==================== design 1
`src/rtl/ulpi_op_assembler_pkg.sv`:
```
// Shared definitions for the ULPI operation assembler: FSM encoding, message size limits
// and a constant clog2 helper used for port and counter widths.
package ulpi_op_assembler_pkg;

  localparam int unsigned BYTE_W        = 8;
  localparam int unsigned MSG_BYTES_MIN = 1;
  localparam int unsigned MSG_BYTES_MAX = 8;

  typedef enum logic [1:0] {
    ST_IDLE = 2'd0,
    ST_READ = 2'd1,
    ST_PUSH = 2'd2
  } asm_state_e;

  // Ceiling log2; returns 0 for values of 0 or 1.
  function automatic int unsigned clog2(input int unsigned value);
    int unsigned r;
    r = 0;
    for (int unsigned i = 0; i < 32; i++) begin
      if ((64'd1 << i) < 64'(value)) r = i + 1;
    end
    return r;
  endfunction

endpackage

```
`src/rtl/ulpi_op_fifo.sv`:
```
// Synchronous word FIFO with registered read data and registered full/empty/count.
// Pointers wrap modulo DEPTH (power of two); a read of an empty FIFO is ignored.
module ulpi_op_fifo
  import ulpi_op_assembler_pkg::*;
#(
  parameter int unsigned WIDTH = 16,
  parameter int unsigned DEPTH = 16
) (
  input  logic                   clk_i,
  input  logic                   rst_ni,
  input  logic                   wr_en_i,
  input  logic [WIDTH-1:0]       wr_data_i,
  input  logic                   rd_en_i,
  output logic [WIDTH-1:0]       rd_data_o,
  output logic                   full_o,
  output logic                   empty_o,
  output logic [clog2(DEPTH):0]  count_o
);

  localparam int unsigned AW = clog2(DEPTH);
  localparam int unsigned CW = AW + 1;

  logic [WIDTH-1:0] mem_q [DEPTH];
  logic [AW-1:0]    wr_ptr_q, rd_ptr_q;
  logic [CW-1:0]    count_q, count_d;
  logic             full_q, empty_q;
  logic [WIDTH-1:0] rd_data_q;
  logic             wr_ok_c, rd_ok_c;

  // Accept decisions use the flags registered before this edge.
  always_comb begin
    wr_ok_c = wr_en_i & ~full_q;
    rd_ok_c = rd_en_i & ~empty_q;
    count_d = count_q + CW'(wr_ok_c) - CW'(rd_ok_c);
  end

  always_ff @(posedge clk_i) begin
    if (wr_ok_c) mem_q[wr_ptr_q] <= wr_data_i;
  end

  always_ff @(posedge clk_i or negedge rst_ni) begin
    if (!rst_ni) begin
      wr_ptr_q  <= '0;
      rd_ptr_q  <= '0;
      count_q   <= '0;
      full_q    <= 1'b0;
      empty_q   <= 1'b1;
      rd_data_q <= '0;
    end else begin
      if (wr_ok_c) wr_ptr_q <= wr_ptr_q + AW'(1);
      if (rd_ok_c) begin
        rd_ptr_q  <= rd_ptr_q + AW'(1);
        rd_data_q <= mem_q[rd_ptr_q];
      end
      count_q <= count_d;
      full_q  <= (count_d == CW'(DEPTH));
      empty_q <= (count_d == '0);
    end
  end

  assign rd_data_o = rd_data_q;
  assign full_o    = full_q;
  assign empty_o   = empty_q;
  assign count_o   = count_q;

endmodule

```
`src/rtl/ulpi_op_assembler.sv`:
```
// Packs MSG_BYTES UART bytes (first byte in the top slot) into one word and queues it.
// Define ULPI_OP_ASM_TIMEOUT_EN to build the inter-byte idle timeout that discards partial messages.
module ulpi_op_assembler
  import ulpi_op_assembler_pkg::*;
#(
  parameter int unsigned MSG_BYTES      = 2,
  parameter int unsigned DEPTH          = 16,
  parameter int unsigned TIMEOUT_CYCLES = 1024
) (
  input  logic                        clk,
  input  logic                        rst,
  input  logic [BYTE_W-1:0]           uart_data,
  input  logic                        uart_rx_empty,
  output logic                        uart_nxt,
  input  logic                        op_pull,
  output logic [BYTE_W*MSG_BYTES-1:0] op_msg,
  output logic                        op_full,
  output logic                        op_empty,
  output logic [clog2(DEPTH):0]       op_count,
  output logic                        overflow,
  input  logic                        overflow_clr,
  output logic                        resync
);

  localparam int unsigned MSG_W = BYTE_W * MSG_BYTES;
  localparam int unsigned IDX_W = clog2(MSG_BYTES_MAX) + 1;

  asm_state_e       state_q, state_d;
  logic [IDX_W-1:0] idx_q, idx_d;
  logic [MSG_W-1:0] asm_q, asm_d;
  logic             ovf_q, ovf_d;
  logic             nxt_q;
  logic             push_c;

`ifdef ULPI_OP_ASM_TIMEOUT_EN
  localparam int unsigned TMO_W = clog2(TIMEOUT_CYCLES) + 1;

  logic [TMO_W-1:0] tmo_q, tmo_d;
  logic             resync_q, resync_d;
`else
  // TIMEOUT_CYCLES has no effect when the idle counter is not built.
  logic unused_timeout_cfg;
  assign unused_timeout_cfg = (TIMEOUT_CYCLES == 0);
`endif

  // Next-state, byte slotting, push and overflow decisions.
  always_comb begin
    state_d = state_q;
    idx_d   = idx_q;
    asm_d   = asm_q;
    ovf_d   = ovf_q;
    push_c  = 1'b0;
`ifdef ULPI_OP_ASM_TIMEOUT_EN
    tmo_d    = tmo_q;
    resync_d = 1'b0;
`endif

    if (overflow_clr) ovf_d = 1'b0;

    case (state_q)
      ST_IDLE: begin
        if (!uart_rx_empty) state_d = ST_READ;
`ifdef ULPI_OP_ASM_TIMEOUT_EN
        if (idx_q != '0) begin
          if (tmo_q == TMO_W'(TIMEOUT_CYCLES - 1)) begin
            tmo_d    = '0;
            idx_d    = '0;
            resync_d = 1'b1;
          end else begin
            tmo_d = tmo_q + TMO_W'(1);
          end
        end
`endif
      end
      ST_READ: begin
        for (int unsigned b = 0; b < MSG_BYTES; b++) begin
          if (idx_q == IDX_W'(b)) asm_d[MSG_W-1-BYTE_W*b -: BYTE_W] = uart_data;
        end
        idx_d   = idx_q + IDX_W'(1);
        state_d = (idx_q == IDX_W'(MSG_BYTES - 1)) ? ST_PUSH : ST_IDLE;
`ifdef ULPI_OP_ASM_TIMEOUT_EN
        tmo_d = '0;
`endif
      end
      ST_PUSH: begin
        // A drop outranks a same-cycle overflow_clr.
        if (op_full) ovf_d = 1'b1;
        else         push_c = 1'b1;
        idx_d   = '0;
        state_d = ST_IDLE;
      end
      default: state_d = ST_IDLE;
    endcase
  end

  always_ff @(posedge clk or negedge rst) begin
    if (!rst) begin
      state_q <= ST_IDLE;
      idx_q   <= '0;
      asm_q   <= '0;
      ovf_q   <= 1'b0;
      nxt_q   <= 1'b0;
    end else begin
      state_q <= state_d;
      idx_q   <= idx_d;
      asm_q   <= asm_d;
      ovf_q   <= ovf_d;
      nxt_q   <= (state_d == ST_READ);
    end
  end

`ifdef ULPI_OP_ASM_TIMEOUT_EN
  always_ff @(posedge clk or negedge rst) begin
    if (!rst) begin
      tmo_q    <= '0;
      resync_q <= 1'b0;
    end else begin
      tmo_q    <= tmo_d;
      resync_q <= resync_d;
    end
  end

  assign resync = resync_q;
`else
  assign resync = 1'b0;
`endif

  assign uart_nxt = nxt_q;
  assign overflow = ovf_q;

  ulpi_op_fifo #(
    .WIDTH (MSG_W),
    .DEPTH (DEPTH)
  ) u_fifo (
    .clk_i     (clk),
    .rst_ni    (rst),
    .wr_en_i   (push_c),
    .wr_data_i (asm_q),
    .rd_en_i   (op_pull),
    .rd_data_o (op_msg),
    .full_o    (op_full),
    .empty_o   (op_empty),
    .count_o   (op_count)
  );

endmodule

```
`config.mk`:
```
export PLATFORM = sky130hd
export DESIGN_NAME = ulpi_op_assembler
export DESIGN_NICKNAME = d
export VERILOG_FILES = /design/src/rtl/ulpi_op_assembler_pkg.sv /design/src/rtl/ulpi_op_fifo.sv /design/src/rtl/ulpi_op_assembler.sv
export SDC_FILE = /design/constraint.sdc
export NUM_CORES = 1
export LEC_CHECK = 0
export ABC_AREA = 1
export CORE_ASPECT_RATIO = 1.1
export CORE_MARGIN = 2
export CORE_UTILIZATION = 60
export CTS_CLUSTER_SIZE = 30
export DETAILED_ROUTE_END_ITERATION = 10
export PLACE_DENSITY = 0.88
export SLEW_MARGIN = 20
export SYNTH_ARGS = -nofsm -noshare
export SYNTH_HDL_FRONTEND = slang
export SYNTH_HIERARCHICAL = 1
export SYNTH_SLANG_ARGS = --single-unit
```
`constraint.sdc`:
```
create_clock -name clk -period 3.45 [get_ports clk]
set_input_delay 0.5175 -clock clk [delete_from_list [all_inputs] [get_ports clk]]
set_output_delay 0.5175 -clock clk [all_outputs]
set_load 0.01 [all_outputs]
```
==================== design 2
==> src/rtl/ahb_arb_pkg.sv <==
// Shared types for the AHB request arbiter.
// State encoding and the requester-count ceiling.
package ahb_arb_pkg;

  typedef enum logic [1:0] {
    IDLE    = 2'd0,
    ISSUE   = 2'd1,
    WAIT_RD = 2'd2
  } arb_state_t;

  localparam int MAX_REQ = 4;

endpackage

==> src/rtl/ahb_rr_pick.sv <==
// Round-robin winner search: first set request at or above ptr,
// wrapping modulo NUM_REQ. Purely combinational.
module ahb_rr_pick
  import ahb_arb_pkg::*;
#(
  parameter int NUM_REQ = 2,
  parameter int PTR_W   = 1
) (
  input  logic [NUM_REQ-1:0] i_req,
  input  logic [PTR_W-1:0]   i_ptr,
  output logic [PTR_W-1:0]   o_idx,
  output logic               o_found
);

  logic [PTR_W:0]   w_sum;
  logic [PTR_W-1:0] w_cand;

  // Scan offsets high to low so the nearest offset from ptr wins last.
  always_comb begin
    o_idx   = '0;
    o_found = 1'b0;
    w_sum   = '0;
    w_cand  = '0;
    for (int i = NUM_REQ - 1; i >= 0; i--) begin
      w_sum = {1'b0, i_ptr} + (PTR_W+1)'(i);
      if (w_sum >= (PTR_W+1)'(NUM_REQ))
        w_sum = w_sum - (PTR_W+1)'(NUM_REQ);
      w_cand = w_sum[PTR_W-1:0];
      if (i_req[w_cand]) begin
        o_idx   = w_cand;
        o_found = 1'b1;
      end
    end
  end

endmodule

==> src/rtl/ahb_req_arbiter.sv <==
// Round-robin arbiter sharing one bridge request port among NUM_REQ
// requesters. Optional read timeout enabled by ARB_RD_TIMEOUT_EN.
module ahb_req_arbiter
  import ahb_arb_pkg::*;
#(
  parameter int DATA_WIDTH     = 32,
  parameter int ADDR_WIDTH     = 32,
  parameter int NUM_REQ        = 2,
  parameter int TIMEOUT_CYCLES = 256
) (
  input  logic                           i_clk_ahb,
  input  logic                           i_rst_ahb,
  input  logic [NUM_REQ-1:0]             i_valid,
  input  logic [NUM_REQ-1:0]             i_rd0_wr1,
  input  logic [NUM_REQ*ADDR_WIDTH-1:0]  i_addr,
  input  logic [NUM_REQ*DATA_WIDTH-1:0]  i_wr_data,
  output logic [NUM_REQ-1:0]             o_ready,
  output logic [NUM_REQ-1:0]             o_rd_valid,
  output logic [DATA_WIDTH-1:0]          o_rd_data,
  output logic [NUM_REQ-1:0]             o_rd_err,
  output logic                           o_valid,
  output logic                           o_rd0_wr1,
  output logic [ADDR_WIDTH-1:0]          o_addr,
  output logic [DATA_WIDTH-1:0]          o_wr_data,
  input  logic                           i_ready,
  input  logic                           i_rd_valid,
  input  logic [DATA_WIDTH-1:0]          i_rd_data,
  output logic                           o_busy
);

  localparam int PTR_W = $clog2(NUM_REQ);

  if (NUM_REQ < 2 || NUM_REQ > MAX_REQ || TIMEOUT_CYCLES < 2) begin : g_bad_cfg
    $error("ahb_req_arbiter: illegal parameter set");
  end

  arb_state_t             r_state;
  arb_state_t             w_next;
  logic [PTR_W-1:0]       r_ptr;
  logic [PTR_W-1:0]       r_grant;
  logic                   r_rd0_wr1;
  logic [ADDR_WIDTH-1:0]  r_addr;
  logic [DATA_WIDTH-1:0]  r_wr_data;
  logic [PTR_W-1:0]       w_win;
  logic                   w_found;
  logic                   w_take;
  logic                   w_tmo;
  logic                   w_rd_done;

  ahb_rr_pick #(
    .NUM_REQ (NUM_REQ),
    .PTR_W   (PTR_W)
  ) u_pick (
    .i_req   (i_valid),
    .i_ptr   (r_ptr),
    .o_idx   (w_win),
    .o_found (w_found)
  );

  assign w_take = (r_state == IDLE) && w_found;

`ifdef ARB_RD_TIMEOUT_EN
  localparam int CNT_W = $clog2(TIMEOUT_CYCLES);
  logic [CNT_W-1:0] r_cnt;

  // Wait-cycle counter; held at zero outside WAIT_RD so it starts clean.
  always_ff @(posedge i_clk_ahb or posedge i_rst_ahb) begin
    if (i_rst_ahb)
      r_cnt <= '0;
    else if (r_state != WAIT_RD)
      r_cnt <= '0;
    else
      r_cnt <= r_cnt + 1'b1;
  end

  assign w_tmo = (r_state == WAIT_RD) && !i_rd_valid &&
                 (r_cnt == CNT_W'(TIMEOUT_CYCLES - 1));
`else
  assign w_tmo = 1'b0;
`endif

  assign w_rd_done = (r_state == WAIT_RD) && (i_rd_valid || w_tmo);

  // State register.
  always_ff @(posedge i_clk_ahb or posedge i_rst_ahb) begin
    if (i_rst_ahb)
      r_state <= IDLE;
    else
      r_state <= w_next;
  end

  // Next-state logic.
  always_comb begin
    w_next = r_state;
    unique case (r_state)
      IDLE:    if (w_found) w_next = ISSUE;
      ISSUE:   if (i_ready) w_next = r_rd0_wr1 ? IDLE : WAIT_RD;
      WAIT_RD: if (w_rd_done) w_next = IDLE;
      default: w_next = IDLE;
    endcase
  end

  // Capture the winner's request and advance the round-robin pointer.
  always_ff @(posedge i_clk_ahb or posedge i_rst_ahb) begin
    if (i_rst_ahb) begin
      r_ptr     <= '0;
      r_grant   <= '0;
      r_rd0_wr1 <= 1'b1;
      r_addr    <= '0;
      r_wr_data <= '0;
    end else if (w_take) begin
      r_ptr     <= (w_win == PTR_W'(NUM_REQ - 1)) ? '0 : w_win + 1'b1;
      r_grant   <= w_win;
      r_rd0_wr1 <= i_rd0_wr1[w_win];
      r_addr    <= i_addr[w_win*ADDR_WIDTH +: ADDR_WIDTH];
      r_wr_data <= i_wr_data[w_win*DATA_WIDTH +: DATA_WIDTH];
    end
  end

  // Grant and read-return routing; reset masks the grant immediately.
  always_comb begin
    o_ready    = '0;
    o_rd_valid = '0;
    o_rd_err   = '0;
    o_rd_data  = '0;
    if (w_take && !i_rst_ahb)
      o_ready[w_win] = 1'b1;
    if (w_rd_done) begin
      o_rd_valid[r_grant] = 1'b1;
      o_rd_err[r_grant]   = w_tmo;
      if (i_rd_valid)
        o_rd_data = i_rd_data;
    end
  end

  assign o_valid   = (r_state == ISSUE);
  assign o_busy    = (r_state != IDLE);
  assign o_rd0_wr1 = r_rd0_wr1;
  assign o_addr    = r_addr;
  assign o_wr_data = r_wr_data;

endmodule

==> config.mk <==
export PLATFORM = sky130hd
export DESIGN_NAME = ahb_req_arbiter
export DESIGN_NICKNAME = d
export VERILOG_FILES = /design/src/rtl/ahb_arb_pkg.sv /design/src/rtl/ahb_rr_pick.sv /design/src/rtl/ahb_req_arbiter.sv
export SDC_FILE = /design/constraint.sdc
export NUM_CORES = 1
export LEC_CHECK = 0
export CAP_MARGIN = 20
export CORE_UTILIZATION = 30
export CTS_CLUSTER_SIZE = 28
export DETAILED_ROUTE_END_ITERATION = 8
export HOLD_SLACK_MARGIN = 0.08
export PLACE_DENSITY = 0.84
export RECOVER_POWER = 25
export SLEW_MARGIN = 0
export SYNTH_ARGS = -nofsm -noshare
export SYNTH_HDL_FRONTEND = slang
export SYNTH_SLANG_ARGS = --single-unit
==> constraint.sdc <==
create_clock -name i_clk_ahb -period 2.1 [get_ports i_clk_ahb]
set_clock_uncertainty 0.2 [all_clocks]
set_input_delay 0.42 -clock i_clk_ahb [delete_from_list [all_inputs] [get_ports i_clk_ahb]]
set_output_delay 0.42 -clock i_clk_ahb [all_outputs]
set_load 0.01 [all_outputs]
==================== design 3
**src/rtl/imem_loader_pkg.sv**
```systemverilog
// Shared types and widths for the instruction-memory loader.
package imem_loader_pkg;

    localparam int FRAME_LEN_W = 16;
    localparam int BYTE_W      = 8;
    localparam int WORD_W      = 32;

    typedef enum logic [2:0] {
        IDLE,
        LEN0,
        LEN1,
        DATA,
        CHK,
        DONE,
        ERR
    } loader_state_e;

    // Byte address of word number idx, counted from the load base.
    function automatic logic [WORD_W-1:0] word_addr(input logic [WORD_W-1:0]      base,
                                                    input logic [FRAME_LEN_W-1:0] idx);
        return base + {14'd0, idx, 2'b00};
    endfunction

endpackage

```
**src/rtl/imem_loader_byte_packer.sv**
```systemverilog
// Assembles four stream bytes little-endian into one word and pulses
// word_valid for one cycle in the cycle after the fourth byte arrives.
module imem_loader_byte_packer
    import imem_loader_pkg::*;
(
    input  logic              clk_i,
    input  logic              rst_ni,
    input  logic              clr_i,
    input  logic              byte_valid_i,
    input  logic [BYTE_W-1:0] byte_i,
    output logic [1:0]        byte_idx_o,
    output logic              word_valid_o,
    output logic [WORD_W-1:0] word_o
);

    // Lower three bytes of the word under construction; the fourth byte
    // goes straight into word_o together with these.
    logic [WORD_W-BYTE_W-1:0] asm_q;

    // Byte index, partial word, completed word and its one-cycle strobe.
    always_ff @(posedge clk_i or negedge rst_ni) begin
        if (!rst_ni) begin
            byte_idx_o   <= 2'd0;
            asm_q        <= '0;
            word_valid_o <= 1'b0;
            word_o       <= '0;
        end else begin
            word_valid_o <= 1'b0;
            if (clr_i) begin
                byte_idx_o <= 2'd0;
                asm_q      <= '0;
            end else if (byte_valid_i) begin
                case (byte_idx_o)
                    2'd0: asm_q[7:0]   <= byte_i;
                    2'd1: asm_q[15:8]  <= byte_i;
                    2'd2: asm_q[23:16] <= byte_i;
                    default: begin
                        // word_o only changes here, so it holds the last
                        // written word while no strobe is pending.
                        word_o       <= {byte_i, asm_q};
                        word_valid_o <= 1'b1;
                        asm_q        <= '0;
                    end
                endcase
                byte_idx_o <= byte_idx_o + 2'd1;
            end
        end
    end

endmodule

```
**src/rtl/imem_loader.sv**
```systemverilog
// Loads a length-prefixed, XOR-checked byte stream into instruction memory
// one 32-bit word at a time and holds the core stalled while doing so.
module imem_loader
    import imem_loader_pkg::*;
#(
    parameter int          DEPTH     = 1024,
    parameter logic [31:0] BASE_ADDR = 32'h0000_0000
) (
    input  logic                   clk_i,
    input  logic                   rst_ni,
    input  logic                   start_i,
    input  logic                   rx_valid_i,
    input  logic [BYTE_W-1:0]      rx_data_i,
    output logic                   rx_ready_o,
    output logic                   imem_we_o,
    output logic [WORD_W-1:0]      imem_addr_o,
    output logic [WORD_W-1:0]      imem_wdata_o,
    output logic                   busy_o,
    output logic                   done_o,
    output logic                   err_o,
    output logic [FRAME_LEN_W-1:0] words_o
);

    localparam logic [31:0] DEPTH_U = 32'(DEPTH);

    loader_state_e          state_q;
    logic [FRAME_LEN_W-1:0] len_q;     // holds LEN_LO in LEN1, then N
    logic [BYTE_W-1:0]      acc_q;
    logic                   take;
    logic                   start_ok;
    logic                   data_take;
    logic                   last_data_byte;
    logic [FRAME_LEN_W-1:0] len_n;
    logic [1:0]             pk_idx;

    assign take      = rx_valid_i & rx_ready_o;
    assign start_ok  = start_i & ((state_q == IDLE) | (state_q == DONE) | (state_q == ERR));
    assign data_take = take & (state_q == DATA);
    assign len_n     = {rx_data_i, len_q[7:0]};
    // words_o already counts the finished words, so this byte closes word N-1.
    assign last_data_byte = (pk_idx == 2'd3) && ((words_o + 16'd1) == len_q);

    imem_loader_byte_packer u_packer (
        .clk_i        (clk_i),
        .rst_ni       (rst_ni),
        .clr_i        (start_ok),
        .byte_valid_i (data_take),
        .byte_i       (rx_data_i),
        .byte_idx_o   (pk_idx),
        .word_valid_o (imem_we_o),
        .word_o       (imem_wdata_o)
    );

    // Session FSM with registered handshake and status outputs.
    always_ff @(posedge clk_i or negedge rst_ni) begin
        if (!rst_ni) begin
            state_q    <= IDLE;
            len_q      <= '0;
            acc_q      <= '0;
            rx_ready_o <= 1'b0;
            busy_o     <= 1'b0;
            done_o     <= 1'b0;
            err_o      <= 1'b0;
        end else begin
            case (state_q)
                IDLE, DONE, ERR: begin
                    if (start_i) begin
                        state_q    <= LEN0;
                        acc_q      <= '0;
                        rx_ready_o <= 1'b1;
                        busy_o     <= 1'b1;
                        done_o     <= 1'b0;
                        err_o      <= 1'b0;
                    end
                end
                LEN0: begin
                    if (take) begin
                        len_q   <= {8'd0, rx_data_i};
                        state_q <= LEN1;
                    end
                end
                LEN1: begin
                    if (take) begin
                        len_q <= len_n;
                        if (len_n == '0) begin
                            state_q <= CHK;
                        end else if ({16'd0, len_n} > DEPTH_U) begin
                            // Oversized frame: refuse it before any write.
                            state_q    <= ERR;
                            rx_ready_o <= 1'b0;
                            busy_o     <= 1'b0;
                            err_o      <= 1'b1;
                        end else begin
                            state_q <= DATA;
                        end
                    end
                end
                DATA: begin
                    if (take) begin
                        acc_q <= acc_q ^ rx_data_i;
                        if (last_data_byte) state_q <= CHK;
                    end
                end
                CHK: begin
                    if (take) begin
                        rx_ready_o <= 1'b0;
                        busy_o     <= 1'b0;
                        if (rx_data_i == acc_q) begin
                            state_q <= DONE;
                            done_o  <= 1'b1;
                        end else begin
                            state_q <= ERR;
                            err_o   <= 1'b1;
                        end
                    end
                end
                default: begin
                    state_q    <= IDLE;
                    rx_ready_o <= 1'b0;
                    busy_o     <= 1'b0;
                end
            endcase
        end
    end

    // Word counter and write address, updated alongside the packer so they
    // line up with the write strobe one cycle after the fourth byte.
    always_ff @(posedge clk_i or negedge rst_ni) begin
        if (!rst_ni) begin
            words_o     <= '0;
            imem_addr_o <= '0;
        end else if (start_ok) begin
            words_o <= '0;
        end else if (data_take && (pk_idx == 2'd3)) begin
            imem_addr_o <= word_addr(BASE_ADDR, words_o);
            words_o     <= words_o + 16'd1;
        end
    end

endmodule
```
**config.mk**
```make
export PLATFORM = sky130hd
export DESIGN_NAME = imem_loader
export DESIGN_NICKNAME = d
export VERILOG_FILES = /design/src/rtl/imem_loader_pkg.sv /design/src/rtl/imem_loader_byte_packer.sv /design/src/rtl/imem_loader.sv
export SDC_FILE = /design/constraint.sdc
export NUM_CORES = 1
export LEC_CHECK = 0
export CAP_MARGIN = 0
export CORE_ASPECT_RATIO = 0.5
export CORE_MARGIN = 8
export CORE_UTILIZATION = 45
export CTS_CLUSTER_DIAMETER = 30
export DETAILED_ROUTE_END_ITERATION = 10
export DONT_BUFFER_PORTS = 1
export HOLD_SLACK_MARGIN = 0.15
export PLACE_DENSITY_LB_ADDON = 0.15
export REMOVE_ABC_BUFFERS = 1
export SKIP_LAST_GASP = 1
export SLEW_MARGIN = 20
export SYNTH_ARGS = -nofsm -noshare
export SYNTH_HDL_FRONTEND = slang
export SYNTH_SLANG_ARGS = --single-unit
export TNS_END_PERCENT = 30
```
**constraint.sdc**
```tcl
create_clock -name clk_i -period 1.94 [get_ports clk_i]
set_input_delay 0.194 -clock clk_i [delete_from_list [all_inputs] [get_ports clk_i]]
set_output_delay 0.194 -clock clk_i [all_outputs]
set_load 0.005 [all_outputs]
```
Fig. 1: design 1, placed cells, one colour a class
Scale bar: 50 um. Fill, decap, tap and diode cells in grey.
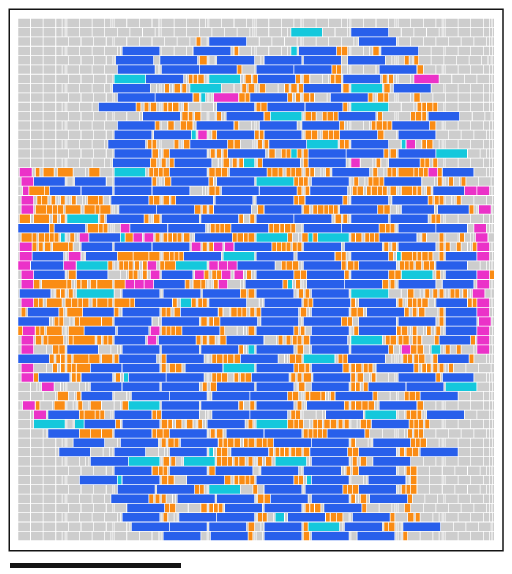
[flip-flops] blue | cells: 311 | share of their area: 65%
[all other logic] orange | cells: 743 | share of their area: 24%
[clock drivers and dummy loads] cyan | cells: 53 | share of their area: 6.8%
[other buffers and delay cells] magenta | cells: 65 | share of their area: 4.3%

==> qor.yml, design 1 <==
clock_area_share_pct: 6.59
min_period_ns: 3.03
slew_viol_final: 0
firstDrtPassIters: 5
swShare_pct: 36.9
ff_latch_area_sq_mm: 0.00907
grt_max_degree: 81
nNonClkInverters: 37
rsz0062_at_grt: "no"
pg_seq_uw: 5640
ir_drop_v: 0.000654
tool_warnings: 33
flop_cell: "edfxtp_1"
worstMarginPinSlew_ns: 0.929
ys_seq_share_pct: 70.6
grt_pass1_wl_um: 44000
cts_tree: "built"
htree_levels: 1
cts_buffers: 29
comb_power_uw: 3950
xor_area_share_pct: 0.682
tap_cells: 290
status: "completed"
seq_share_pct: 63.2
## design 1: how the worst min path moves through the flow
stage | to | slack, ns | depth (start not counted)
after floorplan | asm_q[0] | 0.22 | 0
after global placement | u_fifo/rd_data_o[7] | 0.47 | 2
after detailed placement | u_fifo/rd_data_o[10] | 0.47 | 2
after CTS | overflow | 0.05 | 1
after global routing | overflow | 0.10 | 1
final | u_fifo/count_o[3] | 0.04 | 1
## design 1: cells in the final DEF, fill, tap and decap left out, types with 8 or more instances in the layout
cell and n:
xor2_1 8, clkdlybuf4s50_1 36, ha_1 16, inv_1 34, nor2_1 24, edfxtp_1 256, buf_4 26, nand2_1 424
dfrtp_1 52, o21ai_2 16, nand3_1 197, clkbuf_16 29, clkinv_1 10
## design 1: metal layers
| layer | global-route usage [%] | vias up | share of wire, % |
|---|---|---|---|
| met2 | 43.0 | 565 | 50 |
| met1 | 32.4 | 4006 | 36 |
| li1 | - | 3853 | - |
| met3 | 5.05 | 77 | 11 |
| met5 | 0 | - | 0 |
| met4 | 11.1 | 0 | 2.9 |
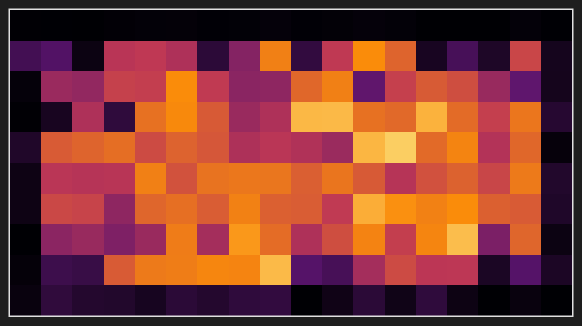
Fig. 2. Local utilization (design 3).
The die is cut into 18 by 10 equal tiles; black is low, pale yellow is high, 0 to 100% covered.
fullest tile: 89%
tiles over 75% full: 5.6%
nearly empty tiles: 14%

==> qor.yml, design 3 <==
clock_buffers: 18
violations: "negative hold slack, negative setup slack"
syn_to_final_growth_pct: 18.3
edf_count: 0
wl_per_cell_um: 18.2
whs_ns: -0.533
final_core_util_pct: 54.7
seq_share_pct: 40.8
top_area_cell: "dfrtp_1"
rows: 30
ff_latch_area_sq_mm: 0.00303
clock_area_share_pct: 7.44
grt_antenna_before_repair: 0
tap_cells: 192
non_clock_buffer_area_share_pct: 8.30
num-fill-cells: 1224
drtIter0Drc: 395
hold_viol_final: 121
crit_type: "flop to flop"
setup_slack_ns: -0.0162
setup_viol: 3
dominant_cells: "registers"
dpl_cell_area_sq_mm: 0.00659
status: "finished with violations"
cts_buffers: 17
pwr-share-comb_pct: 27.6
critPathArrivalTime_ns: 2.25
-- design 3: worst max-delay path, stage by stage, from the launching register on --
cell     delay [ns]
dfrtp_1        0.40
ha_4           0.17
nand4_1        0.18
o31a_1         0.32
o21a_1         0.20
o31ai_4        0.26
nor2_2         0.08
a31o_1         0.22
-- design 3: kinds of logic (layout without fill, tap and decap cells) --
logic type,Yosys count,in the layout,share of synthesized area [%]
and+or+nand+nor,277,277,22.2
DFF,121,121,48.2
buffers and inverters,82,119,7.49
other,1,16,0.0597
muxes,33,33,5.89
xor gates and xnor gates,27,27,3.76
AOI/OAI and AO/OA,115,115,11.1
adders and majority gates,7,7,1.35
-- design 3: sequential cells by signal, summed over array words and instances (netlist names), 2 cells and up --
register / cells
u_packer.byte_idx_o: 2
u_packer.asm_q: 24
acc_q: 8
imem_addr_o: 16
words_o: 16
u_packer.word_o: 32
len_q: 16
state_q: 3
-- design 3: timing repair --
item	in CTS	in global routing
resized	12	12
pin swaps	10	3
hold endpoints to repair	179	126
endpoints found under the setup margin	16	23
hold buffers	10	1
setup buffers	5	1
gates cloned	0	1
Fig. 3: design 2, routing congestion
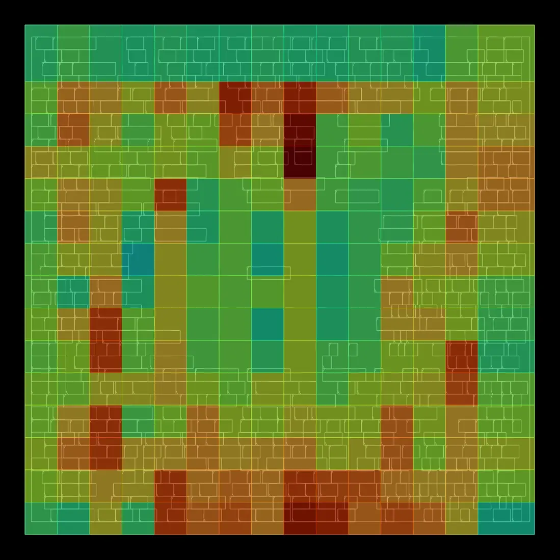
post-layout util: 59.6%
GR peak layer: met2
M1 GR Usage: 22.4%

==> qor.yml, design 2 <==
crit_path_start: "r_state[1]"
drt_wl_total_um: 12900
hold_path_end: "r_ptr"
topCellsByArea: "dfrtp_1, a221o_1, o21a_1"
most_common_cell: "dfrtp_1"
syn-cell-area_sq_mm: 0.00341
cp_top_family: "flip-flops"
vias: 3648
num-fill-cells: 914
power.switching_uw: 2820
swShare_pct: 33.3
worstPathMaxFanout: 12
dpl_cell_area_sq_mm: 0.00633
cp_slowest_cell: "dfrtp_2"
postCtsSetupBuffers: 3
fa_ha_area_share_pct: 0
p_int_uw: 5660
die_w_um: 109
wl_per_cell_um: 18.2
status: "completed"
worstRegToRegCells: 6
syn_to_final_growth_pct: 91.7
flop_cell: "dfrtp_1"
## design 2: flip-flops by register name, summed over array words and instances (netlist names)
signal,flops
o_addr,32
o_wr_data,32
r_state,2
o_rd0_wr1,1
r_grant,1
r_ptr,1
## design 2: power by group through the flow
stage               Clock [uW]  Combinational, uW  Sequential [uW]
floorplan                    0               1990             2630
global placement             0               4370             2360
detailed placement           0               4480             2390
CTS                       1680               4480             2390
global route              1740               4730             2470
finish                    1640               4450             2400
## design 2: logic make-up (layout without fill, tap and decap cells)
kind of cell | count (synthesis) | in the layout
buffers and inverters | 36 | 311
other | 1 | 2
DFF | 69 | 69
and+or+nand+nor | 51 | 51
AOI/OAI and AO/OA | 134 | 134
## design 2: metal layers
metal | share of wire [%] | vias to the layer above | global-route usage [%]
li1 | - | 1660 | -
met1 | 37 | 1780 | 22.4
met2 | 52 | 187 | 39.2
met3 | 8.9 | 21 | 6.34
met4 | 2.2 | 0 | 9.17
met5 | 0 | - | 0
## design 2: cell type report
cell class	count	share of cell area, %
Tap cell	140	2.68
Multi-Input combinational cell	187	23.0
Inverter	3	0.229
Clock buffer	10	3.65
Clock inverter	6	1.32
Timing Repair Buffer	292	42.7
Sequential cell	69	26.4

==> gallery <==
Where the registers sit.
panel A
Scale bar: 20 um.
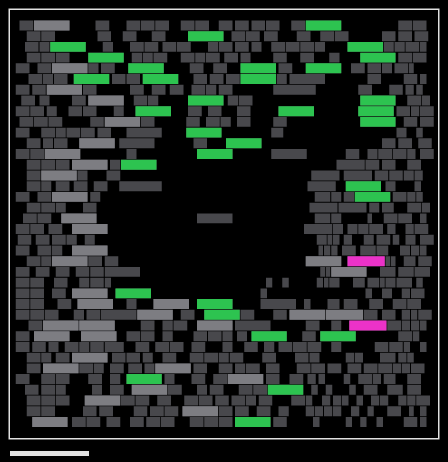
panel B
Scale bar: 50 um.
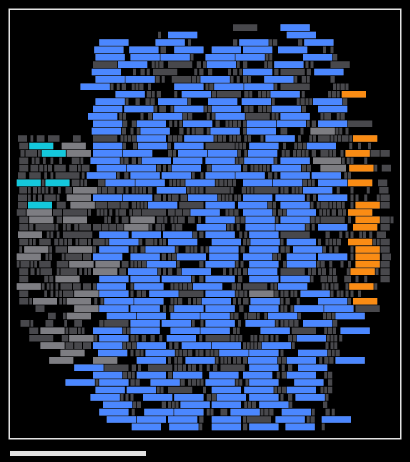
panel C
Scale bar: 50 um.
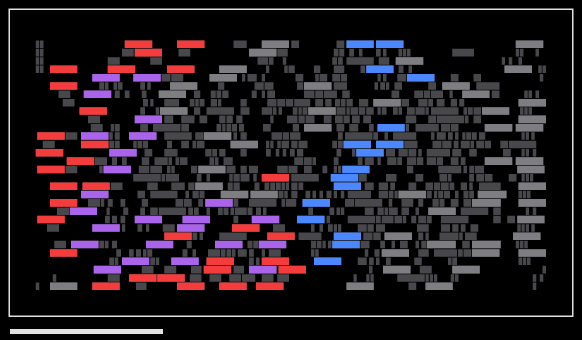
panel A: design 2
panel B: design 1
panel C: design 3
- most cells: panel B
- smallest die: panel A

Key to panel A:
[r_state] magenta | flops: 2
[o_addr] green | flops: 32


==================== design 4
Fig. 4: design 4, routing congestion
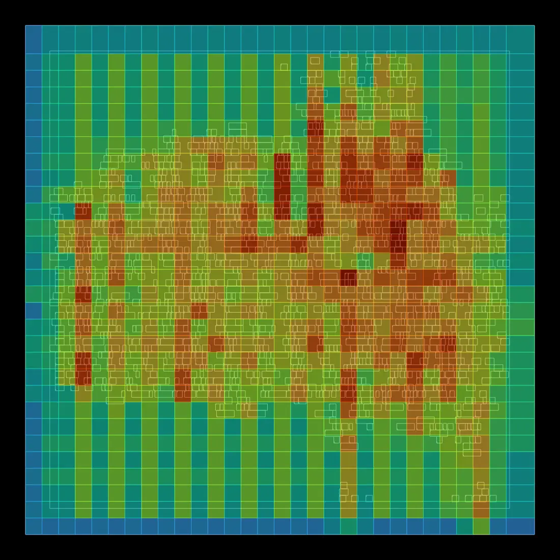

**config.mk**
```make
export PLATFORM = sky130hd
export DESIGN_NAME = vector_div_unit
export DESIGN_NICKNAME = d
export VERILOG_FILES = /design/src/rtl/vector_div_unit_pkg.sv /design/src/rtl/vector_div_step.sv /design/src/rtl/vector_div_unit.sv
export SDC_FILE = /design/constraint.sdc
export NUM_CORES = 1
export LEC_CHECK = 0
export CORE_MARGIN = 10
export CORE_UTILIZATION = 30
export DETAILED_ROUTE_END_ITERATION = 8
export GPL_ROUTABILITY_DRIVEN = 0
export SYNTH_ARGS = -nofsm -noshare
export SYNTH_HDL_FRONTEND = slang
export SYNTH_SLANG_ARGS = --single-unit
```
**constraint.sdc**
```tcl
create_clock -name clk_i -period 3.9 [get_ports clk_i]
set_clock_uncertainty 0.15 [all_clocks]
set_input_delay 0.39 -clock clk_i [delete_from_list [all_inputs] [get_ports clk_i]]
set_output_delay 0.39 -clock clk_i [all_outputs]
set_load 0.1 [all_outputs]
```
**src/rtl/vector_div_unit_pkg.sv**
```systemverilog
// Shared vector-unit definitions: divider FSM states, divide control-bit
// layout and the integer divide funct6 encodings.
package vector_div_unit_pkg;

  typedef enum logic [1:0] {
    IDLE = 2'd0,
    CALC = 2'd1,
    FIX  = 2'd2,
    DONE = 2'd3
  } div_state_e;

  // vdiv_control_vector_i = {remainder_division, signed_unsigned}
  localparam int unsigned VDIV_REM_DIV_BIT = 1;
  localparam int unsigned VDIV_SIGN_BIT    = 0;

  localparam logic [1:0] VDIV_CTRL_VDIVU = 2'b11;
  localparam logic [1:0] VDIV_CTRL_VDIV  = 2'b10;
  localparam logic [1:0] VDIV_CTRL_VREMU = 2'b01;
  localparam logic [1:0] VDIV_CTRL_VREM  = 2'b00;

  localparam logic [5:0] FUNCT6_VDIVU = 6'b100000;
  localparam logic [5:0] FUNCT6_VDIV  = 6'b100001;
  localparam logic [5:0] FUNCT6_VREMU = 6'b100010;
  localparam logic [5:0] FUNCT6_VREM  = 6'b100011;

endpackage

```
**src/rtl/vector_div_step.sv**
```systemverilog
// One restoring radix-2 division step: shift the next dividend bit into the
// partial remainder, trial-subtract the divisor, keep the result if no borrow.
module vector_div_step
  import vector_div_unit_pkg::*;
#(
  parameter int unsigned DATA_WIDTH = 32
) (
  input  logic [DATA_WIDTH-1:0] rem_i,
  input  logic                  dividend_bit_i,
  input  logic [DATA_WIDTH-1:0] divisor_i,
  output logic [DATA_WIDTH-1:0] rem_o,
  output logic                  quo_bit_o
);

  logic [DATA_WIDTH:0] shifted;
  logic [DATA_WIDTH:0] diff;

  always_comb begin
    shifted   = {rem_i, dividend_bit_i};
    diff      = shifted - {1'b0, divisor_i};
    quo_bit_o = ~diff[DATA_WIDTH];
    rem_o     = diff[DATA_WIDTH] ? shifted[DATA_WIDTH-1:0] : diff[DATA_WIDTH-1:0];
  end

endmodule

```
**src/rtl/vector_div_unit.sv**
```systemverilog
// Iterative element divider for vdiv/vdivu/vrem/vremu: magnitude restoring
// division over DATA_WIDTH cycles, then a sign-fix cycle, then a held result.
module vector_div_unit #(
  parameter int unsigned DATA_WIDTH = 32
) (
  input  logic                  clk_i,
  input  logic                  rst_i,
  input  logic                  kill_i,
  input  logic                  valid_i,
  output logic                  ready_o,
  input  logic [1:0]            vdiv_control_vector_i,
  input  logic [DATA_WIDTH-1:0] vs2_i,
  input  logic [DATA_WIDTH-1:0] vs1_i,
  output logic                  valid_o,
  input  logic                  ready_i,
  output logic [DATA_WIDTH-1:0] result_o
);
  import vector_div_unit_pkg::*;

  localparam int unsigned CNT_W = $clog2(DATA_WIDTH);
  localparam logic [CNT_W-1:0] CNT_LAST = CNT_W'(DATA_WIDTH - 1);
  localparam logic [DATA_WIDTH-1:0] MOST_NEG = {1'b1, {(DATA_WIDTH-1){1'b0}}};

  div_state_e state_q, state_d;
  logic [CNT_W-1:0]      cnt_q, cnt_d;
  logic [DATA_WIDTH-1:0] rem_q, rem_d;
  logic [DATA_WIDTH-1:0] quo_q, quo_d;
  logic [DATA_WIDTH-1:0] divisor_q, divisor_d;
  logic [DATA_WIDTH-1:0] result_q, result_d;
  logic                  rem_div_q, rem_div_d;
  logic                  neg_quo_q, neg_quo_d;
  logic                  neg_rem_q, neg_rem_d;

  logic                  signed_op, a_neg, b_neg, div_zero, overflow, accept;
  logic [DATA_WIDTH-1:0] a_mag, b_mag, step_rem;
  logic                  step_qbit;

  vector_div_step #(.DATA_WIDTH(DATA_WIDTH)) u_step (
    .rem_i          (rem_q),
    .dividend_bit_i (quo_q[DATA_WIDTH-1]),
    .divisor_i      (divisor_q),
    .rem_o          (step_rem),
    .quo_bit_o      (step_qbit)
  );

  always_ff @(posedge clk_i) begin
    if (rst_i) begin
      state_q   <= IDLE;
      cnt_q     <= '0;
      rem_q     <= '0;
      quo_q     <= '0;
      divisor_q <= '0;
      result_q  <= '0;
      rem_div_q <= 1'b0;
      neg_quo_q <= 1'b0;
      neg_rem_q <= 1'b0;
    end else begin
      state_q   <= state_d;
      cnt_q     <= cnt_d;
      rem_q     <= rem_d;
      quo_q     <= quo_d;
      divisor_q <= divisor_d;
      result_q  <= result_d;
      rem_div_q <= rem_div_d;
      neg_quo_q <= neg_quo_d;
      neg_rem_q <= neg_rem_d;
    end
  end

  always_comb begin
    signed_op = ~vdiv_control_vector_i[VDIV_SIGN_BIT];
    a_neg     = signed_op & vs2_i[DATA_WIDTH-1];
    b_neg     = signed_op & vs1_i[DATA_WIDTH-1];
    a_mag     = a_neg ? ('0 - vs2_i) : vs2_i;
    b_mag     = b_neg ? ('0 - vs1_i) : vs1_i;
    div_zero  = (vs1_i == '0);
    overflow  = signed_op && (vs2_i == MOST_NEG) && (vs1_i == '1);
    accept    = valid_i && ready_o && !kill_i;
  end

  always_comb begin
    state_d = state_q;
    if (kill_i) begin
      state_d = IDLE;
    end else begin
      case (state_q)
        IDLE:    if (accept) state_d = (div_zero || overflow) ? DONE : CALC;
        CALC:    if (cnt_q == '0) state_d = FIX;
        FIX:     state_d = DONE;
        DONE:    if (ready_i) state_d = IDLE;
        default: state_d = IDLE;
      endcase
    end
  end

  always_comb begin
    cnt_d     = cnt_q;
    rem_d     = rem_q;
    quo_d     = quo_q;
    divisor_d = divisor_q;
    result_d  = result_q;
    rem_div_d = rem_div_q;
    neg_quo_d = neg_quo_q;
    neg_rem_d = neg_rem_q;
    case (state_q)
      IDLE: begin
        if (accept) begin
          rem_div_d = vdiv_control_vector_i[VDIV_REM_DIV_BIT];
          if (div_zero) begin
            result_d = vdiv_control_vector_i[VDIV_REM_DIV_BIT] ? '1 : vs2_i;
          end else if (overflow) begin
            result_d = vdiv_control_vector_i[VDIV_REM_DIV_BIT] ? vs2_i : '0;
          end else begin
            // quo_q doubles as the dividend shift register; quotient bits enter at the LSB
            quo_d     = a_mag;
            rem_d     = '0;
            divisor_d = b_mag;
            cnt_d     = CNT_LAST;
            neg_quo_d = a_neg ^ b_neg;
            neg_rem_d = a_neg;
          end
        end
      end
      CALC: begin
        rem_d = step_rem;
        quo_d = {quo_q[DATA_WIDTH-2:0], step_qbit};
        cnt_d = cnt_q - CNT_W'(1);
      end
      FIX: begin
        if (rem_div_q) result_d = neg_quo_q ? ('0 - quo_q) : quo_q;
        else           result_d = neg_rem_q ? ('0 - rem_q) : rem_q;
      end
      default: ;
    endcase
  end

  always_comb begin
    ready_o  = (state_q == IDLE);
    valid_o  = (state_q == DONE);
    result_o = valid_o ? result_q : '0;
  end

endmodule

```
==================== design 5
## config.mk

```make
export PLATFORM = sky130hd
export DESIGN_NAME = bster_cmd_mux_flat
export DESIGN_NICKNAME = d
export VERILOG_FILES = /design/src/rtl/bster_cmd_mux_if.sv /design/src/rtl/bster_cmd_mux.sv /design/src/flat_wrapper.sv
export SDC_FILE = /design/constraint.sdc
export NUM_CORES = 1
export LEC_CHECK = 0
export CELL_PAD_IN_SITES_DETAIL_PLACEMENT = 0
export CELL_PAD_IN_SITES_GLOBAL_PLACEMENT = 2
export CORE_AREA = 4 4 530 532
export CTS_BUF_LIST = sky130_fd_sc_hd__clkbuf_4
export DETAILED_ROUTE_END_ITERATION = 10
export DIE_AREA = 0 0 534 536
export PLACE_DENSITY_LB_ADDON = 0.12
export SYNTH_ARGS = -nofsm -noshare
export SYNTH_HDL_FRONTEND = slang
export SYNTH_SLANG_ARGS = --single-unit
```

## constraint.sdc

```tcl
create_clock -name aclk -period 10.2 [get_ports aclk]
set_input_delay 1.02 -clock aclk [delete_from_list [all_inputs] [get_ports aclk]]
set_output_delay 1.02 -clock aclk [all_outputs]
set_load 0.01 [all_outputs]
```

## src/rtl/bster_cmd_mux_if.sv

```systemverilog
// Command, completion and status streams between the host clients, bster_cmd_mux and the engine.
// slave is the mux view; master is the client/engine environment view.
interface bster_cmd_mux_if #(
    parameter int NB_CHANNEL = 4,
    parameter int CMD_WIDTH  = 128,
    parameter int STS_WIDTH  = 8
);
    logic [NB_CHANNEL-1:0]           s_cmd_tvalid;
    logic [NB_CHANNEL-1:0]           s_cmd_tready;
    logic [NB_CHANNEL*CMD_WIDTH-1:0] s_cmd_tdata;
    logic [NB_CHANNEL-1:0]           s_cpl_tvalid;
    logic [NB_CHANNEL-1:0]           s_cpl_tready;
    logic [NB_CHANNEL*CMD_WIDTH-1:0] s_cpl_tdata;
    logic [NB_CHANNEL-1:0]           s_sts_tvalid;
    logic [NB_CHANNEL-1:0]           s_sts_tready;
    logic [NB_CHANNEL*STS_WIDTH-1:0] s_sts_tdata;
    logic                            m_cmd_tvalid;
    logic                            m_cmd_tready;
    logic [CMD_WIDTH-1:0]            m_cmd_tdata;
    logic                            m_cpl_tvalid;
    logic                            m_cpl_tready;
    logic [CMD_WIDTH-1:0]            m_cpl_tdata;
    logic                            m_sts_tvalid;
    logic                            m_sts_tready;
    logic [STS_WIDTH-1:0]            m_sts_tdata;

    modport slave (
        input  s_cmd_tvalid, s_cmd_tdata, s_cpl_tready, s_sts_tready,
        input  m_cmd_tready, m_cpl_tvalid, m_cpl_tdata, m_sts_tvalid, m_sts_tdata,
        output s_cmd_tready, s_cpl_tvalid, s_cpl_tdata, s_sts_tvalid, s_sts_tdata,
        output m_cmd_tvalid, m_cmd_tdata, m_cpl_tready, m_sts_tready
    );

    modport master (
        output s_cmd_tvalid, s_cmd_tdata, s_cpl_tready, s_sts_tready,
        output m_cmd_tready, m_cpl_tvalid, m_cpl_tdata, m_sts_tvalid, m_sts_tdata,
        input  s_cmd_tready, s_cpl_tvalid, s_cpl_tdata, s_sts_tvalid, s_sts_tdata,
        input  m_cmd_tvalid, m_cmd_tdata, m_cpl_tready, m_sts_tready
    );
endinterface

```

## src/rtl/bster_cmd_mux.sv

```systemverilog
// Multi-channel command front end for the bster engine: arbitrates client commands, tags them in order
// and routes completion/status beats back. Define BSTER_CMD_MUX_PRIO_EN for fixed-priority arbitration.
module bster_cmd_mux #(
    parameter int NB_CHANNEL = 4,
    parameter int CMD_WIDTH  = 128,
    parameter int STS_WIDTH  = 8,
    parameter int TAG_DEPTH  = 8
) (
    input  logic           aclk,
    input  logic           areset,
    bster_cmd_mux_if.slave bus,
    output logic           busy
);
    localparam int CH_W  = $clog2(NB_CHANNEL);
    localparam int PTR_W = $clog2(TAG_DEPTH);
    localparam int CNT_W = PTR_W + 1;

    typedef logic [CH_W-1:0]  ch_t;
    typedef logic [PTR_W-1:0] ptr_t;
    typedef logic [CNT_W-1:0] cnt_t;

    localparam logic [NB_CHANNEL-1:0] ONE_CH = {{(NB_CHANNEL-1){1'b0}}, 1'b1};

    logic                 cmd_valid_q, cmd_valid_d;
    logic [CMD_WIDTH-1:0] cmd_data_q,  cmd_data_d;
    ptr_t                 wr_ptr_q,    wr_ptr_d;
    ptr_t                 rd_ptr_q,    rd_ptr_d;
    cnt_t                 count_q,     count_d;
    logic                 cpl_done_q,  cpl_done_d;
    logic                 sts_done_q,  sts_done_d;
    ch_t                  tag_mem_q [TAG_DEPTH];

    logic grant_vld;
    ch_t  grant_idx;
    ch_t  head;
    logic empty, full, load_en, accept_ok, push, pop;
    logic cpl_open, sts_open, cpl_route, sts_route, cpl_fire, sts_fire;

`ifdef BSTER_CMD_MUX_PRIO_EN
    // Descending scan so the lowest requesting index is the last to write, and wins.
    always_comb begin
        grant_vld = 1'b0;
        grant_idx = '0;
        for (int i = NB_CHANNEL - 1; i >= 0; i--) begin
            if (bus.s_cmd_tvalid[i]) begin
                grant_vld = 1'b1;
                grant_idx = ch_t'(i);
            end
        end
    end
`else
    ch_t rr_ptr_q, rr_ptr_d;

    // NOTE: every always_comb output gets a default first so no path leaves it unassigned (no latch).
    always_comb begin
        int idx;
        idx       = 0;
        grant_vld = 1'b0;
        grant_idx = '0;
        for (int i = 0; i < NB_CHANNEL; i++) begin
            idx = int'(rr_ptr_q) + i;
            if (idx >= NB_CHANNEL) idx = idx - NB_CHANNEL;
            if (!grant_vld && bus.s_cmd_tvalid[idx]) begin
                grant_vld = 1'b1;
                grant_idx = ch_t'(idx);
            end
        end
    end

    always_comb begin
        rr_ptr_d = rr_ptr_q;
        if (push) rr_ptr_d = ch_t'((int'(grant_idx) + 1) % NB_CHANNEL);
    end

    always_ff @(posedge aclk or posedge areset) begin
        if (areset) rr_ptr_q <= '0;
        else        rr_ptr_q <= rr_ptr_d;
    end
`endif

    assign head  = tag_mem_q[rd_ptr_q];
    assign empty = (count_q == '0);
    assign full  = (count_q == cnt_t'(TAG_DEPTH));

    assign cpl_open  = !empty && !cpl_done_q;
    assign sts_open  = !empty && !sts_done_q;
    assign cpl_route = cpl_open && bus.m_cpl_tvalid;
    assign sts_route = sts_open && bus.m_sts_tvalid;
    assign cpl_fire  = cpl_route && bus.s_cpl_tready[head];
    assign sts_fire  = sts_route && bus.s_sts_tready[head];
    assign pop       = !empty && (cpl_done_q || cpl_fire) && (sts_done_q || sts_fire);

    // A full FIFO still accepts when the head retires in the same cycle.
    assign load_en   = !cmd_valid_q || bus.m_cmd_tready;
    assign accept_ok = !areset && load_en && (!full || pop);
    assign push      = accept_ok && grant_vld;

    assign bus.s_cmd_tready = push ? (ONE_CH << grant_idx) : '0;
    assign bus.m_cmd_tvalid = cmd_valid_q;
    assign bus.m_cmd_tdata  = cmd_data_q;

    assign bus.s_cpl_tvalid = cpl_route ? (ONE_CH << head) : '0;
    assign bus.s_cpl_tdata  = {NB_CHANNEL{bus.m_cpl_tdata}};
    assign bus.m_cpl_tready = cpl_open && bus.s_cpl_tready[head];

    assign bus.s_sts_tvalid = sts_route ? (ONE_CH << head) : '0;
    assign bus.s_sts_tdata  = {NB_CHANNEL{bus.m_sts_tdata}};
    assign bus.m_sts_tready = sts_open && bus.s_sts_tready[head];

    assign busy = cmd_valid_q || !empty;

    always_comb begin
        cmd_valid_d = cmd_valid_q;
        cmd_data_d  = cmd_data_q;
        if (load_en) begin
            cmd_valid_d = push;
            if (push) cmd_data_d = bus.s_cmd_tdata[grant_idx*CMD_WIDTH +: CMD_WIDTH];
        end

        wr_ptr_d = push ? wr_ptr_q + 1'b1 : wr_ptr_q;
        rd_ptr_d = pop  ? rd_ptr_q + 1'b1 : rd_ptr_q;

        count_d = count_q;
        if (push && !pop)      count_d = count_q + cnt_t'(1);
        else if (!push && pop) count_d = count_q - cnt_t'(1);

        cpl_done_d = pop ? 1'b0 : (cpl_done_q || cpl_fire);
        sts_done_d = pop ? 1'b0 : (sts_done_q || sts_fire);
    end

    // NOTE: flops update with <= so every register samples the values from before the edge.
    always_ff @(posedge aclk or posedge areset) begin
        if (areset) begin
            cmd_valid_q <= 1'b0;
            cmd_data_q  <= '0;
            wr_ptr_q    <= '0;
            rd_ptr_q    <= '0;
            count_q     <= '0;
            cpl_done_q  <= 1'b0;
            sts_done_q  <= 1'b0;
        end else begin
            cmd_valid_q <= cmd_valid_d;
            cmd_data_q  <= cmd_data_d;
            wr_ptr_q    <= wr_ptr_d;
            rd_ptr_q    <= rd_ptr_d;
            count_q     <= count_d;
            cpl_done_q  <= cpl_done_d;
            sts_done_q  <= sts_done_d;
        end
    end

    // NOTE: tag storage is not reset; an entry is only read after count_q shows it was written.
    always_ff @(posedge aclk) begin
        if (push) tag_mem_q[wr_ptr_q] <= grant_idx;
    end
endmodule

```

## src/flat_wrapper.sv

```systemverilog
// flat-port wrapper written by rule: the top's interface ports become plain ports
module bster_cmd_mux_flat 
#(
    parameter int NB_CHANNEL = 4,
    parameter int CMD_WIDTH  = 128,
    parameter int STS_WIDTH  = 8,
    parameter int TAG_DEPTH  = 8
)
  (aclk, areset, busy, bus_s_cmd_tvalid, bus_s_cmd_tdata, bus_s_cpl_tready, bus_s_sts_tready, bus_m_cmd_tready, bus_m_cpl_tvalid, bus_m_cpl_tdata, bus_m_sts_tvalid, bus_m_sts_tdata, bus_s_cmd_tready, bus_s_cpl_tvalid, bus_s_cpl_tdata, bus_s_sts_tvalid, bus_s_sts_tdata, bus_m_cmd_tvalid, bus_m_cmd_tdata, bus_m_cpl_tready, bus_m_sts_tready);
  bster_cmd_mux_if #(.NB_CHANNEL(NB_CHANNEL), .CMD_WIDTH(CMD_WIDTH), .STS_WIDTH(STS_WIDTH)) bus_i ();
  input  logic aclk;
  input  logic areset;
  output logic busy;
  input wire logic [$bits(bus_i.s_cmd_tvalid)-1:0] bus_s_cmd_tvalid;
  input wire logic [$bits(bus_i.s_cmd_tdata)-1:0] bus_s_cmd_tdata;
  input wire logic [$bits(bus_i.s_cpl_tready)-1:0] bus_s_cpl_tready;
  input wire logic [$bits(bus_i.s_sts_tready)-1:0] bus_s_sts_tready;
  input wire logic [$bits(bus_i.m_cmd_tready)-1:0] bus_m_cmd_tready;
  input wire logic [$bits(bus_i.m_cpl_tvalid)-1:0] bus_m_cpl_tvalid;
  input wire logic [$bits(bus_i.m_cpl_tdata)-1:0] bus_m_cpl_tdata;
  input wire logic [$bits(bus_i.m_sts_tvalid)-1:0] bus_m_sts_tvalid;
  input wire logic [$bits(bus_i.m_sts_tdata)-1:0] bus_m_sts_tdata;
  output wire logic [$bits(bus_i.s_cmd_tready)-1:0] bus_s_cmd_tready;
  output wire logic [$bits(bus_i.s_cpl_tvalid)-1:0] bus_s_cpl_tvalid;
  output wire logic [$bits(bus_i.s_cpl_tdata)-1:0] bus_s_cpl_tdata;
  output wire logic [$bits(bus_i.s_sts_tvalid)-1:0] bus_s_sts_tvalid;
  output wire logic [$bits(bus_i.s_sts_tdata)-1:0] bus_s_sts_tdata;
  output wire logic [$bits(bus_i.m_cmd_tvalid)-1:0] bus_m_cmd_tvalid;
  output wire logic [$bits(bus_i.m_cmd_tdata)-1:0] bus_m_cmd_tdata;
  output wire logic [$bits(bus_i.m_cpl_tready)-1:0] bus_m_cpl_tready;
  output wire logic [$bits(bus_i.m_sts_tready)-1:0] bus_m_sts_tready;
  assign bus_i.s_cmd_tvalid = bus_s_cmd_tvalid;
  assign bus_i.s_cmd_tdata = bus_s_cmd_tdata;
  assign bus_i.s_cpl_tready = bus_s_cpl_tready;
  assign bus_i.s_sts_tready = bus_s_sts_tready;
  assign bus_i.m_cmd_tready = bus_m_cmd_tready;
  assign bus_i.m_cpl_tvalid = bus_m_cpl_tvalid;
  assign bus_i.m_cpl_tdata = bus_m_cpl_tdata;
  assign bus_i.m_sts_tvalid = bus_m_sts_tvalid;
  assign bus_i.m_sts_tdata = bus_m_sts_tdata;
  assign bus_s_cmd_tready = bus_i.s_cmd_tready;
  assign bus_s_cpl_tvalid = bus_i.s_cpl_tvalid;
  assign bus_s_cpl_tdata = bus_i.s_cpl_tdata;
  assign bus_s_sts_tvalid = bus_i.s_sts_tvalid;
  assign bus_s_sts_tdata = bus_i.s_sts_tdata;
  assign bus_m_cmd_tvalid = bus_i.m_cmd_tvalid;
  assign bus_m_cmd_tdata = bus_i.m_cmd_tdata;
  assign bus_m_cpl_tready = bus_i.m_cpl_tready;
  assign bus_m_sts_tready = bus_i.m_sts_tready;
  bster_cmd_mux #(.NB_CHANNEL(NB_CHANNEL), .CMD_WIDTH(CMD_WIDTH), .STS_WIDTH(STS_WIDTH), .TAG_DEPTH(TAG_DEPTH)) u_core (.aclk(aclk), .areset(areset), .bus(bus_i), .busy(busy));
endmodule
```

==================== design 6
$ cat src/rtl/gear_corr_seq.sv
// Sequencer around a GeAr approximate adder: one-cycle speculative sum, then
// bounded lowest-window-first correction of mispredicted windows.
module gear_corr_seq #(
    parameter int N = 64,
    parameter int R = 8,
    parameter int P = 8,
    localparam int L = R + P,
    localparam int K = 1 + (N - L) / R,
    localparam int CW = $clog2(K)
) (
    input  logic          i_clk,
    input  logic          i_rstn,
    input  logic [N-1:0]  i_a,
    input  logic [N-1:0]  i_b,
    input  logic [CW-1:0] i_corr_max,
    input  logic          i_valid,
    output logic          o_ready,
    output logic [N-1:0]  o_sum,
    output logic          o_exact,
    output logic [K-2:0]  o_err_flags,
    output logic [CW-1:0] o_ncorr,
    output logic          o_valid,
    input  logic          i_ready
);

    // state    | meaning
    // S_IDLE   | waiting for a request, o_ready high
    // S_APPROX | operands held, speculative sum and flags being captured
    // S_CORR   | one flagged window repaired per cycle
    // S_DONE   | result presented, waiting for i_ready

    if ((N - L) % R != 0) begin : g_bad_cfg
        $error("gear_corr_seq: (N-L) must be a multiple of R");
    end

    typedef enum logic [1:0] {S_IDLE, S_APPROX, S_CORR, S_DONE} state_t;

    localparam logic [CW-1:0] CMAX_LIM = CW'(K - 1);

    state_t        state;
    state_t        state_nxt;

    logic [N-1:0]  a_r;
    logic [N-1:0]  b_r;
    logic [CW-1:0] cmax_r;
    logic [K-2:0]  corr_done;

    logic [CW-1:0] cmax_sat;
    logic [N-1:0]  exact_sum;
    logic [N-1:0]  approx_sum;
    logic [K-2:0]  approx_flags;
    logic [L-1:0]  win_sum;

    logic [K-2:0]  pending;
    logic [K-2:0]  low_sel;
    logic [K-2:0]  pending_after;
    logic [N-1:0]  corr_sum;
    logic [CW-1:0] cnt_next;
    logic          last_corr;

    assign cmax_sat  = (i_corr_max > CMAX_LIM) ? CMAX_LIM : i_corr_max;
    assign exact_sum = a_r + b_r;

    // Every window adds its L-bit slice with carry-in 0; only window 0 keeps
    // its low P bits, the others contribute just their top R bits.
    always_comb begin
        approx_sum   = '0;
        approx_flags = '0;
        win_sum      = a_r[L-1:0] + b_r[L-1:0];
        approx_sum[L-1:0] = win_sum;
        for (int i = 1; i < K; i++) begin
            win_sum = a_r[i*R +: L] + b_r[i*R +: L];
            approx_sum[i*R+P +: R] = win_sum[P +: R];
            approx_flags[i-1]      = (win_sum[P +: R] != exact_sum[i*R+P +: R]);
        end
    end

    assign pending       = o_err_flags & ~corr_done;
    assign low_sel       = pending & (~pending + (K-1)'(1));
    assign pending_after = pending & ~low_sel;
    assign cnt_next      = o_ncorr + CW'(1);
    assign last_corr     = (pending_after == '0) || (cnt_next >= cmax_r);

    always_comb begin
        corr_sum = o_sum;
        for (int i = 1; i < K; i++) begin
            if (low_sel[i-1]) begin
                corr_sum[i*R+P +: R] = exact_sum[i*R+P +: R];
            end
        end
    end

    always_ff @(posedge i_clk or negedge i_rstn) begin
        if (!i_rstn) begin
            state <= S_IDLE;
        end else begin
            state <= state_nxt;
        end
    end

    always_comb begin
        state_nxt = state;
        case (state)
            S_IDLE:   if (i_valid) state_nxt = S_APPROX;
            S_APPROX: state_nxt = ((|approx_flags) && (cmax_r != '0)) ? S_CORR : S_DONE;
            S_CORR:   if (last_corr) state_nxt = S_DONE;
            S_DONE:   if (i_ready) state_nxt = S_IDLE;
            default:  state_nxt = S_IDLE;
        endcase
    end

    always_comb begin
        o_ready = (state == S_IDLE);
        o_valid = (state == S_DONE);
    end

    always_ff @(posedge i_clk or negedge i_rstn) begin
        if (!i_rstn) begin
            a_r         <= '0;
            b_r         <= '0;
            cmax_r      <= '0;
            corr_done   <= '0;
            o_sum       <= '0;
            o_err_flags <= '0;
            o_ncorr     <= '0;
            o_exact     <= 1'b0;
        end else begin
            case (state)
                S_IDLE: begin
                    if (i_valid) begin
                        a_r     <= i_a;
                        b_r     <= i_b;
                        cmax_r  <= cmax_sat;
                        o_ncorr <= '0;
                    end
                end
                S_APPROX: begin
                    o_sum       <= approx_sum;
                    o_err_flags <= approx_flags;
                    corr_done   <= '0;
                    o_exact     <= ~|approx_flags;
                end
                S_CORR: begin
                    o_sum     <= corr_sum;
                    corr_done <= corr_done | low_sel;
                    o_ncorr   <= cnt_next;
                    o_exact   <= ~|pending_after;
                end
                default: ;
            endcase
        end
    end

endmodule

$ cat config.mk
export PLATFORM = sky130hd
export DESIGN_NAME = gear_corr_seq
export DESIGN_NICKNAME = d
export VERILOG_FILES = /design/src/rtl/gear_corr_seq.sv
export SDC_FILE = /design/constraint.sdc
export NUM_CORES = 1
export LEC_CHECK = 0
export CAP_MARGIN = 20
export CORE_MARGIN = 4
export CORE_UTILIZATION = 45
export DETAILED_ROUTE_END_ITERATION = 6
export GPL_TIMING_DRIVEN = 1
export HOLD_SLACK_MARGIN = 0.08
export PLACE_DENSITY = 0.68
export REMOVE_ABC_BUFFERS = 1
export SLEW_MARGIN = 20
export SYNTH_ARGS = -nofsm -noshare
export SYNTH_HDL_FRONTEND = slang
export SYNTH_SLANG_ARGS = --single-unit
$ cat constraint.sdc
create_clock -name i_clk -period 3.5 [get_ports i_clk]
set_input_delay 0.525 -clock i_clk [delete_from_list [all_inputs] [get_ports i_clk]]
set_output_delay 0.525 -clock i_clk [all_outputs]
set_load 0.01 [all_outputs]
==================== design 7
<file path="src/rtl/chrom_serial_loader.sv">
// Serial chromosome loader: shifts a chromosome into a shadow register over a valid/ready
// link, range-checks the output selectors, then commits tables and selectors atomically.
module chrom_serial_loader #(
  parameter int ROW   = 4,
  parameter int COL   = 4,
  parameter int OUT   = 2,
  parameter int SEL_W = $clog2(ROW * COL)
) (
  input  logic                           clk,
  input  logic                           rst,
  input  logic                           i_start,
  input  logic                           i_abort,
  input  logic                           i_ser_data,
  input  logic                           i_ser_valid,
  output logic                           o_ser_ready,
  output logic [ROW-1:0][COL-1:0][15:0]  o_saidas_LE,
  output logic [OUT-1:0][SEL_W-1:0]      o_out_chrom,
  output logic                           o_chrom_valid,
  output logic                           o_busy,
  output logic                           o_done,
  output logic                           o_err
);

  localparam int NCELL = ROW * COL;
  localparam int NBITS = NCELL * 16 + OUT * SEL_W;
  localparam int CNT_W = $clog2(NBITS + 1);
  localparam int IDX_W = (OUT > 1) ? $clog2(OUT) : 1;

  localparam logic [CNT_W-1:0] LAST_BIT  = CNT_W'(NBITS - 1);
  localparam logic [IDX_W-1:0] LAST_IDX  = IDX_W'(OUT - 1);
  localparam logic [SEL_W:0]   SEL_LIMIT = (SEL_W + 1)'(NCELL);

  typedef enum logic [2:0] {
    S_IDLE,
    S_LOAD,
    S_CHECK,
    S_COMMIT,
    S_REJECT
  } state_t;

  state_t                         r_state;
  state_t                         w_next;
  logic [NBITS-1:0]               r_shadow;
  logic [CNT_W-1:0]               r_cnt;
  logic [IDX_W-1:0]               r_idx;
  logic                           r_bad;
  logic                           w_accept;
  logic                           w_sel_bad;
  logic [SEL_W-1:0]               w_sel;
  logic [ROW-1:0][COL-1:0][15:0]  w_tables;
  logic [OUT-1:0][SEL_W-1:0]      w_sels;

  // First bit received ends up at the shadow MSB, so cell (0,0) bit 15 is on top
  // and selector OUT-1 occupies the lowest SEL_W bits.
  always_comb begin
    w_tables = '0;
    w_sels   = '0;
    for (int i = 0; i < ROW; i++) begin
      for (int j = 0; j < COL; j++) begin
        w_tables[i][j] = r_shadow[NBITS - 16 - 16 * (i * COL + j) +: 16];
      end
    end
    for (int k = 0; k < OUT; k++) begin
      w_sels[k] = r_shadow[(OUT - 1 - k) * SEL_W +: SEL_W];
    end
  end

  always_comb begin
    w_sel = '0;
    for (int k = 0; k < OUT; k++) begin
      if (r_idx == IDX_W'(k)) w_sel = w_sels[k];
    end
    w_sel_bad = ({1'b0, w_sel} >= SEL_LIMIT);
  end

  always_ff @(posedge clk) begin
    if (rst) r_state <= S_IDLE;
    else     r_state <= w_next;
  end

  // NOTE: every output of this block gets a default first, so no path leaves a
  // variable unassigned and no latch is inferred.
  always_comb begin
    w_next      = r_state;
    o_ser_ready = 1'b0;
    o_busy      = (r_state != S_IDLE);
    case (r_state)
      S_IDLE: begin
        if (i_start && !i_abort) w_next = S_LOAD;
      end
      S_LOAD: begin
        o_ser_ready = 1'b1;
        if (i_abort)                              w_next = S_IDLE;
        else if (i_ser_valid && r_cnt == LAST_BIT) w_next = S_CHECK;
      end
      S_CHECK: begin
        if (i_abort)                w_next = S_IDLE;
        else if (r_idx == LAST_IDX) w_next = (r_bad || w_sel_bad) ? S_REJECT : S_COMMIT;
      end
      S_COMMIT: w_next = S_IDLE;
      S_REJECT: w_next = S_IDLE;
      default:  w_next = S_IDLE;
    endcase
  end

  assign w_accept = i_ser_valid && o_ser_ready && !i_abort;

  // NOTE: state is updated only with non-blocking assignments so every register
  // samples pre-edge values, independent of statement order.
  always_ff @(posedge clk) begin
    if (rst) begin
      // NOTE: the shadow is an ordinary register bank, not a RAM, so it is reset
      // along with the rest; a mid-load reset leaves no stale chromosome behind.
      r_shadow      <= '0;
      r_cnt         <= '0;
      r_idx         <= '0;
      r_bad         <= 1'b0;
      o_saidas_LE   <= '0;
      o_out_chrom   <= '0;
      o_chrom_valid <= 1'b0;
      o_done        <= 1'b0;
      o_err         <= 1'b0;
    end else begin
      o_done <= 1'b0;
      o_err  <= 1'b0;
      case (r_state)
        S_IDLE: begin
          if (i_start && !i_abort) begin
            r_cnt <= '0;
            r_idx <= '0;
            r_bad <= 1'b0;
          end
        end
        S_LOAD: begin
          if (w_accept) begin
            r_shadow <= {r_shadow[NBITS-2:0], i_ser_data};
            r_cnt    <= r_cnt + CNT_W'(1);
          end
        end
        S_CHECK: begin
          if (!i_abort) begin
            r_bad <= r_bad | w_sel_bad;
            r_idx <= r_idx + IDX_W'(1);
          end
        end
        S_COMMIT: begin
          o_saidas_LE   <= w_tables;
          o_out_chrom   <= w_sels;
          o_chrom_valid <= 1'b1;
          o_done        <= 1'b1;
        end
        S_REJECT: begin
          o_err <= 1'b1;
        end
        default: ;
      endcase
    end
  end

endmodule

</file>
<file path="config.mk">
export PLATFORM = sky130hd
export DESIGN_NAME = chrom_serial_loader
export DESIGN_NICKNAME = d
export VERILOG_FILES = /design/src/rtl/chrom_serial_loader.sv
export SDC_FILE = /design/constraint.sdc
export NUM_CORES = 1
export LEC_CHECK = 0
export CORE_ASPECT_RATIO = 1.5
export CORE_MARGIN = 4
export CORE_UTILIZATION = 56
export CTS_BUF_LIST = sky130_fd_sc_hd__clkbuf_4 sky130_fd_sc_hd__clkbuf_8
export CTS_CLUSTER_DIAMETER = 80
export CTS_CLUSTER_SIZE = 30
export DETAILED_ROUTE_END_ITERATION = 16
export GPL_TIMING_DRIVEN = 0
export PLACE_DENSITY = 0.92
export SLEW_MARGIN = 30
export SYNTH_ARGS = -nofsm -noshare
export SYNTH_HDL_FRONTEND = slang
export SYNTH_SLANG_ARGS = --single-unit
</file>
<file path="constraint.sdc">
create_clock -name clk -period 2.1 [get_ports clk]
set_input_delay 0.525 -clock clk [delete_from_list [all_inputs] [get_ports clk]]
set_output_delay 0.525 -clock clk [all_outputs]
set_load 0.05 [all_outputs]
</file>
Fig. 5: design 5, where the registers sit
Scale bar: 200 um.
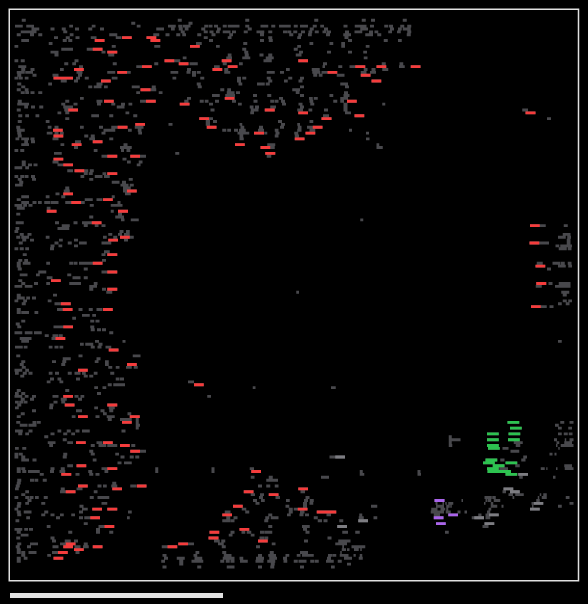
[u_core.tag_mem_q] green | flops: 16 | where: lower right
[u_core.count_q] purple | flops: 4 | where: lower right
[u_core.bus.m_cmd_tdata] red | flops: 128
not coloured: 11

==> qor.yml, design 5 <==
ys.flops: 159
pre_cts_ws_ns: 4.60
r2r_setup_slack_ns: 4.88
nNetsFinal: 2163
grt_antenna_before_repair: 70
seq_cell_count: 159
drcViolationCount: 0
routed-wl-met3_um: 12600
seq_share_pct: 18.0
cp-start-kind: "flop"
status: "completed"
coreArea_sq_mm: 0.276
finalSetupTns_ns: 0
via_per_inst: 1.86
fp_nets: 2064
worstRegToRegCells: 9
die_area_sq_mm: 0.286
common_cells: "buf_4, mux2i_1, dfrtp_1"
worstPathRequired_ns: 9.18
[design 5: worst max-delay path, stage by stage, from the launching register on]
cell and delay (ns):
dfrtp_1 0.63, mux2_1 0.37, mux4_2 0.58, mux4_2 0.53
a211oi_2 0.37, or3_1 0.59, clkinv_8 0.40, and2_1 0.32
clkdlybuf4s50_1 0.50
[design 5: kinds of logic after synthesis]
logic type      share of synthesized area (%)
xor+xnor                                0.462
fa+ha+maj                               0.874
mux                                      39.2
compound gates                          0.726
buf+inv                                  30.2
flops                                    26.8
simple gates                             1.81
[design 5: flip-flops by register name (all words and copies together), names as in the netlist]
signal and flops:
u_core.bus.m_cmd_tdata 128, u_core.tag_mem_q 16, u_core.count_q 4, u_core.rd_ptr_q 3, u_core.wr_ptr_q 3, u_core.rr_ptr_q 2
u_core.bus.m_cmd_tvalid 1, u_core.cpl_done_q 1, u_core.sts_done_q 1
Fig. 6: design 4, wiring by layer
Scale bar: 50 um. Two of the layers only.
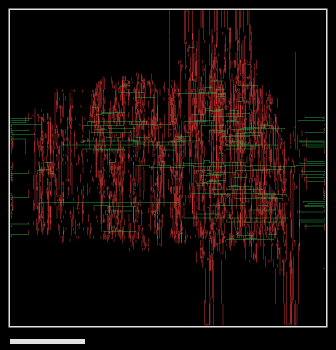
[met3] green | wire length: 2430 um
[met2] red | wire length: 15200 um

Notes on Fig. 4 above:
grt met2 use: 24.0%
GR peak layer: met2
GRT Resource Usage Total: 15.7%

==> qor.yml, design 4 <==
ant_nets: 0
grt.overflow.total: 0
crit_path_start: "rem_q[0]"
grt_antenna_before_repair: 0
endpoint_kind: "flop"
met2_wirelength_um: 15200
worstRegToRegCells: 13
syn-cell-area_sq_mm: 0.0110
fmax_mhz: 291
flop_cell: "dfxtp_1"
ys_area_sq_mm: 0.0110
die_w_um: 212
wl_per_cell_um: 17.5
status: "completed"
synth.logic.top_family: "AND-OR/OR-AND gates"
==> design 4: critical path, stage by stage, from the launching register on <==
cell and delay [ns]:
dfxtp_1 0.46, inv_1 0.15, fa_1 0.44, nor2b_1 0.15, o21ai_0 0.14, o21ai_0 0.28
buf_4 0.18, o21a_1 0.20, o211a_1 0.24, nor3_2 0.10, nor2_2 0.28, buf_12 0.22
nand2_1 0.07, a311oi_1 0.27
==> design 4: state kept, by name (all words and copies together), names as in the netlist <==
signal     cells
cnt_q          5
divisor_q     32
neg_quo_q      1
neg_rem_q      1
quo_q         32
rem_div_q      1
rem_q         32
result_q      32
state_q        2
==> design 4: final cells by class <==
cell class / count / share of cell area (%)
clock buffers: 17 / 3.21
clock inverters: 15 / 1.46
inverters: 60 / 1.70
multi-input cells: 1184 / 58.0
flip-flops and latches: 138 / 20.9
well taps: 468 / 4.42
repair buffers: 152 / 10.4
==> design 4: per-layer routing <==
layer	up-vias	GRT usage, %
li1	5483	-
met3	47	2.74
met1	5175	22.4
met2	381	24.0
met5	-	0
met4	0	3.72
==> design 4: timing repair <==
action / 4_1_cts / 5_1_grt
endpoints found under the setup margin: 0 / 2
gates resized: 0 / 1
hold buffers: 0 / 0
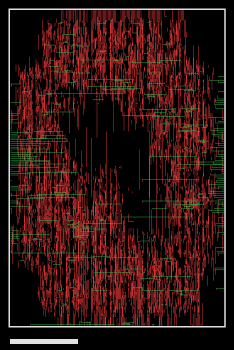
Fig. 7. Wiring by layer (design 7).
Scale bar: 50 um. Two of the layers only.
[met2] red | wire length: 24.9 mm
[met3] green | wire length: 2920 um

==> qor.yml, design 7 <==
drtIter0Drc: 1064
fp_util_pct: 56.9
syn_to_final_growth_pct: 17.2
crit_type: "flop to output pin"
min_period_ns: 2.06
worstPathMaxFanout: 10
setup_viol: 0
final_common_cell: "nand2_1"
yosysWarnings: 0
fa_ha_area_share_pct: 0.0672
nNetsFinal: 2680
clock_skew_ns: 0.0557
tap_cells: 415
final-comb-area_sq_mm: 0.00700
wl_per_cell_um: 15.5
drt_wl_total_um: 47800
slew_viol_final: 0
crit_path_start: "r_state[0]"
clk_pin_slew_worst_paths_ns: 0.16
final_cell_mix: "nand2_1, dfxtp_1, a21oi_1"
non_clock_buffer_area_share_pct: 14.2
die_w_um: 157
critPathArrivalTime_ns: 1.53
relSlewSlack_pct: 47.8
avgSynthCellArea_sq_um: 7.84
status: "completed"
-- design 7: per-stage QoR --
stage	TNS, ns	instances	util (%)
after floorplan	0	2375	-
after global placement	-148.15	3062	66.8
after detailed placement	-164.71	3062	66.8
after CTS	0	3087	67.5
after global routing	-0.00300	3091	66.7
final	0	3091	66.7
-- design 7: metal layers --
metal | vias to the layer above | global-route usage, % | share of wire, %
met5 | - | 0 | 0
met4 | 0 | 11.9 | 4.6
met3 | 139 | 3.90 | 6.1
met2 | 542 | 46.6 | 52
met1 | 7807 | 27.8 | 37
li1 | 8174 | - | -
-- design 7: cells in the mapped netlist, types with 3 or more instances --
library cell and instances:
dfxtp_1 542, nor4_1 3, nand3_1 5, o21ai_0 3, clkbuf_1 110, nor2_1 11, a21oi_1 534, buf_2 71
nand4_1 3, xnor2_1 3, nand2_1 1062
-- design 7: what timing repair did --
item | CTS | global route
resized | 438 | 217
endpoints found under the hold margin | 0 | 0
endpoints found under the setup margin | 337 | 270
buffers inserted | 1 | 1
-- design 7: registers in the layout, summed over array words and instances (netlist names) --
signal / cells
r_state: 2
o_saidas_LE: 256
r_cnt: 9
r_shadow: 264
o_out_chrom: 8
o_done: 1
r_idx: 1
o_chrom_valid: 1
Fig. 8: design 6, routing congestion
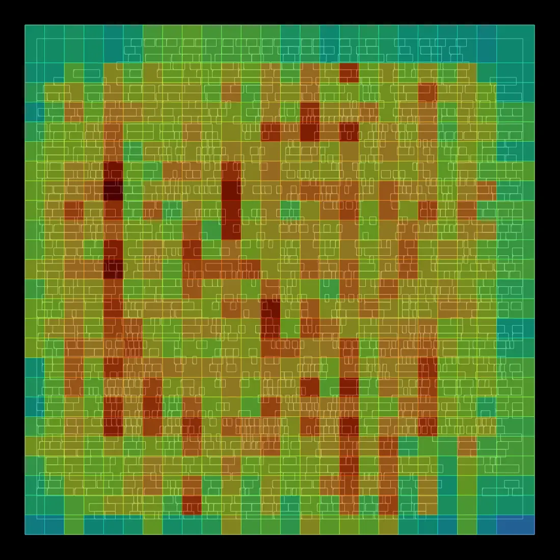
grt met2 use: 41.0%
GR Layer Usage met3: 5.21%
M1 GR Usage: 36.6%

==> qor.yml, design 6 <==
status: "completed"
die_w_um: 179
root_buffer: "clkbuf_16"
clockBufferDepth: 3
maxCapViolations: 0
met2_wirelength_um: 18700
fa_ha_area_share_pct: 6.99
top_area_cell: "dfrtp_1"
edf_count: 0
ctsResizeCount: 0
rows: 62
whs_path_depth: 1
pre_cts_ws_ns: 0.248
stdcell_count: 1995
grt_pass1_wl_um: 65100
grt_antenna_before_repair: 0
postCtsHoldBufs: 1
cp_cell_sequence: "ha_1, a21oi_1, o21ai_0, or4b_1, o21ai_0, o211ai_1, a21boi_0, xnor2_1, a21oi_1"
firstDrtPassIters: 5
drt_wl_total_um: 41500
reg2reg_from: "a_r[25]"
avgSynthCellArea_sq_um: 9.46
pin_count: 211
synth.logic.top_family: "AND-OR/OR-AND gates"
## design 6: worst max-delay path by stage
stage,depth (start not counted),start,slack [ns],end
CTS,11,a_r[1],0.23,state[0]
finish,9,a_r[25],0.14,o_sum[54]
global route,11,a_r[5],0.01,state[0]
detailed placement,9,a_r[25],0.25,o_sum[54]
floorplan,4,state[0],-0.63,a_r[0]
global placement,12,a_r[4],0.13,o_exact
## design 6: cells in the mapped netlist, drive strengths merged, types with 20 or more instances
| cell | instances |
|---|---|
| xor2 | 31 |
| dfrtp | 213 |
| nand3 | 20 |
| nor3 | 28 |
| clkbuf | 46 |
| xnor2 | 29 |
| o21ai | 100 |
| nor2 | 97 |
| a21o | 32 |
| ha | 71 |
| nand2 | 138 |
| nand4 | 33 |
| inv | 25 |
| a21oi | 147 |
| mux2 | 138 |
| buf | 28 |
## design 6: cell type report
| type | instances | area [sq um] | area share, % |
|---|---|---|---|
| clock buffers | 36 | 747 | 4.50 |
| clock inverters | 9 | 51.3 | 0.309 |
| inverters | 27 | 101 | 0.610 |
| multi-input cells | 1076 | 7450 | 44.8 |
| flip-flops and latches | 213 | 5330 | 32.1 |
| well taps | 384 | 480 | 2.89 |
| repair buffers | 250 | 2460 | 14.8 |

==================== design 8
Fig. 9: design 8, placed cells, one colour a class
Scale bar: 50 um. Fill, decap, tap and diode cells in grey.
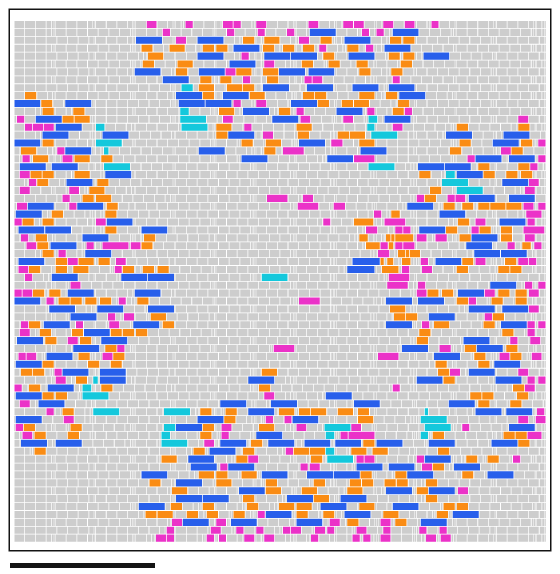

===== src/rtl/ex_mem_pkg.sv =====
// Shared defaults and state encoding for the EX/MEM skid-register stage.
package ex_mem_pkg;

  localparam int CTRL_W_DEF = 5;
  localparam int DATA_W_DEF = 32;
  localparam int RD_W_DEF   = 5;
  localparam int PC_W_DEF   = 15;

  // Encoding doubles as the occupancy count.
  typedef enum logic [1:0] {
    EMPTY = 2'd0,
    ONE   = 2'd1,
    FULL  = 2'd2
  } state_t;

endpackage


===== src/rtl/ex_mem_stage_slot.sv =====
// One storage slot of the stage: a load-enabled register holding the packed entry.
module stage_slot #(
  parameter int W = 8
) (
  input  logic         clk,
  input  logic         rst_n,
  input  logic         load,
  input  logic [W-1:0] d,
  output logic [W-1:0] q
);

  always_ff @(posedge clk or negedge rst_n) begin
    if (!rst_n) begin
      q <= '0;
    end else if (load) begin
      q <= d;
    end
  end

endmodule


===== src/rtl/ex_mem_stage.sv =====
// EX/MEM pipeline stage built as a 2-entry skid register: the main slot always
// drives the outputs, the skid slot absorbs one entry while downstream stalls.
module ex_mem_stage
  import ex_mem_pkg::*;
#(
  parameter int CTRL_W = CTRL_W_DEF,
  parameter int DATA_W = DATA_W_DEF,
  parameter int RD_W   = RD_W_DEF,
  parameter int PC_W   = PC_W_DEF
) (
  input  logic              clk,
  input  logic              rst_n,
  input  logic              flush,
  input  logic              in_valid,
  output logic              in_ready,
  input  logic [CTRL_W-1:0] ctrl_in,
  input  logic [DATA_W-1:0] alu_in,
  input  logic [DATA_W-1:0] wdata_in,
  input  logic [RD_W-1:0]   rd_in,
  input  logic [PC_W-1:0]   pc_in,
  output logic              out_valid,
  input  logic              out_ready,
  output logic [CTRL_W-1:0] ctrl_out,
  output logic [DATA_W-1:0] alu_out,
  output logic [DATA_W-1:0] wdata_out,
  output logic [RD_W-1:0]   rd_out,
  output logic [PC_W-1:0]   pc_out,
  output logic [1:0]        occupancy
);

  localparam int ENTRY_W = CTRL_W + 2 * DATA_W + RD_W + PC_W;
  localparam int MAIN    = 0;
  localparam int SKID    = 1;

  state_t state_reg, state_next;
  logic   acc_evt, rel_evt;
  logic   main_from_skid;

  logic [ENTRY_W-1:0] in_entry;
  logic [ENTRY_W-1:0] slot_d [2];
  logic [ENTRY_W-1:0] slot_q [2];
  logic [1:0]         slot_load;

  // Handshake status depends on registered state only, so out_ready never
  // reaches in_ready combinationally.
  assign in_ready  = (state_reg != FULL);
  assign out_valid = (state_reg != EMPTY);
  assign occupancy = state_reg;
  assign acc_evt   = in_valid && in_ready;
  assign rel_evt   = out_valid && out_ready;

  assign in_entry     = {ctrl_in, alu_in, wdata_in, rd_in, pc_in};
  assign slot_d[MAIN] = main_from_skid ? slot_q[SKID] : in_entry;
  assign slot_d[SKID] = in_entry;

  always_ff @(posedge clk or negedge rst_n) begin
    if (!rst_n) begin
      state_reg <= EMPTY;
    end else begin
      state_reg <= state_next;
    end
  end

  always_comb begin
    state_next     = state_reg;
    slot_load      = 2'b00;
    main_from_skid = 1'b0;
    if (flush) begin
      // Slots keep their contents so the outputs hold their last values.
      state_next = EMPTY;
    end else begin
      unique case (state_reg)
        EMPTY: begin
          if (acc_evt) begin
            slot_load[MAIN] = 1'b1;
            state_next      = ONE;
          end
        end
        ONE: begin
          if (acc_evt && rel_evt) begin
            slot_load[MAIN] = 1'b1;
          end else if (acc_evt) begin
            slot_load[SKID] = 1'b1;
            state_next      = FULL;
          end else if (rel_evt) begin
            state_next = EMPTY;
          end
        end
        FULL: begin
          if (rel_evt) begin
            slot_load[MAIN] = 1'b1;
            main_from_skid  = 1'b1;
            state_next      = ONE;
          end
        end
        default: state_next = EMPTY;
      endcase
    end
  end

  generate
    for (genvar gi = 0; gi < 2; gi++) begin : g_slot
      stage_slot #(.W(ENTRY_W)) u_slot (
        .clk  (clk),
        .rst_n(rst_n),
        .load (slot_load[gi]),
        .d    (slot_d[gi]),
        .q    (slot_q[gi])
      );
    end
  endgenerate

  assign {ctrl_out, alu_out, wdata_out, rd_out, pc_out} = slot_q[MAIN];

endmodule


===== config.mk =====
export PLATFORM = sky130hd
export DESIGN_NAME = ex_mem_stage
export DESIGN_NICKNAME = d
export VERILOG_FILES = /design/src/rtl/ex_mem_pkg.sv /design/src/rtl/ex_mem_stage_slot.sv /design/src/rtl/ex_mem_stage.sv
export SDC_FILE = /design/constraint.sdc
export NUM_CORES = 1
export LEC_CHECK = 0
export ABC_CLOCK_PERIOD_IN_PS = 1800
export CAP_MARGIN = 20
export CORE_UTILIZATION = 23
export DETAILED_ROUTE_END_ITERATION = 7
export PLACE_DENSITY = 0.54
export SETUP_SLACK_MARGIN = 0.02
export SLEW_MARGIN = 10
export SYNTH_ARGS = -nofsm -noshare
export SYNTH_HDL_FRONTEND = slang
export SYNTH_SLANG_ARGS = --single-unit

===== constraint.sdc =====
create_clock -name clk -period 1.8 [get_ports clk]
set_input_delay 0.45 -clock clk [delete_from_list [all_inputs] [get_ports clk]]
set_output_delay 0.45 -clock clk [all_outputs]
set_load 0.05 [all_outputs]

==================== design 9
File: src/rtl/key_map_table.sv
// Note-key remap table: KEYS one-hot entries mapping a played key to the note it sounds,
// with checked read/write, atomic two-entry swap, sequential restore and a duplicate flag.
module key_map_table #(
  parameter int KEYS = 7
) (
  input  logic            clk,
  input  logic            rst,
  input  logic            req_valid,
  output logic            req_ready,
  input  logic [1:0]      req_op,
  input  logic [KEYS-1:0] req_key,
  input  logic [KEYS-1:0] req_data,
  output logic            rsp_valid,
  output logic [KEYS-1:0] rsp_data,
  output logic            rsp_err,
  output logic            busy,
  output logic            dup_flag
);

  localparam int IW = $clog2(KEYS);

  typedef enum logic [1:0] {IDLE, SWAP, RESTORE} state_t;
  typedef enum logic [1:0] {
    OP_READ    = 2'b00,
    OP_WRITE   = 2'b01,
    OP_SWAP    = 2'b10,
    OP_RESTORE = 2'b11
  } op_t;

  function automatic logic is_onehot(input logic [KEYS-1:0] v);
    return (v != '0) && ((v & (v - KEYS'(1))) == '0);
  endfunction

  function automatic logic [IW-1:0] oh2idx(input logic [KEYS-1:0] v);
    logic [IW-1:0] idx;
    idx = '0;
    for (int i = 0; i < KEYS; i++) begin
      if (v[i]) idx = IW'(i);
    end
    return idx;
  endfunction

  state_t          state, state_n;
  logic [KEYS-1:0] mem [KEYS];
  logic [IW-1:0]   a_idx, b_idx, r_idx;
  logic [IW-1:0]   key_idx, data_idx;
  logic            key_ok, data_ok, accept, req_bad, restore_last, dup_now;
  op_t             op;

  assign op           = op_t'(req_op);
  assign key_ok       = is_onehot(req_key);
  assign data_ok      = is_onehot(req_data);
  assign key_idx      = oh2idx(req_key);
  assign data_idx     = oh2idx(req_data);
  assign req_ready    = (state == IDLE) & ~rst;
  assign busy         = (state != IDLE);
  assign accept       = req_valid & req_ready;
  assign restore_last = (r_idx == IW'(KEYS - 1));
  assign req_bad      = ((op != OP_RESTORE) && !key_ok) ||
                        (((op == OP_WRITE) || (op == OP_SWAP)) && !data_ok);

  always_ff @(posedge clk) begin
    if (rst) state <= IDLE;
    else     state <= state_n;
  end

  // NOTE: every variable written in a combinational block gets a default first, so no path leaves it unassigned and infers a latch.
  always_comb begin
    state_n = state;
    case (state)
      IDLE: begin
        if (accept && !req_bad) begin
          if (op == OP_SWAP)         state_n = SWAP;
          else if (op == OP_RESTORE) state_n = RESTORE;
        end
      end
      SWAP:    state_n = IDLE;
      RESTORE: if (restore_last) state_n = IDLE;
      default: state_n = IDLE;
    endcase
  end

  // Any two equal entries mean the table no longer maps keys one-to-one.
  always_comb begin
    dup_now = 1'b0;
    for (int i = 0; i < KEYS; i++) begin
      for (int j = i + 1; j < KEYS; j++) begin
        if (mem[i] == mem[j]) dup_now = 1'b1;
      end
    end
  end

  always_ff @(posedge clk) begin
    if (rst) begin
      // NOTE: the table itself is reset because identity mapping is the defined power-up contents, not a don't-care.
      for (int i = 0; i < KEYS; i++) mem[i] <= KEYS'(1) << i;
      a_idx     <= '0;
      b_idx     <= '0;
      r_idx     <= '0;
      rsp_valid <= 1'b0;
      rsp_data  <= '0;
      rsp_err   <= 1'b0;
      dup_flag  <= 1'b0;
    end else begin
      rsp_valid <= 1'b0;
      dup_flag  <= dup_now;
      case (state)
        IDLE: begin
          if (accept) begin
            if (req_bad) begin
              rsp_valid <= 1'b1;
              rsp_data  <= '0;
              rsp_err   <= 1'b1;
            end else begin
              case (op)
                OP_READ: begin
                  rsp_valid <= 1'b1;
                  rsp_data  <= mem[key_idx];
                  rsp_err   <= 1'b0;
                end
                OP_WRITE: begin
                  mem[key_idx] <= req_data;
                  rsp_valid    <= 1'b1;
                  rsp_data     <= req_data;
                  rsp_err      <= 1'b0;
                end
                OP_SWAP: begin
                  a_idx <= key_idx;
                  b_idx <= data_idx;
                end
                default: r_idx <= '0;
              endcase
            end
          end
        end
        SWAP: begin
          // NOTE: non-blocking assignments read both old entries before either is updated, which makes the exchange atomic.
          mem[a_idx] <= mem[b_idx];
          mem[b_idx] <= mem[a_idx];
          rsp_valid  <= 1'b1;
          rsp_data   <= mem[a_idx];
          rsp_err    <= 1'b0;
        end
        RESTORE: begin
          mem[r_idx] <= KEYS'(1) << r_idx;
          r_idx      <= r_idx + IW'(1);
          if (restore_last) begin
            rsp_valid <= 1'b1;
            rsp_data  <= '0;
            rsp_err   <= 1'b0;
          end
        end
        default: ;
      endcase
    end
  end

endmodule

File: config.mk
export PLATFORM = sky130hd
export DESIGN_NAME = key_map_table
export DESIGN_NICKNAME = d
export VERILOG_FILES = /design/src/rtl/key_map_table.sv
export SDC_FILE = /design/constraint.sdc
export NUM_CORES = 1
export LEC_CHECK = 0
export ABC_AREA = 1
export CAP_MARGIN = 10
export CORE_AREA = 2 2 135 137
export DETAILED_ROUTE_END_ITERATION = 10
export DIE_AREA = 0 0 137 139
export GPL_TIMING_DRIVEN = 1
export HOLD_SLACK_MARGIN = 0.03
export PLACE_DENSITY = 0.66
export SKIP_CTS_REPAIR_TIMING = 1
export SKIP_LAST_GASP = 1
export SLEW_MARGIN = 20
export SYNTH_ARGS = -nofsm -noshare
export SYNTH_HDL_FRONTEND = slang
export SYNTH_SLANG_ARGS = --single-unit
File: constraint.sdc
create_clock -name clk -period 2.3 [get_ports clk]
set_input_delay 0.345 -clock clk [delete_from_list [all_inputs] [get_ports clk]]
set_output_delay 0.345 -clock clk [all_outputs]
set_load 0.005 [all_outputs]
==================== design 10
===== src/rtl/cmp_pkg.sv =====
// +------------------------------------------------------------------+
// | cmp_pkg: shared state and result encodings for the comparator    |
// | Revision: 1.0                                                    |
// +------------------------------------------------------------------+
`default_nettype none

package cmp_pkg;

  typedef enum logic [0:0] {
    ST_IDLE = 1'b0,
    ST_RUN  = 1'b1
  } state_t;

  // Result vectors are ordered {gt, eq, lt}
  localparam logic [2:0] RES_GT = 3'b100;
  localparam logic [2:0] RES_EQ = 3'b010;
  localparam logic [2:0] RES_LT = 3'b001;

endpackage

`default_nettype wire


===== src/rtl/cmp_bit_cell.sv =====
// +------------------------------------------------------------------+
// | cmp_bit_cell: single-bit magnitude decision with sign-bit swap   |
// | Revision: 1.0                                                    |
// +------------------------------------------------------------------+
`default_nettype none

module cmp_bit_cell (
  input  logic a_bit,
  input  logic b_bit,
  input  logic invert,
  output logic bit_gt,
  output logic bit_lt
);

  logic a_hi;
  logic b_hi;

  assign a_hi = a_bit & ~b_bit;
  assign b_hi = ~a_bit & b_bit;

  // A set sign bit marks the smaller two's-complement value
  assign bit_gt = invert ? b_hi : a_hi;
  assign bit_lt = invert ? a_hi : b_hi;

endmodule

`default_nettype wire


===== src/rtl/seq_magnitude_comparator.sv =====
// +------------------------------------------------------------------+
// | seq_magnitude_comparator: bit-serial MSB-first compare engine    |
// | Revision: 1.0                                                    |
// +------------------------------------------------------------------+
`default_nettype none

module seq_magnitude_comparator
  import cmp_pkg::*;
#(
  parameter int WIDTH      = 8,
  parameter bit EARLY_EXIT = 1'b1
) (
  input  logic             clk,
  input  logic             rst_n,
  input  logic             start,
  input  logic             signed_mode,
  input  logic [WIDTH-1:0] a,
  input  logic [WIDTH-1:0] b,
  output logic             busy,
  output logic             done,
  output logic             gt,
  output logic             eq,
  output logic             lt
);

  localparam int            CW       = (WIDTH > 1) ? $clog2(WIDTH) : 1;
  localparam logic [CW-1:0] CNT_LAST = CW'(WIDTH - 1);

  state_t           state;
  logic [WIDTH-1:0] sa;
  logic [WIDTH-1:0] sb;
  logic             sm;
  logic             first;
  logic             seen;
  logic             pend_gt;
  logic [CW-1:0]    cnt;
  logic             bit_gt;
  logic             bit_lt;
  logic             diff;
  logic             decide;
  logic [2:0]       res;

  cmp_bit_cell u_cell (
    .a_bit  (sa[WIDTH-1]),
    .b_bit  (sb[WIDTH-1]),
    .invert (sm & first),
    .bit_gt (bit_gt),
    .bit_lt (bit_lt)
  );

  assign diff   = bit_gt | bit_lt;
  assign decide = (EARLY_EXIT && diff) || (cnt == '0);

  // A difference latched earlier outranks the current bit pair
  always_comb begin
    res = RES_EQ;
    if (seen)        res = pend_gt ? RES_GT : RES_LT;
    else if (bit_gt) res = RES_GT;
    else if (bit_lt) res = RES_LT;
  end

  always_ff @(posedge clk or negedge rst_n) begin
    if (!rst_n) begin
      state   <= ST_IDLE;
      sa      <= '0;
      sb      <= '0;
      sm      <= 1'b0;
      first   <= 1'b0;
      seen    <= 1'b0;
      pend_gt <= 1'b0;
      cnt     <= '0;
      busy    <= 1'b0;
      done    <= 1'b0;
      gt      <= 1'b0;
      eq      <= 1'b0;
      lt      <= 1'b0;
    end else begin
      done <= 1'b0;
      case (state)
        ST_IDLE: begin
          if (start) begin
            sa      <= a;
            sb      <= b;
            sm      <= signed_mode;
            cnt     <= CNT_LAST;
            first   <= 1'b1;
            seen    <= 1'b0;
            pend_gt <= 1'b0;
            busy    <= 1'b1;
            state   <= ST_RUN;
          end
        end
        ST_RUN: begin
          if (decide) begin
            {gt, eq, lt} <= res;
            done         <= 1'b1;
            busy         <= 1'b0;
            state        <= ST_IDLE;
          end else begin
            sa    <= sa << 1;
            sb    <= sb << 1;
            cnt   <= cnt - 1'b1;
            first <= 1'b0;
            if (!seen && diff) begin
              seen    <= 1'b1;
              pend_gt <= bit_gt;
            end
          end
        end
        default: state <= ST_IDLE;
      endcase
    end
  end

endmodule

`default_nettype wire

===== config.mk =====
export PLATFORM = sky130hd
export DESIGN_NAME = seq_magnitude_comparator
export DESIGN_NICKNAME = d
export VERILOG_FILES = /design/src/rtl/cmp_pkg.sv /design/src/rtl/cmp_bit_cell.sv /design/src/rtl/seq_magnitude_comparator.sv
export SDC_FILE = /design/constraint.sdc
export NUM_CORES = 1
export LEC_CHECK = 0
export CAP_MARGIN = 20
export CELL_PAD_IN_SITES_DETAIL_PLACEMENT = 1
export CELL_PAD_IN_SITES_GLOBAL_PLACEMENT = 1
export CORE_UTILIZATION = 40
export CTS_CLUSTER_SIZE = 28
export DETAILED_ROUTE_END_ITERATION = 16
export DONT_BUFFER_PORTS = 1
export HOLD_SLACK_MARGIN = 0.1
export MAX_ROUTING_LAYER = met4
export PLACE_DENSITY_LB_ADDON = 0.1
export SLEW_MARGIN = 20
export SYNTH_ARGS = -nofsm -noshare
export SYNTH_HDL_FRONTEND = slang
export SYNTH_HIERARCHICAL = 1
export SYNTH_SLANG_ARGS = --single-unit

===== constraint.sdc =====
create_clock -name clk -period 3 [get_ports clk]
set_input_delay 0.6 -clock clk [delete_from_list [all_inputs] [get_ports clk]]
set_output_delay 0.6 -clock clk [all_outputs]
set_load 0.005 [all_outputs]

Fig. 10: design 9, where the registers sit
Scale bar: 50 um.
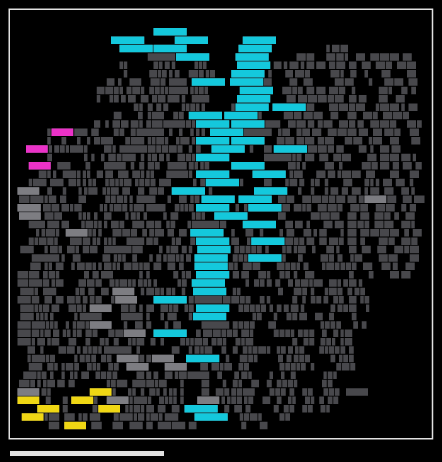
[mem] cyan | flops: 56
[rsp_data] yellow | flops: 7 | where: lower left
[r_idx] magenta | flops: 3
not coloured: 17

Fig. 11: design 9, routing congestion
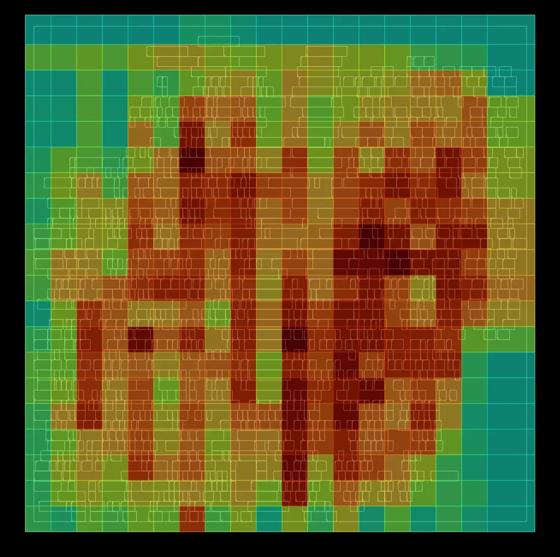
post-layout util: 56.2%
M1 GR Usage: 41.5%
GR Layer Usage met3: 6.21%

==> qor.yml, design 9 <==
vias: 8577
min_period_ns: 2.16
dp_hpwl_um: 23900
grt_antenna_before_repair: 0
critPathArrivalTime_ns: 2.25
cp-start-kind: "flop"
final_cell_mix: "nand2_1, buf_4, o21ai_0"
ant_nets: 0
aoi_share_pct: 19.7
worstMarginPinSlew_ns: 0.489
fp_nets: 1159
num-fill-cells: 1678
comb_cells: 851
fp.dieH_um: 139
rsz0062_at_grt: "no"
tap_cells: 229
path_buffers: 2
drt_wl_total_um: 30400
clockBufferDepth: 2
non_clock_buffer_area_share_pct: 17.9
status: "completed"
synth.cellmix.simpleShare_pct: 23.8
ys_area_sq_mm: 0.00774
ff_latch_area_sq_mm: 0.00222
[design 9: cells by family after synthesis]
family / Yosys count
adders and majority gates: 14
and+or+nand+nor: 416
AOI/OAI and AO/OA: 280
xor gates and xnor gates: 141
buffers and inverters: 192
DFF: 83
[design 9: flip-flops by register name, indices dropped and copies added, names as in the netlist, named ones only]
name       count
rsp_err        1
a_idx          3
rsp_data       7
b_idx          3
state          2
mem           56
r_idx          3
dup_flag       1
rsp_valid      1
[design 9: where the power goes]
part	internal, uW	switching (uW)	total [uW]
sequential	1670	65.7	1730
clock	834	616	1450
combinational	471	637	1110
[design 9: cells in the mapped netlist (all sizes together), types with 4 or more instances]
| cell type | instances |
|---|---|
| nand3 | 91 |
| edfxtp | 56 |
| a31oi | 6 |
| ha | 14 |
| a21oi | 89 |
| o21ai | 145 |
| nand4 | 24 |
| xor2 | 75 |
| nor4 | 9 |
| nor3 | 10 |
| o22ai | 8 |
| dfxtp | 27 |
| buf | 18 |
| clkinv | 4 |
| xnor2 | 66 |
| o211ai | 21 |
| nand2 | 203 |
| nor2 | 77 |
| inv | 103 |
| clkbuf | 67 |
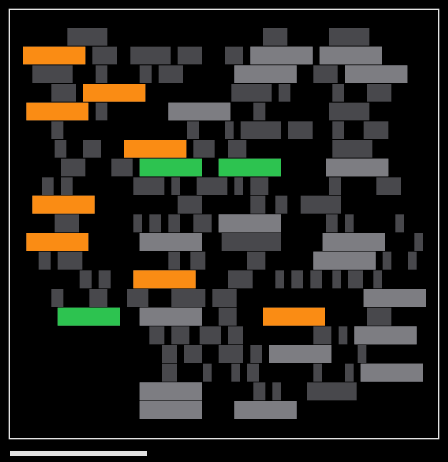
Fig. 12. Where the registers sit (design 10).
Scale bar: 20 um.
[cnt] green | flops: 3
[sa] orange | flops: 8

Fig. 13: design 10, wiring by layer
Scale bar: 20 um. Two of the layers only.
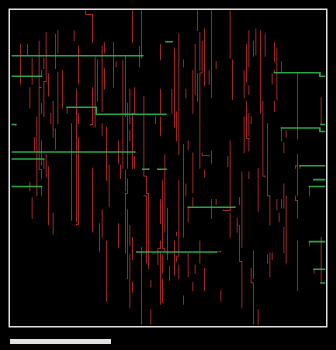
[met2] red | wire length: 1250 um
[met3] green | wire length: 154 um

==> qor.yml, design 10 <==
ys.flops: 29
path_buffers: 2
clk_latency_ns: 0.33
finalSetupTns_ns: 0
fp_nets: 146
avgSynthCellArea_sq_um: 11.8
postCtsSetupBuffers: 0
setup_viol: 0
cts.sinks: 29
status: "completed"
cp.depth: 7
vias: 910
endpoint_kind: "flop"
period_used_pct: 71.3
slowest_delay_ns: 0.41
clk_pin_slew_worst_paths_ns: 0.09
power_leader: "combinational cells"
cp_slowest_cell: "dfrtp_1"
grtUsageMet2_pct: 25.3
clock_skew_ns: 0.00295
cp-start-kind: "flop"
worstPathRequired_ns: 3.21
drcViolationCount: 0
yosys-stat-cells: 124
whs_ns: 0.382
cts_buffers: 5
common_cells: "dfrtp_1, mux2i_1, nor3_1"
synth_cells: 124
pg_seq_uw: 661
[design 10: kinds of logic (layout without fill, tap and decap cells)]
group,count (synthesis),after routing,share of synthesized area (%)
and+or+nand+nor,38,38,14.2
AOI/OAI and AO/OA,25,25,16.5
buffers and inverters,13,18,6.18
adders and majority gates,2,2,1.71
DFF,29,29,49.7
muxes,17,17,11.7
[design 10: through the flow]
stage | util (%) | power, uW | cells
after floorplan | - | 1510 | 124
after global placement | 43.2 | 1570 | 166
after detailed placement | 43.2 | 1610 | 166
after CTS | 45.7 | 1870 | 175
after global routing | 45.7 | 1990 | 175
final | 45.7 | 1840 | 175
[design 10: worst min path at each step]
stage	slack [ns]	endpoint
after global routing	0.39	sm
after detailed placement	0.31	done
after CTS	0.38	sm
after global placement	0.31	done
after floorplan	0.30	busy
final	0.38	sm
[design 10: layout make-up]
type,count,area [sq um]
Sequential cell,29,726
Fill cell,381,1860
Multi-Input combinational cell,82,643
Tap cell,46,57.6
Clock buffer,7,55.1
Inverter,5,18.8
Timing Repair Buffer,6,60.1
[design 10: layer usage]
layer	vias to the layer above	wire length (um)
met2	22	1250
met1	438	1310
li1	444	-
met4	0	63
met5	-	0
met3	6	154
Fig. 14: design 8, where the registers sit
Scale bar: 50 um.
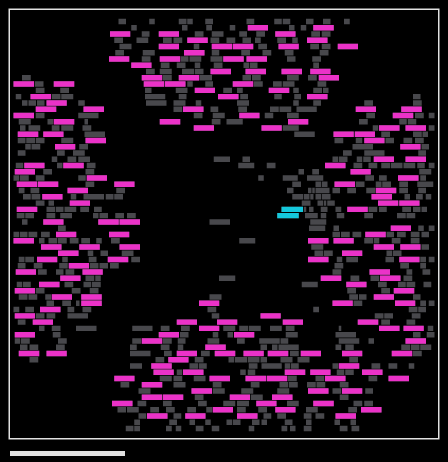
[g_slot.u_slot.q] magenta | flops: 178 | where: spread over the die
[occupancy] cyan | flops: 2

## Picture notes: Fig. 9
[other buffers and delay cells] magenta | cells: 220 | share of their area: 20%
[flip-flops] blue | cells: 180 | share of their area: 43%
[all other logic] orange | cells: 283 | share of their area: 32%
[clock drivers and dummy loads] cyan | cells: 32 | share of their area: 5.2%

==> qor.yml, design 8 <==
tap_cells: 442
synth_top_area_share_pct: 57.9
pin_count: 187
worstPathRequired_ns: 2.11
violations: "negative setup slack"
final-comb-area_sq_mm: 0.00335
min_period_ns: 1.94
top_area_cell: "dfrtp_1"
aoi_share_pct: 0.338
setup_viol: 90
setup_slack_ns: -0.144
tool_warnings: 29
r2r-end: "g_slot[0].u_slot.q[38]"
status: "finished with violations"
dp_hpwl_um: 11700
slew_viol_final: 0
drive_above_1_share_pct: 59.7
crit_type: "flop to flop"
grt_pass1_wl_um: 28100
-- design 8: per-layer routing --
layer  share of wire [%]  up-vias  wire length [um]  GRT usage (%)
met3                 8.1       10              1480           4.77
li1                    -     2198                 -              -
met4                 1.0        0               187           3.31
met2                  47      119              8670           17.0
met5                   0        -                 0              0
met1                  44     2449              8070           13.1
-- design 8: cells in the final DEF, fill, tap and decap left out, types with 2 or more instances in the layout --
cell             instances
mux2_2                 204
dfrtp_1                178
buf_4                  105
clkdlybuf4s50_1         92
mux2_4                  55
clkbuf_16               19
buf_12                  11
mux2_1                   8
inv_6                    7
buf_6                    7
nor2_1                   3
clkinv_2                 2
clkinvlp_4               2
inv_8                    2
clkinv_4                 2
dfrtp_2                  2
-- design 8: sequential cells by signal, indices dropped and copies added, names as in the netlist --
| signal | flops |
|---|---|
| g_slot.u_slot.q | 178 |
| occupancy | 2 |
-- design 8: metrics by stage --
step,area [sq um],utilization [%]
floorplan,7820,-
global placement,10200,31.0
detailed placement,10200,31.0
global route,11100,33.7
finish,11100,33.7
CTS,10800,32.8

==================== design 11
<file path="src/rtl/elevator_pkg.sv">
// ---------------------------------------------------------------------------
// elevator_pkg
// Shared definitions for the elevator request front end.
//   NUM_FLOORS_DEF : default number of floors / buttons
//   FLOOR_W_DEF    : width of a floor index for the default floor count
//   db_state_t     : per-button debouncer state
// ---------------------------------------------------------------------------
package elevator_pkg;

  localparam int NUM_FLOORS_DEF = 5;
  localparam int FLOOR_W_DEF    = $clog2(NUM_FLOORS_DEF);

  typedef enum logic [1:0] {
    LOW      = 2'd0,  // settled released
    CHK_HIGH = 2'd1,  // released, counting pressed samples
    HIGH     = 2'd2,  // settled pressed
    CHK_LOW  = 2'd3   // pressed, counting released samples
  } db_state_t;

endpackage

</file>
<file path="src/rtl/button_debounce.sv">
// ---------------------------------------------------------------------------
// button_debounce
// Synchronises one raw, asynchronous button level and debounces it.
// A level change is accepted after DEBOUNCE_CYCLES consecutive matching
// synchronised samples.
// Ports:
//   clk    : system clock (rising edge)
//   rst_n  : asynchronous active-low reset
//   raw    : raw button level, 1 = pressed
//   stable : debounced level (high in HIGH and CHK_LOW)
//   rise   : high during the cycle whose closing edge enters HIGH from the
//            released side; the parent latches a press on that edge
// ---------------------------------------------------------------------------
module button_debounce
  import elevator_pkg::*;
#(
  parameter int DEBOUNCE_CYCLES = 4
) (
  input  logic clk,
  input  logic rst_n,
  input  logic raw,
  output logic stable,
  output logic rise
);

  localparam int               CNT_W    = $clog2(DEBOUNCE_CYCLES + 1);
  localparam logic [CNT_W-1:0] CNT_LAST = CNT_W'(DEBOUNCE_CYCLES - 1);
  localparam logic [CNT_W-1:0] CNT_MAX  = {CNT_W{1'b1}};

  logic             s1;
  logic             s2;
  db_state_t        state;
  db_state_t        state_next;
  logic [CNT_W-1:0] cnt;
  logic [CNT_W-1:0] cnt_next;
  logic             cnt_inc_sat;

  // Two-flop synchroniser for the asynchronous button input.
  always_ff @(posedge clk or negedge rst_n) begin
    if (!rst_n) begin
      s1 <= 1'b0;
      s2 <= 1'b0;
    end else begin
      s1 <= raw;
      s2 <= s1;
    end
  end

  // State and counter registers.
  always_ff @(posedge clk or negedge rst_n) begin
    if (!rst_n) begin
      state <= LOW;
      cnt   <= '0;
    end else begin
      state <= state_next;
      cnt   <= cnt_next;
    end
  end

  // The counter holds the number of matching samples seen so far,
  // including the one that caused entry to a CHK state.
  always_comb begin
    cnt_inc_sat = (cnt == CNT_MAX) ? 1'b0 : 1'b1;
  end

  // Next-state logic.
  always_comb begin
    state_next = state;
    cnt_next   = cnt;
    case (state)
      LOW: begin
        if (s2) begin
          if (DEBOUNCE_CYCLES == 1) begin
            state_next = HIGH;
            cnt_next   = '0;
          end else begin
            state_next = CHK_HIGH;
            cnt_next   = CNT_W'(1);
          end
        end
      end
      CHK_HIGH: begin
        if (!s2) begin
          state_next = LOW;
          cnt_next   = '0;
        end else if (cnt >= CNT_LAST) begin
          state_next = HIGH;
          cnt_next   = '0;
        end else if (cnt_inc_sat) begin
          cnt_next = cnt + 1'b1;
        end
      end
      HIGH: begin
        if (!s2) begin
          if (DEBOUNCE_CYCLES == 1) begin
            state_next = LOW;
            cnt_next   = '0;
          end else begin
            state_next = CHK_LOW;
            cnt_next   = CNT_W'(1);
          end
        end
      end
      CHK_LOW: begin
        if (s2) begin
          state_next = HIGH;
          cnt_next   = '0;
        end else if (cnt >= CNT_LAST) begin
          state_next = LOW;
          cnt_next   = '0;
        end else if (cnt_inc_sat) begin
          cnt_next = cnt + 1'b1;
        end
      end
      default: begin
        state_next = LOW;
        cnt_next   = '0;
      end
    endcase
  end

  // Outputs. A return from CHK_LOW to HIGH is a bounce on a held button,
  // not a new press, so only entries from the released side count.
  always_comb begin
    stable = (state == HIGH) || (state == CHK_LOW);
    rise   = (state_next == HIGH) && ((state == LOW) || (state == CHK_HIGH));
  end

endmodule

</file>
<file path="src/rtl/elevator_request_latch.sv">
// ---------------------------------------------------------------------------
// elevator_request_latch
// Debounces every floor button and holds each accepted press as a pending
// request until the controller serves that floor.
// Ports:
//   clk         : system clock (rising edge)
//   rst_n       : asynchronous active-low reset
//   buttons_raw : raw button levels, 1 = pressed
//   serve_valid : controller served serve_floor this cycle
//   serve_floor : served floor index; out-of-range values are ignored
//   requests    : pending request per floor
//   press_pulse : one-cycle pulse per accepted press
//   any_request : OR of requests
// ---------------------------------------------------------------------------
module elevator_request_latch
  import elevator_pkg::*;
#(
  parameter int NUM_FLOORS      = NUM_FLOORS_DEF,
  parameter int DEBOUNCE_CYCLES = 4,
  parameter int FLOOR_W         = $clog2(NUM_FLOORS)
) (
  input  logic                  clk,
  input  logic                  rst_n,
  input  logic [NUM_FLOORS-1:0] buttons_raw,
  input  logic                  serve_valid,
  input  logic [FLOOR_W-1:0]    serve_floor,
  output logic [NUM_FLOORS-1:0] requests,
  output logic [NUM_FLOORS-1:0] press_pulse,
  output logic                  any_request
);

  logic [NUM_FLOORS-1:0] rise;
  logic [NUM_FLOORS-1:0] stable;
  logic [NUM_FLOORS-1:0] press_now;
  logic [NUM_FLOORS-1:0] serve_hit;
  logic [NUM_FLOORS-1:0] requests_next;

  generate
    for (genvar gi = 0; gi < NUM_FLOORS; gi++) begin : g_floor
      button_debounce #(
        .DEBOUNCE_CYCLES(DEBOUNCE_CYCLES)
      ) u_debounce (
        .clk    (clk),
        .rst_n  (rst_n),
        .raw    (buttons_raw[gi]),
        .stable (stable[gi]),
        .rise   (rise[gi])
      );

      // A press can only be accepted from the released side.
      assign press_now[gi] = rise[gi] & ~stable[gi];

      // Out-of-range floor indices never match any decoder output.
      assign serve_hit[gi] = serve_valid && (serve_floor == FLOOR_W'(gi));
    end
  endgenerate

  // Clear has priority over a same-edge press on the same floor.
  always_comb begin
    requests_next = (requests | press_now) & ~serve_hit;
  end

  always_ff @(posedge clk or negedge rst_n) begin
    if (!rst_n) begin
      requests    <= '0;
      press_pulse <= '0;
    end else begin
      requests    <= requests_next;
      press_pulse <= press_now;
    end
  end

  assign any_request = |requests;

endmodule

</file>
<file path="config.mk">
export PLATFORM = sky130hd
export DESIGN_NAME = elevator_request_latch
export DESIGN_NICKNAME = d
export VERILOG_FILES = /design/src/rtl/elevator_pkg.sv /design/src/rtl/button_debounce.sv /design/src/rtl/elevator_request_latch.sv
export SDC_FILE = /design/constraint.sdc
export NUM_CORES = 1
export LEC_CHECK = 0
export CAP_MARGIN = 20
export CELL_PAD_IN_SITES_DETAIL_PLACEMENT = 1
export CELL_PAD_IN_SITES_GLOBAL_PLACEMENT = 2
export CORE_ASPECT_RATIO = 0.5
export CORE_MARGIN = 3
export CORE_UTILIZATION = 38
export CTS_CLUSTER_SIZE = 14
export DETAILED_ROUTE_END_ITERATION = 8
export PLACE_DENSITY = 0.79
export RECOVER_POWER = 100
export SYNTH_ARGS = -nofsm -noshare
export SYNTH_HDL_FRONTEND = slang
export SYNTH_HIERARCHICAL = 1
export SYNTH_SLANG_ARGS = --single-unit
</file>
<file path="constraint.sdc">
create_clock -name clk -period 1.8 [get_ports clk]
set_input_delay 0.36 -clock clk [delete_from_list [all_inputs] [get_ports clk]]
set_output_delay 0.36 -clock clk [all_outputs]
set_load 0.03 [all_outputs]
</file>
==================== design 12
$ cat config.mk
export PLATFORM = sky130hd
export DESIGN_NAME = m_axi_cmd_master_flat
export DESIGN_NICKNAME = d
export VERILOG_FILES = /design/src/rtl/axi_pkg.sv /design/src/rtl/m_axi_cmd_master_if.sv /design/src/rtl/axi_timeout_cnt.sv /design/src/rtl/m_axi_cmd_master.sv /design/src/flat_wrapper.sv
export SDC_FILE = /design/constraint.sdc
export NUM_CORES = 1
export LEC_CHECK = 0
export CAP_MARGIN = 20
export CORE_ASPECT_RATIO = 1.5
export CORE_UTILIZATION = 43
export DETAILED_ROUTE_END_ITERATION = 12
export GPL_TIMING_DRIVEN = 0
export MAX_ROUTING_LAYER = met4
export PLACE_DENSITY = 0.85
export SKIP_CTS_REPAIR_TIMING = 1
export SYNTH_ARGS = -nofsm -noshare
export SYNTH_HDL_FRONTEND = slang
export SYNTH_SLANG_ARGS = --single-unit
$ cat constraint.sdc
create_clock -name clk -period 7.15 [get_ports clk]
set_input_delay 0.715 -clock clk [delete_from_list [all_inputs] [get_ports clk]]
set_output_delay 0.715 -clock clk [all_outputs]
set_load 0.02 [all_outputs]
$ cat src/rtl/axi_pkg.sv
// Shared types and constants for the single-beat AXI command master.
// Latency: n/a (types and constants only).
// Backpressure: n/a.
package axi_pkg;

    localparam int ADDR_W_DEF = 32;
    localparam int DATA_W_DEF = 32;
    localparam int ID_W_DEF   = 4;

    localparam logic [1:0] RESP_OKAY   = 2'b00;
    localparam logic [1:0] RESP_SLVERR = 2'b10;

    typedef enum logic [2:0] {
        IDLE    = 3'd0,
        WR_REQ  = 3'd1,
        WR_RESP = 3'd2,
        RD_REQ  = 3'd3,
        RD_DATA = 3'd4,
        RSP     = 3'd5
    } state_t;

endpackage

$ cat src/rtl/m_axi_cmd_master_if.sv
// Bundle of the command port, response port and AXI AW/W/B/AR/R channels.
// Latency: none, wires only.
// Backpressure: carried by the valid/ready pairs of each channel.
interface m_axi_cmd_master_if
    import axi_pkg::*;
#(
    parameter int ADDR_W = ADDR_W_DEF,
    parameter int DATA_W = DATA_W_DEF,
    parameter int ID_W   = ID_W_DEF
);
    localparam int STRB_W = DATA_W / 8;

    // command port
    logic              cmd_valid_i;
    logic              cmd_ready_o;
    logic              cmd_write_i;
    logic [ADDR_W-1:0] cmd_addr_i;
    logic [DATA_W-1:0] cmd_wdata_i;
    logic [STRB_W-1:0] cmd_wstrb_i;
    logic [ID_W-1:0]   cmd_id_i;

    // response port
    logic              rsp_valid_o;
    logic              rsp_ready_i;
    logic              rsp_write_o;
    logic [ID_W-1:0]   rsp_id_o;
    logic [DATA_W-1:0] rsp_rdata_o;
    logic [1:0]        rsp_resp_o;
    logic              rsp_timeout_o;

    // write address / data / response
    logic [ID_W-1:0]   awid_o;
    logic [ADDR_W-1:0] awaddr_o;
    logic              awvalid_o;
    logic              awready_i;
    logic [ID_W-1:0]   wid_o;
    logic [DATA_W-1:0] wdata_o;
    logic [STRB_W-1:0] wstrb_o;
    logic              wlast_o;
    logic              wvalid_o;
    logic              wready_i;
    logic [ID_W-1:0]   bid_i;
    logic [1:0]        bresp_i;
    logic              bvalid_i;
    logic              bready_o;

    // read address / data
    logic [ID_W-1:0]   arid_o;
    logic [ADDR_W-1:0] araddr_o;
    logic              arvalid_o;
    logic              arready_i;
    logic [ID_W-1:0]   rid_i;
    logic [DATA_W-1:0] rdata_i;
    logic [1:0]        rresp_i;
    logic              rlast_i;
    logic              rvalid_i;
    logic              rready_o;

    modport master (
        input  cmd_valid_i, cmd_write_i, cmd_addr_i, cmd_wdata_i, cmd_wstrb_i, cmd_id_i,
        output cmd_ready_o,
        input  rsp_ready_i,
        output rsp_valid_o, rsp_write_o, rsp_id_o, rsp_rdata_o, rsp_resp_o, rsp_timeout_o,
        output awid_o, awaddr_o, awvalid_o,
        input  awready_i,
        output wid_o, wdata_o, wstrb_o, wlast_o, wvalid_o,
        input  wready_i,
        input  bid_i, bresp_i, bvalid_i,
        output bready_o,
        output arid_o, araddr_o, arvalid_o,
        input  arready_i,
        input  rid_i, rdata_i, rresp_i, rlast_i, rvalid_i,
        output rready_o
    );

    modport slave (
        output cmd_valid_i, cmd_write_i, cmd_addr_i, cmd_wdata_i, cmd_wstrb_i, cmd_id_i,
        input  cmd_ready_o,
        output rsp_ready_i,
        input  rsp_valid_o, rsp_write_o, rsp_id_o, rsp_rdata_o, rsp_resp_o, rsp_timeout_o,
        input  awid_o, awaddr_o, awvalid_o,
        output awready_i,
        input  wid_o, wdata_o, wstrb_o, wlast_o, wvalid_o,
        output wready_i,
        output bid_i, bresp_i, bvalid_i,
        input  bready_o,
        input  arid_o, araddr_o, arvalid_o,
        output arready_i,
        output rid_i, rdata_i, rresp_i, rlast_i, rvalid_i,
        input  rready_o
    );

endinterface

$ cat src/rtl/axi_timeout_cnt.sv
// Wait counter for B/R beats; flags expiry once TIMEOUT waiting cycles have elapsed.
// Latency: expired is combinational on the last waiting cycle (count == TIMEOUT-1 with en).
// Backpressure: none; clr has priority over en, TIMEOUT=0 never expires.
module axi_timeout_cnt #(
    parameter int TIMEOUT = 255
) (
    input  logic clk,
    input  logic areset,
    input  logic clr,
    input  logic en,
    output logic expired
);
    localparam int CW = (TIMEOUT < 2) ? 1 : $clog2(TIMEOUT);
    localparam logic [CW-1:0] LAST = (TIMEOUT == 0) ? '0 : CW'(TIMEOUT - 1);

    logic [CW-1:0] cnt_q;

    // Expire on the cycle whose increment would make the count reach TIMEOUT.
    assign expired = (TIMEOUT != 0) && en && (cnt_q == LAST);

    // Count waiting cycles; restart whenever the owner leaves its wait state.
    always_ff @(posedge clk or posedge areset) begin
        if (areset) begin
            cnt_q <= '0;
        end else if (clr) begin
            cnt_q <= '0;
        end else if (en && !expired) begin
            cnt_q <= cnt_q + 1'b1;
        end
    end

endmodule

$ cat src/rtl/m_axi_cmd_master.sv
// Single-beat AXI master: one command in, AW+W/B or AR/R on the bus, one response word out.
// Latency: 3 cycles accept-to-rsp_valid with an always-ready slave; timeout bounds the B/R wait.
// Backpressure: cmd_ready only in IDLE; response held in RSP until rsp_ready; AXI valids held until ready.
module m_axi_cmd_master
    import axi_pkg::*;
#(
    parameter int ADDR_W  = ADDR_W_DEF,
    parameter int DATA_W  = DATA_W_DEF,
    parameter int ID_W    = ID_W_DEF,
    parameter int TIMEOUT = 255
) (
    input  logic clk,
    input  logic areset,
    m_axi_cmd_master_if.master bus
);
    localparam int STRB_W = DATA_W / 8;

    typedef struct packed {
        logic              wr;
        logic [ADDR_W-1:0] addr;
        logic [DATA_W-1:0] wdata;
        logic [STRB_W-1:0] wstrb;
        logic [ID_W-1:0]   id;
    } cmd_t;

    typedef struct packed {
        logic [1:0]        resp;
        logic [DATA_W-1:0] rdata;
        logic              timeout;
    } rsp_t;

    state_t state_q, state_d;
    cmd_t   cmd_q, cmd_d;
    rsp_t   rsp_q, rsp_d;
    logic   aw_done_q, aw_done_d;
    logic   w_done_q, w_done_d;

    logic awvalid, wvalid, arvalid, bready, rready;
    logic aw_hs, w_hs, beat, wait_st;
    logic tmo_clr, tmo_en, tmo_expired;

    // Channel valids/readies decode straight from state so reset drops them at once.
    assign awvalid = (state_q == WR_REQ) && !aw_done_q;
    assign wvalid  = (state_q == WR_REQ) && !w_done_q;
    assign arvalid = (state_q == RD_REQ);
    assign bready  = (state_q == WR_RESP);
    assign rready  = (state_q == RD_DATA);

    assign aw_hs   = awvalid && bus.awready_i;
    assign w_hs    = wvalid && bus.wready_i;
    assign beat    = (bready && bus.bvalid_i) || (rready && bus.rvalid_i);
    assign wait_st = bready || rready;

    // A beat in the expiring cycle suppresses the timeout because en drops.
    assign tmo_clr = !wait_st;
    assign tmo_en  = wait_st && !beat;

    axi_timeout_cnt #(
        .TIMEOUT (TIMEOUT)
    ) u_tmo (
        .clk     (clk),
        .areset  (areset),
        .clr     (tmo_clr),
        .en      (tmo_en),
        .expired (tmo_expired)
    );

    // Next state plus command/response/progress register updates.
    always_comb begin
        state_d   = state_q;
        cmd_d     = cmd_q;
        rsp_d     = rsp_q;
        aw_done_d = aw_done_q;
        w_done_d  = w_done_q;
        case (state_q)
            IDLE: begin
                if (bus.cmd_valid_i) begin
                    cmd_d.wr    = bus.cmd_write_i;
                    cmd_d.addr  = bus.cmd_addr_i;
                    cmd_d.wdata = bus.cmd_wdata_i;
                    cmd_d.wstrb = bus.cmd_wstrb_i;
                    cmd_d.id    = bus.cmd_id_i;
                    rsp_d       = '0;
                    aw_done_d   = 1'b0;
                    w_done_d    = 1'b0;
                    state_d     = bus.cmd_write_i ? WR_REQ : RD_REQ;
                end
            end
            WR_REQ: begin
                if (aw_hs) aw_done_d = 1'b1;
                if (w_hs)  w_done_d  = 1'b1;
                if ((aw_done_q || aw_hs) && (w_done_q || w_hs)) begin
                    state_d = WR_RESP;
                end
            end
            WR_RESP: begin
                if (bus.bvalid_i) begin
                    rsp_d.resp = (bus.bid_i == cmd_q.id) ? bus.bresp_i : RESP_SLVERR;
                    state_d    = RSP;
                end else if (tmo_expired) begin
                    rsp_d.resp    = RESP_SLVERR;
                    rsp_d.rdata   = '0;
                    rsp_d.timeout = 1'b1;
                    state_d       = RSP;
                end
            end
            RD_REQ: begin
                if (bus.arready_i) begin
                    state_d = RD_DATA;
                end
            end
            RD_DATA: begin
                if (bus.rvalid_i) begin
                    rsp_d.rdata = bus.rdata_i;
                    rsp_d.resp  = ((bus.rid_i == cmd_q.id) && bus.rlast_i) ? bus.rresp_i
                                                                         : RESP_SLVERR;
                    state_d     = RSP;
                end else if (tmo_expired) begin
                    rsp_d.resp    = RESP_SLVERR;
                    rsp_d.rdata   = '0;
                    rsp_d.timeout = 1'b1;
                    state_d       = RSP;
                end
            end
            RSP: begin
                if (bus.rsp_ready_i) begin
                    state_d = IDLE;
                end
            end
            default: begin
                state_d = IDLE;
            end
        endcase
    end

    // State register.
    always_ff @(posedge clk or posedge areset) begin
        if (areset) begin
            state_q <= IDLE;
        end else begin
            state_q <= state_d;
        end
    end

    // Captured command, response word and AW/W completion flags.
    always_ff @(posedge clk or posedge areset) begin
        if (areset) begin
            cmd_q     <= '0;
            rsp_q     <= '0;
            aw_done_q <= 1'b0;
            w_done_q  <= 1'b0;
        end else begin
            cmd_q     <= cmd_d;
            rsp_q     <= rsp_d;
            aw_done_q <= aw_done_d;
            w_done_q  <= w_done_d;
        end
    end

    assign bus.cmd_ready_o   = (state_q == IDLE);

    assign bus.awid_o        = cmd_q.id;
    assign bus.awaddr_o      = cmd_q.addr;
    assign bus.awvalid_o     = awvalid;
    assign bus.wid_o         = cmd_q.id;
    assign bus.wdata_o       = cmd_q.wdata;
    assign bus.wstrb_o       = cmd_q.wstrb;
    assign bus.wlast_o       = 1'b1;
    assign bus.wvalid_o      = wvalid;
    assign bus.bready_o      = bready;
    assign bus.arid_o        = cmd_q.id;
    assign bus.araddr_o      = cmd_q.addr;
    assign bus.arvalid_o     = arvalid;
    assign bus.rready_o      = rready;

    assign bus.rsp_valid_o   = (state_q == RSP);
    assign bus.rsp_write_o   = cmd_q.wr;
    assign bus.rsp_id_o      = cmd_q.id;
    assign bus.rsp_rdata_o   = rsp_q.rdata;
    assign bus.rsp_resp_o    = rsp_q.resp;
    assign bus.rsp_timeout_o = rsp_q.timeout;

endmodule

$ cat src/flat_wrapper.sv
// flat-port wrapper written by rule: the top's interface ports become plain ports
module m_axi_cmd_master_flat import axi_pkg::*;
#(
    parameter int ADDR_W  = ADDR_W_DEF,
    parameter int DATA_W  = DATA_W_DEF,
    parameter int ID_W    = ID_W_DEF,
    parameter int TIMEOUT = 255
)
  (clk, areset, bus_cmd_valid_i, bus_cmd_write_i, bus_cmd_addr_i, bus_cmd_wdata_i, bus_cmd_wstrb_i, bus_cmd_id_i, bus_cmd_ready_o, bus_rsp_ready_i, bus_rsp_valid_o, bus_rsp_write_o, bus_rsp_id_o, bus_rsp_rdata_o, bus_rsp_resp_o, bus_rsp_timeout_o, bus_awid_o, bus_awaddr_o, bus_awvalid_o, bus_awready_i, bus_wid_o, bus_wdata_o, bus_wstrb_o, bus_wlast_o, bus_wvalid_o, bus_wready_i, bus_bid_i, bus_bresp_i, bus_bvalid_i, bus_bready_o, bus_arid_o, bus_araddr_o, bus_arvalid_o, bus_arready_i, bus_rid_i, bus_rdata_i, bus_rresp_i, bus_rlast_i, bus_rvalid_i, bus_rready_o);
  m_axi_cmd_master_if #(.ADDR_W(ADDR_W), .DATA_W(DATA_W), .ID_W(ID_W)) bus_i ();
  input  logic clk;
  input  logic areset;
  input wire logic [$bits(bus_i.cmd_valid_i)-1:0] bus_cmd_valid_i;
  input wire logic [$bits(bus_i.cmd_write_i)-1:0] bus_cmd_write_i;
  input wire logic [$bits(bus_i.cmd_addr_i)-1:0] bus_cmd_addr_i;
  input wire logic [$bits(bus_i.cmd_wdata_i)-1:0] bus_cmd_wdata_i;
  input wire logic [$bits(bus_i.cmd_wstrb_i)-1:0] bus_cmd_wstrb_i;
  input wire logic [$bits(bus_i.cmd_id_i)-1:0] bus_cmd_id_i;
  output wire logic [$bits(bus_i.cmd_ready_o)-1:0] bus_cmd_ready_o;
  input wire logic [$bits(bus_i.rsp_ready_i)-1:0] bus_rsp_ready_i;
  output wire logic [$bits(bus_i.rsp_valid_o)-1:0] bus_rsp_valid_o;
  output wire logic [$bits(bus_i.rsp_write_o)-1:0] bus_rsp_write_o;
  output wire logic [$bits(bus_i.rsp_id_o)-1:0] bus_rsp_id_o;
  output wire logic [$bits(bus_i.rsp_rdata_o)-1:0] bus_rsp_rdata_o;
  output wire logic [$bits(bus_i.rsp_resp_o)-1:0] bus_rsp_resp_o;
  output wire logic [$bits(bus_i.rsp_timeout_o)-1:0] bus_rsp_timeout_o;
  output wire logic [$bits(bus_i.awid_o)-1:0] bus_awid_o;
  output wire logic [$bits(bus_i.awaddr_o)-1:0] bus_awaddr_o;
  output wire logic [$bits(bus_i.awvalid_o)-1:0] bus_awvalid_o;
  input wire logic [$bits(bus_i.awready_i)-1:0] bus_awready_i;
  output wire logic [$bits(bus_i.wid_o)-1:0] bus_wid_o;
  output wire logic [$bits(bus_i.wdata_o)-1:0] bus_wdata_o;
  output wire logic [$bits(bus_i.wstrb_o)-1:0] bus_wstrb_o;
  output wire logic [$bits(bus_i.wlast_o)-1:0] bus_wlast_o;
  output wire logic [$bits(bus_i.wvalid_o)-1:0] bus_wvalid_o;
  input wire logic [$bits(bus_i.wready_i)-1:0] bus_wready_i;
  input wire logic [$bits(bus_i.bid_i)-1:0] bus_bid_i;
  input wire logic [$bits(bus_i.bresp_i)-1:0] bus_bresp_i;
  input wire logic [$bits(bus_i.bvalid_i)-1:0] bus_bvalid_i;
  output wire logic [$bits(bus_i.bready_o)-1:0] bus_bready_o;
  output wire logic [$bits(bus_i.arid_o)-1:0] bus_arid_o;
  output wire logic [$bits(bus_i.araddr_o)-1:0] bus_araddr_o;
  output wire logic [$bits(bus_i.arvalid_o)-1:0] bus_arvalid_o;
  input wire logic [$bits(bus_i.arready_i)-1:0] bus_arready_i;
  input wire logic [$bits(bus_i.rid_i)-1:0] bus_rid_i;
  input wire logic [$bits(bus_i.rdata_i)-1:0] bus_rdata_i;
  input wire logic [$bits(bus_i.rresp_i)-1:0] bus_rresp_i;
  input wire logic [$bits(bus_i.rlast_i)-1:0] bus_rlast_i;
  input wire logic [$bits(bus_i.rvalid_i)-1:0] bus_rvalid_i;
  output wire logic [$bits(bus_i.rready_o)-1:0] bus_rready_o;
  assign bus_i.cmd_valid_i = bus_cmd_valid_i;
  assign bus_i.cmd_write_i = bus_cmd_write_i;
  assign bus_i.cmd_addr_i = bus_cmd_addr_i;
  assign bus_i.cmd_wdata_i = bus_cmd_wdata_i;
  assign bus_i.cmd_wstrb_i = bus_cmd_wstrb_i;
  assign bus_i.cmd_id_i = bus_cmd_id_i;
  assign bus_cmd_ready_o = bus_i.cmd_ready_o;
  assign bus_i.rsp_ready_i = bus_rsp_ready_i;
  assign bus_rsp_valid_o = bus_i.rsp_valid_o;
  assign bus_rsp_write_o = bus_i.rsp_write_o;
  assign bus_rsp_id_o = bus_i.rsp_id_o;
  assign bus_rsp_rdata_o = bus_i.rsp_rdata_o;
  assign bus_rsp_resp_o = bus_i.rsp_resp_o;
  assign bus_rsp_timeout_o = bus_i.rsp_timeout_o;
  assign bus_awid_o = bus_i.awid_o;
  assign bus_awaddr_o = bus_i.awaddr_o;
  assign bus_awvalid_o = bus_i.awvalid_o;
  assign bus_i.awready_i = bus_awready_i;
  assign bus_wid_o = bus_i.wid_o;
  assign bus_wdata_o = bus_i.wdata_o;
  assign bus_wstrb_o = bus_i.wstrb_o;
  assign bus_wlast_o = bus_i.wlast_o;
  assign bus_wvalid_o = bus_i.wvalid_o;
  assign bus_i.wready_i = bus_wready_i;
  assign bus_i.bid_i = bus_bid_i;
  assign bus_i.bresp_i = bus_bresp_i;
  assign bus_i.bvalid_i = bus_bvalid_i;
  assign bus_bready_o = bus_i.bready_o;
  assign bus_arid_o = bus_i.arid_o;
  assign bus_araddr_o = bus_i.araddr_o;
  assign bus_arvalid_o = bus_i.arvalid_o;
  assign bus_i.arready_i = bus_arready_i;
  assign bus_i.rid_i = bus_rid_i;
  assign bus_i.rdata_i = bus_rdata_i;
  assign bus_i.rresp_i = bus_rresp_i;
  assign bus_i.rlast_i = bus_rlast_i;
  assign bus_i.rvalid_i = bus_rvalid_i;
  assign bus_rready_o = bus_i.rready_o;
  m_axi_cmd_master #(.ADDR_W(ADDR_W), .DATA_W(DATA_W), .ID_W(ID_W), .TIMEOUT(TIMEOUT)) u_core (.clk(clk), .areset(areset), .bus(bus_i));
endmodule
==================== design 13
===== src/rtl/counter_multidigit_sevenseg.sv =====
// Multi-digit BCD/hex up/down counter with wrap carry pulse and a time-multiplexed
// seven-segment scan that presents one digit at a time on a shared segment bus.
module counter_multidigit_sevenseg #(
    parameter int DIGITS   = 4,
    parameter int DECIMAL  = 1,
    parameter int SCAN_DIV = 4,
    parameter int LZ_BLANK = 0
) (
    input  logic                clk,
    input  logic                reset,
    input  logic                enable,
    input  logic                up,
    input  logic                load,
    input  logic [4*DIGITS-1:0] load_val,
    output logic [4*DIGITS-1:0] count,
    output logic                carry,
    output logic [6:0]          seg,
    output logic [DIGITS-1:0]   dig_sel
);
    localparam int IDX_W = (DIGITS > 1) ? $clog2(DIGITS) : 1;
    localparam int PRE_W = (SCAN_DIV > 1) ? $clog2(SCAN_DIV) : 1;
    localparam logic [3:0]       MAX_DIGIT = (DECIMAL != 0) ? 4'd9 : 4'd15;
    localparam logic [IDX_W-1:0] LAST_IDX  = IDX_W'(DIGITS - 1);
    localparam logic [PRE_W-1:0] LAST_PRE  = PRE_W'(SCAN_DIV - 1);

    logic [4*DIGITS-1:0] count_r;
    logic [4*DIGITS-1:0] step_s;
    logic [4*DIGITS-1:0] load_s;
    logic                carry_r;
    logic                wrap_s;
    logic [PRE_W-1:0]    prescaler_r;
    logic [IDX_W-1:0]    scan_idx_r;
    logic [3:0]          cur_digit_s;
    logic                upper_nonzero_s;
    logic [6:0]          seg_s;
    logic [DIGITS-1:0]   dig_sel_s;

    function automatic logic [6:0] seg_encode(input logic [3:0] d);
        case (d)
            4'h0:    seg_encode = 7'b1111110;
            4'h1:    seg_encode = 7'b0110000;
            4'h2:    seg_encode = 7'b1101101;
            4'h3:    seg_encode = 7'b1111001;
            4'h4:    seg_encode = 7'b0110011;
            4'h5:    seg_encode = 7'b1011011;
            4'h6:    seg_encode = 7'b1011111;
            4'h7:    seg_encode = 7'b1110000;
            4'h8:    seg_encode = 7'b1111111;
            4'h9:    seg_encode = 7'b1111011;
            4'hA:    seg_encode = 7'b1110111;
            4'hB:    seg_encode = 7'b0011111;
            4'hC:    seg_encode = 7'b1001110;
            4'hD:    seg_encode = 7'b0111101;
            4'hE:    seg_encode = 7'b1001111;
            4'hF:    seg_encode = 7'b1000111;
            default: seg_encode = 7'b0000000;
        endcase
    endfunction

    // Ripple the +1/-1 through the digits; a chain still set past the top digit is a full wrap.
    always_comb begin
        logic       chain;
        logic [3:0] d;
        step_s = count_r;
        chain  = 1'b1;
        d      = 4'd0;
        for (int i = 0; i < DIGITS; i++) begin
            d = count_r[4*i +: 4];
            if (!chain) begin
                step_s[4*i +: 4] = d;
            end else if (up) begin
                if (d == MAX_DIGIT) begin
                    step_s[4*i +: 4] = 4'd0;
                end else begin
                    step_s[4*i +: 4] = d + 4'd1;
                    chain = 1'b0;
                end
            end else begin
                if (d == 4'd0) begin
                    step_s[4*i +: 4] = MAX_DIGIT;
                end else begin
                    step_s[4*i +: 4] = d - 4'd1;
                    chain = 1'b0;
                end
            end
        end
        wrap_s = chain;
    end

    // In BCD mode an out-of-range nibble loads as zero so the count never leaves 0-9.
    always_comb begin
        load_s = load_val;
        for (int i = 0; i < DIGITS; i++) begin
            if ((DECIMAL != 0) && (load_val[4*i +: 4] > 4'd9)) begin
                load_s[4*i +: 4] = 4'd0;
            end else begin
                load_s[4*i +: 4] = load_val[4*i +: 4];
            end
        end
    end

    // Count and carry register: reset > load > enable > hold.
    always_ff @(posedge clk) begin
        if (reset) begin
            count_r <= '0;
            carry_r <= 1'b0;
        end else if (load) begin
            count_r <= load_s;
            carry_r <= 1'b0;
        end else if (enable) begin
            count_r <= step_s;
            carry_r <= wrap_s;
        end else begin
            carry_r <= 1'b0;
        end
    end

    // Free-running scan prescaler and digit index.
    always_ff @(posedge clk) begin
        if (reset) begin
            prescaler_r <= '0;
            scan_idx_r  <= '0;
        end else if (prescaler_r == LAST_PRE) begin
            prescaler_r <= '0;
            scan_idx_r  <= (scan_idx_r == LAST_IDX) ? '0 : scan_idx_r + IDX_W'(1);
        end else begin
            prescaler_r <= prescaler_r + PRE_W'(1);
        end
    end

    // Select the scanned digit and decide whether it is a blanked leading zero.
    always_comb begin
        cur_digit_s     = 4'd0;
        upper_nonzero_s = 1'b0;
        for (int i = 0; i < DIGITS; i++) begin
            if (IDX_W'(i) == scan_idx_r) begin
                cur_digit_s = count_r[4*i +: 4];
            end else begin
                cur_digit_s = cur_digit_s;
            end
            upper_nonzero_s = upper_nonzero_s |
                ((IDX_W'(i) >= scan_idx_r) && (count_r[4*i +: 4] != 4'd0));
        end
        if ((LZ_BLANK != 0) && (scan_idx_r != '0) && !upper_nonzero_s) begin
            seg_s = 7'b0000000;
        end else begin
            seg_s = seg_encode(cur_digit_s);
        end
        dig_sel_s = DIGITS'(1) << scan_idx_r;
    end

    assign count   = count_r;
    assign carry   = carry_r;
    assign seg     = seg_s;
    assign dig_sel = dig_sel_s;
endmodule


===== config.mk =====
export PLATFORM = sky130hd
export DESIGN_NAME = counter_multidigit_sevenseg
export DESIGN_NICKNAME = d
export VERILOG_FILES = /design/src/rtl/counter_multidigit_sevenseg.sv
export SDC_FILE = /design/constraint.sdc
export NUM_CORES = 1
export LEC_CHECK = 0
export ABC_AREA = 1
export CORE_UTILIZATION = 30
export CTS_CLUSTER_DIAMETER = 200
export DETAILED_ROUTE_END_ITERATION = 10
export HOLD_SLACK_MARGIN = 0.05
export SYNTH_ARGS = -nofsm -noshare
export SYNTH_HDL_FRONTEND = slang
export SYNTH_SLANG_ARGS = --single-unit
export TNS_END_PERCENT = 1

===== constraint.sdc =====
create_clock -name clk -period 4.6 [get_ports clk]
set_input_delay 1.38 -clock clk [delete_from_list [all_inputs] [get_ports clk]]
set_output_delay 1.38 -clock clk [all_outputs]
set_load 0.02 [all_outputs]

Fig. 15: design 11, local utilization
The die is cut into 10 by 6 equal tiles; black is low, pale yellow is high, 0 to 100% covered.
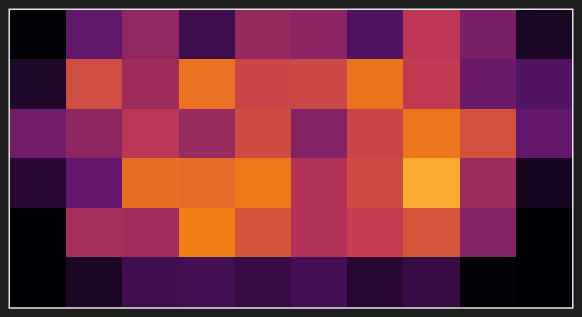
densest ninth of the die: centre
tiles over 75% full: 1.7%
fullest tile: 81%
mean over tiles: 36%

Fig. 16: design 11, placed cells, one colour a class
Scale bar: 20 um. Fill, decap, tap and diode cells in grey.
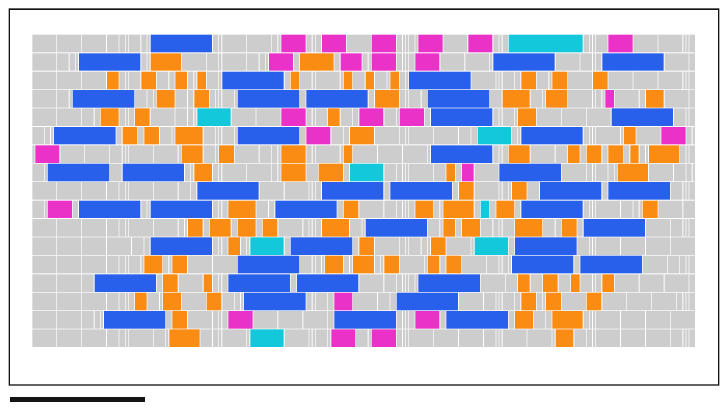
[other buffers and delay cells] magenta | cells: 24 | share of their area: 11%
[all other logic] orange | cells: 87 | share of their area: 30%
[flip-flops] blue | cells: 45 | share of their area: 54%
[clock drivers and dummy loads] cyan | cells: 8 | share of their area: 5.6%

==> qor.yml, design 11 <==
status: "completed"
met1_length_um: 1420
power.switching_uw: 1110
synthMuxAreaShare_pct: 4.07
comb_cells: 85
clk_latency_ns: 0.29
yosysWarnings: 6
dp_hpwl_um: 2280
grt_max_degree: 20
slew_viol_final: 0
grt_use_total_pct: 11.9
critPathArrivalTime_ns: 1.36
swShare_pct: 33.5
drcViolationCount: 0
p_int_uw: 2210
==> design 11: power groups by stage <==
stage               registers (uW)  clock network, uW  logic [uW]
floorplan                     1670                  0         743
global placement              1600                  0        1120
detailed placement            1620                  0        1160
CTS                           1600                809        1140
global route                  1600                860        1130
finish                        1550                773         996
==> design 11: what timing repair did <==
action,4_1_cts,5_1_grt
endpoints found under the hold margin,13,0
setup buffers,0,0
hold buffers,1,0
gates resized,1,0
setup endpoints to repair,1,0
==> design 11: sequential cells by signal, summed over array words and instances, names as in the netlist <==
register and flops:
g_floor.u_debounce/cnt 15, g_floor.u_debounce/state 10, g_floor.u_debounce/s1 5, g_floor.u_debounce/s2 5
press_pulse 5, requests 5
==> design 11: synthesized netlist by cell type (all sizes together), types with 6 or more instances <==
master  number  area [sq um]
dfrtp       45          1130
nor2         6          22.5
nand2b      11           114
nor3b       10          75.1
==> design 11: metrics by stage <==
step | hold WS [ns] | total power (uW)
4_1_cts | 0.355 | 3550
5_1_grt | 0.358 | 3590
2_1_floorplan | 0.0644 | 2410
6_report | 0.350 | 3320
3_5_place_dp | 0.274 | 2770
3_3_place_gp | 0.269 | 2720
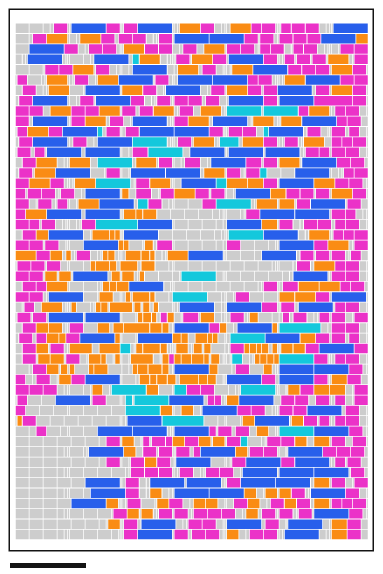
Fig. 17. Placed cells, one colour a class (design 12).
Scale bar: 20 um. Fill, decap, tap and diode cells in grey.
[clock drivers and dummy loads] cyan | cells: 32 | share of their area: 6.5%
[flip-flops] blue | cells: 121 | share of their area: 33%
[all other logic] orange | cells: 223 | share of their area: 23%
[other buffers and delay cells] magenta | cells: 349 | share of their area: 37%

Fig. 18: design 12, where the registers sit
Scale bar: 20 um.
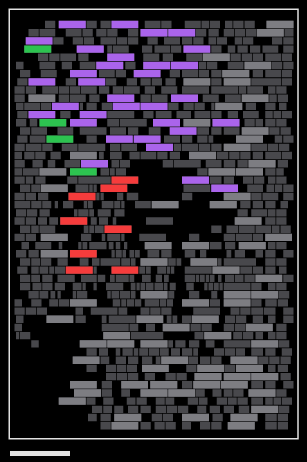
[u_core.bus.wstrb_o] green | flops: 4 | where: upper left
[u_core.u_tmo.cnt_q] red | flops: 8
[u_core.bus.wdata_o] purple | flops: 32

==> qor.yml, design 12 <==
xor_area_share_pct: 1.55
p_seq_share_pct: 26.6
flop_cell: "dfrtp_1"
cts.sinks: 121
die_w_um: 95.5
via_per_inst: 5.06
ys.flops: 121
status: "completed"
seq_cell_count: 121
clock_area_share_pct: 6.40
coreArea_sq_mm: 0.0126
cts_tree: "built"
r2r_setup_slack_ns: 5.36
clk_latency_ns: 0.40
pg_seq_uw: 1180
design 12: cells in the mapped netlist, types with 3 or more instances:
| cell type | count | area, sq um |
|---|---|---|
| buf_2 | 8 | 40.0 |
| o22ai_1 | 4 | 25.0 |
| o21ai_1 | 3 | 15.0 |
| inv_1 | 6 | 22.5 |
| buf_6 | 8 | 90.1 |
| dfrtp_1 | 121 | 3030 |
| nor3_2 | 4 | 40.0 |
| nand3_1 | 6 | 30.0 |
| a21oi_1 | 11 | 55.1 |
| mux2_4 | 59 | 886 |
| buf_4 | 46 | 345 |
| mux2_1 | 14 | 158 |
| nor2_1 | 16 | 60.1 |
| o21ai_0 | 3 | 15.0 |
| mux2i_1 | 3 | 30.0 |
| xor2_1 | 3 | 26.3 |
| nor3_1 | 3 | 15.0 |
| nand2_1 | 9 | 33.8 |
| a22o_1 | 32 | 280 |
| xnor2_1 | 7 | 61.3 |
design 12: routing by layer:
metal  global-route usage [%]  vias to the layer above  routed length (um)
li1                         -                     2018                   -
met1                     27.1                     2170                5900
met2                     44.1                      217                8770
met3                     6.62                       51                1200
met4                     13.0                        0                 788
met5                        -                        -                   0
Fig. 19: design 13, local utilization
The die is cut into 9 by 9 equal tiles; black is low, pale yellow is high, 0 to 100% covered.
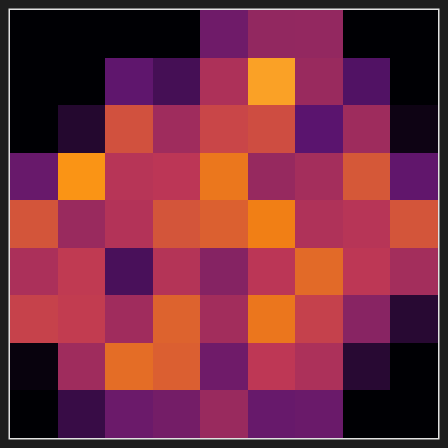
nearly empty tiles: 17%
mean over tiles: 36%
densest ninth of the die: centre
fullest tile: 80%

==> qor.yml, design 13 <==
status: "completed"
relSlewSlack_pct: 54.7
p_leak_uw: 0.00124
ant_nets: 0
r2r_setup_slack_ns: 3.04
hold_viol_final: 0
crit_type: "flop to output pin"
ys_area_sq_mm: 0.00207
path_common_cell: "nand2_1"
nNonClkInverters: 43
firstDrtPassIters: 4
worstPathMaxFanout: 7
drt_wl_total_um: 5920
grt_pass1_wl_um: 10200
port-buffer-count: 48
grt.overflow.total: 0
clock_buffers: 3
comb_power_uw: 295
drtIter0Drc: 138
syn-cell-area_sq_mm: 0.00207
design 13: layout by cell type (no fill, tap or decap), types with 3 or more instances in the layout:
master           count
nor3_1               3
nand3_1             32
a21oi_1             20
buf_4                4
clkbuf_8             3
o211ai_1             3
o21ai_0             36
inv_1               42
nand2_1            113
clkdlybuf4s50_1     48
a31oi_1              4
nor2_1              44
nand2_2              3
dfxtp_1             21
ha_1                12
design 13: kinds of logic after synthesis:
logic type	count (synthesis)	synth area share [%]
buf+inv	53	10.3
fa+ha+maj	12	7.24
flops	21	20.3
compound gates	70	18.6
xor+xnor	3	1.27
simple gates	206	42.4
design 13: routing by layer:
layer | share of wire, % | up-vias | wire (um)
met4 | 3.0 | 0 | 175
met3 | 6.5 | 17 | 383
li1 | - | 1269 | -
met2 | 44 | 71 | 2580
met5 | 0 | - | 0
met1 | 47 | 1047 | 2780
design 13: path summary, 6_finish.rpt:
check                                       to  cells past startpoint
worst max register to register       count[15]                     11
worst max-delay path                    seg[3]                     13
worst min register to register  prescaler_r[0]                      1
worst min-delay path            prescaler_r[0]                      1
design 13: sequential cells by signal, summed over array words and instances, names as in the netlist:
| register | count |
|---|---|
| count | 16 |
| carry | 1 |
| scan_idx_r | 2 |
| prescaler_r | 2 |

==> gallery <==
Wiring by layer.
Scale bar: 20 um. Two of the layers only.
Plate I
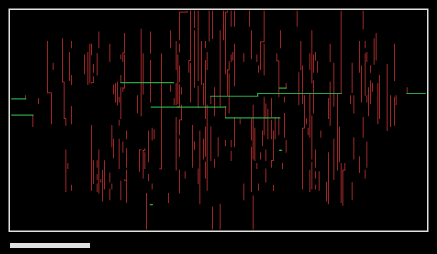
Plate II
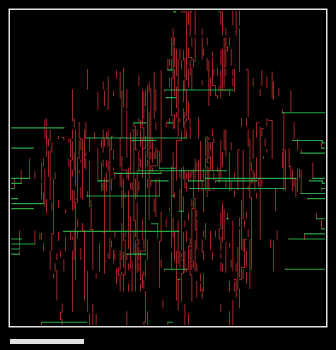
Plate III
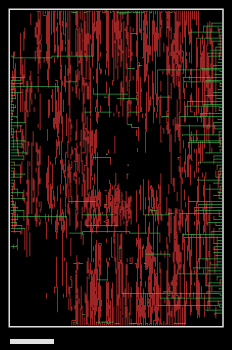
| picture | from |
|---|---|
| Plate I | design 11 |
| Plate II | design 13 |
| Plate III | design 12 |
- smallest die: Plate I
- least wire: Plate I

Key to Plate II:
[met3] green | wire length: 383 um
[met2] red | wire length: 2580 um


==================== design 14
Fig. 20: design 14, routing congestion
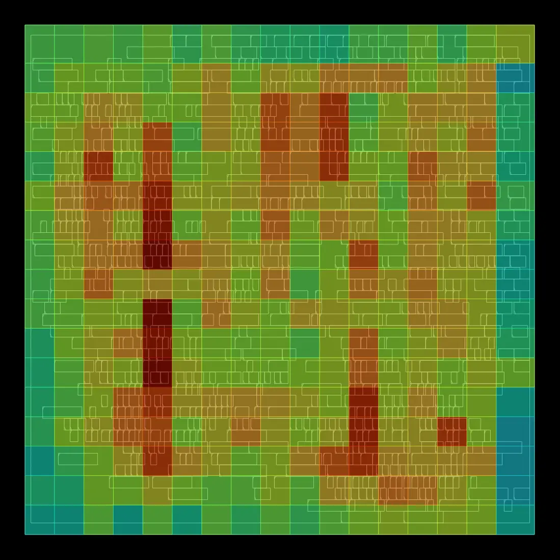

--- src/rtl/hex_entry_pkg.sv ---
// Shared types and sizing for the front-panel hex entry path.
package hex_entry_pkg;

  typedef enum logic {ENTRY, OFFER} state_e;

  localparam int unsigned NIBBLES = 8;
  localparam int unsigned NCNT_W  = 4;

endpackage

--- src/rtl/hex_entry_capture_debounce.sv ---
// One push button: 2-flop synchroniser, stability counter, accepted level and
// a single-cycle pulse on each accepted press.
module button_debounce #(
  parameter int unsigned DEBOUNCE_CYCLES = 1000000,
  parameter int unsigned CNT_W           = 20
) (
  input  logic clk,
  input  logic rst,
  input  logic btn_i,
  output logic pulse_o
);

  localparam logic [CNT_W-1:0] CNT_LAST = CNT_W'(DEBOUNCE_CYCLES - 1);

  logic             sync1_q;
  logic             sync2_q;
  logic             stable_q;
  logic             pulse_q;
  logic [CNT_W-1:0] cnt_q;

  always_ff @(posedge clk or negedge rst) begin
    if (!rst) begin
      sync1_q  <= 1'b0;
      sync2_q  <= 1'b0;
      stable_q <= 1'b0;
      pulse_q  <= 1'b0;
      cnt_q    <= '0;
    end else begin
      sync1_q <= btn_i;
      sync2_q <= sync1_q;
      pulse_q <= 1'b0;
      if (sync2_q == stable_q) begin
        cnt_q <= '0;
      end else if (cnt_q == CNT_LAST) begin
        // level accepted; only the 0->1 acceptance produces a pulse
        stable_q <= sync2_q;
        pulse_q  <= sync2_q;
        cnt_q    <= '0;
      end else begin
        cnt_q <= cnt_q + 1'b1;
      end
    end
  end

  assign pulse_o = pulse_q;

endmodule

--- src/rtl/hex_entry_capture.sv ---
// Front-panel hex entry: switches + ENTER build a 32-bit word, SEND offers it
// to the core over valid/ready; the live word is exported for the display.
module hex_entry_capture
  import hex_entry_pkg::*;
#(
  parameter int unsigned DEBOUNCE_CYCLES = 1000000,
  parameter int unsigned CNT_W           = 20
) (
  input  logic        clk,
  input  logic        rst,
  input  logic [3:0]  sw,
  input  logic        btn_enter,
  input  logic        btn_clear,
  input  logic        btn_send,
  output logic [31:0] preview,
  output logic [3:0]  nibble_count,
  output logic [31:0] data_out,
  output logic        data_valid,
  input  logic        data_ready
);

  localparam logic [NCNT_W-1:0] CNT_FULL = NCNT_W'(NIBBLES);

  logic [3:0]        sw_meta_q;
  logic [3:0]        sw_sync_q;
  logic              enter_p;
  logic              clear_p;
  logic              send_p;
  state_e            state_q;
  logic [31:0]       acc_q;
  logic [NCNT_W-1:0] cnt_q;
  logic [31:0]       out_q;
  logic              valid_q;

  button_debounce #(.DEBOUNCE_CYCLES(DEBOUNCE_CYCLES), .CNT_W(CNT_W)) u_enter (
    .clk(clk), .rst(rst), .btn_i(btn_enter), .pulse_o(enter_p)
  );
  button_debounce #(.DEBOUNCE_CYCLES(DEBOUNCE_CYCLES), .CNT_W(CNT_W)) u_clear (
    .clk(clk), .rst(rst), .btn_i(btn_clear), .pulse_o(clear_p)
  );
  button_debounce #(.DEBOUNCE_CYCLES(DEBOUNCE_CYCLES), .CNT_W(CNT_W)) u_send (
    .clk(clk), .rst(rst), .btn_i(btn_send), .pulse_o(send_p)
  );

  always_ff @(posedge clk or negedge rst) begin
    if (!rst) begin
      sw_meta_q <= '0;
      sw_sync_q <= '0;
    end else begin
      sw_meta_q <= sw;
      sw_sync_q <= sw_meta_q;
    end
  end

  always_ff @(posedge clk or negedge rst) begin
    if (!rst) begin
      state_q <= ENTRY;
      acc_q   <= '0;
      cnt_q   <= '0;
      out_q   <= '0;
      valid_q <= 1'b0;
    end else begin
      unique case (state_q)
        ENTRY: begin
          // clear beats send beats enter; lower-priority pulses are dropped
          if (clear_p) begin
            acc_q <= '0;
            cnt_q <= '0;
          end else if (send_p && (cnt_q != '0)) begin
            out_q   <= acc_q;
            valid_q <= 1'b1;
            state_q <= OFFER;
          end else if (enter_p && !send_p) begin
            acc_q <= {acc_q[27:0], sw_sync_q};
            if (cnt_q != CNT_FULL) cnt_q <= cnt_q + 1'b1;
          end
        end
        OFFER: begin
          if (data_ready) begin
            valid_q <= 1'b0;
            acc_q   <= '0;
            cnt_q   <= '0;
            state_q <= ENTRY;
          end
        end
        default: state_q <= ENTRY;
      endcase
    end
  end

  assign preview      = acc_q;
  assign nibble_count = cnt_q;
  assign data_out     = out_q;
  assign data_valid   = valid_q;

endmodule

--- config.mk ---
export PLATFORM = sky130hd
export DESIGN_NAME = hex_entry_capture
export DESIGN_NICKNAME = d
export VERILOG_FILES = /design/src/rtl/hex_entry_pkg.sv /design/src/rtl/hex_entry_capture_debounce.sv /design/src/rtl/hex_entry_capture.sv
export SDC_FILE = /design/constraint.sdc
export NUM_CORES = 1
export LEC_CHECK = 0
export ABC_AREA = 1
export CAP_MARGIN = 30
export CORE_UTILIZATION = 50
export CTS_CLUSTER_DIAMETER = 40
export DETAILED_ROUTE_END_ITERATION = 7
export PLACE_DENSITY = 0.72
export RECOVER_POWER = 50
export SLEW_MARGIN = 40
export SYNTH_ARGS = -nofsm -noshare
export SYNTH_HDL_FRONTEND = slang
export SYNTH_SLANG_ARGS = --single-unit
--- constraint.sdc ---
create_clock -name clk -period 2.7 [get_ports clk]
set_input_delay 0.405 -clock clk [delete_from_list [all_inputs] [get_ports clk]]
set_output_delay 0.405 -clock clk [all_outputs]
set_load 0.02 [all_outputs]
==================== design 15
`src/rtl/munky_pkg.sv`:
```
// rtl/munky_pkg.sv - shared types and helpers for the register-file write-back path
package munky_pkg;
    localparam int XLEN     = 64;
    localparam int IDX_W    = 6;
    localparam int NUM_REGS = 32;
    localparam int ZERO_REG = 31;

    typedef enum logic {GRANT_ALU = 1'b0, GRANT_MEM = 1'b1} grant_t;

    typedef struct packed {
        logic [IDX_W-1:0] Reg;
        logic [XLEN-1:0]  Data;
    } wb_entry_t;

    // Writes to the zero register or to an out-of-range index are swallowed.
    function automatic logic is_discarded(input logic [IDX_W-1:0] idx);
        return (idx == IDX_W'(ZERO_REG)) || idx[IDX_W-1];
    endfunction

    // Out-of-range indices shift the bit off the top, giving an empty mask.
    function automatic logic [NUM_REGS-1:0] reg_mask(input logic [IDX_W-1:0] idx);
        return NUM_REGS'(1) << idx;
    endfunction
endpackage

```
`src/rtl/wb_fifo.sv`:
```
// rtl/wb_fifo.sv - small synchronous FIFO of write-back entries with a per-entry register view
module wb_fifo
    import munky_pkg::*;
#(
    parameter int DEPTH = 2
) (
    input  logic                   CLK,
    input  logic                   RSTn,
    input  logic                   push,
    input  logic                   pop,
    input  wb_entry_t              push_entry,
    output logic                   full,
    output logic                   empty,
    output wb_entry_t              head,
    output logic [DEPTH-1:0]       entry_valid,
    output logic [DEPTH*IDX_W-1:0] entry_reg
);
    localparam int PW = $clog2(DEPTH);

    wb_entry_t       store [DEPTH];
    logic [PW-1:0]   rd_ptr;
    logic [PW-1:0]   wr_ptr;
    logic [PW:0]     count;
    logic            do_push;
    logic            do_pop;

    assign full    = (count == (PW+1)'(DEPTH));
    assign empty   = (count == '0);
    assign head    = store[rd_ptr];
    assign do_push = push && !full;
    assign do_pop  = pop && !empty;

    always_ff @(posedge CLK or negedge RSTn) begin
        if (!RSTn) begin
            rd_ptr <= '0;
            wr_ptr <= '0;
            count  <= '0;
        end else begin
            if (do_push) wr_ptr <= wr_ptr + PW'(1);
            if (do_pop)  rd_ptr <= rd_ptr + PW'(1);
            case ({do_push, do_pop})
                2'b10:   count <= count + (PW+1)'(1);
                2'b01:   count <= count - (PW+1)'(1);
                default: count <= count;
            endcase
        end
    end

    always_ff @(posedge CLK) begin
        if (do_push) store[wr_ptr] <= push_entry;
    end

    // A slot is live when its distance from the read pointer is below the count.
    for (genvar i = 0; i < DEPTH; i++) begin : g_view
        logic [PW-1:0] offset;
        assign offset                         = PW'(i) - rd_ptr;
        assign entry_valid[i]                 = ({1'b0, offset} < count);
        assign entry_reg[i*IDX_W +: IDX_W]    = store[i].Reg;
    end
endmodule

```
`src/rtl/regfile_write_arbiter.sv`:
```
// rtl/regfile_write_arbiter.sv - merges ALU and load write-backs onto the single register-file write port
module regfile_write_arbiter #(
    parameter int XLEN  = munky_pkg::XLEN,
    parameter int IDX_W = munky_pkg::IDX_W,
    parameter int DEPTH = 2
) (
    input  logic                          CLK,
    input  logic                          RSTn,
    input  logic                          AluValid,
    output logic                          AluReady,
    input  logic [IDX_W-1:0]              AluReg,
    input  logic [XLEN-1:0]               AluData,
    input  logic                          MemValid,
    output logic                          MemReady,
    input  logic [IDX_W-1:0]              MemReg,
    input  logic [XLEN-1:0]               MemData,
    output logic                          RegWrite,
    output logic [IDX_W-1:0]              WriteReg,
    output logic [XLEN-1:0]               WriteData,
    output logic [munky_pkg::NUM_REGS-1:0] Pending
);
    import munky_pkg::*;

    wb_entry_t              alu_in, mem_in, alu_head, mem_head, win;
    logic                   alu_full, alu_empty, mem_full, mem_empty;
    logic                   alu_push, mem_push, alu_pop, mem_pop;
    logic [DEPTH-1:0]       alu_valid_v, mem_valid_v;
    logic [DEPTH*IDX_W-1:0] alu_reg_v, mem_reg_v;
    grant_t                 last_grant, grant_src;
    logic                   grant_valid;

    assign AluReady = RSTn && !alu_full;
    assign MemReady = RSTn && !mem_full;
    assign alu_push = AluValid && AluReady && !is_discarded(AluReg);
    assign mem_push = MemValid && MemReady && !is_discarded(MemReg);
    assign alu_in   = '{Reg: AluReg, Data: AluData};
    assign mem_in   = '{Reg: MemReg, Data: MemData};

    wb_fifo #(.DEPTH(DEPTH)) u_alu_fifo (
        .CLK(CLK), .RSTn(RSTn), .push(alu_push), .pop(alu_pop), .push_entry(alu_in),
        .full(alu_full), .empty(alu_empty), .head(alu_head),
        .entry_valid(alu_valid_v), .entry_reg(alu_reg_v)
    );

    wb_fifo #(.DEPTH(DEPTH)) u_mem_fifo (
        .CLK(CLK), .RSTn(RSTn), .push(mem_push), .pop(mem_pop), .push_entry(mem_in),
        .full(mem_full), .empty(mem_empty), .head(mem_head),
        .entry_valid(mem_valid_v), .entry_reg(mem_reg_v)
    );

    // Same-target heads go to MEM: the load belongs to the older instruction.
    always_comb begin
        grant_valid = 1'b0;
        grant_src   = GRANT_ALU;
        if (!alu_empty && !mem_empty) begin
            grant_valid = 1'b1;
            if ((alu_head.Reg == mem_head.Reg) || (last_grant == GRANT_ALU))
                grant_src = GRANT_MEM;
        end else if (!mem_empty) begin
            grant_valid = 1'b1;
            grant_src   = GRANT_MEM;
        end else if (!alu_empty) begin
            grant_valid = 1'b1;
        end
    end

    assign alu_pop = grant_valid && (grant_src == GRANT_ALU);
    assign mem_pop = grant_valid && (grant_src == GRANT_MEM);
    assign win     = (grant_src == GRANT_MEM) ? mem_head : alu_head;

    always_ff @(posedge CLK or negedge RSTn) begin
        if (!RSTn) begin
            RegWrite   <= 1'b0;
            WriteReg   <= '0;
            WriteData  <= '0;
            last_grant <= GRANT_ALU;
        end else begin
            RegWrite <= grant_valid;
            if (grant_valid) begin
                WriteReg   <= win.Reg;
                WriteData  <= win.Data;
                last_grant <= grant_src;
            end
        end
    end

    always_comb begin
        Pending = '0;
        for (int i = 0; i < DEPTH; i++) begin
            if (alu_valid_v[i]) Pending = Pending | reg_mask(alu_reg_v[i*IDX_W +: IDX_W]);
            if (mem_valid_v[i]) Pending = Pending | reg_mask(mem_reg_v[i*IDX_W +: IDX_W]);
        end
        if (RegWrite) Pending = Pending | reg_mask(WriteReg);
    end
endmodule

```
`config.mk`:
```
export PLATFORM = sky130hd
export DESIGN_NAME = regfile_write_arbiter
export DESIGN_NICKNAME = d
export VERILOG_FILES = /design/src/rtl/munky_pkg.sv /design/src/rtl/wb_fifo.sv /design/src/rtl/regfile_write_arbiter.sv
export SDC_FILE = /design/constraint.sdc
export NUM_CORES = 1
export LEC_CHECK = 0
export ABC_CLOCK_PERIOD_IN_PS = 5300
export CAP_MARGIN = 20
export CORE_MARGIN = 5
export CORE_UTILIZATION = 53
export DETAILED_ROUTE_END_ITERATION = 8
export PLACE_DENSITY = 0.91
export SYNTH_ARGS = -nofsm -noshare
export SYNTH_HDL_FRONTEND = slang
export SYNTH_SLANG_ARGS = --single-unit
```
`constraint.sdc`:
```
create_clock -name CLK -period 5.3 [get_ports CLK]
set_input_delay 0.795 -clock CLK [delete_from_list [all_inputs] [get_ports CLK]]
set_output_delay 0.795 -clock CLK [all_outputs]
set_load 0.02 [all_outputs]
```
Fig. 21: design 14, where the registers sit
Scale bar: 20 um.
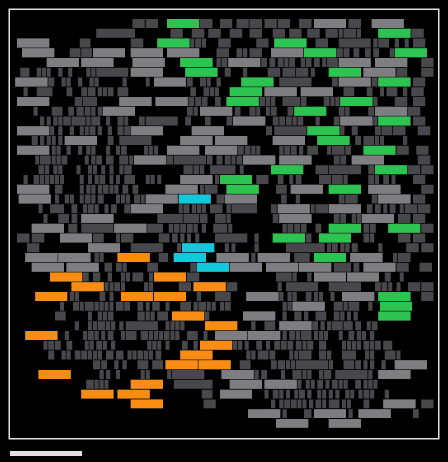
[u_clear.cnt_q] orange | flops: 20
[data_out] green | flops: 32
[nibble_count] cyan | flops: 4 | where: centre
not coloured: 94

Notes on Fig. 20 above:
M1 GR Usage: 30.4%
grt met2 use: 36.5%
GRT Resource Usage Total: 22.6%
WL/cell: 13.9 um

==> qor.yml, design 14 <==
status: "finished with violations"
violations: "max-capacitance violations"
common_cells: "dfrtp_1, nand2_1, nor2_1"
root_buffer: "clkbuf_16"
ctsResizeCount: 0
synthMuxAreaShare_pct: 0
maxCapViolations: 1
topCellsByArea: "dfrtp_1, nand2_1, nor2_1"
fmax_mhz: 465
final_cell_mix: "dfrtp_1, nand2_1, nor2_1"
xor_area_share_pct: 3.89
htree_levels: 4
rows: 42
netlist-cell-type-count: 32
grt.busiest_layer: "met2"
swShare_pct: 23.9
routed-wl-met3_um: 661
slowest_delay_ns: 1.11
[design 14: worst paths after layout]
kind	start	endpoint	slack (ns)	depth (start not counted)
worst max-delay path	state_q	preview[14]	0.55	4
worst min-delay path	u_clear.sync1_q	u_clear.sync2_q	0.35	0
worst max register to register	state_q	preview[14]	0.55	4
worst min register to register	u_clear.sync1_q	u_clear.sync2_q	0.35	0
max in group asynchronous	rst	u_send.cnt_q[17]	0.77	3
min in group asynchronous	rst	u_enter.cnt_q[16]	0.84	2
[design 14: state kept, by name, indices dropped and copies added (netlist names), 4 cells and up]
register / cells
data_out: 32
nibble_count: 4
preview: 32
sw_meta_q: 4
sw_sync_q: 4
u_clear.cnt_q: 20
u_enter.cnt_q: 20
u_send.cnt_q: 20
[design 14: cell type report]
cell class | count | area [sq um]
Tap cell | 176 | 220
Multi-Input combinational cell | 535 | 2620
Fill cell | 1148 | 4950
Inverter | 88 | 330
Clock buffer | 20 | 457
Sequential cell | 150 | 3750
Timing Repair Buffer | 85 | 865
Clock inverter | 12 | 151
Fig. 22: design 15, routing congestion
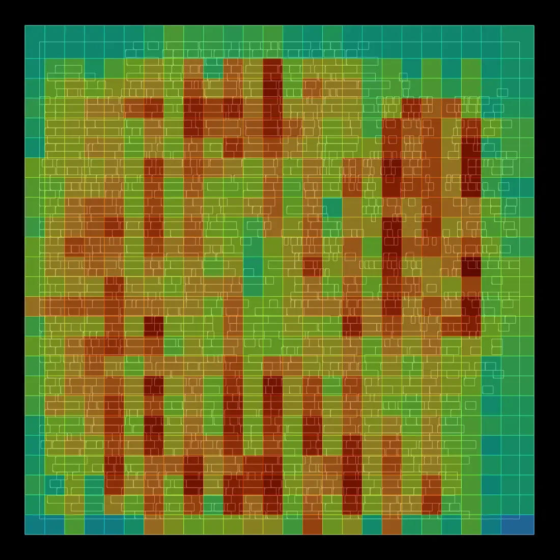
M1 GR Usage: 34.1%
WL/cell: 26.1 um
grt met2 use: 44.1%

==> qor.yml, design 15 <==
most_common_cell: "edfxtp_1"
vias: 10100
xor_area_share_pct: 0.947
path_buffers: 2
setup_viol: 0
ys_area_sq_mm: 0.0148
status: "completed"
syn_to_final_growth_pct: 26.5
num-fill-cells: 1836
hp-class: "primary input to asynchronous set/reset pin"
met2_wirelength_um: 21000
yosysWarnings: 0
worstPathRequired_ns: 4.51
maxCapViolations: 0
top_area_cell: "edfxtp_1"
drtIter0Drc: 944
pre_cts_ws_ns: 1.53
finalSetupTns_ns: 0
clock_skew_ns: 0.0198
ctsResizeCount: 0
fp_util_pct: 53.4
reg2reg_from: "u_alu_fifo.rd_ptr"
r2r-end: "WriteData[23]"
## design 15: flip-flops by register name, indices dropped and copies added, names as in the netlist
| signal | flops |
|---|---|
| RegWrite | 1 |
| WriteData | 64 |
| WriteReg | 6 |
| last_grant | 1 |
| u_alu_fifo.count | 2 |
| u_alu_fifo.rd_ptr | 1 |
| u_alu_fifo.store | 140 |
| u_alu_fifo.wr_ptr | 1 |
| u_mem_fifo.count | 2 |
| u_mem_fifo.rd_ptr | 1 |
| u_mem_fifo.store | 140 |
| u_mem_fifo.wr_ptr | 1 |
## design 15: layout make-up
class                   instances  share of cell area, %
diodes                          2                 0.0268
clock buffers                  48                   4.83
clock inverters                12                  0.803
inverters                       9                  0.181
multi-input cells             538                   21.9
flip-flops and latches        360                   55.7
well taps                     378                   2.53
repair buffers                264                   14.0
## design 15: worst min path at each step
stage	from	slack (ns)	end	cells past startpoint
2_1_floorplan	u_alu_fifo.wr_ptr	0.47	u_alu_fifo.wr_ptr	1
3_3_place_gp	last_grant	0.50	last_grant	2
3_5_place_dp	last_grant	0.50	last_grant	2
4_1_cts	RSTn	0.22	WriteData[11]	1
5_1_grt	RSTn	0.26	WriteData[11]	1
6_report	RSTn	0.23	u_alu_fifo.count[1]	1

==================== design 16
Fig. 23: design 16, where the registers sit
Scale bar: 20 um.
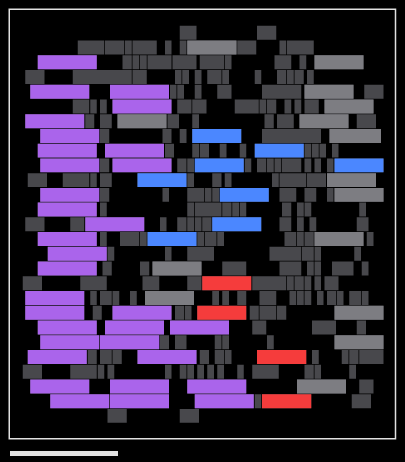

**config.mk**
```make
export PLATFORM = sky130hd
export DESIGN_NAME = uart_tx
export DESIGN_NICKNAME = d
export VERILOG_FILES = /design/src/rtl/uart_tx.sv
export SDC_FILE = /design/constraint.sdc
export NUM_CORES = 1
export LEC_CHECK = 0
export ABC_AREA = 1
export CORE_AREA = 2 2 69 77
export DETAILED_ROUTE_END_ITERATION = 12
export DIE_AREA = 0 0 71 79
export PLACE_DENSITY_LB_ADDON = 0.08
export SLEW_MARGIN = 10
export SYNTH_ARGS = -nofsm -noshare
export SYNTH_HDL_FRONTEND = slang
export SYNTH_SLANG_ARGS = --single-unit
```
**constraint.sdc**
```tcl
create_clock -name clk_i -period 2.7 [get_ports clk_i]
set_input_delay 0.54 -clock clk_i [delete_from_list [all_inputs] [get_ports clk_i]]
set_output_delay 0.54 -clock clk_i [all_outputs]
set_load 0.005 [all_outputs]
```
**src/rtl/uart_tx.sv**
```systemverilog
// 8N1 UART transmitter: valid/ready byte FIFO feeding an LSB-first serialiser on rs232_tx_o.
// Define UART_TX_PARITY_EN to insert an even-parity bit between the data bits and the stop bit.
module uart_tx #(
    parameter int CLK_DIV = 16,
    parameter int FIFO_AW = 2
) (
    input  logic       clk_i,
    input  logic       rstn_i,
    input  logic [7:0] data_i,
    input  logic       valid_i,
    output logic       ready_o,
    output logic       busy_o,
    output logic       rs232_tx_o
);

    localparam int DIV_W = (CLK_DIV > 1) ? $clog2(CLK_DIV) : 1;
    localparam int DEPTH = 1 << FIFO_AW;
    localparam logic [DIV_W-1:0]   DIV_LAST = DIV_W'(CLK_DIV - 1);
    localparam logic [FIFO_AW:0]   FULL_CNT = (FIFO_AW + 1)'(DEPTH);

    typedef enum logic [2:0] {
        S_IDLE,
        S_START,
        S_DATA,
`ifdef UART_TX_PARITY_EN
        S_PARITY,
`endif
        S_STOP
    } state_t;

    state_t             r_state;
    state_t             w_stateNext;
    logic [DIV_W-1:0]   r_div;
    logic [DIV_W-1:0]   w_divNext;
    logic [2:0]         r_bitIdx;
    logic [2:0]         w_bitNext;
    logic [7:0]         r_shift;
    logic [7:0]         w_shiftNext;
    logic               r_tx;
    logic               w_txNext;
    logic               r_busy;
    logic               w_busyNext;
`ifdef UART_TX_PARITY_EN
    logic               r_par;
    logic               w_parNext;
`endif

    logic [7:0]         r_mem [DEPTH];
    logic [FIFO_AW-1:0] r_wptr;
    logic [FIFO_AW-1:0] r_rptr;
    logic [FIFO_AW:0]   r_count;
    logic [FIFO_AW:0]   w_countNext;
    logic               w_full;
    logic               w_empty;
    logic               w_push;
    logic               w_pop;
    logic               w_divLast;
    logic [7:0]         w_head;

    // ready_o looks only at the registered count, so a pop on the same edge never admits a push into a full FIFO.
    assign w_full    = (r_count == FULL_CNT);
    assign w_empty   = (r_count == '0);
    assign w_push    = valid_i && !w_full;
    assign w_divLast = (r_div == DIV_LAST);
    assign w_head    = r_mem[r_rptr];

    assign ready_o    = !w_full;
    assign busy_o     = r_busy;
    assign rs232_tx_o = r_tx;

    always_comb begin
        w_countNext = r_count;
        case ({w_push, w_pop})
            2'b10:   w_countNext = r_count + 1'b1;
            2'b01:   w_countNext = r_count - 1'b1;
            default: w_countNext = r_count;
        endcase
    end

    always_ff @(posedge clk_i) begin
        if (w_push) begin
            r_mem[r_wptr] <= data_i;
        end
    end

    always_ff @(posedge clk_i or negedge rstn_i) begin
        if (!rstn_i) begin
            r_wptr  <= '0;
            r_rptr  <= '0;
            r_count <= '0;
        end else begin
            if (w_push) begin
                r_wptr <= r_wptr + 1'b1;
            end
            if (w_pop) begin
                r_rptr <= r_rptr + 1'b1;
            end
            r_count <= w_countNext;
        end
    end

    // The divider restarts on every state entry and on every data-bit advance.
    always_comb begin
        w_stateNext = r_state;
        w_divNext   = r_div;
        w_bitNext   = r_bitIdx;
        w_shiftNext = r_shift;
        w_pop       = 1'b0;
`ifdef UART_TX_PARITY_EN
        w_parNext   = r_par;
`endif
        case (r_state)
            S_IDLE: begin
                w_divNext = '0;
                if (!w_empty) begin
                    w_pop       = 1'b1;
                    w_shiftNext = w_head;
`ifdef UART_TX_PARITY_EN
                    w_parNext   = ^w_head;
`endif
                    w_stateNext = S_START;
                end
            end
            S_START: begin
                if (w_divLast) begin
                    w_divNext   = '0;
                    w_bitNext   = 3'd0;
                    w_stateNext = S_DATA;
                end else begin
                    w_divNext = r_div + DIV_W'(1);
                end
            end
            S_DATA: begin
                if (w_divLast) begin
                    w_divNext   = '0;
                    w_shiftNext = {1'b0, r_shift[7:1]};
                    if (r_bitIdx == 3'd7) begin
`ifdef UART_TX_PARITY_EN
                        w_stateNext = S_PARITY;
`else
                        w_stateNext = S_STOP;
`endif
                    end else begin
                        w_bitNext = r_bitIdx + 3'd1;
                    end
                end else begin
                    w_divNext = r_div + DIV_W'(1);
                end
            end
`ifdef UART_TX_PARITY_EN
            S_PARITY: begin
                if (w_divLast) begin
                    w_divNext   = '0;
                    w_stateNext = S_STOP;
                end else begin
                    w_divNext = r_div + DIV_W'(1);
                end
            end
`endif
            S_STOP: begin
                if (w_divLast) begin
                    w_divNext = '0;
                    if (!w_empty) begin
                        w_pop       = 1'b1;
                        w_shiftNext = w_head;
`ifdef UART_TX_PARITY_EN
                        w_parNext   = ^w_head;
`endif
                        w_stateNext = S_START;
                    end else begin
                        w_stateNext = S_IDLE;
                    end
                end else begin
                    w_divNext = r_div + DIV_W'(1);
                end
            end
            default: begin
                w_divNext   = '0;
                w_stateNext = S_IDLE;
            end
        endcase
    end

    // Line level and busy are computed from the next state so both come straight from flops.
    always_comb begin
        w_txNext = 1'b1;
        case (w_stateNext)
            S_START:  w_txNext = 1'b0;
            S_DATA:   w_txNext = w_shiftNext[0];
`ifdef UART_TX_PARITY_EN
            S_PARITY: w_txNext = w_parNext;
`endif
            default:  w_txNext = 1'b1;
        endcase
        w_busyNext = (w_stateNext != S_IDLE) || (w_countNext != '0);
    end

    always_ff @(posedge clk_i or negedge rstn_i) begin
        if (!rstn_i) begin
            r_state  <= S_IDLE;
            r_div    <= '0;
            r_bitIdx <= '0;
            r_shift  <= '0;
            r_tx     <= 1'b1;
            r_busy   <= 1'b0;
`ifdef UART_TX_PARITY_EN
            r_par    <= 1'b0;
`endif
        end else begin
            r_state  <= w_stateNext;
            r_div    <= w_divNext;
            r_bitIdx <= w_bitNext;
            r_shift  <= w_shiftNext;
            r_tx     <= w_txNext;
            r_busy   <= w_busyNext;
`ifdef UART_TX_PARITY_EN
            r_par    <= w_parNext;
`endif
        end
    end

endmodule

```
==================== design 17
**config.mk**
```make
export PLATFORM = sky130hd
export DESIGN_NAME = bridge_ingress_arbiter
export DESIGN_NICKNAME = d
export VERILOG_FILES = /design/src/rtl/bridge_ingress_arbiter.sv
export SDC_FILE = /design/constraint.sdc
export NUM_CORES = 1
export LEC_CHECK = 0
export ABC_AREA = 0
export CAP_MARGIN = 5
export CORE_ASPECT_RATIO = 1.4
export CORE_UTILIZATION = 44
export CTS_CLUSTER_DIAMETER = 50
export DETAILED_ROUTE_END_ITERATION = 12
export PLACE_DENSITY_LB_ADDON = 0.15
export SETUP_SLACK_MARGIN = 0.3
export SKIP_LAST_GASP = 1
export SLEW_MARGIN = 20
export SYNTH_ARGS = -nofsm -noshare
export SYNTH_HDL_FRONTEND = slang
export SYNTH_SLANG_ARGS = --single-unit
```
**constraint.sdc**
```tcl
create_clock -name clk -period 2 [get_ports clk]
set_input_delay 0.6 -clock clk [delete_from_list [all_inputs] [get_ports clk]]
set_output_delay 0.6 -clock clk [all_outputs]
set_load 0.01 [all_outputs]
```
**src/rtl/bridge_ingress_arbiter.sv**
```systemverilog
// bridge_ingress_arbiter
// Frame-level round-robin arbiter that shares one 8-bit fifo_buff write port
// between two ingress byte streams (port A, port B). A grant lasts for a whole
// frame, so bytes of different frames never interleave in the FIFO.
//
// Ports:
//   clk, rst_n                  clock, asynchronous active-low reset
//   en                          enable; low blocks new grants only
//   a_valid/a_data/a_last       port A byte stream, a_ready = accept
//   b_valid/b_data/b_last       port B byte stream, b_ready = accept
//   fifo_full                   full flag from fifo_buff (backpressure)
//   fifo_write/fifo_data        write strobe and data_in to fifo_buff
//   frame_done                  one-cycle pulse after a frame's last byte
//   done_port/done_len          source (0=A, 1=B) and length of that frame
//   overflow                    sticky, a frame exceeded 2^LEN_W-1 bytes
//   a_frames/b_frames           wrapping per-port completed-frame counters
module bridge_ingress_arbiter #(
  parameter int LEN_W = 11,
  parameter int CNT_W = 16
) (
  input  logic             clk,
  input  logic             rst_n,
  input  logic             en,
  input  logic             a_valid,
  input  logic [7:0]       a_data,
  input  logic             a_last,
  output logic             a_ready,
  input  logic             b_valid,
  input  logic [7:0]       b_data,
  input  logic             b_last,
  output logic             b_ready,
  input  logic             fifo_full,
  output logic             fifo_write,
  output logic [7:0]       fifo_data,
  output logic             frame_done,
  output logic             done_port,
  output logic [LEN_W-1:0] done_len,
  output logic             overflow,
  output logic [CNT_W-1:0] a_frames,
  output logic [CNT_W-1:0] b_frames
);

  typedef enum logic [1:0] {IDLE, GNT_A, GNT_B} state_t;

  localparam logic [LEN_W-1:0] LEN_MAX = '1;

  state_t           state, state_nxt;
  logic             last_grant;   // 0 = A, 1 = B
  logic [LEN_W-1:0] byte_cnt;
  logic [LEN_W-1:0] cnt_inc;
  logic             accept_last;
  logic             src_is_b;

  // Saturating increment: the count sticks at LEN_MAX once a frame runs long.
  assign cnt_inc  = (byte_cnt == LEN_MAX) ? LEN_MAX : LEN_W'(byte_cnt + 1'b1);
  assign src_is_b = (state == GNT_B);

  // Next-state and the zero-latency FIFO mux. Ready follows ~fifo_full
  // combinationally so the FIFO is never written while full.
  always_comb begin
    state_nxt   = state;
    a_ready     = 1'b0;
    b_ready     = 1'b0;
    fifo_write  = 1'b0;
    fifo_data   = 8'h00;
    accept_last = 1'b0;
    case (state)
      IDLE: begin
        // Grant is decided from this cycle's valids only; a tie goes to the
        // port that did not have the previous grant.
        if (en) begin
          if (a_valid && b_valid)
            state_nxt = last_grant ? GNT_A : GNT_B;
          else if (a_valid)
            state_nxt = GNT_A;
          else if (b_valid)
            state_nxt = GNT_B;
        end
      end
      GNT_A: begin
        a_ready     = ~fifo_full;
        fifo_write  = a_valid & ~fifo_full;
        fifo_data   = a_data;
        accept_last = a_valid & ~fifo_full & a_last;
        if (accept_last)
          state_nxt = IDLE;
      end
      GNT_B: begin
        b_ready     = ~fifo_full;
        fifo_write  = b_valid & ~fifo_full;
        fifo_data   = b_data;
        accept_last = b_valid & ~fifo_full & b_last;
        if (accept_last)
          state_nxt = IDLE;
      end
      default: state_nxt = IDLE;
    endcase
  end

  // State, byte counter and frame reporting. A reset mid-frame simply drops
  // the partial frame; nothing is reported for it.
  always_ff @(posedge clk or negedge rst_n) begin
    if (!rst_n) begin
      state      <= IDLE;
      last_grant <= 1'b1;
      byte_cnt   <= '0;
      frame_done <= 1'b0;
      done_port  <= 1'b0;
      done_len   <= '0;
      overflow   <= 1'b0;
      a_frames   <= '0;
      b_frames   <= '0;
    end else begin
      state      <= state_nxt;
      frame_done <= accept_last;
      if (fifo_write) begin
        if (byte_cnt == LEN_MAX)
          overflow <= 1'b1;
        byte_cnt <= accept_last ? '0 : cnt_inc;
      end
      if (accept_last) begin
        last_grant <= src_is_b;
        done_port  <= src_is_b;
        done_len   <= cnt_inc;
        if (src_is_b)
          b_frames <= b_frames + CNT_W'(1);
        else
          a_frames <= a_frames + CNT_W'(1);
      end
    end
  end

endmodule
```
Fig. 24: design 17, where the registers sit
Scale bar: 20 um.
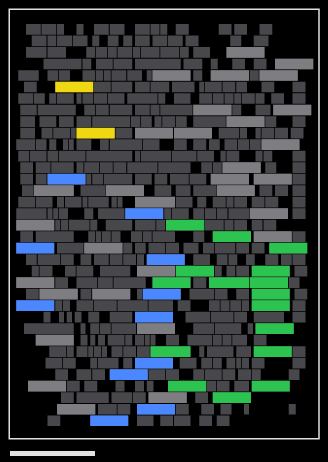
[b_frames] green | flops: 16
[done_len] blue | flops: 11
[state] yellow | flops: 2
not coloured: 31

Fig. 25: design 17, placed cells, one colour a class
Scale bar: 20 um. Fill, decap, tap and diode cells in grey.
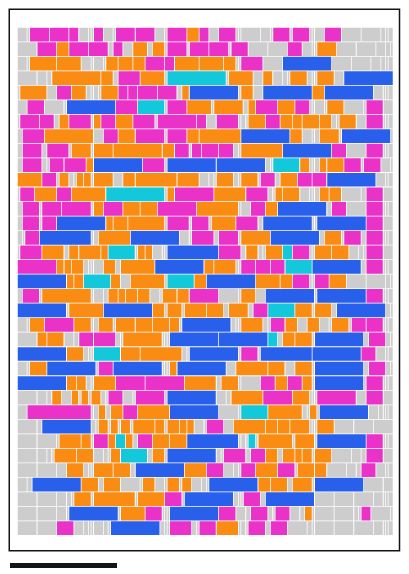
[clock drivers and dummy loads] cyan | cells: 16 | share of their area: 4.2%
[all other logic] orange | cells: 220 | share of their area: 38%
[other buffers and delay cells] magenta | cells: 153 | share of their area: 28%
[flip-flops] blue | cells: 60 | share of their area: 29%

==> qor.yml, design 17 <==
cp_cell_sequence: "buf_4, inv_6, ha_4, buf_6, a22oi_2, nor2b_1, buf_2"
ys_area_sq_mm: 0.00309
drive_above_1_share_pct: 41.4
top_layer: "met4"
clk_pin_slew_worst_paths_ns: 0.08
die_area_sq_mm: 0.00737
fp_nets: 323
fmax_mhz: 458
setup_slack_ns: -0.181
synth.logic.top_family: "simple AND/OR/NAND/NOR gates"
grt_pass1_vias: 2913
nNonClkInverters: 6
cp.depth: 7
dp_hpwl_um: 5120
edf_count: 0
worstPathRequired_ns: 1.40
setup_viol: 30
ys.flops: 60
cp_slowest_cell: "dfrtp_1"
use_met3_pct: 4.48
dpl_cell_area_sq_mm: 0.00422
status: "finished with violations"
grt.overflow.total: 0
grt.met1_usage_pct: 28.5
netlist-cell-type-count: 50
met1_length_um: 3610
drcViolationCount: 0
syn-cell-area_sq_mm: 0.00309
final-comb-area_sq_mm: 0.00191
violations: "negative setup slack"
-- design 17: worst reg2reg max path: stages (launching register included) --
cell	delay (ns)
dfrtp_1	0.41
inv_2	0.09
ha_4	0.19
buf_6	0.14
a22oi_2	0.23
nor2_4	0.05
buf_4	0.14
buf_12	0.13
nand2_8	0.10
clkinv_8	0.07
buf_8	0.13
o21bai_1	0.14
a211oi_1	0.17
-- design 17: stage by stage --
step / total power (uW) / hold WS (ns) / instances / setup TNS [ns] / worst slack, ns
6_report: 4490 / 0.182 / 541 / -1.93 / -0.181
4_1_cts: 4250 / 0.185 / 528 / -1.22 / -0.161
3_5_place_dp: 2690 / 0.460 / 483 / -21.33 / -0.451
3_3_place_gp: 2670 / 0.442 / 483 / -19.13 / -0.447
2_1_floorplan: 2160 / 0.304 / 293 / 0 / 0.107
5_1_grt: 4700 / 0.214 / 541 / -4.52 / -0.303
-- design 17: kinds of logic (layout without fill, tap and decap cells) --
logic type,after synthesis,in the layout
compound gates,53,53
mux,6,6
simple gates,114,114
buf+inv,19,175
fa+ha+maj,6,6
xor+xnor,35,35
flops,60,60
-- design 17: report_power, final --
group,internal (uW),switching [uW]
Sequential,1340,122
Clock,730,490
Combinational,991,817
Total,3060,1430
Fig. 26: design 16, wiring by layer
Scale bar: 20 um. Two of the layers only.
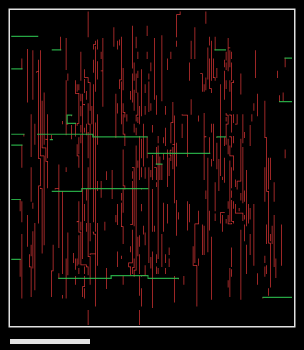
[met2] red | wire length: 2140 um
[met3] green | wire length: 143 um

About Fig. 23:
[r_shift] blue | flops: 8
[r_mem] purple | flops: 32
[r_div] red | flops: 4

==> qor.yml, design 16 <==
power_leader: "registers"
clk_latency_ns: 0.34
power.switching_uw: 1020
synth.logic.top_family: "simple AND/OR/NAND/NOR gates"
ctsResizeCount: 0
cp-start-kind: "flop"
comb_power_uw: 868
status: "completed"
fp.dieH_um: 79
gp_congestion: 0.783
avgSynthCellArea_sq_um: 10.7
edf_count: 32
worstMarginPinSlew_ns: 0.543
clock_skew_ns: 0.00697
slowest_delay_ns: 0.37
largest_register_ffs: 32
reg2reg_from: "r_div[0]"
worstPathRequired_ns: 2.93
p_leak_uw: 0.00129
cts.sinks: 59
endpoint_kind: "flop"
setup_slack_ns: 0.236
pre_cts_ws_ns: 0.240
hold_path_startpoint: "r_div[0]"
whs_path_depth: 1
die_w_um: 71
postCtsHoldBufs: 0
n_all_buffers: 20
final-comb-area_sq_um: 841
worstRegToRegCells: 12
==> design 16: cells in the final DEF, fill, tap and decap left out <==
cell and count:
clkinv_4 2, o21ai_0 20, inv_6 1, dfstp_2 1, edfxtp_1 32, clkbuf_8 9, clkinvlp_4 2, ha_1 8
nand3_2 2, nand4_1 1, xnor2_1 3, nor3_1 2, nand3_1 12, inv_2 3, nand2_1 50, fa_1 1
conb_1 1, dfrtp_1 26, o22ai_1 6, inv_1 22, a32o_1 1, clkdlybuf4s50_1 13, xor2_1 3, buf_4 7
nor2_1 29, nand3_4 1, nor2_4 2, o211ai_1 1, a21oi_1 3, bufinv_16 2, o21ai_4 1, nand3b_1 1
nand2_2 3, nor2_2 2, or2_0 1
==> design 16: how the worst max path moves through the flow <==
| stage | depth (start not counted) | to | slack (ns) |
|---|---|---|---|
| floorplan | 12 | busy_o | 0.41 |
| global placement | 12 | busy_o | 0.31 |
| detailed placement | 12 | busy_o | 0.24 |
| CTS | 12 | busy_o | 0.23 |
| global route | 12 | busy_o | 0.01 |
| finish | 12 | busy_o | 0.24 |


==> notes/layouts.md <==
Pictures saved along the way, in no particular order.

Where the registers sit.
image #1
Scale bar: 20 um.
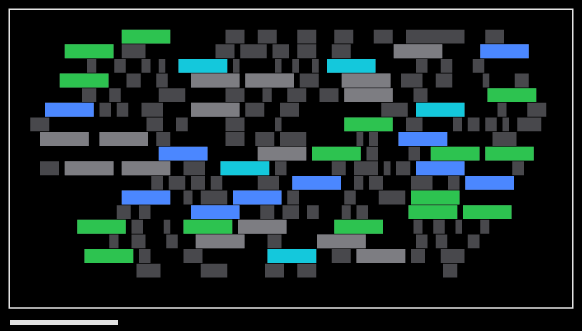
image #2
Scale bar: 50 um.
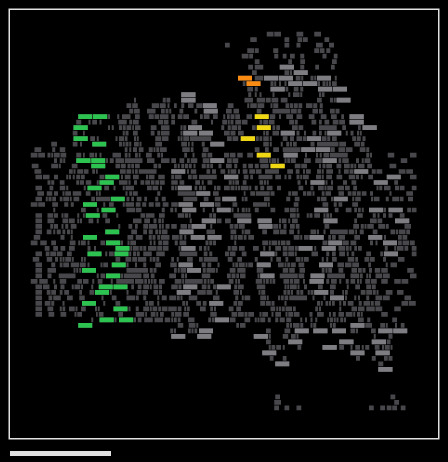
image #3
Scale bar: 50 um.
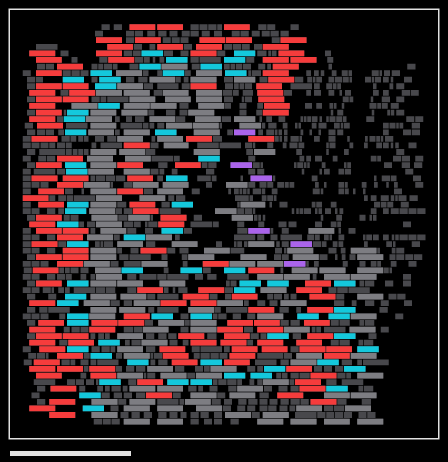
image #4
Scale bar: 50 um.
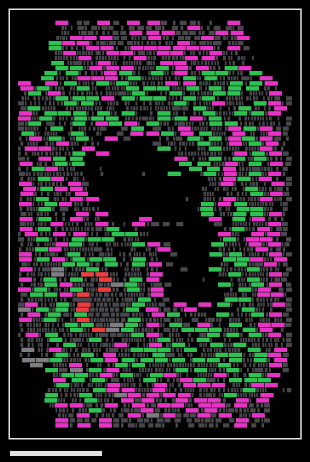
image #5
Scale bar: 50 um.
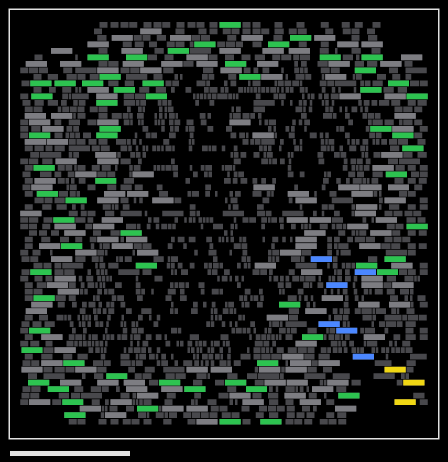
image #6
Scale bar: 20 um.
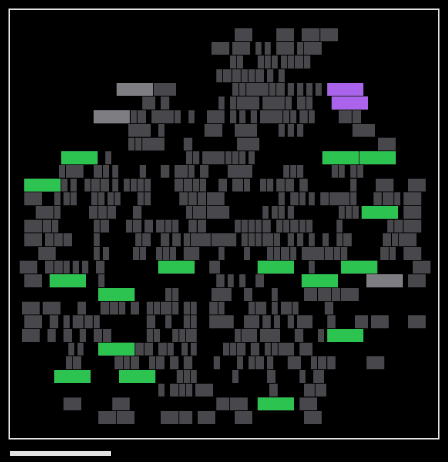
image #3: design 15
image #4: design 7
image #2: design 4
image #6: design 13
image #5: design 6
image #1: design 11

Key to image #6:
[prescaler_r] purple | flops: 2
[count] green | flops: 16
not coloured: 3


==> notes/layouts.md <==
Pictures saved along the way, in no particular order.

Placed cells, one colour a class.
shot_01.png
Scale bar: 20 um. Fill, decap, tap and diode cells in grey.
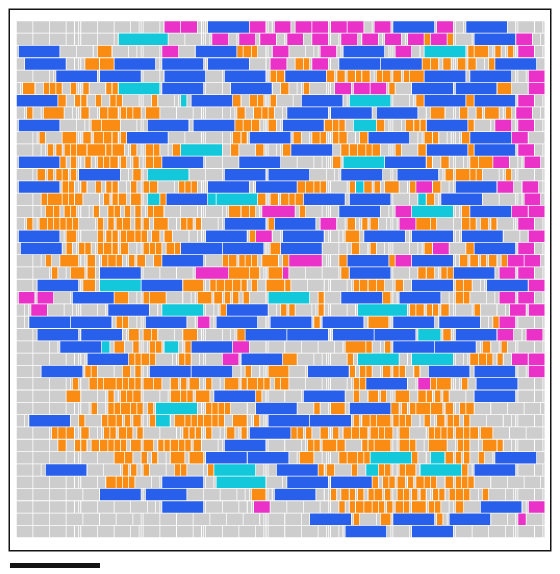
shot_02.png
Scale bar: 50 um. Fill, decap, tap and diode cells in grey.
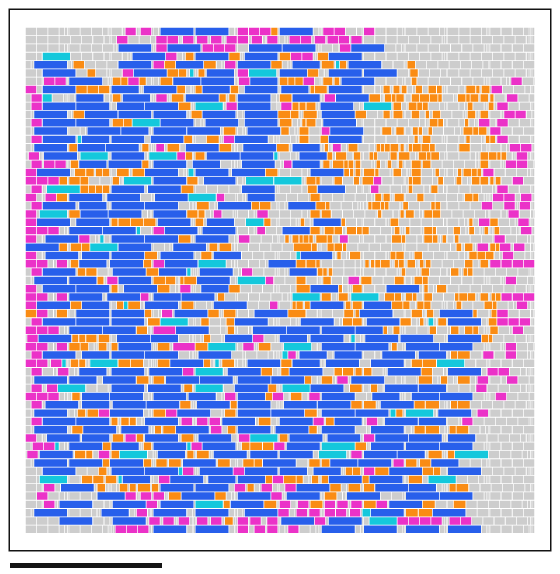
shot_03.png
Scale bar: 20 um. Fill, decap, tap and diode cells in grey.
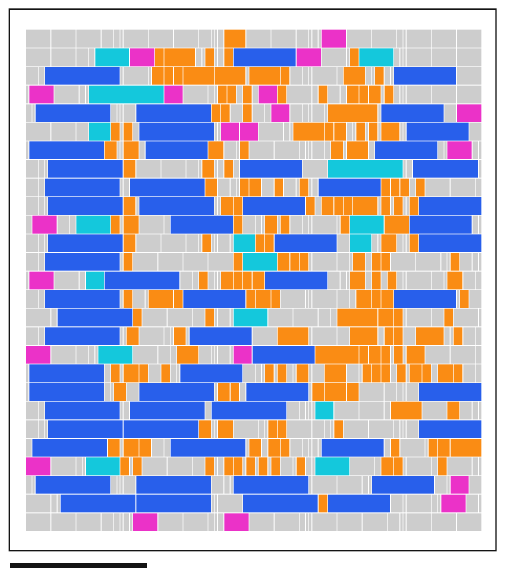
shot_04.png
Scale bar: 20 um. Fill, decap, tap and diode cells in grey.
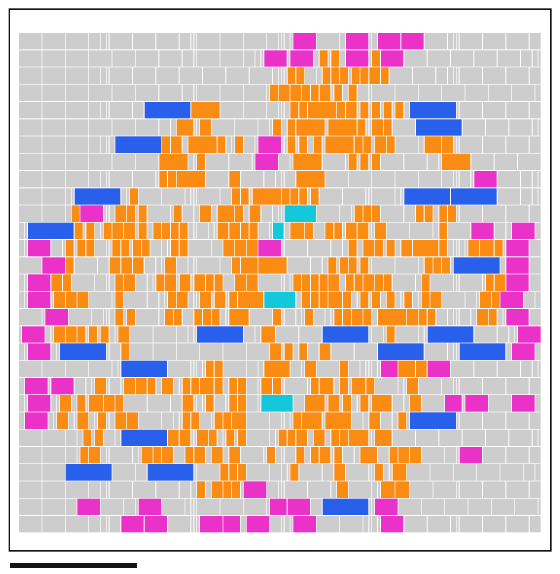
shot_05.png
Scale bar: 50 um. Fill, decap, tap and diode cells in grey.
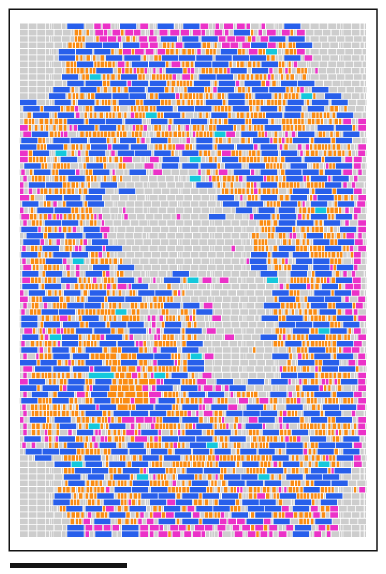
shot_06.png
Scale bar: 20 um. Fill, decap, tap and diode cells in grey.
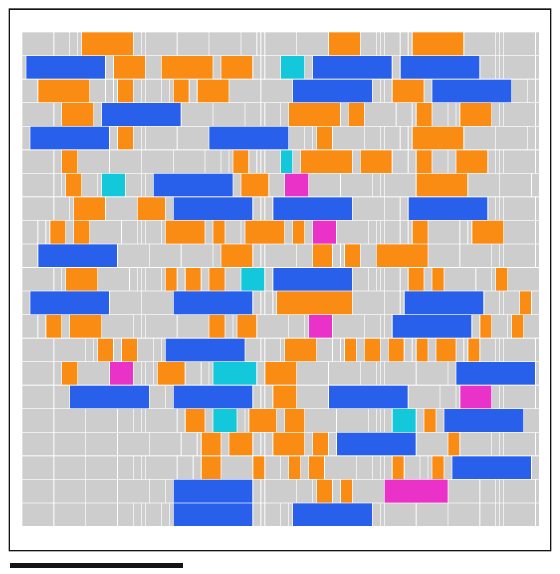
shot_01.png: design 14
shot_02.png: design 15
shot_06.png: design 10
shot_05.png: design 7
shot_03.png: design 16
shot_04.png: design 13

Key to shot_04.png:
[clock drivers and dummy loads] cyan | cells: 4 | share of their area: 1.8%
[all other logic] orange | cells: 334 | share of their area: 62%
[other buffers and delay cells] magenta | cells: 52 | share of their area: 20%
[flip-flops] blue | cells: 21 | share of their area: 16%

Power and IR drop assume default switching activity.
